######## mmio_router_flat ########
Fig. 1: mmio_router_flat, wiring by layer
The bar under the picture is 20 µm long.
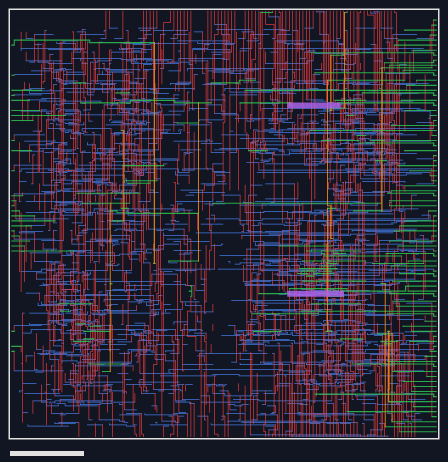

===== src/rtl/mmio_router_if.sv =====
// CPU-side IO bus of mmio_router: address, write data and control in, read data out.
interface mmio_router_if;
    logic [31:0] address_io;
    logic [15:0] data_in_io;
    logic [1:0]  control_io;  // {write, byte}
    logic [15:0] data_out_io;

    modport master (
        output address_io,
        output data_in_io,
        output control_io,
        input  data_out_io
    );

    modport slave (
        input  address_io,
        input  data_in_io,
        input  control_io,
        output data_out_io
    );
endinterface


===== src/rtl/mmio_router.sv =====
// IO address decoder: registered per-slot write strobes, pipelined read-data select, internal
// slot 0 (LEDs, sticky error block). Define MMIO_WRITE_LOCK_EN to add the per-slot write lock.
module mmio_router #(
    parameter int unsigned NUM_DEV      = 8,
    parameter int unsigned SEL_LSB      = 23,
    parameter int unsigned SEL_W        = 3,
    parameter int unsigned READ_LATENCY = 2,
    parameter int unsigned LED_W        = 10
) (
    input  logic                    main_clk,
    input  logic                    main_rst_n,
    mmio_router_if.slave            cpu,
    output logic [NUM_DEV-1:0]      dev_write,
    output logic                    dev_byte,
    output logic [SEL_LSB-1:0]      dev_addr,
    output logic [15:0]             dev_wdata,
    input  logic [16*NUM_DEV-1:0]   dev_rdata,
    input  logic [NUM_DEV-1:0]      dev_present,
    output logic [LED_W-1:0]        led_out_state,
    output logic                    err_irq
);

    typedef struct packed {
        logic             io;
        logic             valid;
        logic [SEL_W-1:0] slot;
        logic             a0;
        logic             byt;
        logic [15:0]      s0;
    } rd_stage_t;

    logic               io_acc, wr, byt;
    logic [SEL_W-1:0]   slot;
    logic [7:0]         offset;
    logic [15:0]        wdata;
    logic               slot_ok, locked, wr_ok, s0_wr, err_hit, err_clr;
    logic [15:0]        s0_rdata;
    logic [NUM_DEV-1:0] lock_mask;

    logic [NUM_DEV-1:0] dev_write_d, dev_write_q;
    logic               dev_byte_q;
    logic [SEL_LSB-1:0] dev_addr_q;
    logic [15:0]        dev_wdata_q;
    logic [LED_W-1:0]   led_d, led_q;
    logic [7:0]         err_count_d, err_count_q;
    logic [3:0]         err_slot_d, err_slot_q;
    logic [15:0]        err_addr_d, err_addr_q;
    rd_stage_t          rd_d, rd_last;
    rd_stage_t          rd_q [READ_LATENCY];
    logic [15:0]        rd_sel;
    logic               unused_bits;

    assign io_acc = cpu.address_io[31];
    assign slot   = cpu.address_io[SEL_LSB+SEL_W-1:SEL_LSB];
    assign offset = cpu.address_io[7:0];
    assign wr     = cpu.control_io[1];
    assign byt    = cpu.control_io[0];
    assign wdata  = {byt ? cpu.data_in_io[7:0] : cpu.data_in_io[15:8], cpu.data_in_io[7:0]};

    // Slot 0's dev_rdata field and present bit are replaced by internal logic.
    assign unused_bits = ^{cpu.address_io, dev_rdata[15:0], dev_present[0]};

`ifdef MMIO_WRITE_LOCK_EN
    logic [NUM_DEV-1:0] lock_mask_d, lock_mask_q;

    always_comb begin
        lock_mask_d = lock_mask_q;
        if (s0_wr && !byt && offset == 8'h30) begin
            lock_mask_d = wdata[NUM_DEV-1:0];
        end
        lock_mask_d[0] = 1'b0;
    end

    always_ff @(posedge main_clk or negedge main_rst_n) begin
        if (!main_rst_n) begin
            lock_mask_q <= '0;
        end else begin
            lock_mask_q <= lock_mask_d;
        end
    end

    assign lock_mask = lock_mask_q;
`else
    assign lock_mask = '0;
`endif

    always_comb begin
        slot_ok = 1'b0;
        locked  = 1'b0;
        for (int unsigned i = 0; i < NUM_DEV; i++) begin
            if (slot == SEL_W'(i)) begin
                slot_ok = (i == 0) || dev_present[i];
                locked  = lock_mask[i];
            end
        end
    end

    assign wr_ok   = io_acc && wr && slot_ok && !locked;
    assign s0_wr   = wr_ok && (slot == '0);
    assign err_hit = io_acc && (!slot_ok || (wr && locked));
    assign err_clr = s0_wr && (offset == 8'h20);

    always_comb begin
        dev_write_d = '0;
        for (int unsigned i = 1; i < NUM_DEV; i++) begin
            dev_write_d[i] = wr_ok && (slot == SEL_W'(i));
        end
    end

    always_comb begin
        led_d = led_q;
        for (int unsigned i = 0; i < LED_W; i++) begin
            if (s0_wr && offset == 8'(i)) begin
                led_d[i] = wdata[0];
            end
        end
    end

    always_comb begin
        err_count_d = err_count_q;
        err_slot_d  = err_slot_q;
        err_addr_d  = err_addr_q;
        if (err_clr) begin
            err_count_d = '0;
            err_slot_d  = '0;
            err_addr_d  = '0;
        end else if (err_hit) begin
            if (err_count_q != 8'hFF) begin
                err_count_d = err_count_q + 8'd1;
            end
            err_slot_d = 4'(slot);
            err_addr_d = cpu.address_io[15:0];
        end
    end

    // Sampled from current state so a read right after a write sees the update.
    always_comb begin
        s0_rdata = '0;
        case (offset)
            8'h10:   s0_rdata = {err_count_q, 4'h0, err_slot_q};
            8'h12:   s0_rdata = err_addr_q;
`ifdef MMIO_WRITE_LOCK_EN
            8'h30:   s0_rdata = 16'(lock_mask_q);
`endif
            default: s0_rdata = '0;
        endcase
    end

    always_comb begin
        rd_d       = '0;
        rd_d.io    = io_acc;
        rd_d.valid = slot_ok;
        rd_d.slot  = slot;
        rd_d.a0    = cpu.address_io[0];
        rd_d.byt   = byt;
        rd_d.s0    = s0_rdata;
    end

    always_ff @(posedge main_clk or negedge main_rst_n) begin
        if (!main_rst_n) begin
            dev_write_q <= '0;
            dev_byte_q  <= 1'b0;
            dev_addr_q  <= '0;
            dev_wdata_q <= '0;
            led_q       <= '0;
            err_count_q <= '0;
            err_slot_q  <= '0;
            err_addr_q  <= '0;
            for (int unsigned i = 0; i < READ_LATENCY; i++) begin
                rd_q[i] <= '0;
            end
        end else begin
            dev_write_q <= dev_write_d;
            dev_byte_q  <= byt;
            dev_addr_q  <= cpu.address_io[SEL_LSB-1:0];
            dev_wdata_q <= wdata;
            led_q       <= led_d;
            err_count_q <= err_count_d;
            err_slot_q  <= err_slot_d;
            err_addr_q  <= err_addr_d;
            rd_q[0]     <= rd_d;
            for (int unsigned i = 1; i < READ_LATENCY; i++) begin
                rd_q[i] <= rd_q[i-1];
            end
        end
    end

    // Device read data is selected live at the final stage.
    always_comb begin
        rd_last = rd_q[READ_LATENCY-1];
        rd_sel  = 16'hFFFF;
        if (rd_last.valid) begin
            rd_sel = rd_last.s0;
            for (int unsigned i = 1; i < NUM_DEV; i++) begin
                if (rd_last.slot == SEL_W'(i)) begin
                    rd_sel = dev_rdata[16*i +: 16];
                end
            end
        end
        cpu.data_out_io = '0;
        if (rd_last.io) begin
            cpu.data_out_io = rd_last.byt ? {8'h00, rd_last.a0 ? rd_sel[15:8] : rd_sel[7:0]}
                                          : rd_sel;
        end
    end

    assign dev_write     = dev_write_q;
    assign dev_byte      = dev_byte_q;
    assign dev_addr      = dev_addr_q;
    assign dev_wdata     = dev_wdata_q;
    assign led_out_state = led_q;
    assign err_irq       = (err_count_q != 8'd0);

endmodule


===== src/flat_wrapper.sv =====
// flat-port wrapper written by rule: the top's interface ports become plain ports
module mmio_router_flat 
#(
    parameter int unsigned NUM_DEV      = 8,
    parameter int unsigned SEL_LSB      = 23,
    parameter int unsigned SEL_W        = 3,
    parameter int unsigned READ_LATENCY = 2,
    parameter int unsigned LED_W        = 10
)
  (main_clk, main_rst_n, dev_write, dev_byte, dev_addr, dev_wdata, dev_rdata, dev_present, led_out_state, err_irq, cpu_address_io, cpu_data_in_io, cpu_control_io, cpu_data_out_io);
  mmio_router_if cpu_i ();
  input  logic main_clk;
  input  logic main_rst_n;
  output logic [NUM_DEV-1:0] dev_write;
  output logic dev_byte;
  output logic [SEL_LSB-1:0] dev_addr;
  output logic [15:0] dev_wdata;
  input  logic [16*NUM_DEV-1:0] dev_rdata;
  input  logic [NUM_DEV-1:0] dev_present;
  output logic [LED_W-1:0] led_out_state;
  output logic err_irq;
  input wire logic [$bits(cpu_i.address_io)-1:0] cpu_address_io;
  input wire logic [$bits(cpu_i.data_in_io)-1:0] cpu_data_in_io;
  input wire logic [$bits(cpu_i.control_io)-1:0] cpu_control_io;
  output wire logic [$bits(cpu_i.data_out_io)-1:0] cpu_data_out_io;
  assign cpu_i.address_io = cpu_address_io;
  assign cpu_i.data_in_io = cpu_data_in_io;
  assign cpu_i.control_io = cpu_control_io;
  assign cpu_data_out_io = cpu_i.data_out_io;
  mmio_router #(.NUM_DEV(NUM_DEV), .SEL_LSB(SEL_LSB), .SEL_W(SEL_W), .READ_LATENCY(READ_LATENCY), .LED_W(LED_W)) u_core (.main_clk(main_clk), .main_rst_n(main_rst_n), .cpu(cpu_i), .dev_write(dev_write), .dev_byte(dev_byte), .dev_addr(dev_addr), .dev_wdata(dev_wdata), .dev_rdata(dev_rdata), .dev_present(dev_present), .led_out_state(led_out_state), .err_irq(err_irq));
endmodule

===== config.mk =====
export PLATFORM = sky130hd
export DESIGN_NAME = mmio_router_flat
export DESIGN_NICKNAME = d
export VERILOG_FILES = /design/src/rtl/mmio_router_if.sv /design/src/rtl/mmio_router.sv /design/src/flat_wrapper.sv
export SDC_FILE = /design/constraint.sdc
export NUM_CORES = 1
export LEC_CHECK = 0
export CAP_MARGIN = 20
export CORE_MARGIN = 2
export CORE_UTILIZATION = 47
export CTS_BUF_LIST = sky130_fd_sc_hd__clkbuf_4 sky130_fd_sc_hd__clkbuf_8
export CTS_CLUSTER_DIAMETER = 80
export CTS_CLUSTER_SIZE = 20
export DETAILED_ROUTE_END_ITERATION = 6
export HOLD_SLACK_MARGIN = 0.06
export PLACE_DENSITY_LB_ADDON = 0.08
export RECOVER_POWER = 50
export SYNTH_ARGS = -nofsm -noshare
export SYNTH_HDL_FRONTEND = slang
export SYNTH_SLANG_ARGS = --single-unit

===== constraint.sdc =====
create_clock -name main_clk -period 5.17 [get_ports main_clk]
set_input_delay 0.517 -clock main_clk [delete_from_list [all_inputs] [get_ports main_clk]]
set_output_delay 0.517 -clock main_clk [all_outputs]
set_load 0.05 [all_outputs]

######## ex_mem_pipe_stage_flat ########
$ cat config.mk
export PLATFORM = sky130hd
export DESIGN_NAME = ex_mem_pipe_stage_flat
export DESIGN_NICKNAME = d
export VERILOG_FILES = /design/src/rtl/ex_mem_pipe_stage_if.sv /design/src/rtl/ex_mem_pipe_stage.sv /design/src/flat_wrapper.sv
export SDC_FILE = /design/constraint.sdc
export NUM_CORES = 1
export LEC_CHECK = 0
export CELL_PAD_IN_SITES_DETAIL_PLACEMENT = 1
export CELL_PAD_IN_SITES_GLOBAL_PLACEMENT = 2
export CORE_AREA = 2 2 107 109
export DETAILED_ROUTE_END_ITERATION = 10
export DIE_AREA = 0 0 109 111
export GPL_TIMING_DRIVEN = 0
export PLACE_DENSITY = 0.86
export SLEW_MARGIN = 0
export SYNTH_ARGS = -nofsm -noshare
export SYNTH_HDL_FRONTEND = slang
export SYNTH_SLANG_ARGS = --single-unit
$ cat constraint.sdc
create_clock -name clk -period 5.4 [get_ports clk]
set_input_delay 1.62 -clock clk [delete_from_list [all_inputs] [get_ports clk]]
set_output_delay 1.62 -clock clk [all_outputs]
set_load 0.01 [all_outputs]
$ cat src/rtl/ex_mem_pipe_stage_if.sv
// ex_mem_pipe_stage_if
// Bundles the EX-side and MEM-side handshake and payload of the elastic
// EX->MEM pipeline register.
//   EX side : in_valid / in_ready, RegWriteE, MemtoRegE, MemWriteE,
//             ALUInE, WriteDataE, WriteRegE
//   MEM side: out_valid / out_ready, RegWriteM, MemtoRegM, MemWriteM,
//             ALUOutM, WriteDataM, WriteRegM
//   Status  : occupancy (number of valid stages, 0..DEPTH)
// modport slave  : the pipeline stage itself
// modport master : the surrounding core / testbench driving both ends
interface ex_mem_pipe_stage_if #(
  parameter int DATA_W = 32,
  parameter int REG_W  = 5,
  parameter int DEPTH  = 1
);
  localparam int OCC_W = $clog2(DEPTH + 1);

  logic              in_valid;
  logic              in_ready;
  logic              RegWriteE;
  logic              MemtoRegE;
  logic              MemWriteE;
  logic [DATA_W-1:0] ALUInE;
  logic [DATA_W-1:0] WriteDataE;
  logic [REG_W-1:0]  WriteRegE;

  logic              out_valid;
  logic              out_ready;
  logic              RegWriteM;
  logic              MemtoRegM;
  logic              MemWriteM;
  logic [DATA_W-1:0] ALUOutM;
  logic [DATA_W-1:0] WriteDataM;
  logic [REG_W-1:0]  WriteRegM;

  logic [OCC_W-1:0]  occupancy;

  modport slave (
    input  in_valid, RegWriteE, MemtoRegE, MemWriteE, ALUInE, WriteDataE, WriteRegE,
    input  out_ready,
    output in_ready,
    output out_valid, RegWriteM, MemtoRegM, MemWriteM, ALUOutM, WriteDataM, WriteRegM,
    output occupancy
  );

  modport master (
    output in_valid, RegWriteE, MemtoRegE, MemWriteE, ALUInE, WriteDataE, WriteRegE,
    output out_ready,
    input  in_ready,
    input  out_valid, RegWriteM, MemtoRegM, MemWriteM, ALUOutM, WriteDataM, WriteRegM,
    input  occupancy
  );
endinterface

$ cat src/rtl/ex_mem_pipe_stage.sv
// ex_mem_pipe_stage
// Elastic EX->MEM pipeline register with DEPTH stages (1..8), valid/ready
// handshake, backpressure, flush and occupancy reporting.
// Ports:
//   clk   - rising-edge clock
//   rst   - asynchronous active-high reset, clears all stages
//   flush - synchronous kill of every in-flight entry (data fields hold)
//   bus   - slave modport of ex_mem_pipe_stage_if (EX inputs, MEM outputs,
//           occupancy)
// Stage 0 receives from EX, stage DEPTH-1 drives the MEM outputs.
module ex_mem_pipe_stage #(
  parameter int DATA_W = 32,
  parameter int REG_W  = 5,
  parameter int DEPTH  = 1
) (
  input  logic                   clk,
  input  logic                   rst,
  input  logic                   flush,
  ex_mem_pipe_stage_if.slave     bus
);
  localparam int OCC_W = $clog2(DEPTH + 1);

  logic [DEPTH-1:0]  stage_valid;
  logic [DEPTH-1:0]  stage_reg_write;
  logic [DEPTH-1:0]  stage_mem_to_reg;
  logic [DEPTH-1:0]  stage_mem_write;
  logic [DATA_W-1:0] stage_alu   [DEPTH];
  logic [DATA_W-1:0] stage_wdata [DEPTH];
  logic [REG_W-1:0]  stage_wreg  [DEPTH];

  logic [DEPTH-1:0]  can_load;
  logic              accept;

  logic [DEPTH-1:0]  src_valid;
  logic [DEPTH-1:0]  src_reg_write;
  logic [DEPTH-1:0]  src_mem_to_reg;
  logic [DEPTH-1:0]  src_mem_write;
  logic [DATA_W-1:0] src_alu   [DEPTH];
  logic [DATA_W-1:0] src_wdata [DEPTH];
  logic [REG_W-1:0]  src_wreg  [DEPTH];

  logic [OCC_W-1:0]  occ;

  // Ready chain, walked from the output back to the input. A stage can load
  // when it is empty or its contents move on, so bubbles collapse even while
  // MEM is stalled. Purely combinational: no skid buffer.
  always_comb begin
    logic chain;
    chain    = bus.out_ready;
    can_load = '0;
    for (int k = DEPTH - 1; k >= 0; k--) begin
      chain       = !stage_valid[k] || chain;
      can_load[k] = chain;
    end
  end

  assign accept       = can_load[0] && !flush;
  assign bus.in_ready = accept;

  // Source of each stage: EX inputs for stage 0, previous stage otherwise.
  always_comb begin
    src_valid      = '0;
    src_reg_write  = '0;
    src_mem_to_reg = '0;
    src_mem_write  = '0;
    src_alu        = '{default: '0};
    src_wdata      = '{default: '0};
    src_wreg       = '{default: '0};

    src_valid[0]      = bus.in_valid && accept;
    src_reg_write[0]  = bus.RegWriteE;
    src_mem_to_reg[0] = bus.MemtoRegE;
    src_mem_write[0]  = bus.MemWriteE;
    src_alu[0]        = bus.ALUInE;
    src_wdata[0]      = bus.WriteDataE;
    src_wreg[0]       = bus.WriteRegE;

    for (int k = 1; k < DEPTH; k++) begin
      src_valid[k]      = stage_valid[k-1];
      src_reg_write[k]  = stage_reg_write[k-1];
      src_mem_to_reg[k] = stage_mem_to_reg[k-1];
      src_mem_write[k]  = stage_mem_write[k-1];
      src_alu[k]        = stage_alu[k-1];
      src_wdata[k]      = stage_wdata[k-1];
      src_wreg[k]       = stage_wreg[k-1];
    end
  end

  // Stage registers. Control bits are qualified by the source valid so an
  // empty slot never carries a live write enable; data fields follow the
  // source regardless. Flush clears valid and control but keeps data.
  always_ff @(posedge clk or posedge rst) begin
    if (rst) begin
      stage_valid      <= '0;
      stage_reg_write  <= '0;
      stage_mem_to_reg <= '0;
      stage_mem_write  <= '0;
      for (int k = 0; k < DEPTH; k++) begin
        stage_alu[k]   <= '0;
        stage_wdata[k] <= '0;
        stage_wreg[k]  <= '0;
      end
    end else if (flush) begin
      stage_valid      <= '0;
      stage_reg_write  <= '0;
      stage_mem_to_reg <= '0;
      stage_mem_write  <= '0;
    end else begin
      for (int k = 0; k < DEPTH; k++) begin
        if (can_load[k]) begin
          stage_valid[k]      <= src_valid[k];
          stage_reg_write[k]  <= src_valid[k] && src_reg_write[k];
          stage_mem_to_reg[k] <= src_valid[k] && src_mem_to_reg[k];
          stage_mem_write[k]  <= src_valid[k] && src_mem_write[k];
          stage_alu[k]        <= src_alu[k];
          stage_wdata[k]      <= src_wdata[k];
          stage_wreg[k]       <= src_wreg[k];
        end
      end
    end
  end

  // Occupancy is a popcount of the registered valid bits.
  always_comb begin
    occ = '0;
    for (int k = 0; k < DEPTH; k++) begin
      occ = occ + OCC_W'(stage_valid[k]);
    end
  end

  assign bus.occupancy = occ;

  // Control outputs are gated by out_valid so a consumer ignoring the
  // handshake can never act on a bubble; data outputs are shown as stored.
  assign bus.out_valid  = stage_valid[DEPTH-1];
  assign bus.RegWriteM  = stage_reg_write[DEPTH-1]  && stage_valid[DEPTH-1];
  assign bus.MemtoRegM  = stage_mem_to_reg[DEPTH-1] && stage_valid[DEPTH-1];
  assign bus.MemWriteM  = stage_mem_write[DEPTH-1]  && stage_valid[DEPTH-1];
  assign bus.ALUOutM    = stage_alu[DEPTH-1];
  assign bus.WriteDataM = stage_wdata[DEPTH-1];
  assign bus.WriteRegM  = stage_wreg[DEPTH-1];

endmodule

$ cat src/flat_wrapper.sv
// flat-port wrapper written by rule: the top's interface ports become plain ports
module ex_mem_pipe_stage_flat 
#(
  parameter int DATA_W = 32,
  parameter int REG_W  = 5,
  parameter int DEPTH  = 1
)
  (clk, rst, flush, bus_in_valid, bus_RegWriteE, bus_MemtoRegE, bus_MemWriteE, bus_ALUInE, bus_WriteDataE, bus_WriteRegE, bus_out_ready, bus_in_ready, bus_out_valid, bus_RegWriteM, bus_MemtoRegM, bus_MemWriteM, bus_ALUOutM, bus_WriteDataM, bus_WriteRegM, bus_occupancy);
  ex_mem_pipe_stage_if #(.DATA_W(DATA_W), .REG_W(REG_W), .DEPTH(DEPTH)) bus_i ();
  input  logic clk;
  input  logic rst;
  input  logic flush;
  input wire logic [$bits(bus_i.in_valid)-1:0] bus_in_valid;
  input wire logic [$bits(bus_i.RegWriteE)-1:0] bus_RegWriteE;
  input wire logic [$bits(bus_i.MemtoRegE)-1:0] bus_MemtoRegE;
  input wire logic [$bits(bus_i.MemWriteE)-1:0] bus_MemWriteE;
  input wire logic [$bits(bus_i.ALUInE)-1:0] bus_ALUInE;
  input wire logic [$bits(bus_i.WriteDataE)-1:0] bus_WriteDataE;
  input wire logic [$bits(bus_i.WriteRegE)-1:0] bus_WriteRegE;
  input wire logic [$bits(bus_i.out_ready)-1:0] bus_out_ready;
  output wire logic [$bits(bus_i.in_ready)-1:0] bus_in_ready;
  output wire logic [$bits(bus_i.out_valid)-1:0] bus_out_valid;
  output wire logic [$bits(bus_i.RegWriteM)-1:0] bus_RegWriteM;
  output wire logic [$bits(bus_i.MemtoRegM)-1:0] bus_MemtoRegM;
  output wire logic [$bits(bus_i.MemWriteM)-1:0] bus_MemWriteM;
  output wire logic [$bits(bus_i.ALUOutM)-1:0] bus_ALUOutM;
  output wire logic [$bits(bus_i.WriteDataM)-1:0] bus_WriteDataM;
  output wire logic [$bits(bus_i.WriteRegM)-1:0] bus_WriteRegM;
  output wire logic [$bits(bus_i.occupancy)-1:0] bus_occupancy;
  assign bus_i.in_valid = bus_in_valid;
  assign bus_i.RegWriteE = bus_RegWriteE;
  assign bus_i.MemtoRegE = bus_MemtoRegE;
  assign bus_i.MemWriteE = bus_MemWriteE;
  assign bus_i.ALUInE = bus_ALUInE;
  assign bus_i.WriteDataE = bus_WriteDataE;
  assign bus_i.WriteRegE = bus_WriteRegE;
  assign bus_i.out_ready = bus_out_ready;
  assign bus_in_ready = bus_i.in_ready;
  assign bus_out_valid = bus_i.out_valid;
  assign bus_RegWriteM = bus_i.RegWriteM;
  assign bus_MemtoRegM = bus_i.MemtoRegM;
  assign bus_MemWriteM = bus_i.MemWriteM;
  assign bus_ALUOutM = bus_i.ALUOutM;
  assign bus_WriteDataM = bus_i.WriteDataM;
  assign bus_WriteRegM = bus_i.WriteRegM;
  assign bus_occupancy = bus_i.occupancy;
  ex_mem_pipe_stage #(.DATA_W(DATA_W), .REG_W(REG_W), .DEPTH(DEPTH)) u_core (.clk(clk), .rst(rst), .flush(flush), .bus(bus_i));
endmodule
Fig. 2: ex_mem_pipe_stage_flat, sequential cells colored by netlist name
The bar under the picture is 20 µm long. Other sequential cells in the stronger gray, the rest of the logic in the fainter gray.
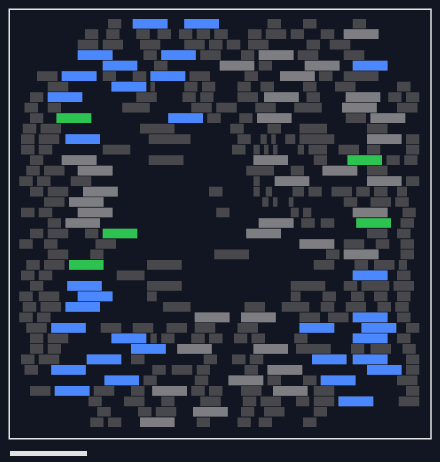
Key: blue = `u_core.bus.ALUOutM` [placed flops 32, where spread over the die]; green = `u_core.bus.WriteRegM` [placed flops 5]

==> results.ini, ex_mem_pipe_stage_flat <==
[critical_path]
endpoint_kind=output pin
cp.buffers_inverters=3

[yosys]
avgSynthCellArea_um2=18.6
ys_warn_count=0
ys_seq_share_pct=58.5
top_cells_by_area=dfrtp_1 59%, mux2_4 33%, buf_12 4.5%, nor2_8 0.64%, a21oi_1 0.48%
top_area_cell=dfrtp_1

[global_route]
grt.busiest_layer=met2
grtUsageMet2_pct=21.4

[routing]
routed_wl_um=7750
drt_iter0_drc=54

[run]
warnings=26

[cts]
cts.sinks=73
hold_buffers=0
clkLatencyLatePin_ns=0.32
htree_num_levels=3

[final_layout]
num-nets-final=408
antenna_cells=1

[outcome]
status=complete, no violations

[power_and_ir_drop]
seq_power_share_pct=39.9
clock_power_w=0.000591
total_power_w=0.00164
p_seq_w=0.000653
p_comb_w=0.000394
swShare_pct=23.5

[sta]
max_slew_margin_pct=69.8
grt_setup_unrepaired=no

[floorplanning]
die_y_um=111
pin_count=152

-- ex_mem_pipe_stage_flat: layer usage --
metal / routed length [µm] / vias up
met5: 0 / -
met2: 3810 / 86
met4: 124 / 0
li1: - / 910
met3: 627 / 8
met1: 3180 / 986
-- ex_mem_pipe_stage_flat: cells in the final DEF (no fill, tap or decap), types with 2 or more instances in the layout --
cell type        netlist  routed
dfrtp_1               73      73
a21oi_1                3       3
clkbuf_16              0       9
clkdlybuf4s50_1        0     151
clkinv_2               0       2
buf_12                 7       8
clkinvlp_4             0       2
nand2_1                3       3
and2_1                 2       2
nor2_1                 2       2
nand3_1                3       3
mux2_4                69      69
-- ex_mem_pipe_stage_flat: stage by stage --
step	hold slack [ns]	std cells	worst slack [ns]	util, %	cell area (µm²)
2_1_floorplan	0.485	168	1.56	-	3120
3_3_place_gp	0.491	462	0.433	43.4	4810
3_5_place_dp	0.492	463	0.437	43.6	4830
4_1_cts	0.510	479	0.422	46.3	5130
5_1_grt	0.522	479	0.362	46.3	5130
6_report	0.506	480	0.454	46.4	5130
Fig. 3: mmio_router_flat, port wiring
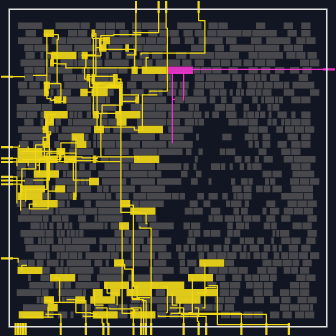
Key: yellow = `cpu_address_io` [bits 32, direction input, end cells 76, buffers 27, wire 1510 µm]; magenta = `dev_byte` [bits 1, direction output, end cells 1, buffers 1, wire 97.3 µm]

## Picture notes: Fig. 1
Key: blue = M1 [wire length 7420 µm]; purple = M5 [wire length 26.7 µm]; green = M3 [wire length 1630 µm]; orange = M4 [wire length 413 µm]; red = M2 [wire length 9080 µm]

==> results.ini, mmio_router_flat <==
[sta]
max_freq_mhz=241
drv_slew=80
holdWs_ns=0.348
fin_skew_ns=0.00931

[yosys]
edf_count=0
ys_async_sr_fraction_pct=100
top_area_cell=dfrtp_1
ys_warn_count=0
yosysUniqueCellTypes=56

[routing]
wl_met1_um=7420
drt_iter0_drc=432
viasPerCell=5.53
dr_wl_met3_um=1630

[run]
maxCapViolCount=1

[critical_path]
crit_end=cpu_data_out_io[1]
path_cells=buf_4, inv_1, nor2_2, nand2_1, and2_1, a221oi_1, clkdlybuf4s50_1
slowest_stage=clkdlybuf4s50_1

[outcome]
violations=max-capacitance violations, max-slew violations
status=finished with violations

[final_layout]
fill_cells=919
clock_buffer_count=23
signal_buffers=245
fin_util_pct=72.5

[cts]
cts_setup_buffers=0
cts_resized=0

[placed_design]
dp.cells=881

[mmio_router_flat: cells in the final DEF (no fill, tap or decap), types with 3 or more instances in the layout]
| master | instances |
|---|---|
| a211oi_1 | 10 |
| a21boi_0 | 7 |
| a21oi_1 | 7 |
| a221oi_1 | 8 |
| a22o_1 | 11 |
| a22oi_1 | 9 |
| and2_1 | 8 |
| and3_1 | 7 |
| buf_4 | 5 |
| bufinv_16 | 3 |
| clkbuf_8 | 21 |
| clkdlybuf4s50_1 | 202 |
| clkinvlp_4 | 4 |
| dfrtp_1 | 127 |
| dlygate4sd3_1 | 36 |
| inv_1 | 9 |
| mux2_2 | 21 |
| mux2_4 | 4 |
| mux2i_1 | 37 |
| mux4_2 | 6 |
| nand2_1 | 32 |
| nand2b_1 | 7 |
| nand3_1 | 16 |
| nor2_1 | 38 |
| nor2b_1 | 10 |
| nor3_1 | 10 |
| nor4b_1 | 5 |
| o211ai_1 | 10 |
| o21ai_0 | 17 |
| o22ai_1 | 15 |
| o311ai_0 | 3 |
| o31ai_1 | 3 |
| o32ai_1 | 3 |
[mmio_router_flat: power by group]
part           internal, W  switching, W
logic             0.000265      0.000312
clock network     0.000538      0.000366
registers          0.00108     0.0000679
total              0.00188      0.000747

######## alu_sequencer_flat ########
Fig. 4: alu_sequencer_flat, sizing map
The bar under the picture is 20 µm long.
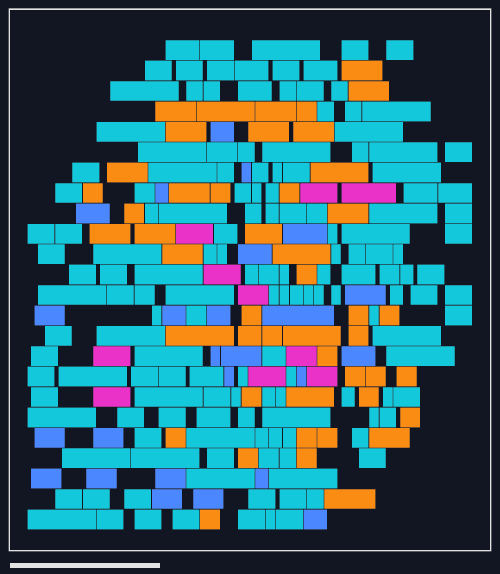

===== config.mk =====
export PLATFORM = sky130hd
export DESIGN_NAME = alu_sequencer_flat
export DESIGN_NICKNAME = d
export VERILOG_FILES = /design/src/rtl/alu_sequencer_if.sv /design/src/rtl/alu_sequencer.sv /design/src/flat_wrapper.sv
export SDC_FILE = /design/constraint.sdc
export NUM_CORES = 1
export LEC_CHECK = 0
export CORE_AREA = 2 2 62 70
export DETAILED_ROUTE_END_ITERATION = 10
export DIE_AREA = 0 0 64 72
export PLACE_DENSITY = 0.88
export SETUP_SLACK_MARGIN = 0.5
export SLEW_MARGIN = 0
export SYNTH_ARGS = -nofsm -noshare
export SYNTH_HDL_FRONTEND = slang
export SYNTH_SLANG_ARGS = --single-unit

===== constraint.sdc =====
create_clock -name Clk -period 2.3 [get_ports Clk]
set_clock_uncertainty 0.05 [all_clocks]
set_input_delay 0.23 -clock Clk [delete_from_list [all_inputs] [get_ports Clk]]
set_output_delay 0.23 -clock Clk [all_outputs]
set_load 0.03 [all_outputs]

===== src/rtl/alu_sequencer_if.sv =====
// Command/result handshake bundle between a command source and alu_sequencer.
//   cmd_valid/cmd_ready : command handshake; cmd_op/cmd_data/cmd_rep payload
//   res_valid/res_ready : result handshake; res_data/res_err payload
// master = command source / result sink, slave = sequencer.
interface alu_sequencer_if #(
   parameter int unsigned REP_W = 4
) ();
   logic             cmd_valid;
   logic             cmd_ready;
   logic [2:0]       cmd_op;
   logic [7:0]       cmd_data;
   logic [REP_W-1:0] cmd_rep;
   logic             res_valid;
   logic             res_ready;
   logic [7:0]       res_data;
   logic             res_err;

   modport master (
      output cmd_valid, cmd_op, cmd_data, cmd_rep, res_ready,
      input  cmd_ready, res_valid, res_data, res_err
   );

   modport slave (
      input  cmd_valid, cmd_op, cmd_data, cmd_rep, res_ready,
      output cmd_ready, res_valid, res_data, res_err
   );
endinterface


===== src/rtl/alu_sequencer.sv =====
// Sequences one command at a time into an external accumulator ALU: drives
// the ALU opcode/operand/strobes for N back-to-back cycles, captures the
// accumulator and returns it through a valid/ready result handshake.
// Ports:
//   Clk, RST            : clock, asynchronous active-low reset
//   bus (slave)         : command and result handshakes
//   alu_dout            : ALU accumulator value
//   BusOut, alu_op      : operand and opcode driven to the ALU
//   Wen, INC, alu_rst   : ALU load / increment / synchronous-clear strobes
//   busy                : high whenever the sequencer is not idle

// Fallback opcode values, used only when the shared ALU defines are absent.
`ifndef ALU_NONE
`define ALU_NONE 3'd0
`endif
`ifndef ALU_ADD
`define ALU_ADD 3'd1
`endif
`ifndef ALU_MUL
`define ALU_MUL 3'd2
`endif
`ifndef ALU_DIV
`define ALU_DIV 3'd3
`endif
`ifndef ALU_MOD
`define ALU_MOD 3'd4
`endif

module alu_sequencer #(
   parameter int unsigned REP_W = 4
) (
   input  logic       Clk,
   input  logic       RST,
   alu_sequencer_if.slave bus,
   input  logic [7:0] alu_dout,
   output logic [7:0] BusOut,
   output logic [2:0] alu_op,
   output logic       Wen,
   output logic       INC,
   output logic       alu_rst,
   output logic       busy
);

   localparam logic [2:0] OP_LOAD = 3'd0;
   localparam logic [2:0] OP_ADD  = 3'd1;
   localparam logic [2:0] OP_MUL  = 3'd2;
   localparam logic [2:0] OP_DIV  = 3'd3;
   localparam logic [2:0] OP_MOD  = 3'd4;
   localparam logic [2:0] OP_INC  = 3'd5;
   localparam logic [2:0] OP_CLR  = 3'd6;

   typedef enum logic [1:0] {
      S_IDLE,
      S_ISSUE,
      S_CAPTURE,
      S_DONE
   } state_t;

   state_t           state_q;
   logic [REP_W-1:0] rem_q;
   logic             cmd_ready_q;
   logic             res_valid_q;
   logic [7:0]       res_data_q;
   logic             res_err_q;

   logic [2:0]       stim_op_c;
   logic             stim_wen_c;
   logic             stim_inc_c;
   logic             stim_rst_c;
   logic             single_c;
   logic             div0_c;
   logic             read_c;
   logic [REP_W-1:0] rep_c;

   assign bus.cmd_ready = cmd_ready_q;
   assign bus.res_valid = res_valid_q;
   assign bus.res_data  = res_data_q;
   assign bus.res_err   = res_err_q;

   // Decode the offered command into ALU stimulus and sequencing attributes.
   always_comb begin
      stim_op_c  = `ALU_NONE;
      stim_wen_c = 1'b0;
      stim_inc_c = 1'b0;
      stim_rst_c = 1'b0;
      single_c   = 1'b0;
      div0_c     = 1'b0;
      read_c     = 1'b0;
      case (bus.cmd_op)
         OP_LOAD: begin
            stim_wen_c = 1'b1;
            single_c   = 1'b1;
         end
         OP_ADD: stim_op_c = `ALU_ADD;
         OP_MUL: stim_op_c = `ALU_MUL;
         OP_DIV: begin
            stim_op_c = `ALU_DIV;
            div0_c    = (bus.cmd_data == 8'h00);
         end
         OP_MOD: begin
            stim_op_c = `ALU_MOD;
            div0_c    = (bus.cmd_data == 8'h00);
         end
         OP_INC: stim_inc_c = 1'b1;
         OP_CLR: begin
            stim_rst_c = 1'b1;
            single_c   = 1'b1;
         end
         default: read_c = 1'b1;
      endcase
      // A repeat count of zero is treated as one; LOAD/CLR always run once.
      if (single_c || (bus.cmd_rep == '0)) rep_c = REP_W'(1);
      else                                 rep_c = bus.cmd_rep;
   end

   // Sequencer FSM with registered ALU stimulus and handshake outputs.
   always_ff @(posedge Clk or negedge RST) begin
      if (!RST) begin
         state_q     <= S_IDLE;
         rem_q       <= '0;
         cmd_ready_q <= 1'b1;
         busy        <= 1'b0;
         res_valid_q <= 1'b0;
         res_data_q  <= 8'h00;
         res_err_q   <= 1'b0;
         BusOut      <= 8'h00;
         alu_op      <= `ALU_NONE;
         Wen         <= 1'b0;
         INC         <= 1'b0;
         alu_rst     <= 1'b0;
      end else begin
         case (state_q)
            S_IDLE: begin
               if (bus.cmd_valid && cmd_ready_q) begin
                  cmd_ready_q <= 1'b0;
                  busy        <= 1'b1;
                  res_err_q   <= div0_c;
                  if (read_c || div0_c) begin
                     // Nothing to issue: report the accumulator as it stands.
                     rem_q   <= '0;
                     state_q <= S_CAPTURE;
                  end else begin
                     rem_q   <= rep_c;
                     BusOut  <= bus.cmd_data;
                     alu_op  <= stim_op_c;
                     Wen     <= stim_wen_c;
                     INC     <= stim_inc_c;
                     alu_rst <= stim_rst_c;
                     state_q <= S_ISSUE;
                  end
               end
            end
            S_ISSUE: begin
               rem_q <= rem_q - REP_W'(1);
               // Stimulus holds for further repeats; drop it after the last one.
               if (rem_q <= REP_W'(1)) begin
                  BusOut  <= 8'h00;
                  alu_op  <= `ALU_NONE;
                  Wen     <= 1'b0;
                  INC     <= 1'b0;
                  alu_rst <= 1'b0;
                  state_q <= S_CAPTURE;
               end
            end
            S_CAPTURE: begin
               res_data_q  <= alu_dout;
               res_valid_q <= 1'b1;
               state_q     <= S_DONE;
            end
            S_DONE: begin
               if (res_valid_q && bus.res_ready) begin
                  res_valid_q <= 1'b0;
                  cmd_ready_q <= 1'b1;
                  busy        <= 1'b0;
                  state_q     <= S_IDLE;
               end
            end
            default: state_q <= S_IDLE;
         endcase
      end
   end

endmodule


===== src/flat_wrapper.sv =====
// flat-port wrapper written by rule: the top's interface ports become plain ports
module alu_sequencer_flat 
#(
   parameter int unsigned REP_W = 4
)
  (Clk, RST, alu_dout, BusOut, alu_op, Wen, INC, alu_rst, busy, bus_cmd_valid, bus_cmd_op, bus_cmd_data, bus_cmd_rep, bus_res_ready, bus_cmd_ready, bus_res_valid, bus_res_data, bus_res_err);
  alu_sequencer_if #(.REP_W(REP_W)) bus_i ();
  input  logic Clk;
  input  logic RST;
  input  logic [7:0] alu_dout;
  output logic [7:0] BusOut;
  output logic [2:0] alu_op;
  output logic Wen;
  output logic INC;
  output logic alu_rst;
  output logic busy;
  input wire logic [$bits(bus_i.cmd_valid)-1:0] bus_cmd_valid;
  input wire logic [$bits(bus_i.cmd_op)-1:0] bus_cmd_op;
  input wire logic [$bits(bus_i.cmd_data)-1:0] bus_cmd_data;
  input wire logic [$bits(bus_i.cmd_rep)-1:0] bus_cmd_rep;
  input wire logic [$bits(bus_i.res_ready)-1:0] bus_res_ready;
  output wire logic [$bits(bus_i.cmd_ready)-1:0] bus_cmd_ready;
  output wire logic [$bits(bus_i.res_valid)-1:0] bus_res_valid;
  output wire logic [$bits(bus_i.res_data)-1:0] bus_res_data;
  output wire logic [$bits(bus_i.res_err)-1:0] bus_res_err;
  assign bus_i.cmd_valid = bus_cmd_valid;
  assign bus_i.cmd_op = bus_cmd_op;
  assign bus_i.cmd_data = bus_cmd_data;
  assign bus_i.cmd_rep = bus_cmd_rep;
  assign bus_i.res_ready = bus_res_ready;
  assign bus_cmd_ready = bus_i.cmd_ready;
  assign bus_res_valid = bus_i.res_valid;
  assign bus_res_data = bus_i.res_data;
  assign bus_res_err = bus_i.res_err;
  alu_sequencer #(.REP_W(REP_W)) u_core (.Clk(Clk), .RST(RST), .bus(bus_i), .alu_dout(alu_dout), .BusOut(BusOut), .alu_op(alu_op), .Wen(Wen), .INC(INC), .alu_rst(alu_rst), .busy(busy));
endmodule

######## ped_walk_timer ########
===== config.mk =====
export PLATFORM = sky130hd
export DESIGN_NAME = ped_walk_timer
export DESIGN_NICKNAME = d
export VERILOG_FILES = /design/src/rtl/ped_walk_timer_pkg.sv /design/src/rtl/ped_walk_timer_phase.sv /design/src/rtl/ped_walk_timer.sv
export SDC_FILE = /design/constraint.sdc
export NUM_CORES = 1
export LEC_CHECK = 0
export CORE_UTILIZATION = 25
export CTS_BUF_LIST = sky130_fd_sc_hd__clkbuf_4 sky130_fd_sc_hd__clkbuf_8
export DETAILED_ROUTE_END_ITERATION = 10
export PLACE_DENSITY = 0.55
export SLEW_MARGIN = 40
export SYNTH_ARGS = -nofsm -noshare
export SYNTH_HDL_FRONTEND = slang
export SYNTH_SLANG_ARGS = --single-unit

===== constraint.sdc =====
create_clock -name i_clk -period 4.2 [get_ports i_clk]
set_input_delay 1.05 -clock i_clk [delete_from_list [all_inputs] [get_ports i_clk]]
set_output_delay 1.05 -clock i_clk [all_outputs]
set_load 0.005 [all_outputs]

===== src/rtl/ped_walk_timer_pkg.sv =====
// Shared types and defaults for the pedestrian walk timer and its phase counter.
package ped_walk_timer_pkg;

    typedef enum logic [1:0] {
        ST_IDLE  = 2'd0,
        ST_WALK  = 2'd1,
        ST_FLASH = 2'd2,
        ST_DONE  = 2'd3
    } ped_state_e;

    localparam int PHASE_TICKS_DEF = 50;
    localparam int DIGIT_TICKS_DEF = 10;
    localparam int TEN_SEC_W       = 7;

endpackage


===== src/rtl/ped_walk_timer_phase.sv =====
// Phase counter: tenth-of-a-second count across WALK+FLASH plus the digit sub-counter
// that tells the sequencer when the countdown digit should step.
module ped_phase_counter
    import ped_walk_timer_pkg::*;
#(
    parameter int PHASE_TICKS = PHASE_TICKS_DEF,
    parameter int DIGIT_TICKS = DIGIT_TICKS_DEF
) (
    input  logic                 i_clk,
    input  logic                 i_rst_n,
    input  logic                 i_load,
    input  logic                 i_tick_en,
    output logic [TEN_SEC_W-1:0] o_ten_sec,
    output logic                 o_digit_wrap,
    output logic                 o_phase_end
);

    localparam int SUB_W = $clog2(DIGIT_TICKS + 1);
    localparam logic [TEN_SEC_W-1:0] WALK_LAST  = TEN_SEC_W'(PHASE_TICKS - 1);
    localparam logic [TEN_SEC_W-1:0] FLASH_LAST = TEN_SEC_W'(2 * PHASE_TICKS - 1);
    localparam logic [SUB_W-1:0]     SUB_LAST   = SUB_W'(DIGIT_TICKS - 1);

    logic [TEN_SEC_W-1:0] r_ten_sec;
    logic [SUB_W-1:0]     r_sub;
    logic                 w_phase_end;
    logic                 w_digit_wrap;

    assign w_phase_end  = (r_ten_sec == WALK_LAST) || (r_ten_sec == FLASH_LAST);
    assign w_digit_wrap = (r_sub == SUB_LAST);

    // The last tick of FLASH returns the count to 0 so it never runs past the end.
    always_ff @(posedge i_clk or negedge i_rst_n) begin
        if (!i_rst_n) begin
            r_ten_sec <= '0;
            r_sub     <= '0;
        end else if (i_load) begin
            r_ten_sec <= '0;
            r_sub     <= '0;
        end else if (i_tick_en) begin
            r_ten_sec <= (r_ten_sec == FLASH_LAST) ? '0 : r_ten_sec + 1'b1;
            r_sub     <= (w_digit_wrap || w_phase_end) ? '0 : r_sub + 1'b1;
        end
    end

    assign o_ten_sec    = r_ten_sec;
    assign o_digit_wrap = w_digit_wrap;
    assign o_phase_end  = w_phase_end;

endmodule


===== src/rtl/ped_walk_timer.sv =====
// Pedestrian crossing sequencer: latches walk requests, waits for the traffic grant,
// then runs WALK and FLASH phases with a countdown digit and a completion pulse.
module ped_walk_timer
    import ped_walk_timer_pkg::*;
#(
    parameter int PHASE_TICKS = PHASE_TICKS_DEF,
    parameter int DIGIT_TICKS = DIGIT_TICKS_DEF
) (
    input  logic                 i_clk,
    input  logic                 i_rst_n,
    input  logic                 i_tick,
    input  logic                 i_ped_req,
    input  logic                 i_cross_ok,
    output logic [TEN_SEC_W-1:0] o_ten_sec,
    output logic [3:0]           o_countdown,
    output logic                 o_walk,
    output logic                 o_flash,
    output logic                 o_req_pending,
    output logic                 o_ped_done
);

    localparam logic [3:0] DIGIT_TOP = 4'(PHASE_TICKS / DIGIT_TICKS - 1);

    ped_state_e r_state;
    logic [3:0] r_countdown;
    logic       r_walk;
    logic       r_flash;
    logic       r_req_pending;
    logic       r_ped_done;

    logic w_grant;
    logic w_count_en;
    logic w_digit_wrap;
    logic w_phase_end;

    assign w_grant    = (r_state == ST_IDLE) && r_req_pending && i_cross_ok;
    assign w_count_en = i_tick && ((r_state == ST_WALK) || (r_state == ST_FLASH));

    ped_phase_counter #(
        .PHASE_TICKS (PHASE_TICKS),
        .DIGIT_TICKS (DIGIT_TICKS)
    ) u_phase (
        .i_clk        (i_clk),
        .i_rst_n      (i_rst_n),
        .i_load       (w_grant),
        .i_tick_en    (w_count_en),
        .o_ten_sec    (o_ten_sec),
        .o_digit_wrap (w_digit_wrap),
        .o_phase_end  (w_phase_end)
    );

    // A press in the grant cycle is absorbed by that grant; any other press is latched.
    always_ff @(posedge i_clk or negedge i_rst_n) begin
        if (!i_rst_n) begin
            r_state       <= ST_IDLE;
            r_countdown   <= '0;
            r_walk        <= 1'b0;
            r_flash       <= 1'b0;
            r_req_pending <= 1'b0;
            r_ped_done    <= 1'b0;
        end else begin
            r_ped_done <= 1'b0;
            if (i_ped_req) begin
                r_req_pending <= 1'b1;
            end
            case (r_state)
                ST_IDLE: begin
                    if (w_grant) begin
                        r_state       <= ST_WALK;
                        r_walk        <= 1'b1;
                        r_countdown   <= DIGIT_TOP;
                        r_req_pending <= 1'b0;
                    end
                end
                ST_WALK: begin
                    if (i_tick) begin
                        if (w_phase_end) begin
                            r_state     <= ST_FLASH;
                            r_walk      <= 1'b0;
                            r_flash     <= 1'b1;
                            r_countdown <= DIGIT_TOP;
                        end else if (w_digit_wrap) begin
                            r_countdown <= r_countdown - 1'b1;
                        end
                    end
                end
                ST_FLASH: begin
                    if (i_tick) begin
                        if (w_phase_end) begin
                            r_state     <= ST_DONE;
                            r_flash     <= 1'b0;
                            r_countdown <= '0;
                            r_ped_done  <= 1'b1;
                        end else if (w_digit_wrap) begin
                            r_countdown <= r_countdown - 1'b1;
                        end
                    end
                end
                ST_DONE: begin
                    r_state <= ST_IDLE;
                end
                default: begin
                    r_state <= ST_IDLE;
                end
            endcase
        end
    end

    assign o_countdown   = r_countdown;
    assign o_walk        = r_walk;
    assign o_flash       = r_flash;
    assign o_req_pending = r_req_pending;
    assign o_ped_done    = r_ped_done;

endmodule


Fig. 5: ped_walk_timer, wiring by layer
The bar under the picture is 20 µm long.
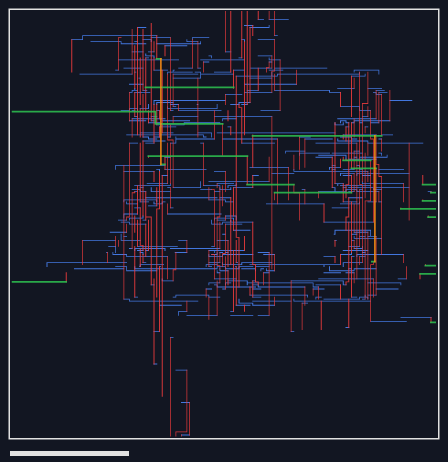
Key: green = M3 [wire length 147 µm]; orange = M4 [wire length 38.8 µm]; red = M2 [wire length 1320 µm]; blue = M1 [wire length 1200 µm]

Fig. 6: ped_walk_timer, clock routing
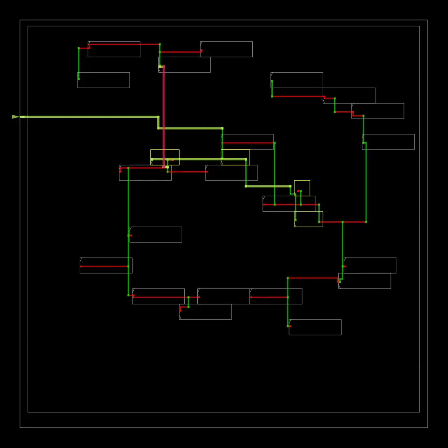
clock buf count: 4
Clk Latency, worst-skew pair: 0.26 ns
clock skew: 0.000759 ns
clk sinks: 21
flop count: 21

==> results.ini, ped_walk_timer <==
[power_and_ir_drop]
p_leak_nw=0.634

[cts]
clockBufferDepth=2
cts_made_buffers=3

[global_route]
grt_overflow=0

[sta]
setup_ws_ns=1.72

[min_path]
hold_path_class=reg2reg

[final_layout]
comb_area_share_pct=43.3
n_all_inverters=8
mi_logic_area_um2=654
logic_gate_count=93

[critical_path]
cp.buffers_inverters=1
slowest_delay_ns=0.55

[floorplanning]
dieWidth_um=71.8

[outcome]
status=complete, no violations

[yosys]
simple_gate_area_share_pct=22.3
syn_nets=138

[routing]
wl_met1_um=1200

## ped_walk_timer: through the flow
| step | area, µm² | util [%] |
|---|---|---|
| after floorplan | 1220 | - |
| after global placement | 1470 | 31.3 |
| after detailed placement | 1460 | 31.2 |
| after CTS | 1510 | 32.2 |
| after global routing | 1510 | 32.2 |
| final | 1510 | 32.2 |
## ped_walk_timer: registers in the layout, summed over array words and instances (netlist names)
register           cells
r_state                2
o_countdown            4
u_phase.o_ten_sec      7
o_ped_done             1
o_walk                 1
o_req_pending          1
o_flash                1
u_phase.r_sub          4
## ped_walk_timer: worst reg2reg max path: cells and delay by family, from the launching register on
kind | cells | cell delay (ns)
AND/OR/NAND/NOR | 2 | 0.71
adder cells (fa/ha/maj) | 1 | 0.29
AND-OR/OR-AND | 2 | 0.40
flip-flops | 1 | 0.47
## ped_walk_timer: path summary, 6_finish.rpt
check | startpoint | endpoint | slack (ns)
max reg2reg | u_phase.o_ten_sec[0] | u_phase.r_sub[3] | 2.25
min reg2reg | o_flash | o_flash | 0.51
min | o_flash | o_flash | 0.51
max | i_tick | o_countdown[1] | 1.72
max in group asynchronous | i_rst_n | r_state[0] | 3.10
min in group asynchronous | i_rst_n | u_phase.o_ten_sec[1] | 0.75
Fig. 7: alu_sequencer_flat, clock routing
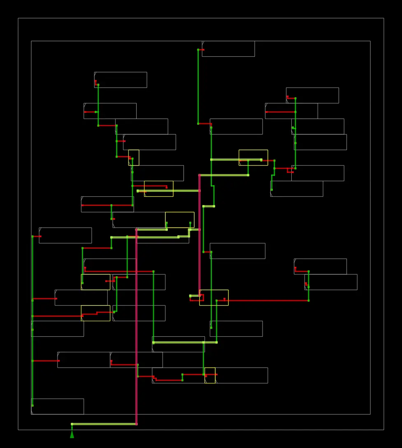
clk sinks: 32
clock buf count: 6
CTS Buf Count: 5
Clk Latency, worst-skew pair: 0.29 ns

## Picture notes: Fig. 4
Key: cyan = x1 and smaller [cells 152, most used clkdlybuf4s50_1]; orange = x3 and x4 [cells 47, most used buf_4]; magenta = x6 and larger [cells 10, most used clkbuf_8]; blue = x2 [cells 25, most used mux2_2]

==> results.ini, alu_sequencer_flat <==
[routing]
routed_wl_um=4860
drt_first_pass_iters=7

[final_layout]
final_cell_area_um2=2750
antenna_cells=0
dominant_cells=combinational gates
syn2layout_area_growth_pct=56.0
fill_cells=247

[floorplanning]
core.rowCount=24
die_area_um2=4610

[outcome]
status=complete, no violations

[cts]
cts_resized=6
htree_num_levels=2

[critical_path]
crit_type=reg2reg

[yosys]
edf_count=0
xor_area_share_pct=0

[placed_design]
io_buffers=52

[run]
warnings=33

[power_and_ir_drop]
total_power_w=0.00401

==> alu_sequencer_flat: routing by layer <==
metal | vias up | wire (µm)
li1 | 705 | -
met1 | 738 | 1880
met2 | 74 | 2550
met3 | 19 | 294
met4 | 0 | 136
met5 | - | 0
==> alu_sequencer_flat: power by group <==
group	switching [W]	leakage (nW)	internal, W
clock	0.000217	0.0510	0.000239
combinational	0.00125	0.807	0.00129
sequential	0.000184	0.398	0.000824
total	0.00165	1.26	0.00236
==> alu_sequencer_flat: how the worst max path moves through the flow <==
| stage | start | slack (ns) | end | depth (start not counted) |
|---|---|---|---|---|
| 6_report | u_core.state_q[1] | 0.17 | u_core.BusOut[7] | 8 |
| 5_1_grt | u_core.state_q[1] | 0.10 | u_core.BusOut[7] | 8 |
| 4_1_cts | u_core.rem_q[0] | 0.30 | u_core.BusOut[7] | 9 |
| 3_5_place_dp | bus_cmd_data[1] | -0.05 | u_core.INC | 6 |
| 3_3_place_gp | bus_cmd_data[1] | 0.04 | u_core.Wen | 6 |
| 2_1_floorplan | u_core.rem_q[0] | 0.34 | u_core.BusOut[0] | 8 |

######## ram_program_loader ########
Fig. 8: ram_program_loader, port wiring
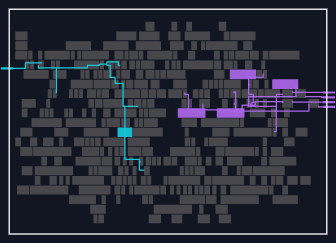

## config.mk

```make
export PLATFORM = sky130hd
export DESIGN_NAME = ram_program_loader
export DESIGN_NICKNAME = d
export VERILOG_FILES = /design/src/rtl/ram_program_loader.sv
export SDC_FILE = /design/constraint.sdc
export NUM_CORES = 1
export LEC_CHECK = 0
export ABC_AREA = 1
export CAP_MARGIN = 20
export CORE_ASPECT_RATIO = 0.7
export CORE_UTILIZATION = 35
export CTS_CLUSTER_DIAMETER = 200
export DETAILED_ROUTE_END_ITERATION = 6
export GPL_TIMING_DRIVEN = 0
export REMOVE_ABC_BUFFERS = 1
export SLEW_MARGIN = 15
export SYNTH_ARGS = -nofsm -noshare
export SYNTH_HDL_FRONTEND = slang
export SYNTH_SLANG_ARGS = --single-unit
```

## constraint.sdc

```tcl
create_clock -name clk -period 1.5 [get_ports clk]
set_input_delay 0.3 -clock clk [delete_from_list [all_inputs] [get_ports clk]]
set_output_delay 0.3 -clock clk [all_outputs]
set_load 0.01 [all_outputs]
```

## src/rtl/ram_program_loader.sv

```systemverilog
// Host-side loader that writes a program image into the CPU's RAM over the shared bus.
// Holds the CPU in reset while a session is active; each host byte becomes an address load, a data load and a RAM write.
module ram_program_loader #(
  parameter int ADDR_WIDTH  = 4,
  parameter int RAM_BYTES   = 16,
  parameter int SYNC_STAGES = 2
) (
  input  logic                  clk,
  input  logic                  rst_n,
  input  logic                  prog_en,
  input  logic                  prog_strobe,
  input  logic [7:0]            prog_data,
  output logic                  prog_ack,
  output logic [7:0]            bus_out,
  output logic                  bus_oe,
  output logic                  n_load_addr,
  output logic                  n_load_data,
  output logic                  ram_we_n,
  output logic                  cpu_rst_n,
  output logic [ADDR_WIDTH-1:0] addr,
  output logic [7:0]            checksum,
  output logic                  done
);

  localparam int CNT_W = $clog2(RAM_BYTES + 1);

  typedef enum logic [2:0] {
    IDLE,
    WAIT_STB,
    LOAD_ADDR,
    LOAD_DATA,
    WRITE,
    ACK,
    DONE
  } state_t;

  state_t                  state_q, state_d;
  logic [SYNC_STAGES-1:0]  en_sync_q, stb_sync_q;
  logic                    stb_prev_q;
  logic [ADDR_WIDTH-1:0]   addr_q, addr_d;
  logic [7:0]              chk_q, chk_d;
  logic [CNT_W-1:0]        cnt_q, cnt_d;
  logic                    abort_q, abort_d;
  logic                    cpu_rst_q;
  logic [7:0]              byte_q;
  logic                    capture;
  logic                    en_s, stb_s, stb_rise;

  assign en_s     = en_sync_q[SYNC_STAGES-1];
  assign stb_s    = stb_sync_q[SYNC_STAGES-1];
  assign stb_rise = stb_s & ~stb_prev_q;

  always_ff @(posedge clk) begin
    if (!rst_n) begin
      en_sync_q  <= '0;
      stb_sync_q <= '0;
      stb_prev_q <= 1'b0;
      state_q    <= IDLE;
      addr_q     <= '0;
      chk_q      <= '0;
      cnt_q      <= '0;
      abort_q    <= 1'b0;
      cpu_rst_q  <= 1'b0;
    end else begin
      en_sync_q  <= {en_sync_q[SYNC_STAGES-2:0], prog_en};
      stb_sync_q <= {stb_sync_q[SYNC_STAGES-2:0], prog_strobe};
      stb_prev_q <= stb_s;
      state_q    <= state_d;
      addr_q     <= addr_d;
      chk_q      <= chk_d;
      cnt_q      <= cnt_d;
      abort_q    <= abort_d;
      cpu_rst_q  <= (state_q == IDLE);
    end
  end

  // The byte register only feeds the bus in LOAD_DATA, so it needs no reset.
  always_ff @(posedge clk) begin
    if (capture) begin
      byte_q <= prog_data;
    end
  end

  always_comb begin
    state_d = state_q;
    addr_d  = addr_q;
    chk_d   = chk_q;
    cnt_d   = cnt_q;
    abort_d = abort_q;
    capture = 1'b0;
    case (state_q)
      IDLE: begin
        if (en_s) begin
          state_d = WAIT_STB;
          addr_d  = '0;
          chk_d   = '0;
          cnt_d   = '0;
        end
      end
      WAIT_STB: begin
        if (!en_s) begin
          state_d = IDLE;
        end else if (stb_rise) begin
          state_d = LOAD_ADDR;
          capture = 1'b1;
        end
      end
      LOAD_ADDR: state_d = LOAD_DATA;
      LOAD_DATA: state_d = WRITE;
      WRITE: begin
        state_d = ACK;
        chk_d   = chk_q + byte_q;
        abort_d = ~en_s;
      end
      ACK: begin
        // An enable drop seen before ACK still retires the byte; a drop during ACK needs the strobe low too.
        if (abort_q || !en_s) begin
          state_d = IDLE;
          if (abort_q || !stb_s) begin
            addr_d = addr_q + 1'b1;
            cnt_d  = cnt_q + 1'b1;
          end
        end else if (!stb_s) begin
          addr_d  = addr_q + 1'b1;
          cnt_d   = cnt_q + 1'b1;
          state_d = (cnt_q == CNT_W'(RAM_BYTES - 1)) ? DONE : WAIT_STB;
        end
      end
      DONE: begin
        if (!en_s) begin
          state_d = IDLE;
        end
      end
      default: state_d = IDLE;
    endcase
  end

  always_comb begin
    bus_out     = 8'h00;
    bus_oe      = 1'b0;
    n_load_addr = 1'b1;
    n_load_data = 1'b1;
    ram_we_n    = 1'b1;
    prog_ack    = 1'b0;
    done        = 1'b0;
    case (state_q)
      LOAD_ADDR: begin
        bus_out     = 8'(addr_q);
        bus_oe      = 1'b1;
        n_load_addr = 1'b0;
      end
      LOAD_DATA: begin
        bus_out     = byte_q;
        bus_oe      = 1'b1;
        n_load_data = 1'b0;
      end
      WRITE:   ram_we_n = 1'b0;
      ACK:     prog_ack = 1'b1;
      DONE:    done     = 1'b1;
      default: ;
    endcase
  end

  assign cpu_rst_n = cpu_rst_q;
  assign addr      = addr_q;
  assign checksum  = chk_q;

endmodule

```

######## proc_sequencer_flat ########
## src/rtl/proc_sequencer_pkg.sv

```systemverilog
// Shared types for the downsampling-processor sequencer: state encoding,
// error cause codes and a small helper used by the FSM.
package proc_seq_pkg;

    typedef enum logic [2:0] {
        ST_IDLE     = 3'd0,
        ST_DRAM_RD  = 3'd1,
        ST_PROC_RUN = 3'd2,
        ST_DRAM_WR  = 3'd3,
        ST_COMPLETE = 3'd4,
        ST_ERROR    = 3'd5
    } state_e;

    localparam logic [1:0] ERR_NONE    = 2'd0;
    localparam logic [1:0] ERR_RD_TO   = 2'd1;
    localparam logic [1:0] ERR_PROC_TO = 2'd2;
    localparam logic [1:0] ERR_WR_TO   = 2'd3;

    // True in the three phases that wait on an external done pulse.
    function automatic logic isActive(input state_e s);
        return (s == ST_DRAM_RD) || (s == ST_PROC_RUN) || (s == ST_DRAM_WR);
    endfunction

endpackage

```

## src/rtl/proc_sequencer_if.sv

```systemverilog
// Control bundle between the host / DRAM controllers / processor core and the
// sequencer. master drives the requests and done pulses, slave is the sequencer.
interface proc_seq_if #(
    parameter int TILE_W = 8
);
    logic              start;
    logic              abort;
    logic              rd_done;
    logic              finish;
    logic              wr_done;
    logic              rd_en;
    logic              enable;
    logic              wr_en;
    logic [TILE_W-1:0] tile_idx;
    logic              busy;
    logic              done;
    logic              error;
    logic [1:0]        err_code;
    logic [2:0]        state_o;

    modport master (
        output start, abort, rd_done, finish, wr_done,
        input  rd_en, enable, wr_en, tile_idx, busy, done, error, err_code, state_o
    );

    modport slave (
        input  start, abort, rd_done, finish, wr_done,
        output rd_en, enable, wr_en, tile_idx, busy, done, error, err_code, state_o
    );
endinterface

```

## src/rtl/proc_sequencer_watchdog.sv

```systemverilog
// Per-phase watchdog: counts cycles spent in the current phase and flags the
// last allowed cycle. TIMEOUT_CYCLES == 0 pins the counter and never expires.
module phase_watchdog #(
    parameter int TIMEOUT_CYCLES = 1024,
    parameter int TO_W           = 16
) (
    input  logic clk,
    input  logic reset,
    input  logic i_clear,
    input  logic i_enable,
    output logic o_expired
);
    localparam logic [TO_W-1:0] LIMIT =
        (TIMEOUT_CYCLES == 0) ? '0 : TO_W'(TIMEOUT_CYCLES - 1);

    logic [TO_W-1:0] r_count;

    always_ff @(posedge clk) begin
        if (reset || i_clear || (TIMEOUT_CYCLES == 0)) begin
            r_count <= '0;
        end else if (i_enable) begin
            r_count <= r_count + TO_W'(1);
        end
    end

    // Expiry marks the final permitted cycle; the FSM decides whether it is fatal.
    assign o_expired = (TIMEOUT_CYCLES != 0) && i_enable && (r_count == LIMIT);

endmodule

```

## src/rtl/proc_sequencer.sv

```systemverilog
// Top-level tile sequencer: DRAM read -> process -> DRAM write for each tile,
// with start/abort control, per-phase watchdog and a sticky error state.
module proc_sequencer
    import proc_seq_pkg::*;
#(
    parameter int NUM_TILES      = 4,
    parameter int TILE_W         = 8,
    parameter int TIMEOUT_CYCLES = 1024,
    parameter int TO_W           = 16
) (
    input  logic        clk,
    input  logic        reset,
    proc_seq_if.slave   io_seq
);
    localparam logic [TILE_W-1:0] LAST_TILE = TILE_W'(NUM_TILES - 1);

    state_e            r_state;
    state_e            w_nextState;
    logic [TILE_W-1:0] r_tileIdx;
    logic [TILE_W-1:0] w_nextTile;
    logic [1:0]        r_errCode;
    logic [1:0]        w_nextErr;
    logic              w_expired;
    logic              w_wdClear;

    assign w_wdClear = (w_nextState != r_state);

    phase_watchdog #(
        .TIMEOUT_CYCLES (TIMEOUT_CYCLES),
        .TO_W           (TO_W)
    ) u_watchdog (
        .clk       (clk),
        .reset     (reset),
        .i_clear   (w_wdClear),
        .i_enable  (isActive(r_state)),
        .o_expired (w_expired)
    );

    always_ff @(posedge clk) begin
        if (reset) begin
            r_state   <= ST_IDLE;
            r_tileIdx <= '0;
            r_errCode <= ERR_NONE;
        end else begin
            r_state   <= w_nextState;
            r_tileIdx <= w_nextTile;
            r_errCode <= w_nextErr;
        end
    end

    // In each active phase: abort beats the phase's done input, which beats timeout.
    always_comb begin
        w_nextState = r_state;
        w_nextTile  = r_tileIdx;
        w_nextErr   = r_errCode;
        case (r_state)
            ST_IDLE, ST_COMPLETE: begin
                if (io_seq.start) begin
                    w_nextState = ST_DRAM_RD;
                    w_nextTile  = '0;
                    w_nextErr   = ERR_NONE;
                end
            end
            ST_DRAM_RD: begin
                if (io_seq.abort) begin
                    w_nextState = ST_IDLE;
                    w_nextTile  = '0;
                end else if (io_seq.rd_done) begin
                    w_nextState = ST_PROC_RUN;
                end else if (w_expired) begin
                    w_nextState = ST_ERROR;
                    w_nextErr   = ERR_RD_TO;
                end
            end
            ST_PROC_RUN: begin
                if (io_seq.abort) begin
                    w_nextState = ST_IDLE;
                    w_nextTile  = '0;
                end else if (io_seq.finish) begin
                    w_nextState = ST_DRAM_WR;
                end else if (w_expired) begin
                    w_nextState = ST_ERROR;
                    w_nextErr   = ERR_PROC_TO;
                end
            end
            ST_DRAM_WR: begin
                if (io_seq.abort) begin
                    w_nextState = ST_IDLE;
                    w_nextTile  = '0;
                end else if (io_seq.wr_done) begin
                    if (r_tileIdx == LAST_TILE) begin
                        w_nextState = ST_COMPLETE;
                    end else begin
                        w_nextState = ST_DRAM_RD;
                        w_nextTile  = r_tileIdx + TILE_W'(1);
                    end
                end else if (w_expired) begin
                    w_nextState = ST_ERROR;
                    w_nextErr   = ERR_WR_TO;
                end
            end
            ST_ERROR: begin
                w_nextState = ST_ERROR;
            end
            default: begin
                w_nextState = ST_IDLE;
            end
        endcase
    end

    assign io_seq.rd_en    = (r_state == ST_DRAM_RD);
    assign io_seq.enable   = (r_state == ST_PROC_RUN);
    assign io_seq.wr_en    = (r_state == ST_DRAM_WR);
    assign io_seq.busy     = isActive(r_state);
    assign io_seq.done     = (r_state == ST_COMPLETE);
    assign io_seq.error    = (r_state == ST_ERROR);
    assign io_seq.tile_idx = r_tileIdx;
    assign io_seq.err_code = r_errCode;
    assign io_seq.state_o  = r_state;

endmodule

```

## src/flat_wrapper.sv

```systemverilog
// flat-port wrapper written by rule: the top's interface ports become plain ports
module proc_sequencer_flat import proc_seq_pkg::*;
#(
    parameter int NUM_TILES      = 4,
    parameter int TILE_W         = 8,
    parameter int TIMEOUT_CYCLES = 1024,
    parameter int TO_W           = 16
)
  (clk, reset, io_seq_start, io_seq_abort, io_seq_rd_done, io_seq_finish, io_seq_wr_done, io_seq_rd_en, io_seq_enable, io_seq_wr_en, io_seq_tile_idx, io_seq_busy, io_seq_done, io_seq_error, io_seq_err_code, io_seq_state_o);
  proc_seq_if #(.TILE_W(TILE_W)) io_seq_i ();
  input  logic clk;
  input  logic reset;
  input wire logic [$bits(io_seq_i.start)-1:0] io_seq_start;
  input wire logic [$bits(io_seq_i.abort)-1:0] io_seq_abort;
  input wire logic [$bits(io_seq_i.rd_done)-1:0] io_seq_rd_done;
  input wire logic [$bits(io_seq_i.finish)-1:0] io_seq_finish;
  input wire logic [$bits(io_seq_i.wr_done)-1:0] io_seq_wr_done;
  output wire logic [$bits(io_seq_i.rd_en)-1:0] io_seq_rd_en;
  output wire logic [$bits(io_seq_i.enable)-1:0] io_seq_enable;
  output wire logic [$bits(io_seq_i.wr_en)-1:0] io_seq_wr_en;
  output wire logic [$bits(io_seq_i.tile_idx)-1:0] io_seq_tile_idx;
  output wire logic [$bits(io_seq_i.busy)-1:0] io_seq_busy;
  output wire logic [$bits(io_seq_i.done)-1:0] io_seq_done;
  output wire logic [$bits(io_seq_i.error)-1:0] io_seq_error;
  output wire logic [$bits(io_seq_i.err_code)-1:0] io_seq_err_code;
  output wire logic [$bits(io_seq_i.state_o)-1:0] io_seq_state_o;
  assign io_seq_i.start = io_seq_start;
  assign io_seq_i.abort = io_seq_abort;
  assign io_seq_i.rd_done = io_seq_rd_done;
  assign io_seq_i.finish = io_seq_finish;
  assign io_seq_i.wr_done = io_seq_wr_done;
  assign io_seq_rd_en = io_seq_i.rd_en;
  assign io_seq_enable = io_seq_i.enable;
  assign io_seq_wr_en = io_seq_i.wr_en;
  assign io_seq_tile_idx = io_seq_i.tile_idx;
  assign io_seq_busy = io_seq_i.busy;
  assign io_seq_done = io_seq_i.done;
  assign io_seq_error = io_seq_i.error;
  assign io_seq_err_code = io_seq_i.err_code;
  assign io_seq_state_o = io_seq_i.state_o;
  proc_sequencer #(.NUM_TILES(NUM_TILES), .TILE_W(TILE_W), .TIMEOUT_CYCLES(TIMEOUT_CYCLES), .TO_W(TO_W)) u_core (.clk(clk), .reset(reset), .io_seq(io_seq_i));
endmodule
```

## config.mk

```make
export PLATFORM = sky130hd
export DESIGN_NAME = proc_sequencer_flat
export DESIGN_NICKNAME = d
export VERILOG_FILES = /design/src/rtl/proc_sequencer_pkg.sv /design/src/rtl/proc_sequencer_if.sv /design/src/rtl/proc_sequencer_watchdog.sv /design/src/rtl/proc_sequencer.sv /design/src/flat_wrapper.sv
export SDC_FILE = /design/constraint.sdc
export NUM_CORES = 1
export LEC_CHECK = 0
export ABC_AREA = 1
export CORE_MARGIN = 10
export CORE_UTILIZATION = 50
export DETAILED_ROUTE_END_ITERATION = 7
export MAX_ROUTING_LAYER = met4
export PLACE_DENSITY = 0.86
export SETUP_SLACK_MARGIN = 0.02
export SYNTH_ARGS = -nofsm -noshare
export SYNTH_HDL_FRONTEND = slang
export SYNTH_HIERARCHICAL = 1
export SYNTH_SLANG_ARGS = --single-unit
```

## constraint.sdc

```tcl
create_clock -name clk -period 6.6 [get_ports clk]
set_input_delay 1.98 -clock clk [delete_from_list [all_inputs] [get_ports clk]]
set_output_delay 1.98 -clock clk [all_outputs]
set_load 0.02 [all_outputs]
```

######## lcd_bcd_driver_flat ########
[src/rtl/lcd_bcd_driver_if.sv]
`default_nettype none
// +----------------------------------------------------------------------+
// | Module  : lcd_bcd_driver_if                                          |
// | Purpose : Host-side request/acknowledge bundle for lcd_bcd_driver.   |
// |           The application drives digits/upd_req and observes        |
// |           upd_ack/busy.                                              |
// | Revision: 1.0  initial release                                       |
// +----------------------------------------------------------------------+
interface lcd_bcd_driver_if #(
  parameter int NUM_DIGITS = 4
);
  logic [4*NUM_DIGITS-1:0] digits;
  logic                    upd_req;
  logic                    upd_ack;
  logic                    busy;

  modport master (
    output digits,
    output upd_req,
    input  upd_ack,
    input  busy
  );

  modport slave (
    input  digits,
    input  upd_req,
    output upd_ack,
    output busy
  );
endinterface
`default_nettype wire

[src/rtl/lcd_bcd_driver.sv]
`default_nettype none
// +----------------------------------------------------------------------+
// | Module  : lcd_bcd_driver                                             |
// | Purpose : HD44780 4-bit-mode controller. Powers up and initialises   |
// |           the panel, then on request writes NUM_DIGITS BCD digits    |
// |           starting at column START_COL of line 1.                    |
// | Options : define LCD_HEX_EN to show digit values 10..15 as 'A'..'F'; |
// |           otherwise they are shown as '-'.                           |
// | Revision: 1.0  initial release                                       |
// +----------------------------------------------------------------------+
module lcd_bcd_driver #(
  parameter int NUM_DIGITS     = 4,
  parameter int START_COL      = 0,
  parameter int E_PULSE_CYC    = 12,
  parameter int NIB_GAP_CYC    = 50,
  parameter int CMD_WAIT_CYC   = 2000,
  parameter int CLR_WAIT_CYC   = 82000,
  parameter int INIT_WAIT_CYC  = 205000,
  parameter int PWRUP_WAIT_CYC = 750000
) (
  input  wire logic        clk,
  input  wire logic        rst_n,
  lcd_bcd_driver_if.slave  host,
  output logic             sf_e,
  output logic             lcd_e,
  output logic             lcd_rs,
  output logic             lcd_rw,
  output logic [3:0]       lcd_d
);

  localparam int M1 = (E_PULSE_CYC   > NIB_GAP_CYC)    ? E_PULSE_CYC   : NIB_GAP_CYC;
  localparam int M2 = (CMD_WAIT_CYC  > CLR_WAIT_CYC)   ? CMD_WAIT_CYC  : CLR_WAIT_CYC;
  localparam int M3 = (INIT_WAIT_CYC > PWRUP_WAIT_CYC) ? INIT_WAIT_CYC : PWRUP_WAIT_CYC;
  localparam int M4 = (M1 > M2) ? M1 : M2;
  localparam int MAX_WAIT = (M4 > M3) ? M4 : M3;
  localparam int CW = $clog2(MAX_WAIT) + 1;
  localparam int IW = 5;

  // Terminal counts: a wait of N cycles ends when the counter reads N-1.
  localparam logic [CW-1:0] E_LAST     = CW'(E_PULSE_CYC - 1);
  localparam logic [CW-1:0] GAP_LAST   = CW'(NIB_GAP_CYC - 1);
  localparam logic [CW-1:0] CMD_LAST   = CW'(CMD_WAIT_CYC - 1);
  localparam logic [CW-1:0] CLR_LAST   = CW'(CLR_WAIT_CYC - 1);
  localparam logic [CW-1:0] INIT_LAST  = CW'(INIT_WAIT_CYC - 1);
  localparam logic [CW-1:0] PWRUP_LAST = CW'(PWRUP_WAIT_CYC - 1);

  typedef enum logic [2:0] {
    PWRUP, INIT_NIB, INIT_WAIT, CMD, IDLE, UPD
  } state_t;

  // Sub-phases of one byte/nibble transfer.
  typedef enum logic [2:0] {
    P_LOAD, P_SETUP, P_HIGH, P_GAP, P_POST
  } phase_t;

  state_t                  state;
  phase_t                  ph;
  logic [CW-1:0]           cnt;
  logic [IW-1:0]           idx;
  logic                    lo;
  logic [4*NUM_DIGITS-1:0] shadow;
  logic                    ack_reg;
  logic                    busy_reg;

  logic [7:0]              cur_byte;
  logic                    cur_rs;
  logic                    last_byte;
  logic [CW-1:0]           post_last;

  assign host.upd_ack = ack_reg;
  assign host.busy    = busy_reg;

  function automatic logic [7:0] to_ascii(input logic [3:0] v);
    if (v <= 4'd9)
      to_ascii = 8'h30 | {4'h0, v};
`ifdef LCD_HEX_EN
    else
      to_ascii = 8'h37 + {4'h0, v};
`else
    else
      to_ascii = 8'h2D;
`endif
  endfunction

  // Byte selected by the sequencer index: init commands in CMD, address then digits in UPD.
  always_comb begin
    cur_byte = 8'h00;
    if (state == CMD) begin
      case (idx[1:0])
        2'd0:    cur_byte = 8'h28;
        2'd1:    cur_byte = 8'h06;
        2'd2:    cur_byte = 8'h0C;
        default: cur_byte = 8'h01;
      endcase
    end else if (idx == '0) begin
      cur_byte = 8'h80 | 8'(START_COL);
    end else begin
      for (int i = 0; i < NUM_DIGITS; i++) begin
        if (idx == IW'(i + 1))
          cur_byte = to_ascii(shadow[4*(NUM_DIGITS-1-i) +: 4]);
      end
    end
    cur_rs    = (state == UPD) && (idx != '0);
    last_byte = (state == CMD) ? (idx == IW'(3)) : (idx == IW'(NUM_DIGITS));
    // Clear-display needs the long wait; every other byte uses the short one.
    post_last = ((state == CMD) && (idx == IW'(3))) ? CLR_LAST : CMD_LAST;
  end

  // Main controller: power-up, init nibbles, byte sequencing and host handshake.
  always_ff @(posedge clk or negedge rst_n) begin
    if (!rst_n) begin
      state    <= PWRUP;
      ph       <= P_LOAD;
      cnt      <= '0;
      idx      <= '0;
      lo       <= 1'b0;
      shadow   <= '0;
      sf_e     <= 1'b1;
      lcd_e    <= 1'b0;
      lcd_rs   <= 1'b0;
      lcd_rw   <= 1'b0;
      lcd_d    <= 4'h0;
      busy_reg <= 1'b1;
      ack_reg  <= 1'b0;
    end else begin
      ack_reg <= 1'b0;
      sf_e    <= 1'b1;
      lcd_rw  <= 1'b0;
      case (state)
        PWRUP: begin
          if (cnt == PWRUP_LAST) begin
            cnt    <= '0;
            idx    <= '0;
            lcd_rs <= 1'b0;
            lcd_d  <= 4'h3;
            ph     <= P_SETUP;
            state  <= INIT_NIB;
          end else begin
            cnt <= cnt + 1'b1;
          end
        end

        INIT_NIB: begin
          case (ph)
            P_SETUP: begin
              lcd_e <= 1'b1;
              cnt   <= '0;
              ph    <= P_HIGH;
            end
            P_HIGH: begin
              if (cnt == E_LAST) begin
                lcd_e <= 1'b0;
                cnt   <= '0;
                state <= INIT_WAIT;
              end else begin
                cnt <= cnt + 1'b1;
              end
            end
            default: ph <= P_SETUP;
          endcase
        end

        INIT_WAIT: begin
          if (cnt == INIT_LAST) begin
            cnt <= '0;
            if (idx == IW'(3)) begin
              idx   <= '0;
              ph    <= P_LOAD;
              state <= CMD;
            end else begin
              // Three 0x3 wake-up nibbles, then 0x2 selects 4-bit mode.
              lcd_d <= (idx == IW'(2)) ? 4'h2 : 4'h3;
              idx   <= idx + 1'b1;
              ph    <= P_SETUP;
              state <= INIT_NIB;
            end
          end else begin
            cnt <= cnt + 1'b1;
          end
        end

        CMD, UPD: begin
          case (ph)
            P_LOAD: begin
              lcd_rs   <= cur_rs;
              lcd_d    <= cur_byte[7:4];
              lo       <= 1'b0;
              busy_reg <= 1'b1;
              if ((state == UPD) && (idx == '0))
                ack_reg <= 1'b1;
              ph <= P_SETUP;
            end
            P_SETUP: begin
              lcd_e <= 1'b1;
              cnt   <= '0;
              ph    <= P_HIGH;
            end
            P_HIGH: begin
              if (cnt == E_LAST) begin
                lcd_e <= 1'b0;
                cnt   <= '0;
                ph    <= lo ? P_POST : P_GAP;
              end else begin
                cnt <= cnt + 1'b1;
              end
            end
            P_GAP: begin
              if (cnt == GAP_LAST) begin
                lcd_d <= cur_byte[3:0];
                lo    <= 1'b1;
                cnt   <= '0;
                ph    <= P_SETUP;
              end else begin
                cnt <= cnt + 1'b1;
              end
            end
            default: begin
              if (cnt == post_last) begin
                cnt <= '0;
                if (last_byte) begin
                  busy_reg <= 1'b0;
                  state    <= IDLE;
                end else begin
                  idx <= idx + 1'b1;
                  ph  <= P_LOAD;
                end
              end else begin
                cnt <= cnt + 1'b1;
              end
            end
          endcase
        end

        IDLE: begin
          busy_reg <= 1'b0;
          if (host.upd_req) begin
            shadow <= host.digits;
            idx    <= '0;
            cnt    <= '0;
            ph     <= P_LOAD;
            state  <= UPD;
          end
        end

        default: begin
          cnt   <= '0;
          state <= PWRUP;
        end
      endcase
    end
  end

endmodule
`default_nettype wire

[src/flat_wrapper.sv]
// flat-port wrapper written by rule: the top's interface ports become plain ports
module lcd_bcd_driver_flat 
#(
  parameter int NUM_DIGITS     = 4,
  parameter int START_COL      = 0,
  parameter int E_PULSE_CYC    = 12,
  parameter int NIB_GAP_CYC    = 50,
  parameter int CMD_WAIT_CYC   = 2000,
  parameter int CLR_WAIT_CYC   = 82000,
  parameter int INIT_WAIT_CYC  = 205000,
  parameter int PWRUP_WAIT_CYC = 750000
)
  (clk, rst_n, sf_e, lcd_e, lcd_rs, lcd_rw, lcd_d, host_digits, host_upd_req, host_upd_ack, host_busy);
  lcd_bcd_driver_if #(.NUM_DIGITS(NUM_DIGITS)) host_i ();
  input  wire logic clk;
  input  wire logic rst_n;
  output logic sf_e;
  output logic lcd_e;
  output logic lcd_rs;
  output logic lcd_rw;
  output logic [3:0] lcd_d;
  input wire logic [$bits(host_i.digits)-1:0] host_digits;
  input wire logic [$bits(host_i.upd_req)-1:0] host_upd_req;
  output wire logic [$bits(host_i.upd_ack)-1:0] host_upd_ack;
  output wire logic [$bits(host_i.busy)-1:0] host_busy;
  assign host_i.digits = host_digits;
  assign host_i.upd_req = host_upd_req;
  assign host_upd_ack = host_i.upd_ack;
  assign host_busy = host_i.busy;
  lcd_bcd_driver #(.NUM_DIGITS(NUM_DIGITS), .START_COL(START_COL), .E_PULSE_CYC(E_PULSE_CYC), .NIB_GAP_CYC(NIB_GAP_CYC), .CMD_WAIT_CYC(CMD_WAIT_CYC), .CLR_WAIT_CYC(CLR_WAIT_CYC), .INIT_WAIT_CYC(INIT_WAIT_CYC), .PWRUP_WAIT_CYC(PWRUP_WAIT_CYC)) u_core (.clk(clk), .rst_n(rst_n), .host(host_i), .sf_e(sf_e), .lcd_e(lcd_e), .lcd_rs(lcd_rs), .lcd_rw(lcd_rw), .lcd_d(lcd_d));
endmodule
[config.mk]
export PLATFORM = sky130hd
export DESIGN_NAME = lcd_bcd_driver_flat
export DESIGN_NICKNAME = d
export VERILOG_FILES = /design/src/rtl/lcd_bcd_driver_if.sv /design/src/rtl/lcd_bcd_driver.sv /design/src/flat_wrapper.sv
export SDC_FILE = /design/constraint.sdc
export NUM_CORES = 1
export LEC_CHECK = 0
export CAP_MARGIN = 20
export CORE_UTILIZATION = 50
export CTS_BUF_LIST = sky130_fd_sc_hd__clkbuf_8
export CTS_CLUSTER_SIZE = 28
export DETAILED_ROUTE_END_ITERATION = 16
export PLACE_DENSITY = 0.7
export SYNTH_ARGS = -nofsm -noshare
export SYNTH_HDL_FRONTEND = slang
export SYNTH_SLANG_ARGS = --single-unit
[constraint.sdc]
create_clock -name clk -period 3.1 [get_ports clk]
set_clock_uncertainty 0.15 [all_clocks]
set_input_delay 0.465 -clock clk [delete_from_list [all_inputs] [get_ports clk]]
set_output_delay 0.465 -clock clk [all_outputs]
set_load 0.01 [all_outputs]
######## l1_buffer_ctrl ########
$ cat src/rtl/l1_buffer_ctrl.sv
// l1_buffer_ctrl: write-pointer/read-FSM controller for the per-pixel L1 BCID SRAM FIFO.
// Define OVF_CNT_EN to implement the dropped-L1A counter; otherwise ovf_cnt is tied to 0.
module l1_buffer_ctrl #(
  parameter int ADDRWIDTH = 7,
  parameter int WR_DELAY  = 3
) (
  input  logic                 clk,
  input  logic                 reset,
  input  logic                 l1a_in,
  output logic                 l1a_out,
  output logic [ADDRWIDTH-1:0] wrAddr,
  output logic [ADDRWIDTH-1:0] rdAddr,
  output logic                 rdEn,
  input  logic [11:0]          bcid_in,
  output logic [11:0]          dout,
  output logic                 dout_valid,
  input  logic                 dout_ready,
  output logic                 full,
  output logic                 empty,
  output logic [ADDRWIDTH:0]   occupancy,
  output logic [7:0]           ovf_cnt
);
  localparam int DEPTH = 1 << ADDRWIDTH;
  typedef enum logic [1:0] {IDLE, READ, VALID} state_t;
  state_t               r_state;
  logic [WR_DELAY-2:0]  r_pipe;
  logic [ADDRWIDTH:0]   r_occ, r_commit;
  logic [ADDRWIDTH-1:0] r_wr, r_rd;
  logic                 r_rden, r_valid;
  logic [11:0]          r_dout;
  logic                 w_accept, w_hs, w_commit;
  // The final register stage is the wrAddr/commit update itself, giving WR_DELAY edges total.
  assign w_commit   = r_pipe[WR_DELAY-2];
  assign full       = r_occ == (ADDRWIDTH+1)'(DEPTH);
  assign w_accept   = l1a_in & ~full;
  assign w_hs       = r_valid & dout_ready;
  assign l1a_out    = w_accept;
  assign empty      = (r_commit == '0) && (r_state == IDLE);
  assign wrAddr     = r_wr;
  assign rdAddr     = r_rd;
  assign rdEn       = r_rden;
  assign dout       = r_dout;
  assign dout_valid = r_valid;
  assign occupancy  = r_occ;
  always_ff @(posedge clk) begin
    if (!reset) begin
      r_state  <= IDLE;
      r_pipe   <= '0;
      r_occ    <= '0;
      r_commit <= '0;
      r_wr     <= '0;
      r_rd     <= '0;
      r_rden   <= 1'b0;
      r_valid  <= 1'b0;
      r_dout   <= '0;
    end else begin
      r_pipe   <= (r_pipe << 1) | (WR_DELAY-1)'(w_accept);
      r_occ    <= r_occ + (ADDRWIDTH+1)'(w_accept) - (ADDRWIDTH+1)'(w_hs);
      r_commit <= r_commit + (ADDRWIDTH+1)'(w_commit) - (ADDRWIDTH+1)'(w_hs);
      r_wr     <= r_wr + ADDRWIDTH'(w_commit);
      case (r_state)
        IDLE: if (r_commit != '0) begin
          r_rden  <= 1'b1;
          r_state <= READ;
        end
        READ: begin
          r_rden  <= 1'b0;
          r_dout  <= bcid_in;
          r_valid <= 1'b1;
          r_state <= VALID;
        end
        VALID: if (dout_ready) begin
          r_valid <= 1'b0;
          r_rd    <= r_rd + 1'b1;
          r_state <= IDLE;
        end
        default: r_state <= IDLE;
      endcase
    end
  end
`ifdef OVF_CNT_EN
  logic [7:0] r_ovf;
  always_ff @(posedge clk) begin
    if (!reset) r_ovf <= '0;
    else if (l1a_in && full && !(&r_ovf)) r_ovf <= r_ovf + 1'b1;
  end
  assign ovf_cnt = r_ovf;
`else
  assign ovf_cnt = 8'd0;
`endif
endmodule
$ cat config.mk
export PLATFORM = sky130hd
export DESIGN_NAME = l1_buffer_ctrl
export DESIGN_NICKNAME = d
export VERILOG_FILES = /design/src/rtl/l1_buffer_ctrl.sv
export SDC_FILE = /design/constraint.sdc
export NUM_CORES = 1
export LEC_CHECK = 0
export CORE_ASPECT_RATIO = 2
export CORE_MARGIN = 2
export CORE_UTILIZATION = 30
export DETAILED_ROUTE_END_ITERATION = 7
export HOLD_SLACK_MARGIN = 0.06
export PLACE_DENSITY_LB_ADDON = 0.25
export SLEW_MARGIN = 10
export SYNTH_ARGS = -nofsm -noshare
export SYNTH_HDL_FRONTEND = slang
export SYNTH_SLANG_ARGS = --single-unit
$ cat constraint.sdc
create_clock -name clk -period 2 [get_ports clk]
set_input_delay 0.3 -clock clk [delete_from_list [all_inputs] [get_ports clk]]
set_output_delay 0.3 -clock clk [all_outputs]
set_load 0.05 [all_outputs]
Fig. 9: lcd_bcd_driver_flat, sequential cells colored by netlist name
The bar under the picture is 20 µm long. Other sequential cells in the stronger gray, the rest of the logic in the fainter gray.
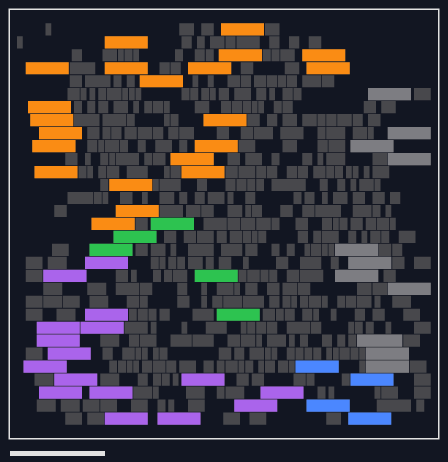
Key: green = `u_core.idx` [placed flops 5]; blue = `u_core.lcd_d` [placed flops 4, where lower right]; orange = `u_core.cnt` [placed flops 21]; purple = `u_core.shadow` [placed flops 16]

==> results.ini, lcd_bcd_driver_flat <==
[outcome]
status=complete, no violations

[cts]
clockBufferDepth=2

[critical_path]
worst-r2r-setup-slack_ns=0.18

[run]
warnings=32

[yosys]
post-synth-top-area-fraction_pct=36.4
synth.cell_area_um2=3850
avgSynthCellArea_um2=8.69
yosys_most_used_dff=dfrtp_1
ys_async_sr_fraction_pct=100

[routing]
drt_iter0_drc=348
drt_first_pass_iters=5
wl_met2_um=4720

[power_and_ir_drop]
power_leader=combinational logic
clock_power_w=0.000639

[floorplanning]
core_area_um2=7330

[placed_design]
hpwl_um=7700

[global_route]
grt_pass1_vias=3597

[final_layout]
final_cell_area_um2=4570

[sta]
tns_ns=0
drv_slew=0

-- lcd_bcd_driver_flat: kinds of logic (layout without fill, tap and decap cells) --
logic type	Yosys count	count (layout)	synth area share, %
muxes	22	22	6.37
adders and majority gates	8	8	2.60
and+or+nand+nor	188	188	26.2
other	2	2	0.195
DFF	57	57	37.1
buffers and inverters	37	83	4.16
AOI/OAI and AO/OA	129	129	23.4
-- lcd_bcd_driver_flat: through the flow --
stage,instances,setup slack [ns]
2_1_floorplan,443,0.322
3_3_place_gp,570,0.245
3_5_place_dp,570,0.189
4_1_cts,586,0.186
5_1_grt,588,0.0376
6_report,588,0.176
-- lcd_bcd_driver_flat: cells in the final DEF, fill, tap and decap left out, types with 11 or more instances in the layout --
master | synthesis | final
and3_1 | 14 | 14
a21oi_1 | 22 | 22
o21ai_0 | 31 | 31
nor2_1 | 29 | 29
dfrtp_1 | 56 | 56
a22o_1 | 11 | 11
mux2_2 | 20 | 20
nand2_1 | 43 | 43
nand3_1 | 22 | 22
buf_4 | 3 | 30
nor3_1 | 13 | 13
clkdlybuf4s50_1 | 0 | 25
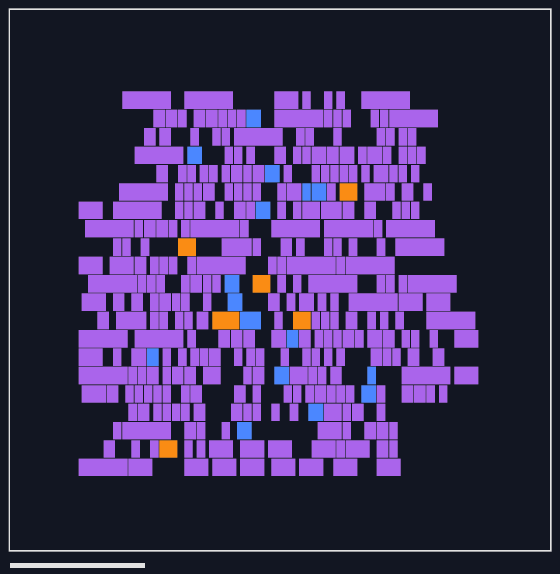
Fig. 10. Sizing map (proc_sequencer_flat).
The bar under the picture is 20 µm long.
Key: purple = x1 and smaller [cells 315, most used nand2_1]; orange = x3 and x4 [cells 6, most used clkbuf_4]; blue = x2 [cells 16, most used nor2_2]

==> results.ini, proc_sequencer_flat <==
[sta]
holdWs_ns=0.466
setup_violations=0
max_freq_mhz=236
fin_skew_ns=0.00549

[outcome]
status=complete, no violations

[critical_path]
path_cells=clkdlybuf4s50_1, clkinv_1, nand3_1, nor2_1, nor2_1, nand3_1, nand2_1, nand2_1, nor2_1, nand2_1, nor2_1, inv_1, a21oi_1
path_depth=13
crit_end=u_core/u_watchdog/r_count[1]
start_kind=primary input

[routing]
dr_total_vias=1936
drt_first_pass_iters=4

[min_path]
min_to=u_core/io_seq.err_code[0]

[placed_design]
gp_congestion=0.963

[final_layout]
n_all_inverters=41

[yosys]
adder_share_pct=1.39
synth.cell_area_um2=1800

[proc_sequencer_flat: registers in the layout, summed over array words and instances (netlist names)]
register and flops:
u_core/u_watchdog/r_count 16, u_core/io_seq.err_code 2, u_core/io_seq.state_o 3, u_core/io_seq.tile_idx 8
[proc_sequencer_flat: report_power, final]
part	switching (W)	internal, W
logic	0.0000312	0.0000177
clock network	0.0000630	0.0000405
registers	0.00000303	0.000177
[proc_sequencer_flat: per-layer routing]
| layer | track usage (%) | up-vias |
|---|---|---|
| met2 | 23.4 | 48 |
| li1 | - | 1029 |
| met1 | 18.6 | 852 |
| met5 | - | - |
| met4 | 6.51 | 0 |
| met3 | 3.15 | 7 |
[proc_sequencer_flat: cells in the mapped netlist, drive strengths merged]
cell type   n
nand3      28
dfxtp      29
xor2        2
nand2      91
nor2       66
o21bai      1
o21ai      15
nor3b       1
ha          2
nand4       8
a21oi      15
a31oi       1
inv        40
a22oi       1
o211ai      1
clkinv      1
nor3        2
buf         2
[proc_sequencer_flat: tightest hold or removal path, cell delays in order (launching register included)]
cell     delay (ns)
dfxtp_1        0.32
nand2_1        0.06
a21oi_1        0.05
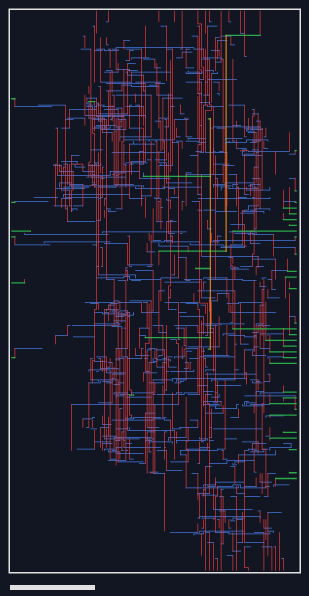
Fig. 11. Wiring by layer (l1_buffer_ctrl).
The bar under the picture is 20 µm long.
Key: blue = M1 [wire length 2120 µm]; red = M2 [wire length 3190 µm]; orange = M4 [wire length 105 µm]; green = M3 [wire length 181 µm]

Fig. 12: l1_buffer_ctrl, sizing map
The bar under the picture is 20 µm long.
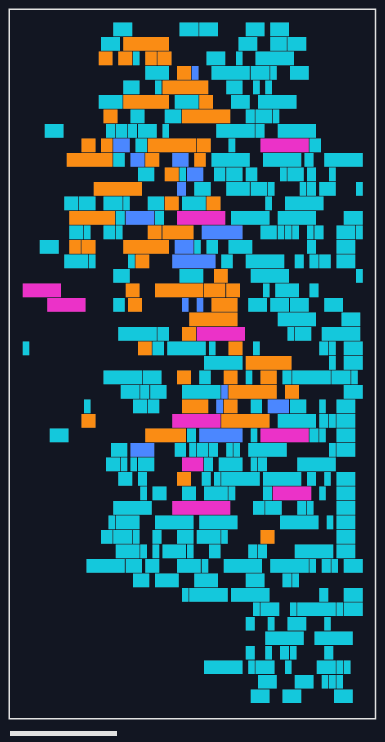
Key: cyan = x1 and smaller [cells 287, most used clkdlybuf4s50_1]; blue = x2 [cells 17, most used inv_2]; orange = x3 and x4 [cells 53, most used buf_4]; magenta = x6 and larger [cells 10, most used clkbuf_16]

==> results.ini, l1_buffer_ctrl <==
[outcome]
status=finished with violations
violations=negative setup slack

[critical_path]
crit_end=r_commit[6]
cp.arrival_ns=2.31
path_cells=and2_4, ha_4, inv_2, ha_4, inv_2, fa_2, nor2b_4, o311a_4, o211ai_2, or3b_1

[sta]
setup_violations=3
setup_ws_ns=-0.143

[final_layout]
lay_top_cells=50 x clkdlybuf4s50_1, 40 x dfxtp_1, 33 x nand2_1, 29 x buf_4, 24 x nor2_1
antenna_cells=0

[cts]
cts_setup_buffers=4
htree_num_levels=2

[floorplanning]
dieWidth_um=68.4

[yosys]
synth_stat.cells=285
adder_share_pct=14.2
synthCells=285
numSynthFlops=48

[min_path]
whs_path_depth=1

[power_and_ir_drop]
p_switching_w=0.00243

-- l1_buffer_ctrl: cell usage after synthesis (all sizes together), types with 5 or more instances --
master  number
buf         13
xor2         5
inv         24
nand2       33
nor2        25
nor2b        5
nor3         7
ha          25
xnor2        9
nand3        8
and2         8
a21oi       25
dfxtp       48
-- l1_buffer_ctrl: through the flow --
stage	instance area, µm²	setup TNS (ns)	hold WS, ns
after floorplan	2590	-1.64	0.412
after global placement	3370	-4.76	0.424
after detailed placement	3370	-5.15	0.421
after CTS	3660	-0.188	0.437
after global routing	3680	-0.513	0.469
final	3680	-0.154	0.437
-- l1_buffer_ctrl: worst reg2reg max path, stage by stage (launching register included) --
cell and delay [ns]:
dfxtp_4 0.34, and2_4 0.14, ha_4 0.26, inv_2 0.04, ha_4 0.15, inv_2 0.05, fa_2 0.21, nor2b_4 0.05
o311a_4 0.31, o211ai_2 0.12, or3b_1 0.36
-- l1_buffer_ctrl: cell type report --
| class | instances | area share [%] |
|---|---|---|
| sequential | 48 | 26.9 |
| inverter | 24 | 2.72 |
| clock inverter | 2 | 0.952 |
| multi-input combinational | 203 | 41.0 |
| timing repair buffer | 84 | 21.7 |
| tap | 98 | 3.33 |
| clock buffer | 6 | 3.50 |
Fig. 13: ram_program_loader, wiring by layer
The bar under the picture is 20 µm long.
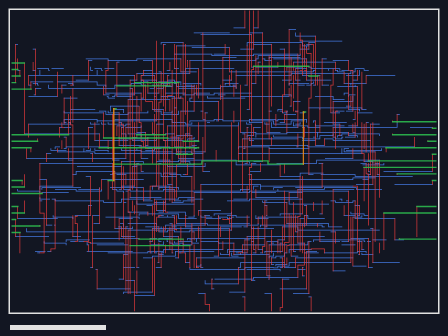
Key: green = M3 [wire length 289 µm]; red = M2 [wire length 2100 µm]; orange = M4 [wire length 25.8 µm]; blue = M1 [wire length 2530 µm]

Fig. 14: ram_program_loader, sequential cells colored by netlist name
The bar under the picture is 20 µm long. Other sequential cells in the stronger gray, the rest of the logic in the fainter gray.
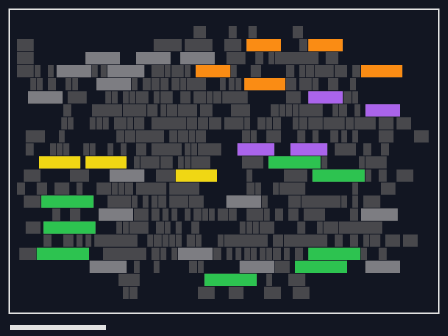
Key: purple = `addr` [placed flops 4, where middle right]; green = `byte_q` [placed flops 8]; orange = `cnt_q` [placed flops 5]; yellow = `state_q` [placed flops 3]
Another 15 sequential cells are not colored.

## Picture notes: Fig. 8
Key: cyan = `ram_we_n` [bits 1, direction output, end cells 1, buffers 1, wire 88.4 µm]; purple = `addr` [bits 4, direction output, end cells 4, buffers 4, wire 147 µm]

==> results.ini, ram_program_loader <==
[cts]
cts-root-buf=clkbuf_8
hold_buffers=0

[power_and_ir_drop]
pwr-share-comb_pct=45.9
p_comb_w=0.00168
total_power_w=0.00366

[yosys]
top_cells_by_area=dfxtp_1 29%, edfxtp_1 13%, nand2_1 13%, inv_1 7.8%, ha_1 6.7%
synth.cell_area_um2=1870
xor_area_share_pct=1.88
avgSynthCellArea_um2=7.32

[critical_path]
required_ns=1.20
path_cells=clkdlybuf4s50_1

[sta]
setup_violations=8
drv_slew=0
setup_ws_ns=-0.0663
worst_pin_slew_ns=0.589

[run]
warnings=27

[placed_design]
gp_congestion=0.793

[min_path]
hold_path_class=reg2reg

[global_route]
grt_usage_pct=17.7

[routing]
drt_first_pass_iters=4
detail-route-antenna-nets=0
dr_wl_met3_um=288

[outcome]
violations=negative setup slack
status=finished with violations

[ram_program_loader: what timing repair did]
action	CTS	global route
setup buffers	8	8
endpoints found under the setup margin	38	41
resized	95	53
cloned	1	1
pin swaps	5	20
[ram_program_loader: Yosys cell counts, drive strengths merged]
library cell and number:
o22ai 4, nand3 22, nor2 27, a21oi 22, inv 41, nand4 5
nand2 66, xor2 3, o21ai 7, clkbuf 4, edfxtp 8, dfxtp 27
fa 1, nand3b 1, ha 10, nor3b 1, or2 2, o21a 1
xnor2 1, nor3 2
[ram_program_loader: metrics by stage]
step	hold WS, ns	utilization [%]	cells	worst slack (ns)
floorplan	0.390	-	251	-0.0777
global placement	0.394	46.9	358	-0.641
detailed placement	0.395	47.0	358	-0.597
CTS	0.411	51.7	375	-0.0325
global route	0.431	56.6	384	-0.121
finish	0.407	56.6	384	-0.0663
[ram_program_loader: worst paths after layout]
path,startpoint,end
max,checksum[4],checksum[4]
max reg2reg,byte_q[0],checksum[4]
min reg2reg,en_sync_q[0],en_sync_q[1]
min,en_sync_q[0],en_sync_q[1]

## Gallery

Clock routing.
panel A
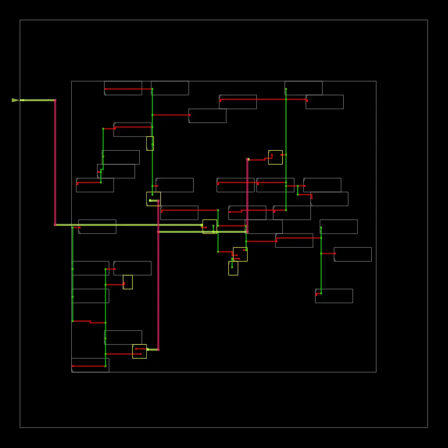
panel B
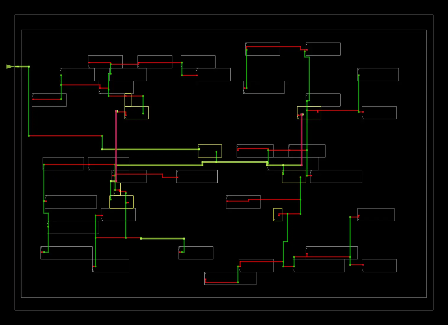
panel C
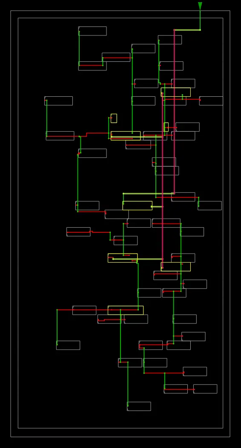
panel D
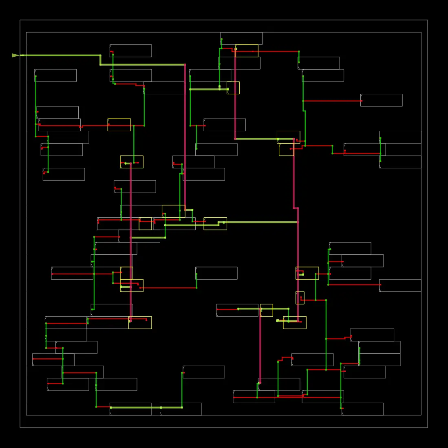
Panel D is lcd_bcd_driver_flat.
Panel B is ram_program_loader.
Panel A is proc_sequencer_flat.
Panel C is l1_buffer_ctrl.
Of these, most clock buffers: panel D


######## seq_bin_multiplier_flat ########
Fig. 15: seq_bin_multiplier_flat, port wiring
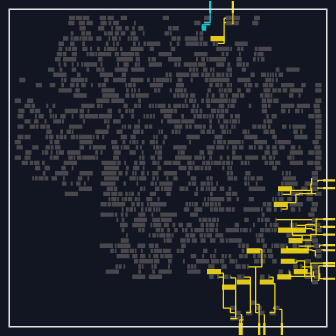

<file path="config.mk">
export PLATFORM = sky130hd
export DESIGN_NAME = seq_bin_multiplier_flat
export DESIGN_NICKNAME = d
export VERILOG_FILES = /design/src/rtl/seq_bin_multiplier_if.sv /design/src/rtl/seq_bin_multiplier.sv /design/src/flat_wrapper.sv
export SDC_FILE = /design/constraint.sdc
export NUM_CORES = 1
export LEC_CHECK = 0
export CAP_MARGIN = 20
export CORE_MARGIN = 2
export CORE_UTILIZATION = 30
export DETAILED_ROUTE_END_ITERATION = 8
export PLACE_DENSITY = 0.56
export SLEW_MARGIN = 20
export SYNTH_ARGS = -nofsm -noshare
export SYNTH_HDL_FRONTEND = slang
export SYNTH_SLANG_ARGS = --single-unit
</file>
<file path="constraint.sdc">
create_clock -name clk -period 13.2 [get_ports clk]
set_clock_uncertainty 0.1 [all_clocks]
set_input_delay 1.98 -clock clk [delete_from_list [all_inputs] [get_ports clk]]
set_output_delay 1.98 -clock clk [all_outputs]
set_load 0.01 [all_outputs]
</file>
<file path="src/rtl/seq_bin_multiplier_if.sv">
`default_nettype none
// ============================================================================
//  Module      : seq_bin_multiplier_if
//  Description : Operand/result handshake bundle for seq_bin_multiplier.
//                The master side presents operands and consumes results.
//                The slave side is the multiplier.
//  Revision    : 1.0 - initial release
// ============================================================================
interface seq_bin_multiplier_if #(
    parameter int D = 16
);
    localparam int N = 2 * D;

    logic         in_valid;
    logic         in_ready;
    logic         signed_mode;
    logic [D-1:0] dba;
    logic [D-1:0] dbb;
    logic         out_valid;
    logic         out_ready;
    logic         busy;
    logic [N-1:0] Y;
    logic [D-1:0] yA;
    logic [D-1:0] yB;

    modport master (
        output in_valid, signed_mode, dba, dbb, out_ready,
        input  in_ready, out_valid, busy, Y, yA, yB
    );

    modport slave (
        input  in_valid, signed_mode, dba, dbb, out_ready,
        output in_ready, out_valid, busy, Y, yA, yB
    );
endinterface
`default_nettype wire

</file>
<file path="src/rtl/seq_bin_multiplier.sv">
`default_nettype none
// ============================================================================
//  Module      : seq_bin_multiplier
//  Description : Iterative shift-add multiplier retiring K multiplier bits
//                per clock. Signed operands are multiplied as magnitudes and
//                the product is negated once at completion. Fixed latency of
//                D/K cycles from accept to out_valid.
//  Revision    : 1.0 - initial release
// ============================================================================
module seq_bin_multiplier #(
    parameter int D = 16,
    parameter int K = 1
) (
    input  wire logic          clk,
    input  wire logic          rst,
    seq_bin_multiplier_if.slave bus
);

    localparam int N     = 2 * D;
    localparam int STEPS = (K > 0) ? (D / K) : 1;
    localparam int CW    = (STEPS > 1) ? $clog2(STEPS) : 1;
    localparam int SW    = $clog2(N) + 1;

    localparam logic [1:0] S_IDLE = 2'd0;
    localparam logic [1:0] S_RUN  = 2'd1;
    localparam logic [1:0] S_DONE = 2'd2;

    // Reject operand widths / step sizes that cannot be iterated evenly.
    generate
        if ((D < 2) || (K < 1) || (K > D) || ((D % ((K > 0) ? K : 1)) != 0)) begin : g_param_check_fail
            $error("seq_bin_multiplier: D must be >= 2 and K must evenly divide D");
        end
    endgenerate

    logic [1:0]    r_state;
    logic [1:0]    w_state_next;
    logic [D-1:0]  r_mag_a;
    logic [D-1:0]  r_mag_b;
    logic          r_neg;
    logic [N-1:0]  r_acc;
    logic [CW-1:0] r_count;
    logic [N-1:0]  r_y;

    logic          w_in_ready;
    logic          w_busy;
    logic          w_out_valid;
    logic          w_accept;
    logic          w_last;
    logic [D-1:0]  w_mag_a;
    logic [D-1:0]  w_mag_b;
    logic          w_neg;
    logic [SW-1:0] w_shift;
    logic [N-1:0]  w_a_shifted;
    logic [N-1:0]  w_pp_term [K];
    logic [N-1:0]  w_pp_sum;
    logic [N-1:0]  w_acc_next;

    // Operand capture: magnitudes of signed operands, raw value otherwise.
    // The most negative value negates to itself, which read unsigned is its
    // correct magnitude.
    assign w_accept = bus.in_valid && w_in_ready;
    assign w_mag_a  = (bus.signed_mode && bus.dba[D-1]) ? -bus.dba : bus.dba;
    assign w_mag_b  = (bus.signed_mode && bus.dbb[D-1]) ? -bus.dbb : bus.dbb;
    assign w_neg    = bus.signed_mode && (bus.dba[D-1] ^ bus.dbb[D-1]);

    // Multiplicand aligned to the weight of the current K-bit group.
    assign w_shift     = SW'(r_count) * SW'(K);
    assign w_a_shifted = {{D{1'b0}}, r_mag_a} << w_shift;
    assign w_last      = (r_count == CW'(STEPS - 1));

    // One partial product per multiplier bit retired this cycle.
    generate
        for (genvar gi = 0; gi < K; gi++) begin : g_pp
            assign w_pp_term[gi] = r_mag_b[gi] ? (w_a_shifted << gi) : '0;
        end
    endgenerate

    // Sum the K partial products of this cycle.
    always_comb begin
        w_pp_sum = '0;
        for (int i = 0; i < K; i++) begin
            w_pp_sum = w_pp_sum + w_pp_term[i];
        end
    end

    assign w_acc_next = r_acc + w_pp_sum;

    // State register.
    always_ff @(posedge clk) begin
        if (rst) begin
            r_state <= S_IDLE;
        end else begin
            r_state <= w_state_next;
        end
    end

    // Next-state logic.
    always_comb begin
        w_state_next = r_state;
        case (r_state)
            S_IDLE:  if (w_accept)      w_state_next = S_RUN;
            S_RUN:   if (w_last)        w_state_next = S_DONE;
            S_DONE:  if (bus.out_ready) w_state_next = S_IDLE;
            default:                    w_state_next = S_IDLE;
        endcase
    end

    // Handshake and status outputs decoded from the state.
    always_comb begin
        w_in_ready  = 1'b0;
        w_busy      = 1'b0;
        w_out_valid = 1'b0;
        case (r_state)
            S_IDLE:  w_in_ready  = 1'b1;
            S_RUN:   w_busy      = 1'b1;
            S_DONE:  w_out_valid = 1'b1;
            default: w_in_ready  = 1'b0;
        endcase
    end

    // Datapath: capture on accept, accumulate in RUN, load product on the last step.
    always_ff @(posedge clk) begin
        if (rst) begin
            r_mag_a <= '0;
            r_mag_b <= '0;
            r_neg   <= 1'b0;
            r_acc   <= '0;
            r_count <= '0;
            r_y     <= '0;
        end else begin
            case (r_state)
                S_IDLE: begin
                    if (w_accept) begin
                        r_mag_a <= w_mag_a;
                        r_mag_b <= w_mag_b;
                        r_neg   <= w_neg;
                        r_acc   <= '0;
                        r_count <= '0;
                    end
                end
                S_RUN: begin
                    r_acc   <= w_acc_next;
                    r_mag_b <= r_mag_b >> K;
                    if (w_last) begin
                        r_count <= '0;
                        r_y     <= r_neg ? -w_acc_next : w_acc_next;
                    end else begin
                        r_count <= r_count + CW'(1);
                    end
                end
                default: begin
                end
            endcase
        end
    end

    assign bus.in_ready  = w_in_ready;
    assign bus.busy      = w_busy;
    assign bus.out_valid = w_out_valid;
    assign bus.Y         = r_y;
    assign bus.yA        = r_y[D-1:0];
    assign bus.yB        = r_y[N-1:D];

endmodule
`default_nettype wire
</file>
<file path="src/flat_wrapper.sv">
// flat-port wrapper written by rule: the top's interface ports become plain ports
module seq_bin_multiplier_flat 
#(
    parameter int D = 16,
    parameter int K = 1
)
  (clk, rst, bus_in_valid, bus_signed_mode, bus_dba, bus_dbb, bus_out_ready, bus_in_ready, bus_out_valid, bus_busy, bus_Y, bus_yA, bus_yB);
  seq_bin_multiplier_if #(.D(D)) bus_i ();
  input  wire logic clk;
  input  wire logic rst;
  input wire logic [$bits(bus_i.in_valid)-1:0] bus_in_valid;
  input wire logic [$bits(bus_i.signed_mode)-1:0] bus_signed_mode;
  input wire logic [$bits(bus_i.dba)-1:0] bus_dba;
  input wire logic [$bits(bus_i.dbb)-1:0] bus_dbb;
  input wire logic [$bits(bus_i.out_ready)-1:0] bus_out_ready;
  output wire logic [$bits(bus_i.in_ready)-1:0] bus_in_ready;
  output wire logic [$bits(bus_i.out_valid)-1:0] bus_out_valid;
  output wire logic [$bits(bus_i.busy)-1:0] bus_busy;
  output wire logic [$bits(bus_i.Y)-1:0] bus_Y;
  output wire logic [$bits(bus_i.yA)-1:0] bus_yA;
  output wire logic [$bits(bus_i.yB)-1:0] bus_yB;
  assign bus_i.in_valid = bus_in_valid;
  assign bus_i.signed_mode = bus_signed_mode;
  assign bus_i.dba = bus_dba;
  assign bus_i.dbb = bus_dbb;
  assign bus_i.out_ready = bus_out_ready;
  assign bus_in_ready = bus_i.in_ready;
  assign bus_out_valid = bus_i.out_valid;
  assign bus_busy = bus_i.busy;
  assign bus_Y = bus_i.Y;
  assign bus_yA = bus_i.yA;
  assign bus_yB = bus_i.yB;
  seq_bin_multiplier #(.D(D), .K(K)) u_core (.clk(clk), .rst(rst), .bus(bus_i));
endmodule
</file>
######## jtag_dma_controller ########
`src/rtl/dma_pkg.sv`:
```
// Shared definitions for the JTAG-side DMA controller.
// Holds the controller state encoding, buffer geometry and the bus byte-enable
// constant, plus the beat-count helper used when a new burst is granted.
package dma_pkg;

  localparam int          DMA_BUF_DEPTH   = 256;
  localparam int          DMA_IDX_W       = $clog2(DMA_BUF_DEPTH);
  localparam logic [3:0]  DMA_BYTE_EN_ALL = 4'hF;

  typedef enum logic [2:0] {
    ST_IDLE       = 3'd0,
    ST_REQUEST    = 3'd1,
    ST_BEGIN      = 3'd2,
    ST_WRITE_DATA = 3'd3,
    ST_READ_DATA  = 3'd4,
    ST_END        = 3'd5,
    ST_ERROR      = 3'd6
  } dma_state_e;

  // Beats in the next burst: min(burst + 1, words_left). words_left is never 0
  // when this is used, so the result always fits in 8 bits.
  function automatic logic [7:0] dma_beats(input logic [7:0] burst,
                                           input logic [7:0] words_left);
    logic [8:0] full;
    full = {1'b0, burst} + 9'd1;
    return (full < {1'b0, words_left}) ? (burst + 8'd1) : words_left;
  endfunction

endpackage

```
`src/rtl/jtag_dma_controller.sv`:
```
// Block-transfer DMA engine between a 256x32 buffer (external RAM, 1-cycle read
// latency) and a burst bus master port, launched from the JTAG chain.
//
// Ports
//   system_clk / system_rstn      : clock, asynchronous active-low reset
//   start, read_n_write, start_address, burst_size, block_size
//                                 : transfer launch and parameters (sampled on start)
//   buf_addr/buf_wdata/buf_we/buf_rdata : buffer RAM port
//   request/grant, begin_transaction, address_data, byte_enables,
//   burst_size_out, read_n_write_out, data_valid, end_transaction
//                                 : bus master outputs (and grant input)
//   address_data_in, data_valid_in, busy_in, end_transaction_in, error_in
//                                 : bus master inputs
//   dma_busy, dma_done, dma_error : status towards the JTAG chain
//   dbg_state                     : current FSM state, for observation only
//
// Handshake: a write beat transfers on every cycle where data_valid = 1 and
// busy_in = 0 (data_valid is "valid", !busy_in is "ready"); while busy_in = 1
// the beat and its data are held unchanged. Read beats have no back-pressure:
// every cycle with data_valid_in = 1 in READ_DATA is one beat.
module jtag_dma_controller
  import dma_pkg::*;
(
  input  logic        system_clk,
  input  logic        system_rstn,
  input  logic        start,
  input  logic        read_n_write,
  input  logic [31:0] start_address,
  input  logic [7:0]  burst_size,
  input  logic [7:0]  block_size,
  output logic [7:0]  buf_addr,
  output logic [31:0] buf_wdata,
  output logic        buf_we,
  input  logic [31:0] buf_rdata,
  output logic        request,
  input  logic        grant,
  output logic        begin_transaction,
  output logic [31:0] address_data,
  output logic [3:0]  byte_enables,
  output logic [7:0]  burst_size_out,
  output logic        read_n_write_out,
  output logic        data_valid,
  output logic        end_transaction,
  input  logic [31:0] address_data_in,
  input  logic        data_valid_in,
  input  logic        busy_in,
  input  logic        end_transaction_in,
  input  logic        error_in,
  output logic        dma_busy,
  output logic        dma_done,
  output logic        dma_error,
  output dma_state_e  dbg_state
);

  dma_state_e             state_q, state_d;
  logic                   dir_q, dir_d;            // 1 = bus to buffer
  logic [31:0]            addr_q, addr_d;
  logic [7:0]             burst_q, burst_d;
  logic [7:0]             left_q, left_d;          // words still to move
  logic [DMA_IDX_W-1:0]   index_q, index_d;
  logic [7:0]             beats_q, beats_d;        // beats in current burst
  logic [7:0]             beat_cnt_q, beat_cnt_d;  // write beats completed
  logic                   gap_q, gap_d;            // hold request low one cycle
  logic                   done_q, done_d;
  logic                   err_q, err_d;
  logic                   burst_done;

  logic [31:0] addr_after;
  logic [7:0]  left_after;
  assign addr_after = addr_q + {22'd0, beats_q, 2'b00};
  assign left_after = left_q - beats_q;

  always_comb begin
    state_d    = state_q;
    dir_d      = dir_q;
    addr_d     = addr_q;
    burst_d    = burst_q;
    left_d     = left_q;
    index_d    = index_q;
    beats_d    = beats_q;
    beat_cnt_d = beat_cnt_q;
    gap_d      = gap_q;
    done_d     = 1'b0;
    err_d      = err_q;
    burst_done = 1'b0;
    case (state_q)
      ST_IDLE: begin
        if (start) begin
          if (block_size == 8'd0) begin
            done_d = 1'b1;
          end else begin
            dir_d   = read_n_write;
            addr_d  = start_address;
            burst_d = burst_size;
            left_d  = block_size;
            index_d = '0;
            err_d   = 1'b0;
            gap_d   = 1'b0;
            state_d = ST_REQUEST;
          end
        end
      end
      ST_REQUEST: begin
        if (gap_q) begin
          gap_d = 1'b0;
        end else if (grant) begin
          beats_d    = dma_beats(burst_q, left_q);
          beat_cnt_d = 8'd0;
          state_d    = ST_BEGIN;
        end
      end
      ST_BEGIN: begin
        if (error_in) begin
          err_d   = 1'b1;
          state_d = ST_ERROR;
        end else begin
          state_d = dir_q ? ST_READ_DATA : ST_WRITE_DATA;
        end
      end
      ST_WRITE_DATA: begin
        if (error_in) begin
          err_d   = 1'b1;
          state_d = ST_ERROR;
        end else if (!busy_in) begin
          index_d    = index_q + DMA_IDX_W'(1);
          beat_cnt_d = beat_cnt_q + 8'd1;
          if (beat_cnt_q + 8'd1 == beats_q) state_d = ST_END;
        end
      end
      ST_READ_DATA: begin
        if (error_in) begin
          err_d   = 1'b1;
          state_d = ST_ERROR;
        end else begin
          if (data_valid_in) index_d = index_q + DMA_IDX_W'(1);
          if (end_transaction_in) burst_done = 1'b1;
        end
      end
      ST_END:   burst_done = 1'b1;
      ST_ERROR: state_d = ST_IDLE;
      default:  state_d = ST_IDLE;
    endcase

    if (burst_done) begin
      addr_d = addr_after;
      left_d = left_after;
      if (left_after != 8'd0) begin
        state_d = ST_REQUEST;
        gap_d   = 1'b1;
      end else begin
        state_d = ST_IDLE;
        done_d  = 1'b1;
      end
    end
  end

  always_ff @(posedge system_clk or negedge system_rstn) begin
    if (!system_rstn) begin
      state_q    <= ST_IDLE;
      dir_q      <= 1'b0;
      addr_q     <= 32'd0;
      burst_q    <= 8'd0;
      left_q     <= 8'd0;
      index_q    <= '0;
      beats_q    <= 8'd0;
      beat_cnt_q <= 8'd0;
      gap_q      <= 1'b0;
      done_q     <= 1'b0;
      err_q      <= 1'b0;
    end else begin
      state_q    <= state_d;
      dir_q      <= dir_d;
      addr_q     <= addr_d;
      burst_q    <= burst_d;
      left_q     <= left_d;
      index_q    <= index_d;
      beats_q    <= beats_d;
      beat_cnt_q <= beat_cnt_d;
      gap_q      <= gap_d;
      done_q     <= done_d;
      err_q      <= err_d;
    end
  end

  // Outputs decode the registered state only (plus the buffer/bus data paths),
  // so reset zeroes them immediately and idle phases drive 0.
  always_comb begin
    request           = ((state_q == ST_REQUEST) && !gap_q) ||
                        (state_q == ST_BEGIN) || (state_q == ST_WRITE_DATA) ||
                        (state_q == ST_READ_DATA) || (state_q == ST_END);
    begin_transaction = (state_q == ST_BEGIN);
    byte_enables      = (state_q == ST_BEGIN) ? DMA_BYTE_EN_ALL : 4'h0;
    burst_size_out    = (state_q == ST_BEGIN) ? (beats_q - 8'd1) : 8'd0;
    read_n_write_out  = (state_q == ST_BEGIN) && dir_q;
    data_valid        = (state_q == ST_WRITE_DATA);
    end_transaction   = (state_q == ST_END) || ((state_q == ST_ERROR) && !dir_q);
    address_data      = 32'd0;
    if (state_q == ST_BEGIN)      address_data = addr_q;
    if (state_q == ST_WRITE_DATA) address_data = buf_rdata;

    // In WRITE_DATA the RAM already presents buffer[index]; look one word ahead
    // whenever the current beat completes so the next cycle needs no bubble.
    buf_addr = 8'd0;
    case (state_q)
      ST_BEGIN, ST_READ_DATA: buf_addr = index_q;
      ST_WRITE_DATA: buf_addr = (busy_in || error_in) ? index_q : (index_q + DMA_IDX_W'(1));
      default: buf_addr = 8'd0;
    endcase
    buf_we    = (state_q == ST_READ_DATA) && data_valid_in;
    buf_wdata = buf_we ? address_data_in : 32'd0;

    dma_busy  = (state_q != ST_IDLE);
    dma_done  = done_q;
    dma_error = err_q;
    dbg_state = state_q;
  end

endmodule

```
`config.mk`:
```
export PLATFORM = sky130hd
export DESIGN_NAME = jtag_dma_controller
export DESIGN_NICKNAME = d
export VERILOG_FILES = /design/src/rtl/dma_pkg.sv /design/src/rtl/jtag_dma_controller.sv
export SDC_FILE = /design/constraint.sdc
export NUM_CORES = 1
export LEC_CHECK = 0
export CAP_MARGIN = 30
export CORE_MARGIN = 4
export CORE_UTILIZATION = 25
export CTS_CLUSTER_DIAMETER = 120
export DETAILED_ROUTE_END_ITERATION = 7
export PLACE_DENSITY_LB_ADDON = 0.1
export SYNTH_ARGS = -nofsm -noshare
export SYNTH_HDL_FRONTEND = slang
export SYNTH_SLANG_ARGS = --single-unit
```
`constraint.sdc`:
```
create_clock -name system_clk -period 6.8 [get_ports system_clk]
set_input_delay 1.7 -clock system_clk [delete_from_list [all_inputs] [get_ports system_clk]]
set_output_delay 1.7 -clock system_clk [all_outputs]
set_load 0.05 [all_outputs]
```
Fig. 16: seq_bin_multiplier_flat, clock routing
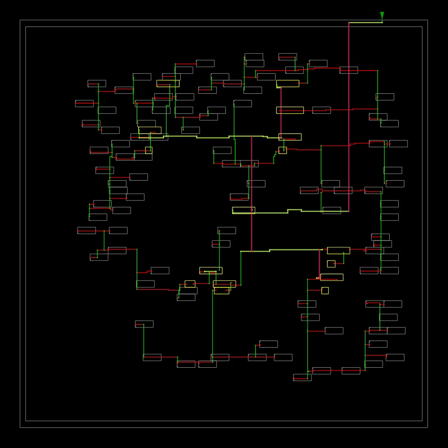
P_clk: 0.000287 W
clock buf count: 9
Clk Latency, worst-skew pair: 0.36 ns
clk sinks: 103

About Fig. 15:
Key: cyan = `bus_out_ready` [bits 1, direction input, end cells 1, buffers 1, wire 15.7 µm]; yellow = `bus_yA` [bits 16, direction output, end cells 16, buffers 16, wire 479 µm]

==> results.ini, seq_bin_multiplier_flat <==
[global_route]
grt_antenna_before_repair=0
grtUsageMet2_pct=25.2

[yosys]
xor_area_share_pct=8.35
synth.cell_area_um2=7870
ys_async_sr_fraction_pct=0
post-synth-top-area-fraction_pct=26.2
synthCells=1045

[routing]
top_layer_used=met4
wl_met2_um=9900
drt_first_pass_iters=5
wl_per_cell_um=15.8

[sta]
max_slew_margin_pct=25.5
worst_pin_slew_ns=1.10
max_freq_mhz=159

[final_layout]
lay_top_cells=119 x nor2_1, 116 x nand2_1, 104 x a21oi_1, 103 x dfxtp_1, 102 x clkdlybuf4s50_1
antenna_cells=0
seq_share_pct=22.4
logic_gate_count=825
lay_top_count=nor2_1
comb_area_share_pct=56.9

[floorplanning]
core_area_um2=25900
core.rowCount=59

[outcome]
status=complete, no violations

[critical_path]
required_ns=13.39
r2r_start=u_core.r_count[1]

[min_path]
min_from=u_core.r_mag_b[15]

[seq_bin_multiplier_flat: critical path: stages (launching register included)]
cell      delay [ns]
dfxtp_1         1.01
mux2_2          0.43
nor2_1          0.09
a21oi_1         0.07
mux2_2          0.30
nor2_1          0.09
a211oi_1        0.07
ha_1            0.48
nand2_1         0.10
o21ai_0         0.41
a311oi_2        0.10
o41ai_1         1.01
xor2_1          0.28
or4_1           0.67
or3_4           0.39
or4_1           0.46
a31oi_1         0.16
[seq_bin_multiplier_flat: stage by stage]
step / instances / total power (W) / area (µm²)
floorplan: 1045 / 0.000425 / 7870
global placement: 1394 / 0.000469 / 8900
detailed placement: 1394 / 0.000469 / 8900
CTS: 1410 / 0.000759 / 9210
global route: 1410 / 0.000787 / 9210
finish: 1410 / 0.000748 / 9210
[seq_bin_multiplier_flat: power breakdown]
part           switching [W]  total, W  internal [W]
Sequential        0.00000879  0.000329      0.000320
Combinational      0.0000814  0.000133     0.0000513
Clock               0.000135  0.000287      0.000152
Total               0.000225  0.000748      0.000523
Fig. 17: jtag_dma_controller, clock routing
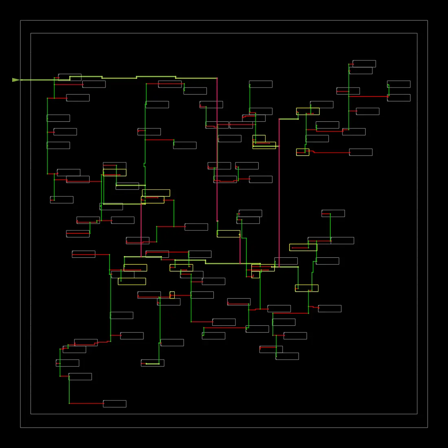
Clk Latency, worst-skew pair: 0.35 ns
clock buf count: 11
CTS Buf Count: 9
flop count: 79
clock skew: 0.00690 ns

==> results.ini, jtag_dma_controller <==
[critical_path]
crit_top_cell=clkdlybuf4s50_1

[routing]
wl_per_cell_um=18.2
wl_met1_um=10200

[yosys]
avgSynthCellArea_um2=8.22
yosysUniqueCellTypes=72

[outcome]
status=complete, no violations

[final_layout]
dominant_cells=combinational gates
comb_area_share_pct=42.8
clkCellAreaFrac_pct=4.04
lay_top_count=clkdlybuf4s50_1

[cts]
cts.sinks=79
cts_tree=built
cts_setup_buffers=0

[sta]
holdWs_ns=0.495
tns_ns=0

[power_and_ir_drop]
power_density_nw_per_um2=487

[min_path]
min_from=addr_q[0]

[floorplanning]
core_area_um2=23500
die_area_um2=26500

[jtag_dma_controller: stage by stage]
step                      cell area (µm²)  utilization, %  std cells  worst slack, ns
final                                8820            37.5       1247            0.846
after global routing                 8820            37.5       1247            0.684
after CTS                            8820            37.5       1247            0.840
after detailed placement             8460            35.9       1231            0.841
after global placement               8440            35.9       1230            0.906
after floorplan                      6000               -        730             1.42
[jtag_dma_controller: how the worst max path moves through the flow]
| stage | depth (start not counted) | slack, ns | endpoint | start |
|---|---|---|---|---|
| after floorplan | 4 | 1.42 | buf_addr[3] | error_in |
| final | 6 | 0.85 | buf_addr[6] | error_in |
| after global placement | 4 | 0.91 | buf_addr[4] | error_in |
| after global routing | 6 | 0.68 | buf_addr[6] | error_in |
| after CTS | 6 | 0.84 | buf_addr[6] | error_in |
| after detailed placement | 6 | 0.84 | buf_addr[6] | error_in |
[jtag_dma_controller: report_power, final]
part	internal (W)	switching, W
sequential	0.000659	0.000300
clock	0.000379	0.000211
combinational	0.00106	0.00168
total	0.00210	0.00219

######## vga_tile_scanner_flat ########
File: src/rtl/vga_tile_scanner_if.sv
// Board input, tile ROM port and video output of the 4x4 tile scanner.
// The master modport is the scanner side; the slave modport is its environment.
interface vga_tile_scanner_if #(
    parameter int DATA_W = 12
);
    logic [16*DATA_W-1:0] board_in;
    logic                 board_load;
    logic [DATA_W-1:0]    memory_select;
    logic [7:0]           row_off;
    logic [7:0]           col_off;
    logic                 pixel_in;
    logic                 hsync;
    logic                 vsync;
    logic                 blank;
    logic [23:0]          rgb;

    modport master (
        input  board_in, board_load, pixel_in,
        output memory_select, row_off, col_off, hsync, vsync, blank, rgb
    );

    modport slave (
        output board_in, board_load, pixel_in,
        input  memory_select, row_off, col_off, hsync, vsync, blank, rgb
    );
endinterface

File: src/rtl/vga_tile_scanner.sv
// VGA raster scanner for a 4x4 board of square tiles: a two-stage pixel pipeline
// drives a tile image ROM and maps its 1-bit response to colour.
module vga_tile_scanner #(
    parameter int DATA_W   = 12,
    parameter int H_VIS    = 640,
    parameter int H_FP     = 16,
    parameter int H_SYNC   = 96,
    parameter int H_BP     = 48,
    parameter int V_VIS    = 480,
    parameter int V_FP     = 10,
    parameter int V_SYNC   = 2,
    parameter int V_BP     = 33,
    parameter int BOARD_X0 = 80,
    parameter int TILE     = 120
) (
    input  logic               clk,
    input  logic               rst,
    vga_tile_scanner_if.master bus
);
    localparam int H_TOT = H_VIS + H_FP + H_SYNC + H_BP;
    localparam int V_TOT = V_VIS + V_FP + V_SYNC + V_BP;

    localparam logic [9:0]  H_LAST   = 10'(H_TOT - 1);
    localparam logic [9:0]  V_LAST   = 10'(V_TOT - 1);
    localparam logic [9:0]  H_VIS_C  = 10'(H_VIS);
    localparam logic [9:0]  V_VIS_C  = 10'(V_VIS);
    localparam logic [9:0]  HS_BEG   = 10'(H_VIS + H_FP);
    localparam logic [9:0]  HS_END   = 10'(H_VIS + H_FP + H_SYNC);
    localparam logic [9:0]  VS_BEG   = 10'(V_VIS + V_FP);
    localparam logic [9:0]  VS_END   = 10'(V_VIS + V_FP + V_SYNC);
    localparam logic [9:0]  BX_BEG   = 10'(BOARD_X0);
    localparam logic [9:0]  BX_END   = 10'(BOARD_X0 + 4 * TILE);
    localparam logic [9:0]  BY_END   = 10'(4 * TILE);
    localparam logic [7:0]  T_LAST   = 8'(TILE - 1);

    localparam logic [23:0] C_BG       = 24'hBBADA0;
    localparam logic [23:0] C_EMPTY_ON = 24'hCDC1B4;
    localparam logic [23:0] C_TILE_ON  = 24'h776E65;
    localparam logic [23:0] C_TILE_OFF = 24'hEEE4DA;

    function automatic logic [23:0] f_colour(input logic inb, input logic nz, input logic px);
        logic [23:0] c;
        if (!inb) begin
            c = C_BG;
        end else if (!nz) begin
            c = px ? C_EMPTY_ON : C_BG;
        end else begin
            c = px ? C_TILE_ON : C_TILE_OFF;
        end
        return c;
    endfunction

    logic                r_pix_en;
    logic [9:0]          r_h_cnt;
    logic [9:0]          r_v_cnt;
    logic [7:0]          r_coff;
    logic [7:0]          r_roff;
    logic [2:0]          r_tcol;
    logic [2:0]          r_trow;
    logic                r_pending;
    logic [DATA_W-1:0]   r_board [16];

    logic [DATA_W-1:0]   r_msel_p1;
    logic [7:0]          r_roff_p1;
    logic [7:0]          r_coff_p1;
    logic                r_inb_p1;
    logic                r_nz_p1;
    logic                r_hs_p1;
    logic                r_vs_p1;
    logic                r_blank_p1;

    logic [23:0]         r_rgb_p2;
    logic                r_hs_p2;
    logic                r_vs_p2;
    logic                r_blank_p2;

    logic                w_h_wrap;
    logic                w_v_wrap;
    logic [9:0]          w_h_next;
    logic [9:0]          w_v_next;
    logic                w_in_board;
    logic                w_visible;
    logic [3:0]          w_cell;
    logic [DATA_W-1:0]   w_tile;
    logic                w_cap_step;
    logic                w_capture;

    assign w_h_wrap   = (r_h_cnt == H_LAST);
    assign w_v_wrap   = (r_v_cnt == V_LAST);
    assign w_h_next   = w_h_wrap ? 10'd0 : r_h_cnt + 10'd1;
    assign w_v_next   = w_v_wrap ? 10'd0 : r_v_cnt + 10'd1;
    assign w_in_board = (r_h_cnt >= BX_BEG) && (r_h_cnt < BX_END) && (r_v_cnt < BY_END);
    assign w_visible  = (r_h_cnt < H_VIS_C) && (r_v_cnt < V_VIS_C);
    assign w_cell     = {r_trow[1:0], r_tcol[1:0]};
    assign w_tile     = r_board[w_cell];
    // The capture point lies in vertical blanking, so a frame never mixes two boards.
    assign w_cap_step = r_pix_en && (r_h_cnt == 10'd0) && (r_v_cnt == V_VIS_C);
    assign w_capture  = w_cap_step && (r_pending || bus.board_load);

    // Raster counters; tile index and offset track the raster so no divider is needed.
    always_ff @(posedge clk) begin
        if (rst) begin
            r_pix_en <= 1'b0;
            r_h_cnt  <= 10'd0;
            r_v_cnt  <= 10'd0;
            r_coff   <= 8'd0;
            r_tcol   <= 3'd0;
            r_roff   <= 8'd0;
            r_trow   <= 3'd0;
        end else begin
            r_pix_en <= ~r_pix_en;
            if (r_pix_en) begin
                r_h_cnt <= w_h_next;
                if (w_h_next <= BX_BEG) begin
                    r_coff <= 8'd0;
                    r_tcol <= 3'd0;
                end else if (r_coff == T_LAST) begin
                    r_coff <= 8'd0;
                    if (r_tcol != 3'd4) begin
                        r_tcol <= r_tcol + 3'd1;
                    end
                end else begin
                    r_coff <= r_coff + 8'd1;
                end

                if (w_h_wrap) begin
                    r_v_cnt <= w_v_next;
                    if (w_v_wrap) begin
                        r_roff <= 8'd0;
                        r_trow <= 3'd0;
                    end else if (r_roff == T_LAST) begin
                        r_roff <= 8'd0;
                        if (r_trow != 3'd4) begin
                            r_trow <= r_trow + 3'd1;
                        end
                    end else begin
                        r_roff <= r_roff + 8'd1;
                    end
                end
            end
        end
    end

    always_ff @(posedge clk) begin
        if (rst) begin
            r_pending <= 1'b0;
            for (int i = 0; i < 16; i++) begin
                r_board[i] <= '0;
            end
        end else if (w_capture) begin
            r_pending <= 1'b0;
            for (int i = 0; i < 16; i++) begin
                r_board[i] <= bus.board_in[DATA_W*i +: DATA_W];
            end
        end else if (bus.board_load) begin
            r_pending <= 1'b1;
        end
    end

    // Stage 1: ROM address and delayed timing.
    always_ff @(posedge clk) begin
        if (rst) begin
            r_msel_p1  <= '0;
            r_roff_p1  <= 8'd0;
            r_coff_p1  <= 8'd0;
            r_inb_p1   <= 1'b0;
            r_nz_p1    <= 1'b0;
            r_hs_p1    <= 1'b1;
            r_vs_p1    <= 1'b1;
            r_blank_p1 <= 1'b1;
        end else if (r_pix_en) begin
            r_inb_p1   <= w_in_board;
            r_blank_p1 <= ~w_visible;
            r_hs_p1    <= ~((r_h_cnt >= HS_BEG) && (r_h_cnt < HS_END));
            r_vs_p1    <= ~((r_v_cnt >= VS_BEG) && (r_v_cnt < VS_END));
            if (w_in_board) begin
                r_msel_p1 <= w_tile;
                r_roff_p1 <= r_roff;
                r_coff_p1 <= r_coff;
                r_nz_p1   <= |w_tile;
            end else begin
                r_msel_p1 <= '0;
                r_roff_p1 <= 8'd0;
                r_coff_p1 <= 8'd0;
                r_nz_p1   <= 1'b0;
            end
        end
    end

    // Stage 2: colour from the ROM response to stage 1.
    always_ff @(posedge clk) begin
        if (rst) begin
            r_rgb_p2   <= 24'd0;
            r_hs_p2    <= 1'b1;
            r_vs_p2    <= 1'b1;
            r_blank_p2 <= 1'b1;
        end else if (r_pix_en) begin
            r_rgb_p2   <= r_blank_p1 ? 24'd0 : f_colour(r_inb_p1, r_nz_p1, bus.pixel_in);
            r_hs_p2    <= r_hs_p1;
            r_vs_p2    <= r_vs_p1;
            r_blank_p2 <= r_blank_p1;
        end
    end

    assign bus.memory_select = r_msel_p1;
    assign bus.row_off       = r_roff_p1;
    assign bus.col_off       = r_coff_p1;
    assign bus.rgb           = r_rgb_p2;
    assign bus.hsync         = r_hs_p2;
    assign bus.vsync         = r_vs_p2;
    assign bus.blank         = r_blank_p2;

endmodule

File: src/flat_wrapper.sv
// flat-port wrapper written by rule: the top's interface ports become plain ports
module vga_tile_scanner_flat 
#(
    parameter int DATA_W   = 12,
    parameter int H_VIS    = 640,
    parameter int H_FP     = 16,
    parameter int H_SYNC   = 96,
    parameter int H_BP     = 48,
    parameter int V_VIS    = 480,
    parameter int V_FP     = 10,
    parameter int V_SYNC   = 2,
    parameter int V_BP     = 33,
    parameter int BOARD_X0 = 80,
    parameter int TILE     = 120
)
  (clk, rst, bus_board_in, bus_board_load, bus_pixel_in, bus_memory_select, bus_row_off, bus_col_off, bus_hsync, bus_vsync, bus_blank, bus_rgb);
  vga_tile_scanner_if #(.DATA_W(DATA_W)) bus_i ();
  input  logic clk;
  input  logic rst;
  input wire logic [$bits(bus_i.board_in)-1:0] bus_board_in;
  input wire logic [$bits(bus_i.board_load)-1:0] bus_board_load;
  input wire logic [$bits(bus_i.pixel_in)-1:0] bus_pixel_in;
  output wire logic [$bits(bus_i.memory_select)-1:0] bus_memory_select;
  output wire logic [$bits(bus_i.row_off)-1:0] bus_row_off;
  output wire logic [$bits(bus_i.col_off)-1:0] bus_col_off;
  output wire logic [$bits(bus_i.hsync)-1:0] bus_hsync;
  output wire logic [$bits(bus_i.vsync)-1:0] bus_vsync;
  output wire logic [$bits(bus_i.blank)-1:0] bus_blank;
  output wire logic [$bits(bus_i.rgb)-1:0] bus_rgb;
  assign bus_i.board_in = bus_board_in;
  assign bus_i.board_load = bus_board_load;
  assign bus_i.pixel_in = bus_pixel_in;
  assign bus_memory_select = bus_i.memory_select;
  assign bus_row_off = bus_i.row_off;
  assign bus_col_off = bus_i.col_off;
  assign bus_hsync = bus_i.hsync;
  assign bus_vsync = bus_i.vsync;
  assign bus_blank = bus_i.blank;
  assign bus_rgb = bus_i.rgb;
  vga_tile_scanner #(.DATA_W(DATA_W), .H_VIS(H_VIS), .H_FP(H_FP), .H_SYNC(H_SYNC), .H_BP(H_BP), .V_VIS(V_VIS), .V_FP(V_FP), .V_SYNC(V_SYNC), .V_BP(V_BP), .BOARD_X0(BOARD_X0), .TILE(TILE)) u_core (.clk(clk), .rst(rst), .bus(bus_i));
endmodule
File: config.mk
export PLATFORM = sky130hd
export DESIGN_NAME = vga_tile_scanner_flat
export DESIGN_NICKNAME = d
export VERILOG_FILES = /design/src/rtl/vga_tile_scanner_if.sv /design/src/rtl/vga_tile_scanner.sv /design/src/flat_wrapper.sv
export SDC_FILE = /design/constraint.sdc
export NUM_CORES = 1
export LEC_CHECK = 0
export CORE_MARGIN = 10
export CORE_UTILIZATION = 40
export DETAILED_ROUTE_END_ITERATION = 12
export HOLD_SLACK_MARGIN = 0.15
export PLACE_DENSITY = 0.61
export SLEW_MARGIN = 20
export SYNTH_ARGS = -nofsm -noshare
export SYNTH_HDL_FRONTEND = slang
export SYNTH_SLANG_ARGS = --single-unit
File: constraint.sdc
create_clock -name clk -period 8.82 [get_ports clk]
set_input_delay 2.205 -clock clk [delete_from_list [all_inputs] [get_ports clk]]
set_output_delay 2.205 -clock clk [all_outputs]
set_load 0.1 [all_outputs]
######## tx_frame_scheduler ########
**src/rtl/dpsk_pkg.sv**
```systemverilog
// rtl/dpsk_pkg.sv - shared DPSK framing types and constants
package dpsk_pkg;

  typedef enum logic [1:0] {
    ST_IDLE = 2'd0,
    ST_HEAD = 2'd1,
    ST_DATA = 2'd2,
    ST_GAP  = 2'd3
  } tx_state_t;

  localparam logic [31:0] HEAD_FRAME1 = 32'h5555_ffff;
  localparam logic [31:0] HEAD_FRAME2 = 32'h5555_aaaa;

  function automatic int frame_bytes(input int data_len);
    return data_len / 8;
  endfunction

endpackage

```
**src/rtl/sync_byte_fifo.sv**
```systemverilog
// rtl/sync_byte_fifo.sv - single-clock FIFO with level, same-cycle push and pop
module sync_byte_fifo #(
  parameter int WIDTH = 8,
  parameter int DEPTH = 64
) (
  input  logic                       sys_clk,
  input  logic                       rst,
  input  logic                       push,
  input  logic [WIDTH-1:0]           push_data,
  input  logic                       pop,
  output logic [WIDTH-1:0]           pop_data,
  output logic                       full,
  output logic                       empty,
  output logic [$clog2(DEPTH):0]     level
);

  localparam int AW = $clog2(DEPTH);
  localparam logic [AW:0] FULL_CNT = (AW+1)'(DEPTH);

  logic [WIDTH-1:0] mem [DEPTH];
  logic [AW-1:0]    wr_ptr;
  logic [AW-1:0]    rd_ptr;
  logic [AW:0]      count;
  logic             do_push;
  logic             do_pop;

  assign do_push  = push && !full;
  assign do_pop   = pop && !empty;
  assign full     = (count == FULL_CNT);
  assign empty    = (count == '0);
  assign level    = count;
  // Head entry is visible without a pop so the consumer can prefetch.
  assign pop_data = mem[rd_ptr];

  always_ff @(posedge sys_clk) begin
    if (do_push) mem[wr_ptr] <= push_data;
  end

  always_ff @(posedge sys_clk) begin
    if (rst) begin
      wr_ptr <= '0;
      rd_ptr <= '0;
      count  <= '0;
    end else begin
      if (do_push) wr_ptr <= wr_ptr + AW'(1);
      if (do_pop)  rd_ptr <= rd_ptr + AW'(1);
      case ({do_push, do_pop})
        2'b10:   count <= count + (AW+1)'(1);
        2'b01:   count <= count - (AW+1)'(1);
        default: count <= count;
      endcase
    end
  end

endmodule

```
**src/rtl/tx_frame_scheduler.sv**
```systemverilog
// rtl/tx_frame_scheduler.sv - buffers UART bytes and paces header/DPSK payload/gap bits to the modulator
module tx_frame_scheduler
  import dpsk_pkg::*;
#(
  parameter int          FRAME_DATA_LEN = 16,
  parameter logic [31:0] HEAD_WORD      = HEAD_FRAME1,
  parameter int          GAP_BITS       = 8,
  parameter int          FIFO_DEPTH     = 64,
  parameter int          TIMEOUT_TICKS  = 1024,
  parameter logic [7:0]  PAD_BYTE       = 8'h00
) (
  input  logic                          sys_clk,
  input  logic                          rst,
  input  logic [7:0]                    uart_frame_data,
  input  logic                          uart_frame_data_vld,
  output logic                          frame_uart_ready,
  input  logic                          bit_tick,
  output logic                          frame_mod_data,
  output logic                          frame_mod_data_vld,
  output logic                          frame_busy,
  output logic [$clog2(FIFO_DEPTH):0]   fifo_level,
  output logic                          overflow
);

  localparam int              LW        = $clog2(FIFO_DEPTH) + 1;
  localparam int              TW        = $clog2(TIMEOUT_TICKS);
  localparam int              FB        = frame_bytes(FRAME_DATA_LEN);
  localparam logic [LW-1:0]   FB_L      = LW'(FB);
  localparam logic [TW-1:0]   TO_LAST   = TW'(TIMEOUT_TICKS - 1);
  localparam logic [15:0]     HEAD_LAST = 16'd31;
  localparam logic [15:0]     DATA_LAST = 16'(32 + FRAME_DATA_LEN - 1);
  localparam logic [7:0]      GAP_LAST  = 8'(GAP_BITS - 1);

  tx_state_t       state;
  tx_state_t       state_next;
  logic [15:0]     bit_cnt;
  logic [7:0]      gap_cnt;
  logic [TW-1:0]   to_cnt;
  logic [LW-1:0]   send_cnt;
  logic [LW-1:0]   used_cnt;
  logic            prev_bit;
  logic [7:0]      shift_byte;

  logic            push;
  logic            pop_req;
  logic [7:0]      fifo_dout;
  logic            fifo_full;
  logic            fifo_empty;

  logic            start;
  logic            emit;
  logic            line_bit;
  logic            partial;
  logic [4:0]      head_idx;
  logic [7:0]      cur_byte;

  assign push             = uart_frame_data_vld && !fifo_full;
  assign frame_uart_ready = !fifo_full;
  assign frame_busy       = (state != ST_IDLE);
  assign partial          = (fifo_level != '0) && (fifo_level < FB_L);
  assign head_idx         = 5'd31 - bit_cnt[4:0];

  sync_byte_fifo #(
    .WIDTH (8),
    .DEPTH (FIFO_DEPTH)
  ) u_fifo (
    .sys_clk   (sys_clk),
    .rst       (rst),
    .push      (push),
    .push_data (uart_frame_data),
    .pop       (pop_req),
    .pop_data  (fifo_dout),
    .full      (fifo_full),
    .empty     (fifo_empty),
    .level     (fifo_level)
  );

  always_ff @(posedge sys_clk) begin
    if (rst) state <= ST_IDLE;
    else     state <= state_next;
  end

  always_comb begin
    state_next = state;
    start      = 1'b0;
    emit       = 1'b0;
    line_bit   = 1'b0;
    pop_req    = 1'b0;
    cur_byte   = shift_byte;
    case (state)
      ST_IDLE: begin
        if ((fifo_level >= FB_L) || (partial && (to_cnt == TO_LAST))) begin
          start      = 1'b1;
          state_next = ST_HEAD;
        end
      end
      ST_HEAD: begin
        if (bit_tick) begin
          emit     = 1'b1;
          line_bit = HEAD_WORD[head_idx];
          if (bit_cnt == HEAD_LAST) state_next = ST_DATA;
        end
      end
      ST_DATA: begin
        if (bit_tick) begin
          emit = 1'b1;
          // Byte boundary: take a latched-count byte from the FIFO, else pad.
          if (bit_cnt[2:0] == 3'd0) begin
            if ((used_cnt < send_cnt) && !fifo_empty) begin
              cur_byte = fifo_dout;
              pop_req  = 1'b1;
            end else begin
              cur_byte = PAD_BYTE;
            end
          end
          line_bit = prev_bit ^ cur_byte[0];
          if (bit_cnt == DATA_LAST) state_next = ST_GAP;
        end
      end
      ST_GAP: begin
        if (bit_tick) begin
          emit = 1'b1;
          if (gap_cnt == GAP_LAST) state_next = ST_IDLE;
        end
      end
      default: state_next = ST_IDLE;
    endcase
  end

  always_ff @(posedge sys_clk) begin
    if (rst) begin
      bit_cnt            <= '0;
      gap_cnt            <= '0;
      to_cnt             <= '0;
      send_cnt           <= '0;
      used_cnt           <= '0;
      prev_bit           <= 1'b0;
      shift_byte         <= '0;
      frame_mod_data     <= 1'b0;
      frame_mod_data_vld <= 1'b0;
      overflow           <= 1'b0;
    end else begin
      if (push || (fifo_level == '0) || (state != ST_IDLE)) to_cnt <= '0;
      else if (bit_tick && partial)                         to_cnt <= to_cnt + TW'(1);

      if (start) begin
        bit_cnt  <= '0;
        used_cnt <= '0;
        send_cnt <= (fifo_level < FB_L) ? fifo_level : FB_L;
        prev_bit <= HEAD_WORD[0];
      end else begin
        if (emit && (state != ST_GAP)) bit_cnt <= bit_cnt + 16'd1;
        if (pop_req) used_cnt <= used_cnt + LW'(1);
        if (emit && (state == ST_DATA)) begin
          prev_bit   <= line_bit;
          shift_byte <= cur_byte >> 1;
        end
      end

      if (state != ST_GAP) gap_cnt <= '0;
      else if (emit)       gap_cnt <= gap_cnt + 8'd1;

      if (emit) frame_mod_data <= line_bit;
      frame_mod_data_vld <= emit;

      if (uart_frame_data_vld && fifo_full) overflow <= 1'b1;
    end
  end

endmodule
```
**config.mk**
```make
export PLATFORM = sky130hd
export DESIGN_NAME = tx_frame_scheduler
export DESIGN_NICKNAME = d
export VERILOG_FILES = /design/src/rtl/dpsk_pkg.sv /design/src/rtl/sync_byte_fifo.sv /design/src/rtl/tx_frame_scheduler.sv
export SDC_FILE = /design/constraint.sdc
export NUM_CORES = 1
export LEC_CHECK = 0
export CAP_MARGIN = 25
export CORE_MARGIN = 1
export CORE_UTILIZATION = 40
export DETAILED_ROUTE_END_ITERATION = 7
export GPL_ROUTABILITY_DRIVEN = 0
export MAX_ROUTING_LAYER = met4
export SLEW_MARGIN = 20
export SYNTH_ARGS = -nofsm -noshare
export SYNTH_HDL_FRONTEND = slang
export SYNTH_HIERARCHICAL = 1
export SYNTH_SLANG_ARGS = --single-unit
```
**constraint.sdc**
```tcl
create_clock -name sys_clk -period 5.34 [get_ports sys_clk]
set_input_delay 0.801 -clock sys_clk [delete_from_list [all_inputs] [get_ports sys_clk]]
set_output_delay 0.801 -clock sys_clk [all_outputs]
set_load 0.02 [all_outputs]
```
Fig. 18: vga_tile_scanner_flat, wiring by layer
The bar under the picture is 50 µm long.
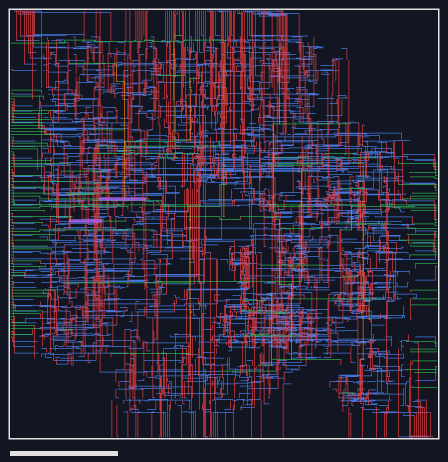
Key: red = M2 [wire length 15400 µm]; purple = M5 [wire length 34.0 µm]; orange = M4 [wire length 637 µm]; green = M3 [wire length 2530 µm]; blue = M1 [wire length 14100 µm]

==> results.ini, vga_tile_scanner_flat <==
[critical_path]
rr_worst_depth=7
slowest_stage=clkdlybuf4s50_1

[floorplanning]
core_util_floorplan_pct=40.3
core_area_um2=31400

[min_path]
min_to=u_core.bus.hsync
hold_path_class=reg2reg

[power_and_ir_drop]
p_int_w=0.00233
p_switching_w=0.000637

[final_layout]
lay_top_cells=248 x clkdlybuf4s50_1, 192 x edfxtp_1, 122 x and2_1, 89 x dfxtp_1, 81 x nor2b_1
lay_top_count=clkdlybuf4s50_1
final_cell_count_no_fill=1597

[yosys]
ys_chip_area_um2=12700
ys_async_sr_fraction_pct=0
aoi_share_pct=7.00

[global_route]
grt_max_degree=185

[outcome]
status=complete, no violations

[placed_design]
io_buffers=249

[sta]
worst_pin_slew_ns=1.24

-- vga_tile_scanner_flat: flip-flops by register name (all words and copies together), names as in the netlist --
| signal | count |
|---|---|
| u_core.r_inb_p1 | 1 |
| u_core.r_tcol | 3 |
| u_core.r_h_cnt | 10 |
| u_core.r_nz_p1 | 1 |
| u_core.r_hs_p1 | 1 |
| u_core.r_trow | 3 |
| u_core.r_roff | 8 |
| u_core.bus.row_off | 8 |
| u_core.r_vs_p1 | 1 |
| u_core.bus.blank | 1 |
| u_core.bus.rgb | 11 |
| u_core.r_blank_p1 | 1 |
| u_core.r_v_cnt | 10 |
| u_core.r_coff | 8 |
| u_core.bus.memory_select | 12 |
| u_core.r_board | 192 |
| u_core.r_pix_en | 1 |
| u_core.bus.vsync | 1 |
| u_core.bus.col_off | 8 |
| u_core.r_pending | 1 |
| u_core.bus.hsync | 1 |
Fig. 19: tx_frame_scheduler, wiring by layer
The bar under the picture is 50 µm long.
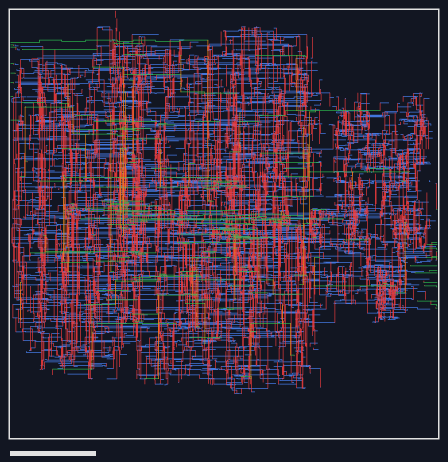
Key: green = M3 [wire length 2810 µm]; orange = M4 [wire length 1370 µm]; red = M2 [wire length 25.7 mm]; blue = M1 [wire length 23.0 mm]

==> results.ini, tx_frame_scheduler <==
[outcome]
status=finished with violations
violations=design-rule violations

[yosys]
xor_area_share_pct=1.67
ys_async_sr_fraction_pct=0

[critical_path]
crit_family=AND-OR/OR-AND gates
r2r_end=u_fifo/level[4]
path_depth=15
endpoint_kind=register

[final_layout]
buf_share_pct=1.56
num-nets-final=1486
mi_logic_area_um2=6600
lay_top_count=edfxtp_1

[routing]
drcViolationCount=4
wl_met2_um=25700
detail-route-antenna-nets=0

[floorplanning]
n_tap_cell=773
core_util_floorplan_pct=40.7

[cts]
cts_tree=built
cts_made_buffers=57

[global_route]
grtUsageMet2_pct=29.1

[sta]
holdWs_ns=0.447
grt_setup_unrepaired=no

[min_path]
min_to=send_cnt[6]

[power_and_ir_drop]
p_leak_nw=8.29

==> tx_frame_scheduler: Yosys cell counts (6+ instances only) <==
library cell / count / area share [%]
nor3b_1: 6 / 0.19
and3_1: 6 / 0.16
a21oi_1: 29 / 0.60
o31ai_1: 6 / 0.19
mux2i_1: 32 / 1.3
clkbuf_1: 24 / 0.37
and4_1: 7 / 0.25
nand3_1: 23 / 0.48
xnor2_1: 16 / 0.58
buf_4: 7 / 0.22
nor2_1: 152 / 2.4
a211oi_1: 6 / 0.19
nor3_1: 16 / 0.33
edfxtp_1: 512 / 64
xor2_1: 30 / 1.1
buf_1: 6 / 0.093
ha_1: 21 / 1.1
inv_1: 21 / 0.33
mux2_2: 7 / 0.33
a22oi_1: 20 / 0.62
buf_2: 29 / 0.60
nand2b_1: 6 / 0.16
nand2_1: 55 / 0.86
nor2b_1: 22 / 0.57
a221oi_1: 7 / 0.25
dfxtp_1: 86 / 7.1
mux4_2: 128 / 12
o21ai_0: 25 / 0.52
or3_1: 10 / 0.26
nand4_1: 23 / 0.60
==> tx_frame_scheduler: power by group <==
group	total (W)	internal (W)	switching, W
Sequential	0.00512	0.00509	0.0000246
Clock	0.00409	0.00235	0.00174
Combinational	0.000331	0.0000987	0.000233

==> screenshots <==
Clock routing.
picture 1
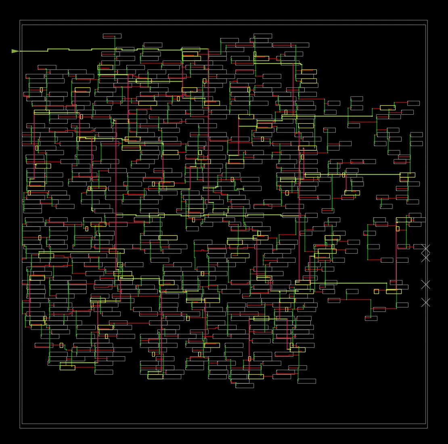
picture 2
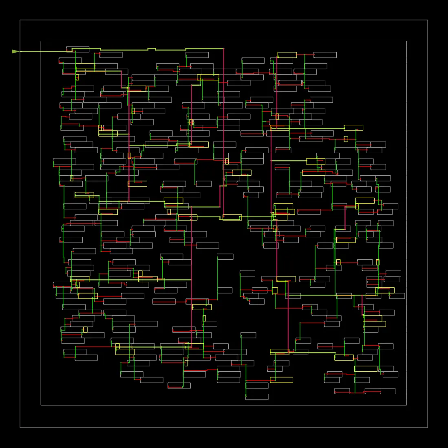
| from | picture |
|---|---|
| vga_tile_scanner_flat | picture 2 |
| tx_frame_scheduler | picture 1 |


######## sorted_word_unpacker ########
`src/rtl/sorted_word_unpacker_pkg.sv`:
```
// Shared constants for the odd-even sorter pipeline and its consumer-side unpacker.
// Element k of a packed word occupies bits [k*SORT_ELEM_W +: SORT_ELEM_W];
// element 0 is the largest value of a correctly sorted word.
package sorted_word_unpacker_pkg;

  localparam int SORT_ELEM_W = 2;
  localparam int SORT_N_ELEM = 4;
  localparam int SORT_WORD_W = SORT_ELEM_W * SORT_N_ELEM;

  // Extract element k from a packed word of the default geometry.
  function automatic logic [SORT_ELEM_W-1:0] sort_elem(input logic [SORT_WORD_W-1:0] word,
                                                       input int k);
    return word[k*SORT_ELEM_W +: SORT_ELEM_W];
  endfunction

endpackage

```
`src/rtl/sorted_word_unpacker_fifo.sv`:
```
// sort_word_fifo: single-clock word buffer for the sorted-word unpacker.
// Pointers carry one extra wrap bit so full and empty can be told apart
// without an occupancy counter. The head word is presented combinationally.
import sorted_word_unpacker_pkg::*;

module sort_word_fifo #(
  parameter int WIDTH = SORT_WORD_W,
  parameter int DEPTH = 4
) (
  input  logic             clk,
  input  logic             rst_n,
  input  logic             i_push,
  input  logic [WIDTH-1:0] i_wdata,
  input  logic             i_pop,
  output logic [WIDTH-1:0] o_head,
  output logic             o_full,
  output logic             o_empty
);

  localparam int AW = $clog2(DEPTH);

  logic [WIDTH-1:0] r_mem [DEPTH];
  logic [AW:0]      r_wr;
  logic [AW:0]      r_rd;

  // Storage array is not reset; the pointers alone decide what is valid.
  always_ff @(posedge clk) begin
    if (i_push) begin
      r_mem[r_wr[AW-1:0]] <= i_wdata;
    end
  end

  // Pointer advance; wrap-around relies on natural overflow of the extra bit.
  always_ff @(posedge clk) begin
    if (!rst_n) begin
      r_wr <= '0;
      r_rd <= '0;
    end else begin
      if (i_push) r_wr <= r_wr + (AW+1)'(1);
      if (i_pop)  r_rd <= r_rd + (AW+1)'(1);
    end
  end

  assign o_head  = r_mem[r_rd[AW-1:0]];
  assign o_empty = (r_wr == r_rd);
  assign o_full  = (r_wr[AW] != r_rd[AW]) && (r_wr[AW-1:0] == r_rd[AW-1:0]);

endmodule

```
`src/rtl/sorted_word_unpacker.sv`:
```
// sorted_word_unpacker: buffers packed sorted words and serialises them one
// element per beat on a valid/ready stream with index and last markers.
// Optional feature macro: SORTED_ORDER_CHECK_EN enables the order_err check on
// accepted words; without it order_err is tied low.
import sorted_word_unpacker_pkg::*;

module sorted_word_unpacker #(
  parameter int ELEM_W     = SORT_ELEM_W,
  parameter int N_ELEM     = SORT_N_ELEM,
  parameter int FIFO_DEPTH = 4
) (
  input  logic                       clk,
  input  logic                       rst_n,
  input  logic                       in_valid,
  output logic                       in_ready,
  input  logic [N_ELEM*ELEM_W-1:0]   in_data,
  output logic                       out_valid,
  input  logic                       out_ready,
  output logic [ELEM_W-1:0]          out_data,
  output logic [$clog2(N_ELEM)-1:0]  out_idx,
  output logic                       out_last,
  output logic                       drop_err,
  output logic                       order_err
);

  localparam int IDX_W  = $clog2(N_ELEM);
  localparam int WORD_W = N_ELEM * ELEM_W;

  logic [WORD_W-1:0] w_head;
  logic              w_full;
  logic              w_empty;
  logic              w_push;
  logic              w_beat;
  logic              w_pop;
  logic [IDX_W-1:0]  r_idx;
  logic              r_drop_err;

  assign w_push = in_valid && !w_full;
  assign w_beat = out_valid && out_ready;
  assign w_pop  = w_beat && out_last;

  sort_word_fifo #(
    .WIDTH (WORD_W),
    .DEPTH (FIFO_DEPTH)
  ) u_fifo (
    .clk     (clk),
    .rst_n   (rst_n),
    .i_push  (w_push),
    .i_wdata (in_data),
    .i_pop   (w_pop),
    .o_head  (w_head),
    .o_full  (w_full),
    .o_empty (w_empty)
  );

  // Element index within the head word: advance per beat, restart after the last one.
  always_ff @(posedge clk) begin
    if (!rst_n) begin
      r_idx <= '0;
    end else if (w_beat) begin
      r_idx <= out_last ? '0 : r_idx + IDX_W'(1);
    end
  end

  // Sticky drop flag: the upstream sorter cannot stall, so a refused word is lost.
  always_ff @(posedge clk) begin
    if (!rst_n) begin
      r_drop_err <= 1'b0;
    end else if (in_valid && !w_full) begin
      r_drop_err <= r_drop_err;
    end else if (in_valid) begin
      r_drop_err <= 1'b1;
    end
  end

  assign in_ready  = !w_full;
  assign out_valid = !w_empty;
  assign out_idx   = r_idx;
  assign out_last  = (r_idx == IDX_W'(N_ELEM-1));
  assign out_data  = w_empty ? '0 : w_head[r_idx*ELEM_W +: ELEM_W];
  assign drop_err  = r_drop_err;

`ifdef SORTED_ORDER_CHECK_EN
  logic w_unsorted;
  logic r_order_err;

  // Flag any adjacent pair where a later element exceeds an earlier one.
  always_comb begin
    w_unsorted = 1'b0;
    for (int k = 0; k < N_ELEM-1; k++) begin
      if (in_data[k*ELEM_W +: ELEM_W] < in_data[(k+1)*ELEM_W +: ELEM_W]) begin
        w_unsorted = 1'b1;
      end
    end
  end

  // One-cycle pulse after an accepted unsorted word; the word itself is still buffered.
  always_ff @(posedge clk) begin
    if (!rst_n) begin
      r_order_err <= 1'b0;
    end else begin
      r_order_err <= w_push && w_unsorted;
    end
  end

  assign order_err = r_order_err;
`else
  assign order_err = 1'b0;
`endif

endmodule

```
`config.mk`:
```
export PLATFORM = sky130hd
export DESIGN_NAME = sorted_word_unpacker
export DESIGN_NICKNAME = d
export VERILOG_FILES = /design/src/rtl/sorted_word_unpacker_pkg.sv /design/src/rtl/sorted_word_unpacker_fifo.sv /design/src/rtl/sorted_word_unpacker.sv
export SDC_FILE = /design/constraint.sdc
export NUM_CORES = 1
export LEC_CHECK = 0
export ABC_AREA = 1
export CAP_MARGIN = 20
export CELL_PAD_IN_SITES_DETAIL_PLACEMENT = 0
export CELL_PAD_IN_SITES_GLOBAL_PLACEMENT = 2
export CORE_UTILIZATION = 38
export CTS_CLUSTER_SIZE = 16
export DETAILED_ROUTE_END_ITERATION = 10
export GPL_TIMING_DRIVEN = 0
export PLACE_DENSITY = 0.81
export SYNTH_ARGS = -nofsm -noshare
export SYNTH_HDL_FRONTEND = slang
export SYNTH_SLANG_ARGS = --single-unit
export TNS_END_PERCENT = 50
```
`constraint.sdc`:
```
create_clock -name clk -period 2.5 [get_ports clk]
set_input_delay 0.25 -clock clk [delete_from_list [all_inputs] [get_ports clk]]
set_output_delay 0.25 -clock clk [all_outputs]
set_load 0.05 [all_outputs]
```
######## wb_port_arbiter ########
[src/rtl/riscv_pkg.sv]
// Shared register-file write-port types and constants.
package riscv_pkg;
  localparam int unsigned XLEN       = 32;
  localparam int unsigned NREG       = 32;
  localparam int unsigned REG_ADDR_W = 5;

  localparam logic [REG_ADDR_W-1:0] REG_ZERO = 5'd0;

  typedef struct packed {
    logic [REG_ADDR_W-1:0] rd;
    logic [XLEN-1:0]       data;
  } wb_beat_t;

  typedef enum logic {
    PRIO_A = 1'b0,
    PRIO_B = 1'b1
  } prio_e;
endpackage

[src/rtl/rr_arb2.sv]
// Two-way round-robin arbiter; the pointer moves to the loser after each grant.
module rr_arb2
  import riscv_pkg::*;
(
  input  logic       clk,
  input  logic       rst,
  input  logic [1:0] req,
  input  logic       advance,
  output logic [1:0] gnt
);

  prio_e prio_q, prio_d;

  always_comb begin
    gnt = '0;
    if (req == 2'b11) begin
      gnt = (prio_q == PRIO_A) ? 2'b01 : 2'b10;
    end else begin
      gnt = req;
    end
  end

  always_comb begin
    prio_d = prio_q;
    if (advance) begin
      if (gnt[0]) begin
        prio_d = PRIO_B;
      end else if (gnt[1]) begin
        prio_d = PRIO_A;
      end
    end
  end

  always_ff @(posedge clk) begin
    if (rst) begin
      prio_q <= PRIO_A;
    end else begin
      prio_q <= prio_d;
    end
  end

endmodule

[src/rtl/wb_port_arbiter.sv]
// Arbitrates WB and load-return beats onto the register-file write port and
// tracks outstanding destination writes for hazard detection.
module wb_port_arbiter
  import riscv_pkg::*;
#(
  parameter int unsigned XLEN = riscv_pkg::XLEN,
  parameter int unsigned NREG = riscv_pkg::NREG
) (
  input  logic                  clk,
  input  logic                  rst,
  input  logic                  a_valid,
  output logic                  a_ready,
  input  logic [REG_ADDR_W-1:0] a_rd,
  input  logic [XLEN-1:0]       a_data,
  input  logic                  b_valid,
  output logic                  b_ready,
  input  logic [REG_ADDR_W-1:0] b_rd,
  input  logic [XLEN-1:0]       b_data,
  input  logic                  set_valid,
  input  logic [REG_ADDR_W-1:0] set_rd,
  input  logic                  flush,
  output logic                  rf_we,
  output logic [REG_ADDR_W-1:0] rf_waddr,
  output logic [XLEN-1:0]       rf_wdata,
  output logic [NREG-1:0]       pending
);

  localparam logic [NREG-1:0] ONE = {{(NREG-1){1'b0}}, 1'b1};

  logic [1:0]            gnt;
  logic                  acc;
  logic [REG_ADDR_W-1:0] acc_rd;
  logic [XLEN-1:0]       acc_data;
  logic [NREG-1:0]       set_mask, clr_mask, pending_d;

  rr_arb2 u_arb (
    .clk     (clk),
    .rst     (rst),
    .req     ({b_valid, a_valid}),
    .advance (acc),
    .gnt     (gnt)
  );

  // Readies are masked by rst so nothing is accepted while the pointer resets.
  assign a_ready = gnt[0] & ~rst;
  assign b_ready = gnt[1] & ~rst;
  assign acc     = a_ready | b_ready;

  always_comb begin
    acc_rd   = a_rd;
    acc_data = a_data;
    if (b_ready) begin
      acc_rd   = b_rd;
      acc_data = b_data;
    end
  end

  always_comb begin
    set_mask = '0;
    clr_mask = '0;
    if (set_valid && set_rd != REG_ZERO) begin
      set_mask = ONE << set_rd;
    end
    if (acc && acc_rd != REG_ZERO) begin
      clr_mask = ONE << acc_rd;
    end
    // set beats clear; clear and flush both drop a bit, so they fold together
    pending_d    = (flush ? '0 : (pending & ~clr_mask)) | set_mask;
    pending_d[0] = 1'b0;
  end

  always_ff @(posedge clk) begin
    if (rst) begin
      rf_we    <= 1'b0;
      rf_waddr <= '0;
      rf_wdata <= '0;
      pending  <= '0;
    end else begin
      rf_we   <= acc && (acc_rd != REG_ZERO);
      pending <= pending_d;
      if (acc) begin
        rf_waddr <= acc_rd;
        rf_wdata <= acc_data;
      end
    end
  end

endmodule

[config.mk]
export PLATFORM = sky130hd
export DESIGN_NAME = wb_port_arbiter
export DESIGN_NICKNAME = d
export VERILOG_FILES = /design/src/rtl/riscv_pkg.sv /design/src/rtl/rr_arb2.sv /design/src/rtl/wb_port_arbiter.sv
export SDC_FILE = /design/constraint.sdc
export NUM_CORES = 1
export LEC_CHECK = 0
export CAP_MARGIN = 20
export CORE_ASPECT_RATIO = 1.25
export CORE_UTILIZATION = 44
export DETAILED_ROUTE_END_ITERATION = 7
export PLACE_DENSITY = 0.91
export SLEW_MARGIN = 15
export SYNTH_ARGS = -nofsm -noshare
export SYNTH_HDL_FRONTEND = slang
export SYNTH_HIERARCHICAL = 1
export SYNTH_SLANG_ARGS = --single-unit
[constraint.sdc]
create_clock -name clk -period 3.8 [get_ports clk]
set_input_delay 0.76 -clock clk [delete_from_list [all_inputs] [get_ports clk]]
set_output_delay 0.76 -clock clk [all_outputs]
set_load 0.02 [all_outputs]
######## fifo_uart_tx ########
--- src/rtl/fifo_tx_pkg.sv ---
`default_nettype none
// ============================================================================
// Module      : fifo_tx_pkg
// Description : Shared widths and the state type for the FIFO-fed UART transmitter.
// Revision    : 1.0 - initial release
// ============================================================================
package fifo_tx_pkg;

   localparam int DATA_W   = 8;
   localparam int FRAMES_W = 16;

   typedef enum logic [2:0] {
      IDLE   = 3'd0,
      START  = 3'd1,
      DATA   = 3'd2,
      PARITY = 3'd3,
      STOP   = 3'd4
   } tx_state_t;

endpackage
`default_nettype wire

--- src/rtl/fifo_uart_tx_baud_tick_gen.sv ---
`default_nettype none
// ============================================================================
// Module      : baud_tick_gen
// Description : Bit-period counter, restarted at frame start, ticking every CLKS_PER_BIT clocks.
// Revision    : 1.0 - initial release
// ============================================================================
module baud_tick_gen #(
   parameter int CLKS_PER_BIT = 16
) (
   input  logic clk,
   input  logic rst_n,
   input  logic clear,
   output logic tick
);

   localparam int c_cnt_w = (CLKS_PER_BIT > 1) ? $clog2(CLKS_PER_BIT) : 1;
   localparam logic [c_cnt_w-1:0] c_last = c_cnt_w'(CLKS_PER_BIT - 1);

   logic [c_cnt_w-1:0] r_cnt;

   always_ff @(posedge clk or negedge rst_n) begin
      if (!rst_n) begin
         r_cnt <= '0;
      end else if (clear || (r_cnt == c_last)) begin
         r_cnt <= '0;
      end else begin
         r_cnt <= r_cnt + 1'b1;
      end
   end

   // Tick marks the final cycle of the current bit period.
   assign tick = (r_cnt == c_last);

endmodule
`default_nettype wire

--- src/rtl/fifo_uart_tx.sv ---
`default_nettype none
// ============================================================================
// Module      : fifo_uart_tx
// Description : UART transmitter popping bytes from a show-ahead FIFO, 8 data bits, optional even parity.
// Revision    : 1.0 - initial release
// ============================================================================
module fifo_uart_tx
   import fifo_tx_pkg::*;
#(
   parameter int CLKS_PER_BIT = 16,
   parameter int PARITY_EN    = 1
) (
   input  logic                clk,
   input  logic                rst_n,
   input  logic                enable,
   input  logic [DATA_W-1:0]   fifo_data,
   input  logic                fifo_empty,
   output logic                fifo_read,
   output logic                tx,
   output logic                busy,
   output logic [FRAMES_W-1:0] frames_sent
);

   localparam bit c_parity_en = (PARITY_EN != 0);

   tx_state_t           r_state;
   tx_state_t           w_state_next;
   logic [DATA_W-1:0]   r_shift;
   logic [DATA_W-1:0]   w_shift_next;
   logic [2:0]          r_bit_idx;
   logic [2:0]          w_bit_idx_next;
   logic                r_parity;
   logic                r_tx;
   logic                w_tx_next;
   logic                r_busy;
   logic [FRAMES_W-1:0] r_frames;
   logic                w_pop;
   logic                w_tick;
   logic                w_frame_done;

   // Gated by rst_n so no pop can be seen while reset is held.
   assign w_pop = rst_n && (r_state == IDLE) && enable && !fifo_empty;

   baud_tick_gen #(
      .CLKS_PER_BIT(CLKS_PER_BIT)
   ) u_baud (
      .clk   (clk),
      .rst_n (rst_n),
      .clear (w_pop),
      .tick  (w_tick)
   );

   always_ff @(posedge clk or negedge rst_n) begin
      if (!rst_n) begin
         r_state   <= IDLE;
         r_shift   <= '0;
         r_bit_idx <= '0;
         r_parity  <= 1'b0;
         r_tx      <= 1'b1;
         r_busy    <= 1'b0;
         r_frames  <= '0;
      end else begin
         r_state   <= w_state_next;
         r_shift   <= w_shift_next;
         r_bit_idx <= w_bit_idx_next;
         r_tx      <= w_tx_next;
         r_busy    <= (w_state_next != IDLE);
         if (w_pop) begin
            r_parity <= ^fifo_data;
         end
         if (w_frame_done) begin
            r_frames <= r_frames + 1'b1;
         end
      end
   end

   // tx is registered, so the value loaded here is the level of the coming bit period.
   always_comb begin
      w_state_next   = r_state;
      w_shift_next   = r_shift;
      w_bit_idx_next = r_bit_idx;
      w_tx_next      = r_tx;
      w_frame_done   = 1'b0;
      case (r_state)
         IDLE: begin
            if (w_pop) begin
               w_state_next   = START;
               w_shift_next   = fifo_data;
               w_bit_idx_next = '0;
               w_tx_next      = 1'b0;
            end
         end
         START: begin
            if (w_tick) begin
               w_state_next = DATA;
               w_tx_next    = r_shift[0];
            end
         end
         DATA: begin
            if (w_tick) begin
               if (r_bit_idx == 3'd7) begin
                  w_state_next = c_parity_en ? PARITY : STOP;
                  w_tx_next    = c_parity_en ? r_parity : 1'b1;
               end else begin
                  w_bit_idx_next = r_bit_idx + 1'b1;
                  w_shift_next   = r_shift >> 1;
                  w_tx_next      = r_shift[1];
               end
            end
         end
         PARITY: begin
            if (w_tick) begin
               w_state_next = STOP;
               w_tx_next    = 1'b1;
            end
         end
         STOP: begin
            if (w_tick) begin
               w_state_next = IDLE;
               w_tx_next    = 1'b1;
               w_frame_done = 1'b1;
            end
         end
         default: begin
            w_state_next = IDLE;
            w_tx_next    = 1'b1;
         end
      endcase
   end

   assign fifo_read   = w_pop;
   assign tx          = r_tx;
   assign busy        = r_busy;
   assign frames_sent = r_frames;

endmodule
`default_nettype wire
--- config.mk ---
export PLATFORM = sky130hd
export DESIGN_NAME = fifo_uart_tx
export DESIGN_NICKNAME = d
export VERILOG_FILES = /design/src/rtl/fifo_tx_pkg.sv /design/src/rtl/fifo_uart_tx_baud_tick_gen.sv /design/src/rtl/fifo_uart_tx.sv
export SDC_FILE = /design/constraint.sdc
export NUM_CORES = 1
export LEC_CHECK = 0
export CAP_MARGIN = 0
export CELL_PAD_IN_SITES_DETAIL_PLACEMENT = 1
export CELL_PAD_IN_SITES_GLOBAL_PLACEMENT = 2
export CORE_ASPECT_RATIO = 0.6
export CORE_UTILIZATION = 37
export DETAILED_ROUTE_END_ITERATION = 8
export PLACE_DENSITY = 0.8
export SLEW_MARGIN = 20
export SYNTH_ARGS = -nofsm -noshare
export SYNTH_HDL_FRONTEND = slang
export SYNTH_SLANG_ARGS = --single-unit
--- constraint.sdc ---
create_clock -name clk -period 5.15 [get_ports clk]
set_input_delay 0.515 -clock clk [delete_from_list [all_inputs] [get_ports clk]]
set_output_delay 0.515 -clock clk [all_outputs]
set_load 0.05 [all_outputs]
######## i2c_controller_tx ########
### src/rtl/i2c_controller_tx.sv
// Write-only I2C controller: START, address+W, streamed data bytes with ACK checks, STOP.
// Open-drain pads are driven through the *_oe outputs; SCL stretching is honoured.
module i2c_controller_tx #(
   parameter int             CLK_DIV         = 30,
   parameter logic [6:0]     I2C_TARGET_ADDR = 7'h66
) (
   input  logic       clk,
   input  logic       rst_n,
   input  logic       i2c_scl_i,
   input  logic       i2c_sda_i,
   output logic       i2c_scl_o,
   output logic       i2c_scl_oe,
   output logic       i2c_sda_o,
   output logic       i2c_sda_oe,
   input  logic [7:0] tx_byte_data_i,
   input  logic       tx_byte_valid_i,
   output logic       tx_byte_ready_o,
   output logic       busy_o,
   output logic       nack_o
);

   // state    | meaning
   // IDLE     | bus free, accepting a byte
   // START    | SDA falls while SCL high (2 quarters)
   // ADDR     | shifting {addr, W} MSB first
   // ADDR_ACK | SDA released, sample target ACK
   // DATA     | shifting latched byte MSB first
   // DATA_ACK | SDA released, sample ACK, optionally take next byte
   // STOP     | SDA rises while SCL high, then bus free
   typedef enum logic [2:0] {
      ST_IDLE, ST_START, ST_ADDR, ST_ADDR_ACK, ST_DATA, ST_DATA_ACK, ST_STOP
   } state_t;

   localparam int         CW        = (CLK_DIV > 1) ? $clog2(CLK_DIV) : 1;
   localparam logic [CW-1:0] CNT_LAST = CW'(CLK_DIV - 1);
   localparam logic [7:0] ADDR_BYTE = {I2C_TARGET_ADDR, 1'b0};

   state_t        state_q, state_d;
   logic [CW-1:0] cnt_q, cnt_d;
   logic [1:0]    qtr_q, qtr_d;
   logic [2:0]    bit_q, bit_d;
   logic [7:0]    byte_q, byte_d;
   logic          nack_q, nack_d;
   logic          scl_pull, sda_pull;
   logic          ready_c;
   logic          qtr_end, stretch_ok, hold;

   always_ff @(posedge clk) begin
      if (!rst_n) begin
         state_q <= ST_IDLE;
         cnt_q   <= '0;
         qtr_q   <= '0;
         bit_q   <= '0;
         byte_q  <= '0;
         nack_q  <= 1'b0;
      end else begin
         state_q <= state_d;
         cnt_q   <= cnt_d;
         qtr_q   <= qtr_d;
         bit_q   <= bit_d;
         byte_q  <= byte_d;
         nack_q  <= nack_d;
      end
   end

   // Pad drive decode: bits hold SCL low in Q0/Q1, SDA changes with the Q0 entry.
   always_comb begin
      scl_pull = 1'b0;
      sda_pull = 1'b0;
      unique case (state_q)
         ST_START: sda_pull = 1'b1;
         ST_ADDR: begin
            scl_pull = !qtr_q[1];
            sda_pull = !ADDR_BYTE[bit_q];
         end
         ST_DATA: begin
            scl_pull = !qtr_q[1];
            sda_pull = !byte_q[bit_q];
         end
         ST_ADDR_ACK, ST_DATA_ACK: scl_pull = !qtr_q[1];
         ST_STOP: begin
            scl_pull = (qtr_q == 2'd0);
            sda_pull = !qtr_q[1];
         end
         default: ;
      endcase
   end

   // A target may stretch only where SCL is released; START and the final STOP quarter are exempt.
   assign stretch_ok = (state_q == ST_ADDR) || (state_q == ST_ADDR_ACK) ||
                       (state_q == ST_DATA) || (state_q == ST_DATA_ACK) ||
                       ((state_q == ST_STOP) && (qtr_q != 2'd3));
   assign hold    = stretch_ok && !scl_pull && (cnt_q == '0) && !i2c_scl_i;
   assign qtr_end = (cnt_q == CNT_LAST);

   always_comb begin
      state_d = state_q;
      cnt_d   = cnt_q;
      qtr_d   = qtr_q;
      bit_d   = bit_q;
      byte_d  = byte_q;
      nack_d  = 1'b0;
      ready_c = 1'b0;

      if (state_q != ST_IDLE) begin
         if (hold) begin
            cnt_d = cnt_q;
         end else if (qtr_end) begin
            cnt_d = '0;
            qtr_d = qtr_q + 2'd1;
         end else begin
            cnt_d = cnt_q + CW'(1);
         end
      end

      unique case (state_q)
         ST_IDLE: begin
            ready_c = 1'b1;
            cnt_d   = '0;
            qtr_d   = '0;
            if (tx_byte_valid_i) begin
               byte_d  = tx_byte_data_i;
               state_d = ST_START;
            end
         end
         ST_START: begin
            if (qtr_end && qtr_q == 2'd1) begin
               qtr_d   = '0;
               bit_d   = 3'd7;
               state_d = ST_ADDR;
            end
         end
         ST_ADDR: begin
            if (qtr_end && qtr_q == 2'd3) begin
               if (bit_q == 3'd0) state_d = ST_ADDR_ACK;
               else               bit_d   = bit_q - 3'd1;
            end
         end
         ST_ADDR_ACK: begin
            if (qtr_end && qtr_q == 2'd3) begin
               if (!i2c_sda_i) begin
                  bit_d   = 3'd7;
                  state_d = ST_DATA;
               end else begin
                  nack_d  = 1'b1;
                  state_d = ST_STOP;
               end
            end
         end
         ST_DATA: begin
            if (qtr_end && qtr_q == 2'd3) begin
               if (bit_q == 3'd0) state_d = ST_DATA_ACK;
               else               bit_d   = bit_q - 3'd1;
            end
         end
         ST_DATA_ACK: begin
            if (qtr_end && qtr_q == 2'd3) begin
               if (i2c_sda_i) begin
                  nack_d  = 1'b1;
                  state_d = ST_STOP;
               end else begin
                  ready_c = 1'b1;
                  if (tx_byte_valid_i) begin
                     byte_d  = tx_byte_data_i;
                     bit_d   = 3'd7;
                     state_d = ST_DATA;
                  end else begin
                     state_d = ST_STOP;
                  end
               end
            end
         end
         ST_STOP: begin
            if (qtr_end && qtr_q == 2'd3) state_d = ST_IDLE;
         end
         default: state_d = ST_IDLE;
      endcase
   end

   assign i2c_scl_o       = 1'b0;
   assign i2c_sda_o       = 1'b0;
   assign i2c_scl_oe      = scl_pull;
   assign i2c_sda_oe      = sda_pull;
   assign tx_byte_ready_o = ready_c & rst_n;
   assign busy_o          = (state_q != ST_IDLE);
   assign nack_o          = nack_q;

endmodule

### config.mk
export PLATFORM = sky130hd
export DESIGN_NAME = i2c_controller_tx
export DESIGN_NICKNAME = d
export VERILOG_FILES = /design/src/rtl/i2c_controller_tx.sv
export SDC_FILE = /design/constraint.sdc
export NUM_CORES = 1
export LEC_CHECK = 0
export CORE_MARGIN = 3
export CORE_UTILIZATION = 50
export CTS_CLUSTER_DIAMETER = 150
export DETAILED_ROUTE_END_ITERATION = 10
export PLACE_DENSITY = 0.74
export SLEW_MARGIN = 20
export SYNTH_ARGS = -nofsm -noshare
export SYNTH_HDL_FRONTEND = slang
export SYNTH_SLANG_ARGS = --single-unit
### constraint.sdc
create_clock -name clk -period 2.4 [get_ports clk]
set_clock_uncertainty 0.15 [all_clocks]
set_input_delay 0.48 -clock clk [delete_from_list [all_inputs] [get_ports clk]]
set_output_delay 0.48 -clock clk [all_outputs]
set_load 0.1 [all_outputs]
Fig. 20: wb_port_arbiter, sizing map
The bar under the picture is 20 µm long.
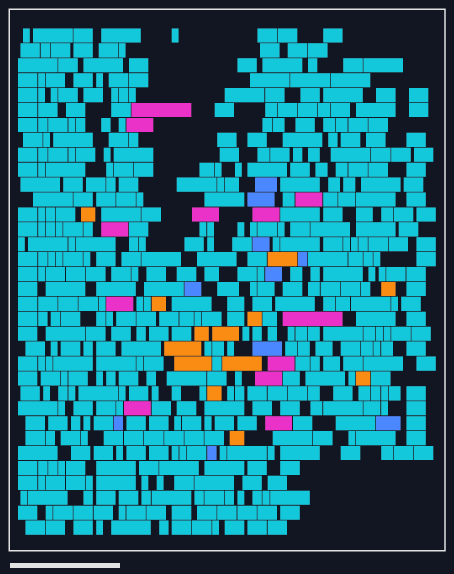
Key: cyan = x1 and smaller [cells 483, most used clkdlybuf4s50_1]; orange = x3 and x4 [cells 13, most used buf_4]; magenta = x6 and larger [cells 12, most used clkbuf_8]; blue = x2 [cells 10]

==> results.ini, wb_port_arbiter <==
[critical_path]
start_kind=primary input
crit_top_cell=clkdlybuf4s50_1
cp.arrival_ns=2.61
required_ns=3.04

[sta]
drv_slew=0
tns_ns=0
fin_skew_ns=0.00799
fin_crit_ns=3.37
worst_pin_slew_ns=0.965
setup_ws_ns=0.433

[final_layout]
ff_count=70
logic_gate_count=265
comb_area_share_pct=34.3

[min_path]
whs_path_depth=2

[global_route]
grt_pass1_vias=3438
grt_usage_pct=26.3

[outcome]
status=complete, no violations

[power_and_ir_drop]
p_seq_w=0.000786
seq_power_share_pct=41.9

[run]
warnings=26

[placed_design]
gp_congestion=0.859
io_buffers=155

[routing]
viasPerCell=5.61
routed_wl_um=10200

## wb_port_arbiter: logic make-up (layout without fill, tap and decap cells)
family                 after synthesis  in the layout  share of synthesized area, %
buffers and inverters               34            183                          4.51
other                                1              2                         0.114
AND/OR/NAND/NOR                    145            145                          22.2
multiplexers                        40             40                          12.5
flip-flops                          70             70                          42.8
AND-OR/OR-AND                       79             79                          17.9
## wb_port_arbiter: per-layer routing
layer / wire (µm) / GRT usage (%) / vias to the layer above / share of wire [%]
li1: - / - / 1637 / -
met1: 3930 / 28.5 / 1581 / 38
met2: 5080 / 45.3 / 186 / 50
met3: 1070 / 9.35 / 14 / 10
met4: 155 / 11.9 / 0 / 1.5
met5: 0 / 0 / - / 0
## wb_port_arbiter: cells in the final DEF (no fill, tap or decap), types with 3 or more instances in the layout
cell and count:
a32o_1 27, and3b_1 3, inv_1 6, a211oi_1 3
mux2i_1 37, nor4_1 3, nand2_1 11, buf_4 6
clkdlybuf4s50_1 154, nand4_1 18, clkbuf_8 10, nor2_1 80
dfxtp_1 70, a21oi_1 35, nand3_1 8
Fig. 21: sorted_word_unpacker, sizing map
The bar under the picture is 20 µm long.
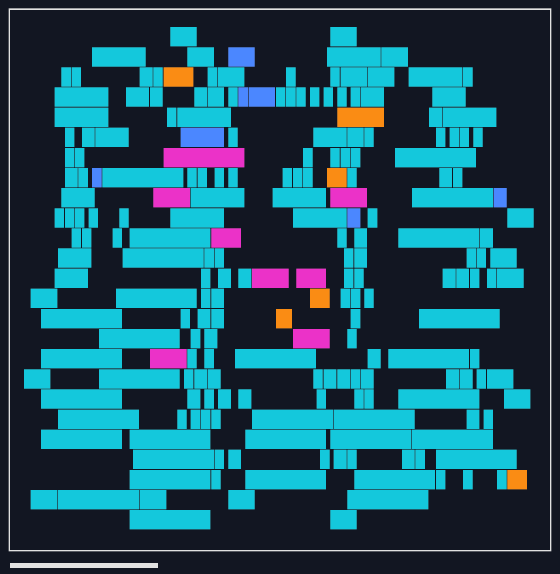
Key: cyan = x1 and smaller [cells 195, most used nand2_1]; orange = x3 and x4 [cells 6, most used buf_4]; blue = x2 [cells 7]; magenta = x6 and larger [cells 8, most used clkbuf_8]

==> results.ini, sorted_word_unpacker <==
[final_layout]
lay_top_cells=54 x nand2_1, 32 x edfxtp_1, 25 x nand3_1, 19 x nor2_1
signal_buffers=24
n_all_inverters=20
mi_logic_area_um2=613
antenna_cells=0

[global_route]
grt_use_met3_pct=3.59

[min_path]
min_from=drop_err
whs_path_depth=2
hold_path_class=reg2reg

[power_and_ir_drop]
power_leader=sequential cells
p_switching_w=0.000384
p_comb_w=0.000212

[sta]
setup_violations=0
drv_slew=0

[cts]
hold_buffers=0

[yosys]
yosysUniqueCellTypes=21

[floorplanning]
core.rowCount=25

[critical_path]
crit_family=buffers and inverters

[outcome]
status=complete, no violations

[routing]
wl_met1_um=1910
drcViolationCount=0
top_layer_used=met4

==> sorted_word_unpacker: logic make-up (layout without fill, tap and decap cells) <==
| kind of cell | count (synthesis) | after routing | share of synthesized area [%] |
|---|---|---|---|
| buf+inv | 25 | 51 | 6.27 |
| simple gates | 104 | 104 | 24.1 |
| fa+ha+maj | 6 | 6 | 3.92 |
| xor+xnor | 3 | 3 | 1.77 |
| compound gates | 8 | 8 | 2.09 |
| other cells | 1 | 1 | 0.196 |
| flops | 43 | 43 | 61.7 |
==> sorted_word_unpacker: registers in the layout (all words and copies together), names as in the netlist, named ones only <==
signal        cells
out_idx           2
drop_err          1
u_fifo.r_rd       3
u_fifo.r_wr       3
u_fifo.r_mem     32
==> sorted_word_unpacker: through the flow <==
stage,total power [W],worst slack (ns)
floorplan,0.000973,0.473
finish,0.00155,0.180
CTS,0.00156,0.122
global placement,0.00105,0.187
detailed placement,0.00106,0.157
global route,0.00162,0.0161
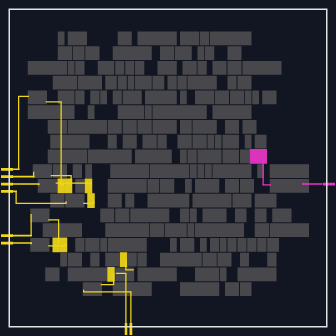
Fig. 22. Port wiring (i2c_controller_tx).
Key: yellow = `tx_byte_data_i` [bits 8, direction input, end cells 8, buffers 8, wire 126 µm]; magenta = `i2c_scl_oe` [bits 1, direction output, end cells 1, buffers 1, wire 9.40 µm]

==> results.ini, i2c_controller_tx <==
[yosys]
top_cells_by_area=dfxtp_1 34%, ha_1 7.3%, o21ai_0 5.5%, a21boi_0 4.4%, nand2_1 4.4%
post-synth-top-area-fraction_pct=33.7
yosysMostFrequentCell=dfxtp_1
synth_stat.cells=162

[cts]
cts.sinks=23
hold_buffers=0
clkLatencyLatePin_ns=0.31

[final_layout]
final_cell_area_um2=1770

[global_route]
grt.busiest_layer=met2
grt_max_degree=19
grt_antenna_before_repair=0

[sta]
finalCritPeriodShare_pct=105
drv_slew=0
finalHoldViolCount=0
setup_violations=1
setup_ws_ns=-0.118

[power_and_ir_drop]
clock_power_w=0.000183
power_density_nw_per_um2=648
power_leader=combinational logic

[critical_path]
crit_type=reg2out
cp.arrival_ns=1.89
slowest_stage=mux4_2
required_ns=1.77
startpoint=bit_q[0]
endpoint_kind=output pin

[min_path]
min_from=byte_q[7]

[outcome]
violations=negative setup slack
status=finished with violations

[routing]
drcViolationCount=0
detail-route-antenna-nets=0

==> i2c_controller_tx: placed cells by master, fill, tap and decap left out, drive strengths merged, types with 2 or more instances in the layout <==
cell type      count
ha                 8
o21ai             15
clkdlybuf4s50     12
nor3               2
conb               2
dfxtp             23
o31ai              2
mux4               2
or2                3
inv                8
nand3              7
a22oi              2
buf               18
nor2b              2
nand2             16
nor2              10
clkbuf             3
o211ai             3
nor3b              2
a21oi             11
a21boi            10
==> i2c_controller_tx: final cells by class <==
type	count	area [µm²]	share of cell area, %
multi-input cells	122	898	50.9
flip-flops and latches	23	468	26.5
repair buffers	30	305	17.3
well taps	30	37.5	2.12
inverters	8	30.0	1.70
clock buffers	3	22.5	1.27
clock inverters	1	5.00	0.283
==> i2c_controller_tx: worst min-delay path, stage by stage, from the launching register on <==
cell and delay (ns):
dfxtp_1 0.33, o21ai_0 0.06, a21boi_0 0.07
==> i2c_controller_tx: kinds of logic after synthesis <==
family	Yosys count	synth area share (%)
AND/OR/NAND/NOR	54	20.5
AND-OR/OR-AND	52	25.9
flip-flops	23	33.7
buffers and inverters	18	6.04
adder cells (fa/ha/maj)	9	8.06
multiplexers	4	4.85
other	1	0.274
XOR/XNOR	1	0.641
Fig. 23: fifo_uart_tx, port wiring
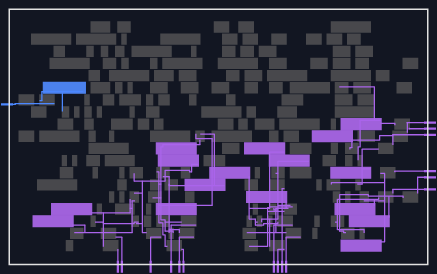
Key: blue = `tx` [bits 1, direction output, end cells 1, buffers 1, wire 25.7 µm]; purple = `frames_sent` [bits 16, direction output, end cells 16, buffers 16, wire 613 µm]

Fig. 24: fifo_uart_tx, clock routing
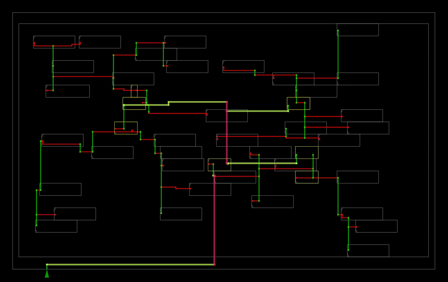
flop count: 37
CTS Buf Count: 5
P_clk: 0.000202 W

==> results.ini, fifo_uart_tx <==
[outcome]
status=complete, no violations

[power_and_ir_drop]
p_int_w=0.000617
p_switching_w=0.000302

[critical_path]
rr_worst_depth=5
r2r_end=r_shift[3]
startpoint=rst_n
crit_type=in2out
crit_family=buffers and inverters
crit_end=fifo_read

[routing]
dr_total_vias=1299
detail-route-antenna-nets=0

[floorplanning]
core_util_floorplan_pct=39.6
core.rowCount=19

[cts]
cts-root-buf=clkbuf_8
cts.sinks=37

[final_layout]
mi_logic_area_um2=866
fin_util_pct=48.5

[sta]
drv_slew=0
worst_pin_slew_ns=0.970
setup_violations=0

[global_route]
grt_usage_pct=16.2

[placed_design]
hpwl_um=2850
io_buffers=30

[run]
warnings=26

[yosys]
post-synth-top-area-fraction_pct=48.6

==> fifo_uart_tx: logic make-up (layout without fill, tap and decap cells) <==
kind of cell    after synthesis  after routing  synth area share (%)
simple gates                 60             60                  17.7
flops                        37             37                  50.0
xor+xnor                     25             25                  11.8
mux                          17             17                  10.2
compound gates               11             11                  4.18
buf+inv                       9             41                  3.37
fa+ha+maj                     4              4                  2.70
==> fifo_uart_tx: routing by layer <==
layer | GRT usage, % | wire length, µm | vias to the layer above
met2 | 23.9 | 1670 | 20
met1 | 23.0 | 1970 | 647
li1 | - | - | 627
met4 | 3.96 | 33 | 0
met5 | 0 | 0 | -
met3 | 5.28 | 148 | 5
==> fifo_uart_tx: final cells by class <==
cell class                      count  area share, %
Sequential cell                    37           40.8
Multi-Input combinational cell    117           38.1
Timing Repair Buffer               31           13.3
Clock buffer                        7           3.80
Tap cell                           63           3.47
Inverter                            3          0.496
==> fifo_uart_tx: power by group through the flow <==
stage	sequential [W]	clock [W]	combinational, W
floorplan	0.000442	0	0.000218
global placement	0.000447	0	0.000255
detailed placement	0.000450	0	0.000274
CTS	0.000445	0.000208	0.000275
global route	0.000460	0.000224	0.000294
finish	0.000446	0.000202	0.000270

######## sigmoid_sweep_harness_flat ########
### config.mk
export PLATFORM = sky130hd
export DESIGN_NAME = sigmoid_sweep_harness_flat
export DESIGN_NICKNAME = d
export VERILOG_FILES = /design/src/rtl/sigmoid_sweep_harness_if.sv /design/src/rtl/sigmoid_sweep_harness.sv /design/src/flat_wrapper.sv
export SDC_FILE = /design/constraint.sdc
export NUM_CORES = 2
export LEC_CHECK = 0
export ABC_CLOCK_PERIOD_IN_PS = 8580
export CORE_AREA = 2 2 734 553
export DETAILED_ROUTE_END_ITERATION = 7
export DIE_AREA = 0 0 736 555
export PLACE_DENSITY_LB_ADDON = 0.05
export SYNTH_ARGS = -nofsm -noshare
export SYNTH_HDL_FRONTEND = slang
export SYNTH_SLANG_ARGS = --single-unit
### constraint.sdc
create_clock -name clk -period 8.58 [get_ports clk]
set_input_delay 2.574 -clock clk [delete_from_list [all_inputs] [get_ports clk]]
set_output_delay 2.574 -clock clk [all_outputs]
set_load 0.1 [all_outputs]
### src/rtl/sigmoid_sweep_harness_if.sv
`default_nettype none
// -----------------------------------------------------------------------------
// sigmoid_sweep_harness_if - host control, approximator handshake and readback
// Revision: 1.0
// -----------------------------------------------------------------------------
interface sigmoid_sweep_harness_if #(
  parameter int ADDR_W = 8
) ();
  logic              start;
  logic [15:0]       base;
  logic [15:0]       step;
  logic [ADDR_W:0]   count;
  logic              dut_valid_in;
  logic [15:0]       dut_data_in;
  logic              dut_valid_out;
  logic [15:0]       dut_data_out;
  logic [ADDR_W-1:0] rd_addr;
  logic [15:0]       rd_data;
  logic              busy;
  logic              done;
  logic              timeout_err;
  logic [ADDR_W:0]   n_captured;

  // master is the harness; slave is the host plus the approximator it drives
  modport master (
    input  start, base, step, count, dut_valid_out, dut_data_out, rd_addr,
    output dut_valid_in, dut_data_in, rd_data, busy, done, timeout_err, n_captured
  );

  modport slave (
    output start, base, step, count, dut_valid_out, dut_data_out, rd_addr,
    input  dut_valid_in, dut_data_in, rd_data, busy, done, timeout_err, n_captured
  );
endinterface
`default_nettype wire

### src/rtl/sigmoid_sweep_harness.sv
`default_nettype none
// -----------------------------------------------------------------------------
// sigmoid_sweep_harness - bf16 sweep stimulus driver with result capture RAM
// Revision: 1.0
// -----------------------------------------------------------------------------
module sigmoid_sweep_harness #(
  parameter int DEPTH   = 256,
  parameter int ADDR_W  = 8,
  parameter int TIMEOUT = 64
) (
  input wire clk,
  input wire rst,
  sigmoid_sweep_harness_if.master bus
);
  localparam int              TW        = $clog2(TIMEOUT + 1);
  localparam logic [TW-1:0]   c_tmax    = TW'(TIMEOUT - 1);
  localparam logic [TW-1:0]   c_t_one   = TW'(1);
  localparam logic [ADDR_W:0] c_depth   = (ADDR_W + 1)'(DEPTH);
  localparam logic [ADDR_W:0] c_idx_one = (ADDR_W + 1)'(1);

  typedef enum logic [1:0] {
    IDLE    = 2'd0,
    WAIT_HI = 2'd1,
    WAIT_LO = 2'd2
  } state_t;

  state_t          r_state;
  logic [15:0]     r_step;
  logic [ADDR_W:0] r_len;
  logic [ADDR_W:0] r_idx;
  logic [TW-1:0]   r_timer;
  logic [15:0]     r_mem [DEPTH];

  logic            w_wr;
  logic [ADDR_W:0] w_idx_nxt;

  assign w_wr      = (r_state == WAIT_HI) && bus.dut_valid_out;
  assign w_idx_nxt = r_idx + c_idx_one;

  always_ff @(posedge clk or posedge rst) begin
    if (rst) begin
      r_state          <= IDLE;
      r_step           <= '0;
      r_len            <= '0;
      r_idx            <= '0;
      r_timer          <= '0;
      bus.dut_valid_in <= 1'b0;
      bus.dut_data_in  <= '0;
      bus.busy         <= 1'b0;
      bus.done         <= 1'b0;
      bus.timeout_err  <= 1'b0;
      bus.n_captured   <= '0;
    end else begin
      case (r_state)
        IDLE: begin
          if (bus.start) begin
            bus.done        <= (bus.count == '0);
            bus.timeout_err <= 1'b0;
            bus.n_captured  <= '0;
            if (bus.count != '0) begin
              r_step           <= bus.step;
              r_len            <= (bus.count > c_depth) ? c_depth : bus.count;
              r_idx            <= '0;
              r_timer          <= '0;
              bus.dut_data_in  <= bus.base;
              bus.dut_valid_in <= 1'b1;
              bus.busy         <= 1'b1;
              r_state          <= WAIT_HI;
            end
          end
        end

        WAIT_HI: begin
          // A response landing on the expiry cycle still counts as captured
          if (bus.dut_valid_out) begin
            bus.n_captured   <= bus.n_captured + c_idx_one;
            bus.dut_valid_in <= 1'b0;
            r_timer          <= '0;
            r_state          <= WAIT_LO;
          end else if (r_timer == c_tmax) begin
            bus.timeout_err  <= 1'b1;
            bus.done         <= 1'b1;
            bus.busy         <= 1'b0;
            bus.dut_valid_in <= 1'b0;
            r_state          <= IDLE;
          end else begin
            r_timer <= r_timer + c_t_one;
          end
        end

        WAIT_LO: begin
          if (!bus.dut_valid_out) begin
            r_idx   <= w_idx_nxt;
            r_timer <= '0;
            if (w_idx_nxt == r_len) begin
              bus.busy <= 1'b0;
              bus.done <= 1'b1;
              r_state  <= IDLE;
            end else begin
              bus.dut_data_in  <= bus.dut_data_in + r_step;
              bus.dut_valid_in <= 1'b1;
              r_state          <= WAIT_HI;
            end
          end else if (r_timer == c_tmax) begin
            bus.timeout_err  <= 1'b1;
            bus.done         <= 1'b1;
            bus.busy         <= 1'b0;
            bus.dut_valid_in <= 1'b0;
            r_state          <= IDLE;
          end else begin
            r_timer <= r_timer + c_t_one;
          end
        end

        default: r_state <= IDLE;
      endcase
    end
  end

  // Capture RAM has no reset so it maps onto block RAM
  always_ff @(posedge clk) begin
    if (w_wr) begin
      r_mem[r_idx[ADDR_W-1:0]] <= bus.dut_data_out;
    end
  end

  always_ff @(posedge clk or posedge rst) begin
    if (rst) begin
      bus.rd_data <= '0;
    end else begin
      bus.rd_data <= r_mem[bus.rd_addr];
    end
  end
endmodule
`default_nettype wire

### src/flat_wrapper.sv
// flat-port wrapper written by rule: the top's interface ports become plain ports
module sigmoid_sweep_harness_flat 
#(
  parameter int DEPTH   = 256,
  parameter int ADDR_W  = 8,
  parameter int TIMEOUT = 64
)
  (clk, rst, bus_start, bus_base, bus_step, bus_count, bus_dut_valid_out, bus_dut_data_out, bus_rd_addr, bus_dut_valid_in, bus_dut_data_in, bus_rd_data, bus_busy, bus_done, bus_timeout_err, bus_n_captured);
  sigmoid_sweep_harness_if #(.ADDR_W(ADDR_W)) bus_i ();
  input wire clk;
  input wire rst;
  input wire logic [$bits(bus_i.start)-1:0] bus_start;
  input wire logic [$bits(bus_i.base)-1:0] bus_base;
  input wire logic [$bits(bus_i.step)-1:0] bus_step;
  input wire logic [$bits(bus_i.count)-1:0] bus_count;
  input wire logic [$bits(bus_i.dut_valid_out)-1:0] bus_dut_valid_out;
  input wire logic [$bits(bus_i.dut_data_out)-1:0] bus_dut_data_out;
  input wire logic [$bits(bus_i.rd_addr)-1:0] bus_rd_addr;
  output wire logic [$bits(bus_i.dut_valid_in)-1:0] bus_dut_valid_in;
  output wire logic [$bits(bus_i.dut_data_in)-1:0] bus_dut_data_in;
  output wire logic [$bits(bus_i.rd_data)-1:0] bus_rd_data;
  output wire logic [$bits(bus_i.busy)-1:0] bus_busy;
  output wire logic [$bits(bus_i.done)-1:0] bus_done;
  output wire logic [$bits(bus_i.timeout_err)-1:0] bus_timeout_err;
  output wire logic [$bits(bus_i.n_captured)-1:0] bus_n_captured;
  assign bus_i.start = bus_start;
  assign bus_i.base = bus_base;
  assign bus_i.step = bus_step;
  assign bus_i.count = bus_count;
  assign bus_i.dut_valid_out = bus_dut_valid_out;
  assign bus_i.dut_data_out = bus_dut_data_out;
  assign bus_i.rd_addr = bus_rd_addr;
  assign bus_dut_valid_in = bus_i.dut_valid_in;
  assign bus_dut_data_in = bus_i.dut_data_in;
  assign bus_rd_data = bus_i.rd_data;
  assign bus_busy = bus_i.busy;
  assign bus_done = bus_i.done;
  assign bus_timeout_err = bus_i.timeout_err;
  assign bus_n_captured = bus_i.n_captured;
  sigmoid_sweep_harness #(.DEPTH(DEPTH), .ADDR_W(ADDR_W), .TIMEOUT(TIMEOUT)) u_core (.clk(clk), .rst(rst), .bus(bus_i));
endmodule
######## dev_rx_port ########
[src/rtl/sw_pkg.sv]
// Shared definitions for the switch egress link: frame layout helpers and
// the receive-port handshake states.
package sw_pkg;

  localparam logic SIDE_X = 1'b0;
  localparam logic SIDE_Y = 1'b1;

  typedef enum logic {
    IDLE = 1'b0,
    ACK  = 1'b1
  } rx_state_t;

  // Frame layout is {src_side, src_port[1:0], payload[dw-1:0]}
  function automatic int FRAME_W(input int dw);
    return dw + 3;
  endfunction

  function automatic int SIDE_BIT(input int dw);
    return dw + 2;
  endfunction

  function automatic int PORT_MSB(input int dw);
    return dw + 1;
  endfunction

  function automatic int PORT_LSB(input int dw);
    return dw;
  endfunction

endpackage

[src/rtl/dev_rx_fifo.sv]
// Show-ahead FIFO with wrap-bit pointers; the head word is visible whenever
// the FIFO is non-empty and reads as zero when it is empty.
module dev_rx_fifo #(
  parameter int W     = 7,
  parameter int DEPTH = 2
) (
  input  logic             clk,
  input  logic             rst_n,
  input  logic             push,
  input  logic [W-1:0]     din,
  input  logic             pop,
  output logic [W-1:0]     dout,
  output logic             valid,
  output logic             full,
  output logic [DEPTH:0]   count
);

  logic [W-1:0] mem [2**DEPTH];
  logic [DEPTH:0] wr_ptr, rd_ptr;
  logic do_push, do_pop;

  assign valid   = (wr_ptr != rd_ptr);
  assign full    = (wr_ptr[DEPTH] != rd_ptr[DEPTH]) &&
                   (wr_ptr[DEPTH-1:0] == rd_ptr[DEPTH-1:0]);
  assign count   = wr_ptr - rd_ptr;
  assign do_push = push && !full;
  assign do_pop  = pop && valid;
  assign dout    = valid ? mem[rd_ptr[DEPTH-1:0]] : '0;

  always_ff @(posedge clk or negedge rst_n) begin
    if (!rst_n) begin
      wr_ptr <= '0;
      rd_ptr <= '0;
    end else begin
      if (do_push) wr_ptr <= wr_ptr + 1'b1;
      if (do_pop)  rd_ptr <= rd_ptr + 1'b1;
    end
  end

  // Storage needs no reset: empty pointers mask the contents.
  always_ff @(posedge clk) begin
    if (do_push) mem[wr_ptr[DEPTH-1:0]] <= din;
  end

endmodule

[src/rtl/dev_rx_port.sv]
// Device-side receive endpoint of a switch egress link: synchronizes the
// request, runs the four-phase ack handshake and buffers frames for local logic.
module dev_rx_port
  import sw_pkg::*;
#(
  parameter int DW          = 4,
  parameter int DEPTH       = 2,
  parameter int SYNC_STAGES = 2
) (
  input  logic                  clk_i,
  input  logic                  rst_i,
  input  logic [FRAME_W(DW)-1:0] dat_o,
  input  logic                  validrx,
  output logic                  ackrx,
  output logic                  rx_valid,
  input  logic                  rx_ready,
  output logic [DW-1:0]         rx_data,
  output logic                  rx_src_side,
  output logic [1:0]            rx_src_port,
  output logic [DEPTH:0]        rx_count,
  output logic                  proto_err,
  output rx_state_t             fsm_state
);

  // Handshake: the switch holds dat_o stable while validrx is high; ackrx
  // rises once the frame is stored and falls after validrx is withdrawn.
  // Local side: a frame leaves the FIFO on any edge with rx_valid && rx_ready.

  logic [SYNC_STAGES-1:0] sync_q;
  logic                   vsync;
  rx_state_t              state_q, state_d;
  logic                   push, full, blocked_q;
  logic [FRAME_W(DW)-1:0] head;

  assign vsync = sync_q[SYNC_STAGES-1];

  always_ff @(posedge clk_i or negedge rst_i) begin
    if (!rst_i) sync_q <= '0;
    else        sync_q <= {sync_q[SYNC_STAGES-2:0], validrx};
  end

  always_ff @(posedge clk_i or negedge rst_i) begin
    if (!rst_i) state_q <= IDLE;
    else        state_q <= state_d;
  end

  always_comb begin
    state_d = state_q;
    push    = 1'b0;
    case (state_q)
      IDLE: if (vsync && !full) begin
        push    = 1'b1;
        state_d = ACK;
      end
      ACK: if (!vsync) state_d = IDLE;
      default: state_d = IDLE;
    endcase
  end

  assign ackrx     = (state_q == ACK);
  assign fsm_state = state_q;

  // A request seen while full that disappears before being accepted was withdrawn.
  always_ff @(posedge clk_i or negedge rst_i) begin
    if (!rst_i) begin
      blocked_q <= 1'b0;
      proto_err <= 1'b0;
    end else begin
      blocked_q <= (state_q == IDLE) && vsync && full;
      if ((state_q == IDLE) && blocked_q && !vsync) proto_err <= 1'b1;
    end
  end

  dev_rx_fifo #(
    .W     (FRAME_W(DW)),
    .DEPTH (DEPTH)
  ) u_fifo (
    .clk   (clk_i),
    .rst_n (rst_i),
    .push  (push),
    .din   (dat_o),
    .pop   (rx_ready),
    .dout  (head),
    .valid (rx_valid),
    .full  (full),
    .count (rx_count)
  );

  assign rx_data     = head[DW-1:0];
  assign rx_src_side = head[SIDE_BIT(DW)];
  assign rx_src_port = head[PORT_MSB(DW):PORT_LSB(DW)];

endmodule

[config.mk]
export PLATFORM = sky130hd
export DESIGN_NAME = dev_rx_port
export DESIGN_NICKNAME = d
export VERILOG_FILES = /design/src/rtl/sw_pkg.sv /design/src/rtl/dev_rx_fifo.sv /design/src/rtl/dev_rx_port.sv
export SDC_FILE = /design/constraint.sdc
export NUM_CORES = 1
export LEC_CHECK = 0
export CORE_ASPECT_RATIO = 1.25
export CORE_UTILIZATION = 40
export DETAILED_ROUTE_END_ITERATION = 8
export PLACE_DENSITY = 0.67
export REMOVE_ABC_BUFFERS = 1
export SLEW_MARGIN = 20
export SYNTH_ARGS = -nofsm -noshare
export SYNTH_HDL_FRONTEND = slang
export SYNTH_HIERARCHICAL = 1
export SYNTH_SLANG_ARGS = --single-unit
[constraint.sdc]
create_clock -name clk_i -period 2.19 [get_ports clk_i]
set_input_delay 0.438 -clock clk_i [delete_from_list [all_inputs] [get_ports clk_i]]
set_output_delay 0.438 -clock clk_i [all_outputs]
set_load 0.01 [all_outputs]
######## note_sequencer ########
--- src/rtl/note_sequencer.sv ---
// Melody sequencer: a DEPTH-entry FIFO of {rest, note, beats} entries, played back
// one entry at a time as registered tone index + mute to a downstream tone generator.
// Latency: an accepted start loads the head entry on that edge; each entry lasts beats*BEAT_CYCLES cycles.
// Backpressure: in_ready = (level < DEPTH); writes are accepted while playing; stop wins over start.
// Ports: clk/rst_n (async active-low); in_valid/in_ready/in_rest/in_note/in_beats melody write;
//        start/stop level-sampled controls; note/hush registered tone outputs; busy/done status;
//        level FIFO occupancy.
// Optional feature: define NOTE_SEQ_GAP_EN to insert a GAP_CYCLES silent gap between entries.
module note_sequencer #(
    parameter int unsigned DEPTH       = 8,
    parameter int unsigned BEAT_CYCLES = 25000000,
    parameter int unsigned GAP_CYCLES  = 1000000
) (
    input  logic                     clk,
    input  logic                     rst_n,
    input  logic                     in_valid,
    output logic                     in_ready,
    input  logic                     in_rest,
    input  logic [3:0]               in_note,
    input  logic [3:0]               in_beats,
    input  logic                     start,
    input  logic                     stop,
    output logic [3:0]               note,
    output logic                     hush,
    output logic                     busy,
    output logic                     done,
    output logic [$clog2(DEPTH):0]   level
);

    localparam int unsigned AW = $clog2(DEPTH);
    localparam int unsigned LW = AW + 1;
    localparam int unsigned PW = $clog2(BEAT_CYCLES + 1);

    typedef enum logic [1:0] {
        S_IDLE = 2'd0,
        S_PLAY = 2'd1
`ifdef NOTE_SEQ_GAP_EN
        ,
        S_GAP  = 2'd2
`endif
    } state_t;

    // Zero-length gaps are not a supported configuration; this empty block only
    // exists so a bad GAP_CYCLES shows up by name in the elaborated hierarchy.
    if (GAP_CYCLES == 0) begin : g_gap_cycles_zero_unsupported
    end

    state_t          state_q, state_d;
    logic [3:0]      note_q, note_d;
    logic            hush_q, hush_d;
    logic            done_q, done_d;
    logic [PW-1:0]   pre_q, pre_d;
    logic [4:0]      beats_q, beats_d;   // remaining beats, 1..16
    logic [AW-1:0]   wr_ptr_q, rd_ptr_q;
    logic [LW-1:0]   level_q;
    logic [8:0]      mem_q [DEPTH];

`ifdef NOTE_SEQ_GAP_EN
    localparam int unsigned GW = $clog2(GAP_CYCLES + 1);
    logic [GW-1:0]   gap_q, gap_d;
`endif

    logic [8:0]      head;
    logic            push, pop, load;
    logic            have_next, beat_wrap, entry_end;

    assign head      = mem_q[rd_ptr_q];
    assign in_ready  = (level_q < LW'(DEPTH));
    assign push      = in_valid && in_ready;
    assign have_next = (level_q != '0);
    assign beat_wrap = (pre_q == PW'(BEAT_CYCLES - 1));
    assign entry_end = beat_wrap && (beats_q == 5'd1);

    always_comb begin
        state_d = state_q;
        note_d  = note_q;
        hush_d  = hush_q;
        done_d  = 1'b0;
        pre_d   = pre_q;
        beats_d = beats_q;
        load    = 1'b0;
        pop     = 1'b0;
`ifdef NOTE_SEQ_GAP_EN
        gap_d   = gap_q;
`endif
        if (stop) begin
            state_d = S_IDLE;
            hush_d  = 1'b1;
        end else begin
            case (state_q)
                S_IDLE: begin
                    if (start && have_next) begin
                        load = 1'b1;
                    end
                end
                S_PLAY: begin
                    if (beat_wrap) begin
                        pre_d   = '0;
                        beats_d = beats_q - 5'd1;
                    end else begin
                        pre_d   = pre_q + PW'(1);
                    end
                    if (entry_end) begin
                        if (have_next) begin
`ifdef NOTE_SEQ_GAP_EN
                            state_d = S_GAP;
                            hush_d  = 1'b1;
                            gap_d   = '0;
`else
                            load    = 1'b1;
`endif
                        end else begin
                            state_d = S_IDLE;
                            hush_d  = 1'b1;
                            done_d  = 1'b1;
                        end
                    end
                end
`ifdef NOTE_SEQ_GAP_EN
                S_GAP: begin
                    if (gap_q == GW'(GAP_CYCLES - 1)) begin
                        // Occupancy is re-checked here: the queue may only be
                        // judged at the moment the next entry would load.
                        if (have_next) begin
                            load = 1'b1;
                        end else begin
                            state_d = S_IDLE;
                            hush_d  = 1'b1;
                            done_d  = 1'b1;
                        end
                    end else begin
                        gap_d = gap_q + GW'(1);
                    end
                end
`endif
                default: begin
                    state_d = S_IDLE;
                    hush_d  = 1'b1;
                end
            endcase
        end

        // A load overrides the counter updates above; beats==0 means 16.
        if (load) begin
            pop     = 1'b1;
            state_d = S_PLAY;
            note_d  = head[7:4];
            hush_d  = head[8];
            pre_d   = '0;
            beats_d = (head[3:0] == 4'd0) ? 5'd16 : {1'b0, head[3:0]};
        end
    end

    always_ff @(posedge clk or negedge rst_n) begin
        if (!rst_n) begin
            state_q  <= S_IDLE;
            note_q   <= 4'd0;
            hush_q   <= 1'b1;
            done_q   <= 1'b0;
            pre_q    <= '0;
            beats_q  <= 5'd0;
            wr_ptr_q <= '0;
            rd_ptr_q <= '0;
            level_q  <= '0;
        end else begin
            state_q  <= state_d;
            note_q   <= note_d;
            hush_q   <= hush_d;
            done_q   <= done_d;
            pre_q    <= pre_d;
            beats_q  <= beats_d;
            if (push) wr_ptr_q <= wr_ptr_q + AW'(1);
            if (pop)  rd_ptr_q <= rd_ptr_q + AW'(1);
            case ({push, pop})
                2'b10:   level_q <= level_q + LW'(1);
                2'b01:   level_q <= level_q - LW'(1);
                default: level_q <= level_q;
            endcase
        end
    end

`ifdef NOTE_SEQ_GAP_EN
    always_ff @(posedge clk or negedge rst_n) begin
        if (!rst_n) gap_q <= '0;
        else        gap_q <= gap_d;
    end
`endif

    // Storage needs no reset: it is only read behind a nonzero level.
    always_ff @(posedge clk) begin
        if (push) mem_q[wr_ptr_q] <= {in_rest, in_note, in_beats};
    end

    assign note  = note_q;
    assign hush  = hush_q;
    assign done  = done_q;
    assign busy  = (state_q != S_IDLE);
    assign level = level_q;

endmodule

--- config.mk ---
export PLATFORM = sky130hd
export DESIGN_NAME = note_sequencer
export DESIGN_NICKNAME = d
export VERILOG_FILES = /design/src/rtl/note_sequencer.sv
export SDC_FILE = /design/constraint.sdc
export NUM_CORES = 1
export LEC_CHECK = 0
export ABC_AREA = 1
export CAP_MARGIN = 5
export CORE_MARGIN = 2
export CORE_UTILIZATION = 55
export CTS_CLUSTER_SIZE = 20
export DETAILED_ROUTE_END_ITERATION = 6
export GPL_ROUTABILITY_DRIVEN = 0
export HOLD_SLACK_MARGIN = 0.1
export PLACE_DENSITY = 0.74
export REMOVE_ABC_BUFFERS = 1
export SETUP_SLACK_MARGIN = 0.5
export SKIP_LAST_GASP = 1
export SLEW_MARGIN = 20
export SYNTH_ARGS = -nofsm -noshare
export SYNTH_HDL_FRONTEND = slang
export SYNTH_SLANG_ARGS = --single-unit
--- constraint.sdc ---
create_clock -name clk -period 6 [get_ports clk]
set_input_delay 1.5 -clock clk [delete_from_list [all_inputs] [get_ports clk]]
set_output_delay 1.5 -clock clk [all_outputs]
set_load 0.1 [all_outputs]
Fig. 25: dev_rx_port, port wiring
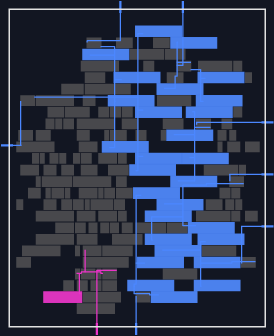
Key: blue = `dat_o` [bits 7, direction input, end cells 28, buffers 7, wire 354 µm]; magenta = `ackrx` [bits 1, direction output, end cells 1, buffers 1, wire 34.5 µm]

==> results.ini, dev_rx_port <==
[outcome]
status=complete, no violations

[critical_path]
start_kind=register
slowest_delay_ns=0.48
startpoint=u_fifo/rd_ptr[0]
r2r_end=u_fifo/mem[1][1]

[global_route]
grt_overflow=0
grt_max_degree=13

[sta]
setup_violations=0
fin_skew_ns=0.00520

[cts]
cts-root-buf=clkbuf_8
cts_resized=28
hold_buffers=0

[power_and_ir_drop]
seq_power_share_pct=28.2
power_leader=combinational logic
p_comb_w=0.00194

[final_layout]
mi_logic_area_um2=547
n_all_inverters=8
final_cell_area_um2=2340
syn2layout_area_growth_pct=39.9
num-nets-final=172

[yosys]
synth.cell_area_um2=1680
ys_chip_area_um2=1680

[routing]
wl_per_cell_um=14.5
drcViolationCount=0

[run]
maxCapViolCount=0

[floorplanning]
core_util_floorplan_pct=42.9

[min_path]
min_to=sync_q[1]

-- dev_rx_port: layer usage --
layer	track usage, %	vias to the layer above	wire, µm
met5	0	-	0
met4	10.6	0	74
met3	3.48	8	118
met2	28.0	27	1620
met1	16.8	466	1210
li1	-	469	-
-- dev_rx_port: placed cells by master (no fill, tap or decap), types with 2 or more instances in the layout --
cell type | Yosys | layout
buf_12 | 0 | 3
o21ai_2 | 2 | 2
buf_4 | 1 | 16
and3_1 | 4 | 4
xnor2_1 | 4 | 4
edfxtp_1 | 28 | 28
a31oi_1 | 2 | 2
dfrtp_1 | 11 | 11
nor2b_1 | 7 | 6
ha_1 | 7 | 6
buf_2 | 1 | 4
nand2_1 | 3 | 2
mux4_2 | 7 | 7
dlygate4sd2_1 | 0 | 3
clkdlybuf4s50_1 | 0 | 13
mux2_2 | 2 | 2
buf_6 | 0 | 6
inv_1 | 8 | 8
clkbuf_8 | 0 | 5
bufinv_16 | 0 | 2
a21oi_1 | 2 | 2
-- dev_rx_port: flip-flops by register name, indices dropped and copies added, names as in the netlist --
register	flops
u_fifo/mem	28
u_fifo/wr_ptr	3
proto_err	1
blocked_q	1
sync_q	2
ackrx	1
u_fifo/rd_ptr	3
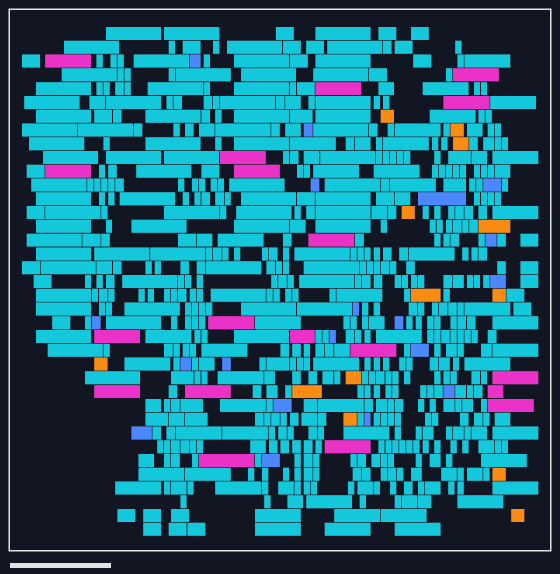
Fig. 26. Sizing map (note_sequencer).
The bar under the picture is 20 µm long.
Key: magenta = x6 and larger [cells 19, most used clkbuf_16]; blue = x2 [cells 19, most used clkinv_2]; cyan = x1 and smaller [cells 607, most used nand2_1]; orange = x3 and x4 [cells 13]

==> results.ini, note_sequencer <==
[floorplanning]
pin_count=26
core_util_floorplan_pct=56.4
n_tap_cell=136

[final_layout]
syn2layout_area_growth_pct=15.1
n_all_inverters=74

[outcome]
status=complete, no violations

[yosys]
top_logic_kind=simple AND/OR/NAND/NOR gates
top_cells_by_count=148 x nand2_1, 76 x nor2_1, 72 x edfxtp_1
ys_seq_share_pct=57.6
ys_async_sr_fraction_pct=39.5

[sta]
max_slew_margin_pct=34.9

[cts]
cts-root-buf=clkbuf_8

[critical_path]
endpoint_kind=register
path_cells=clkdlybuf4s50_1, inv_1, nand3_4, inv_1, ha_1, nand2_1, inv_1, nor2_1, nand3_1, o21ai_0, a21oi_1, o21ai_0, xor2_1
cp_max_fo=27

==> note_sequencer: where the power goes <==
group          switching, W  internal [W]  total (W)
combinational      0.000755      0.000317    0.00107
sequential         0.000144       0.00102    0.00116
clock              0.000347      0.000541   0.000888
==> note_sequencer: registers in the layout, summed over array words and instances (netlist names) <==
register,cells
wr_ptr_q,3
hush,1
rd_ptr_q,3
beats_q,5
pre_q,25
mem_q,72
done,1
level,4
note,4
state_q,1
==> note_sequencer: through the flow <==
step	hold WS, ns	instances	instance area (µm²)	worst slack, ns	utilization, %
global placement	0.497	764	6150	1.98	59.8
floorplan	0.472	600	5710	2.61	-
global route	0.536	794	6670	1.97	64.9
finish	0.507	794	6670	2.23	64.9
CTS	0.514	794	6670	2.29	64.9
detailed placement	0.496	764	6150	1.77	59.8
==> note_sequencer: per-layer routing <==
layer  GRT usage [%]  up-vias
met5               0        -
li1                -     2112
met3            6.50       22
met4            9.37        0
met1            30.3     2079
met2            40.9      141
==> note_sequencer: tightest hold or removal path, delay by kind of cell, from the launching register on <==
family	cells	cell delay (ns)
AND/OR/NAND/NOR	2	0.12
flip-flops	1	0.35
Fig. 27: sigmoid_sweep_harness_flat, port wiring
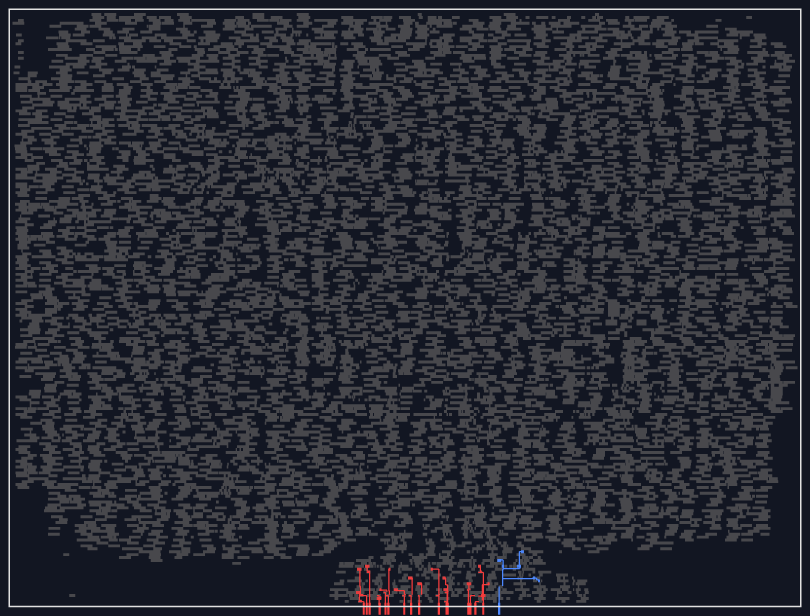
Key: red = `bus_base` [bits 16, direction input, end cells 16, buffers 16, wire 445 µm]; blue = `bus_start` [bits 1, direction input, end cells 6, buffers 1, wire 120 µm]

Fig. 28: sigmoid_sweep_harness_flat, sequential cells colored by netlist name
The bar under the picture is 200 µm long. Other sequential cells in the stronger gray, the rest of the logic in the fainter gray.
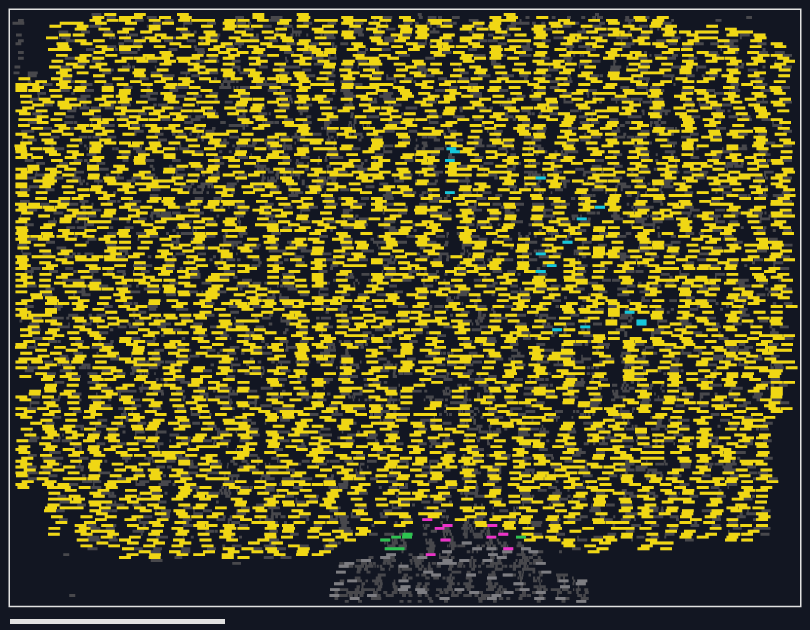
Key: green = `u_core.r_timer` [placed flops 7, where bottom center]; magenta = `u_core.r_idx` [placed flops 9, where bottom center]; yellow = `u_core.r_mem` [placed flops 4096, where spread over the die]; cyan = `u_core.bus.rd_data` [placed flops 16]

==> results.ini, sigmoid_sweep_harness_flat <==
[cts]
path_clk_slew_ns=0.06
cts-root-buf=clkbuf_16

[floorplanning]
die_area_um2=408000

[global_route]
grt_max_degree=180
grt_pass1_wl_um=644000
grt_overflow=0

[power_and_ir_drop]
swShare_pct=23.5

[placed_design]
place_area_um2=170000

[outcome]
violations=max-capacitance violations, max-slew violations
status=finished with violations

[sta]
max_freq_mhz=162
drv_slew=2

[routing]
drcViolationCount=0
dr_total_vias=77900

[critical_path]
crit_type=in2reg
path_depth=8

[run]
maxCapViolCount=1

## sigmoid_sweep_harness_flat: power groups by stage
stage	combinational, W	sequential, W	clock [W]
2_1_floorplan	0.00186	0.0236	0
3_3_place_gp	0.00385	0.0232	0
3_5_place_dp	0.00390	0.0232	0
4_1_cts	0.00391	0.0227	0.0187
5_1_grt	0.00411	0.0228	0.0195
6_report	0.00386	0.0227	0.0183
## sigmoid_sweep_harness_flat: per-layer routing
layer	GRT usage, %	share of wire, %	up-vias
met1	35.3	47	43200
met5	0	0	-
met3	3.12	6.1	462
met4	3.92	1.7	0
li1	-	-	31600
met2	34.0	45	2642
## sigmoid_sweep_harness_flat: final cells by class
type / instances / area share (%)
diodes: 12 / 0.0164
clock buffers: 542 / 6.17
clock inverters: 231 / 1.19
inverters: 18 / 0.0382
multi-input cells: 2484 / 18.0
flip-flops and latches: 4184 / 68.2
well taps: 5304 / 3.62
repair buffers: 533 / 2.73
## sigmoid_sweep_harness_flat: cells by family after synthesis
family,share of synthesized area [%]
xor+xnor,0.175
mux,14.7
simple gates,1.35
fa+ha+maj,0.208
flops,78.3
compound gates,3.93
buf+inv,1.34


## Gallery

Sequential cells colored by netlist name.
image #1
The bar under the picture is 20 µm long. Other sequential cells in the stronger gray, the rest of the logic in the fainter gray.
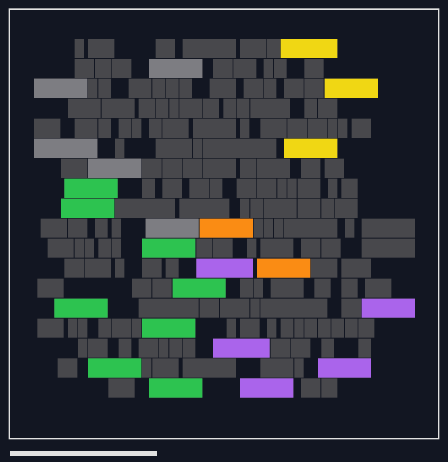
image #2
The bar under the picture is 50 µm long. Other sequential cells in the stronger gray, the rest of the logic in the fainter gray.
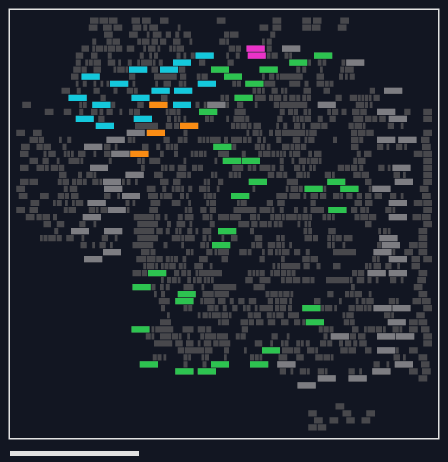
image #3
The bar under the picture is 20 µm long. Other sequential cells in the stronger gray, the rest of the logic in the fainter gray.
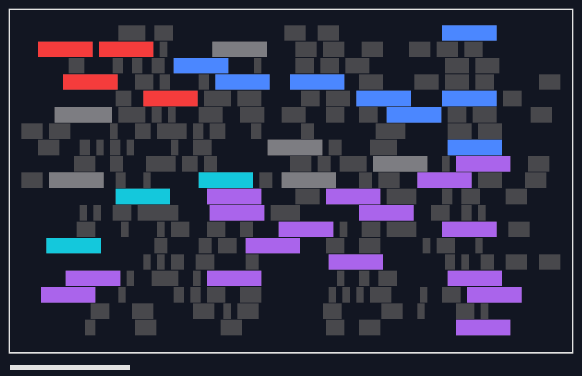
image #4
The bar under the picture is 20 µm long. Other sequential cells in the stronger gray, the rest of the logic in the fainter gray.
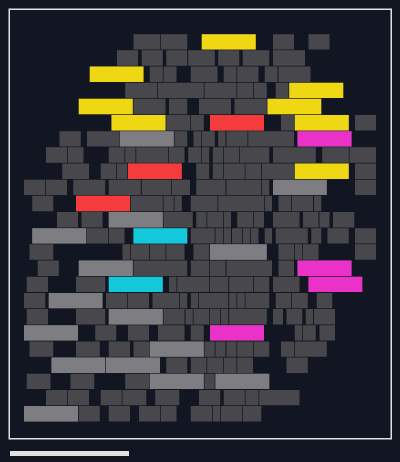
image #5
The bar under the picture is 50 µm long. Other sequential cells in the stronger gray, the rest of the logic in the fainter gray.
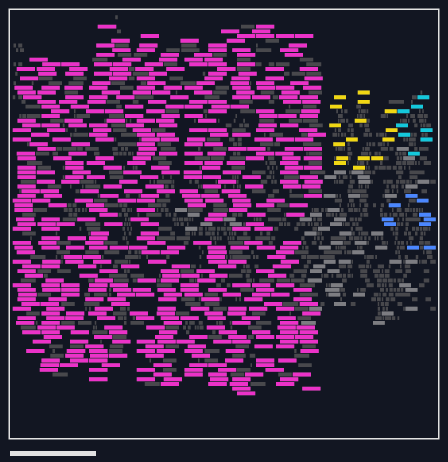
image #6
The bar under the picture is 20 µm long. Other sequential cells in the stronger gray, the rest of the logic in the fainter gray.
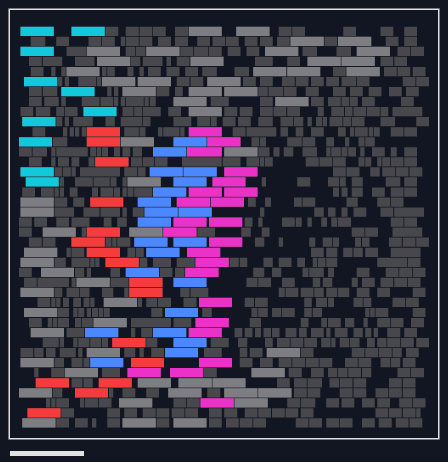
| from | picture |
|---|---|
| fifo_uart_tx | image #3 |
| alu_sequencer_flat | image #4 |
| mmio_router_flat | image #6 |
| seq_bin_multiplier_flat | image #2 |
| tx_frame_scheduler | image #5 |
| i2c_controller_tx | image #1 |


## Gallery

Sizing map.
shot_01.png
The bar under the picture is 50 µm long.
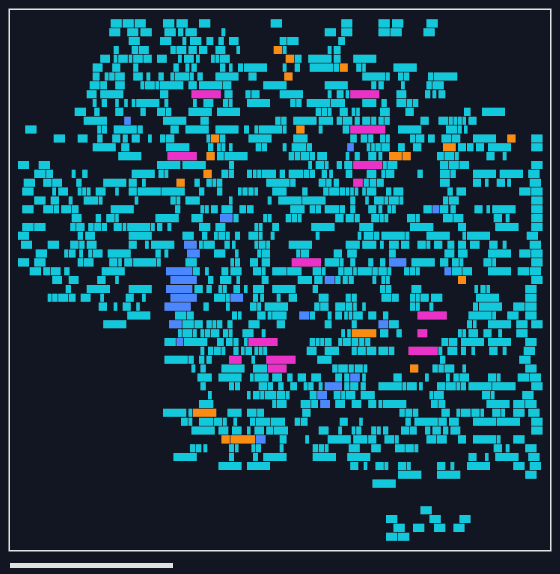
shot_02.png
The bar under the picture is 20 µm long.
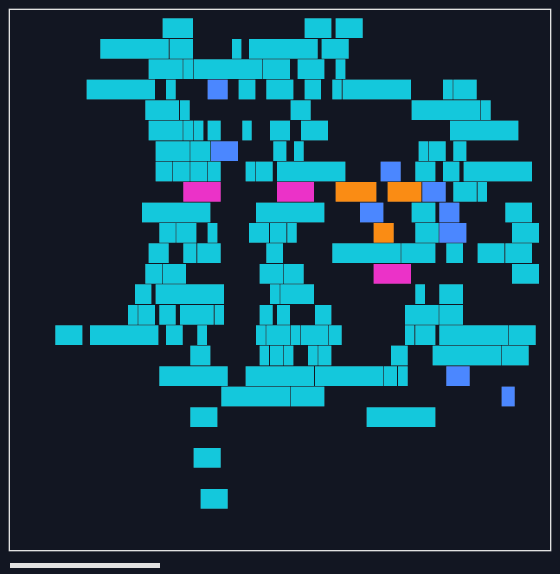
shot_03.png
The bar under the picture is 50 µm long.
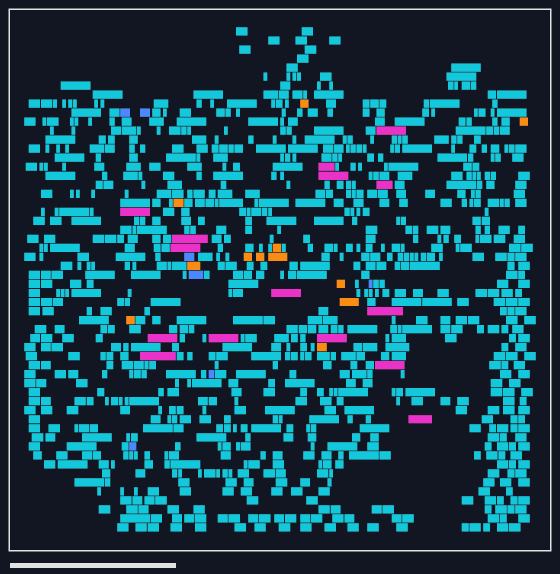
shot_04.png
The bar under the picture is 20 µm long.
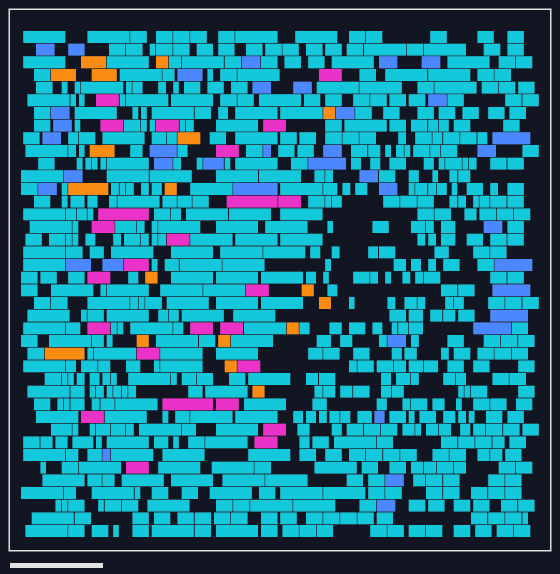
shot_05.png
The bar under the picture is 20 µm long.
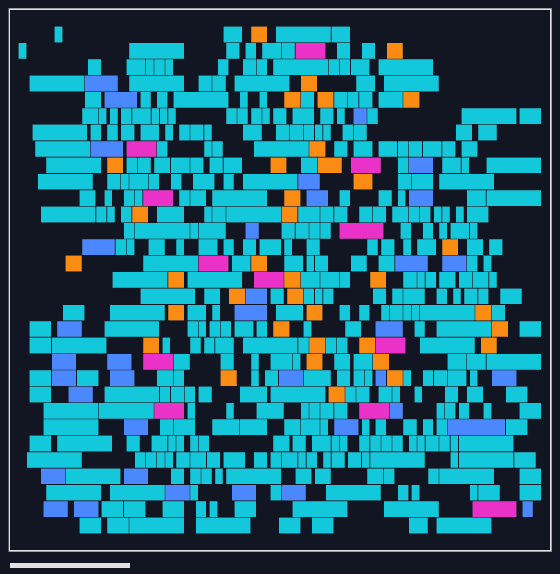
shot_06.png
The bar under the picture is 20 µm long.
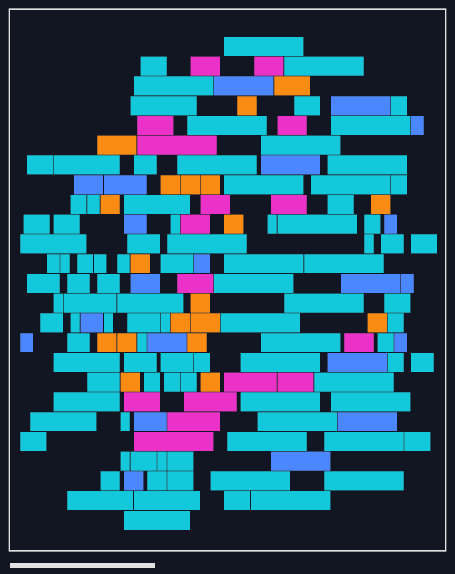
- shot_02.png = ped_walk_timer
- shot_04.png = mmio_router_flat
- shot_05.png = lcd_bcd_driver_flat
- shot_06.png = dev_rx_port
- shot_03.png = jtag_dma_controller
- shot_01.png = seq_bin_multiplier_flat
- smallest die: shot_06.png

Power figures rest on the tool's default switching activity, not on a simulated workload.
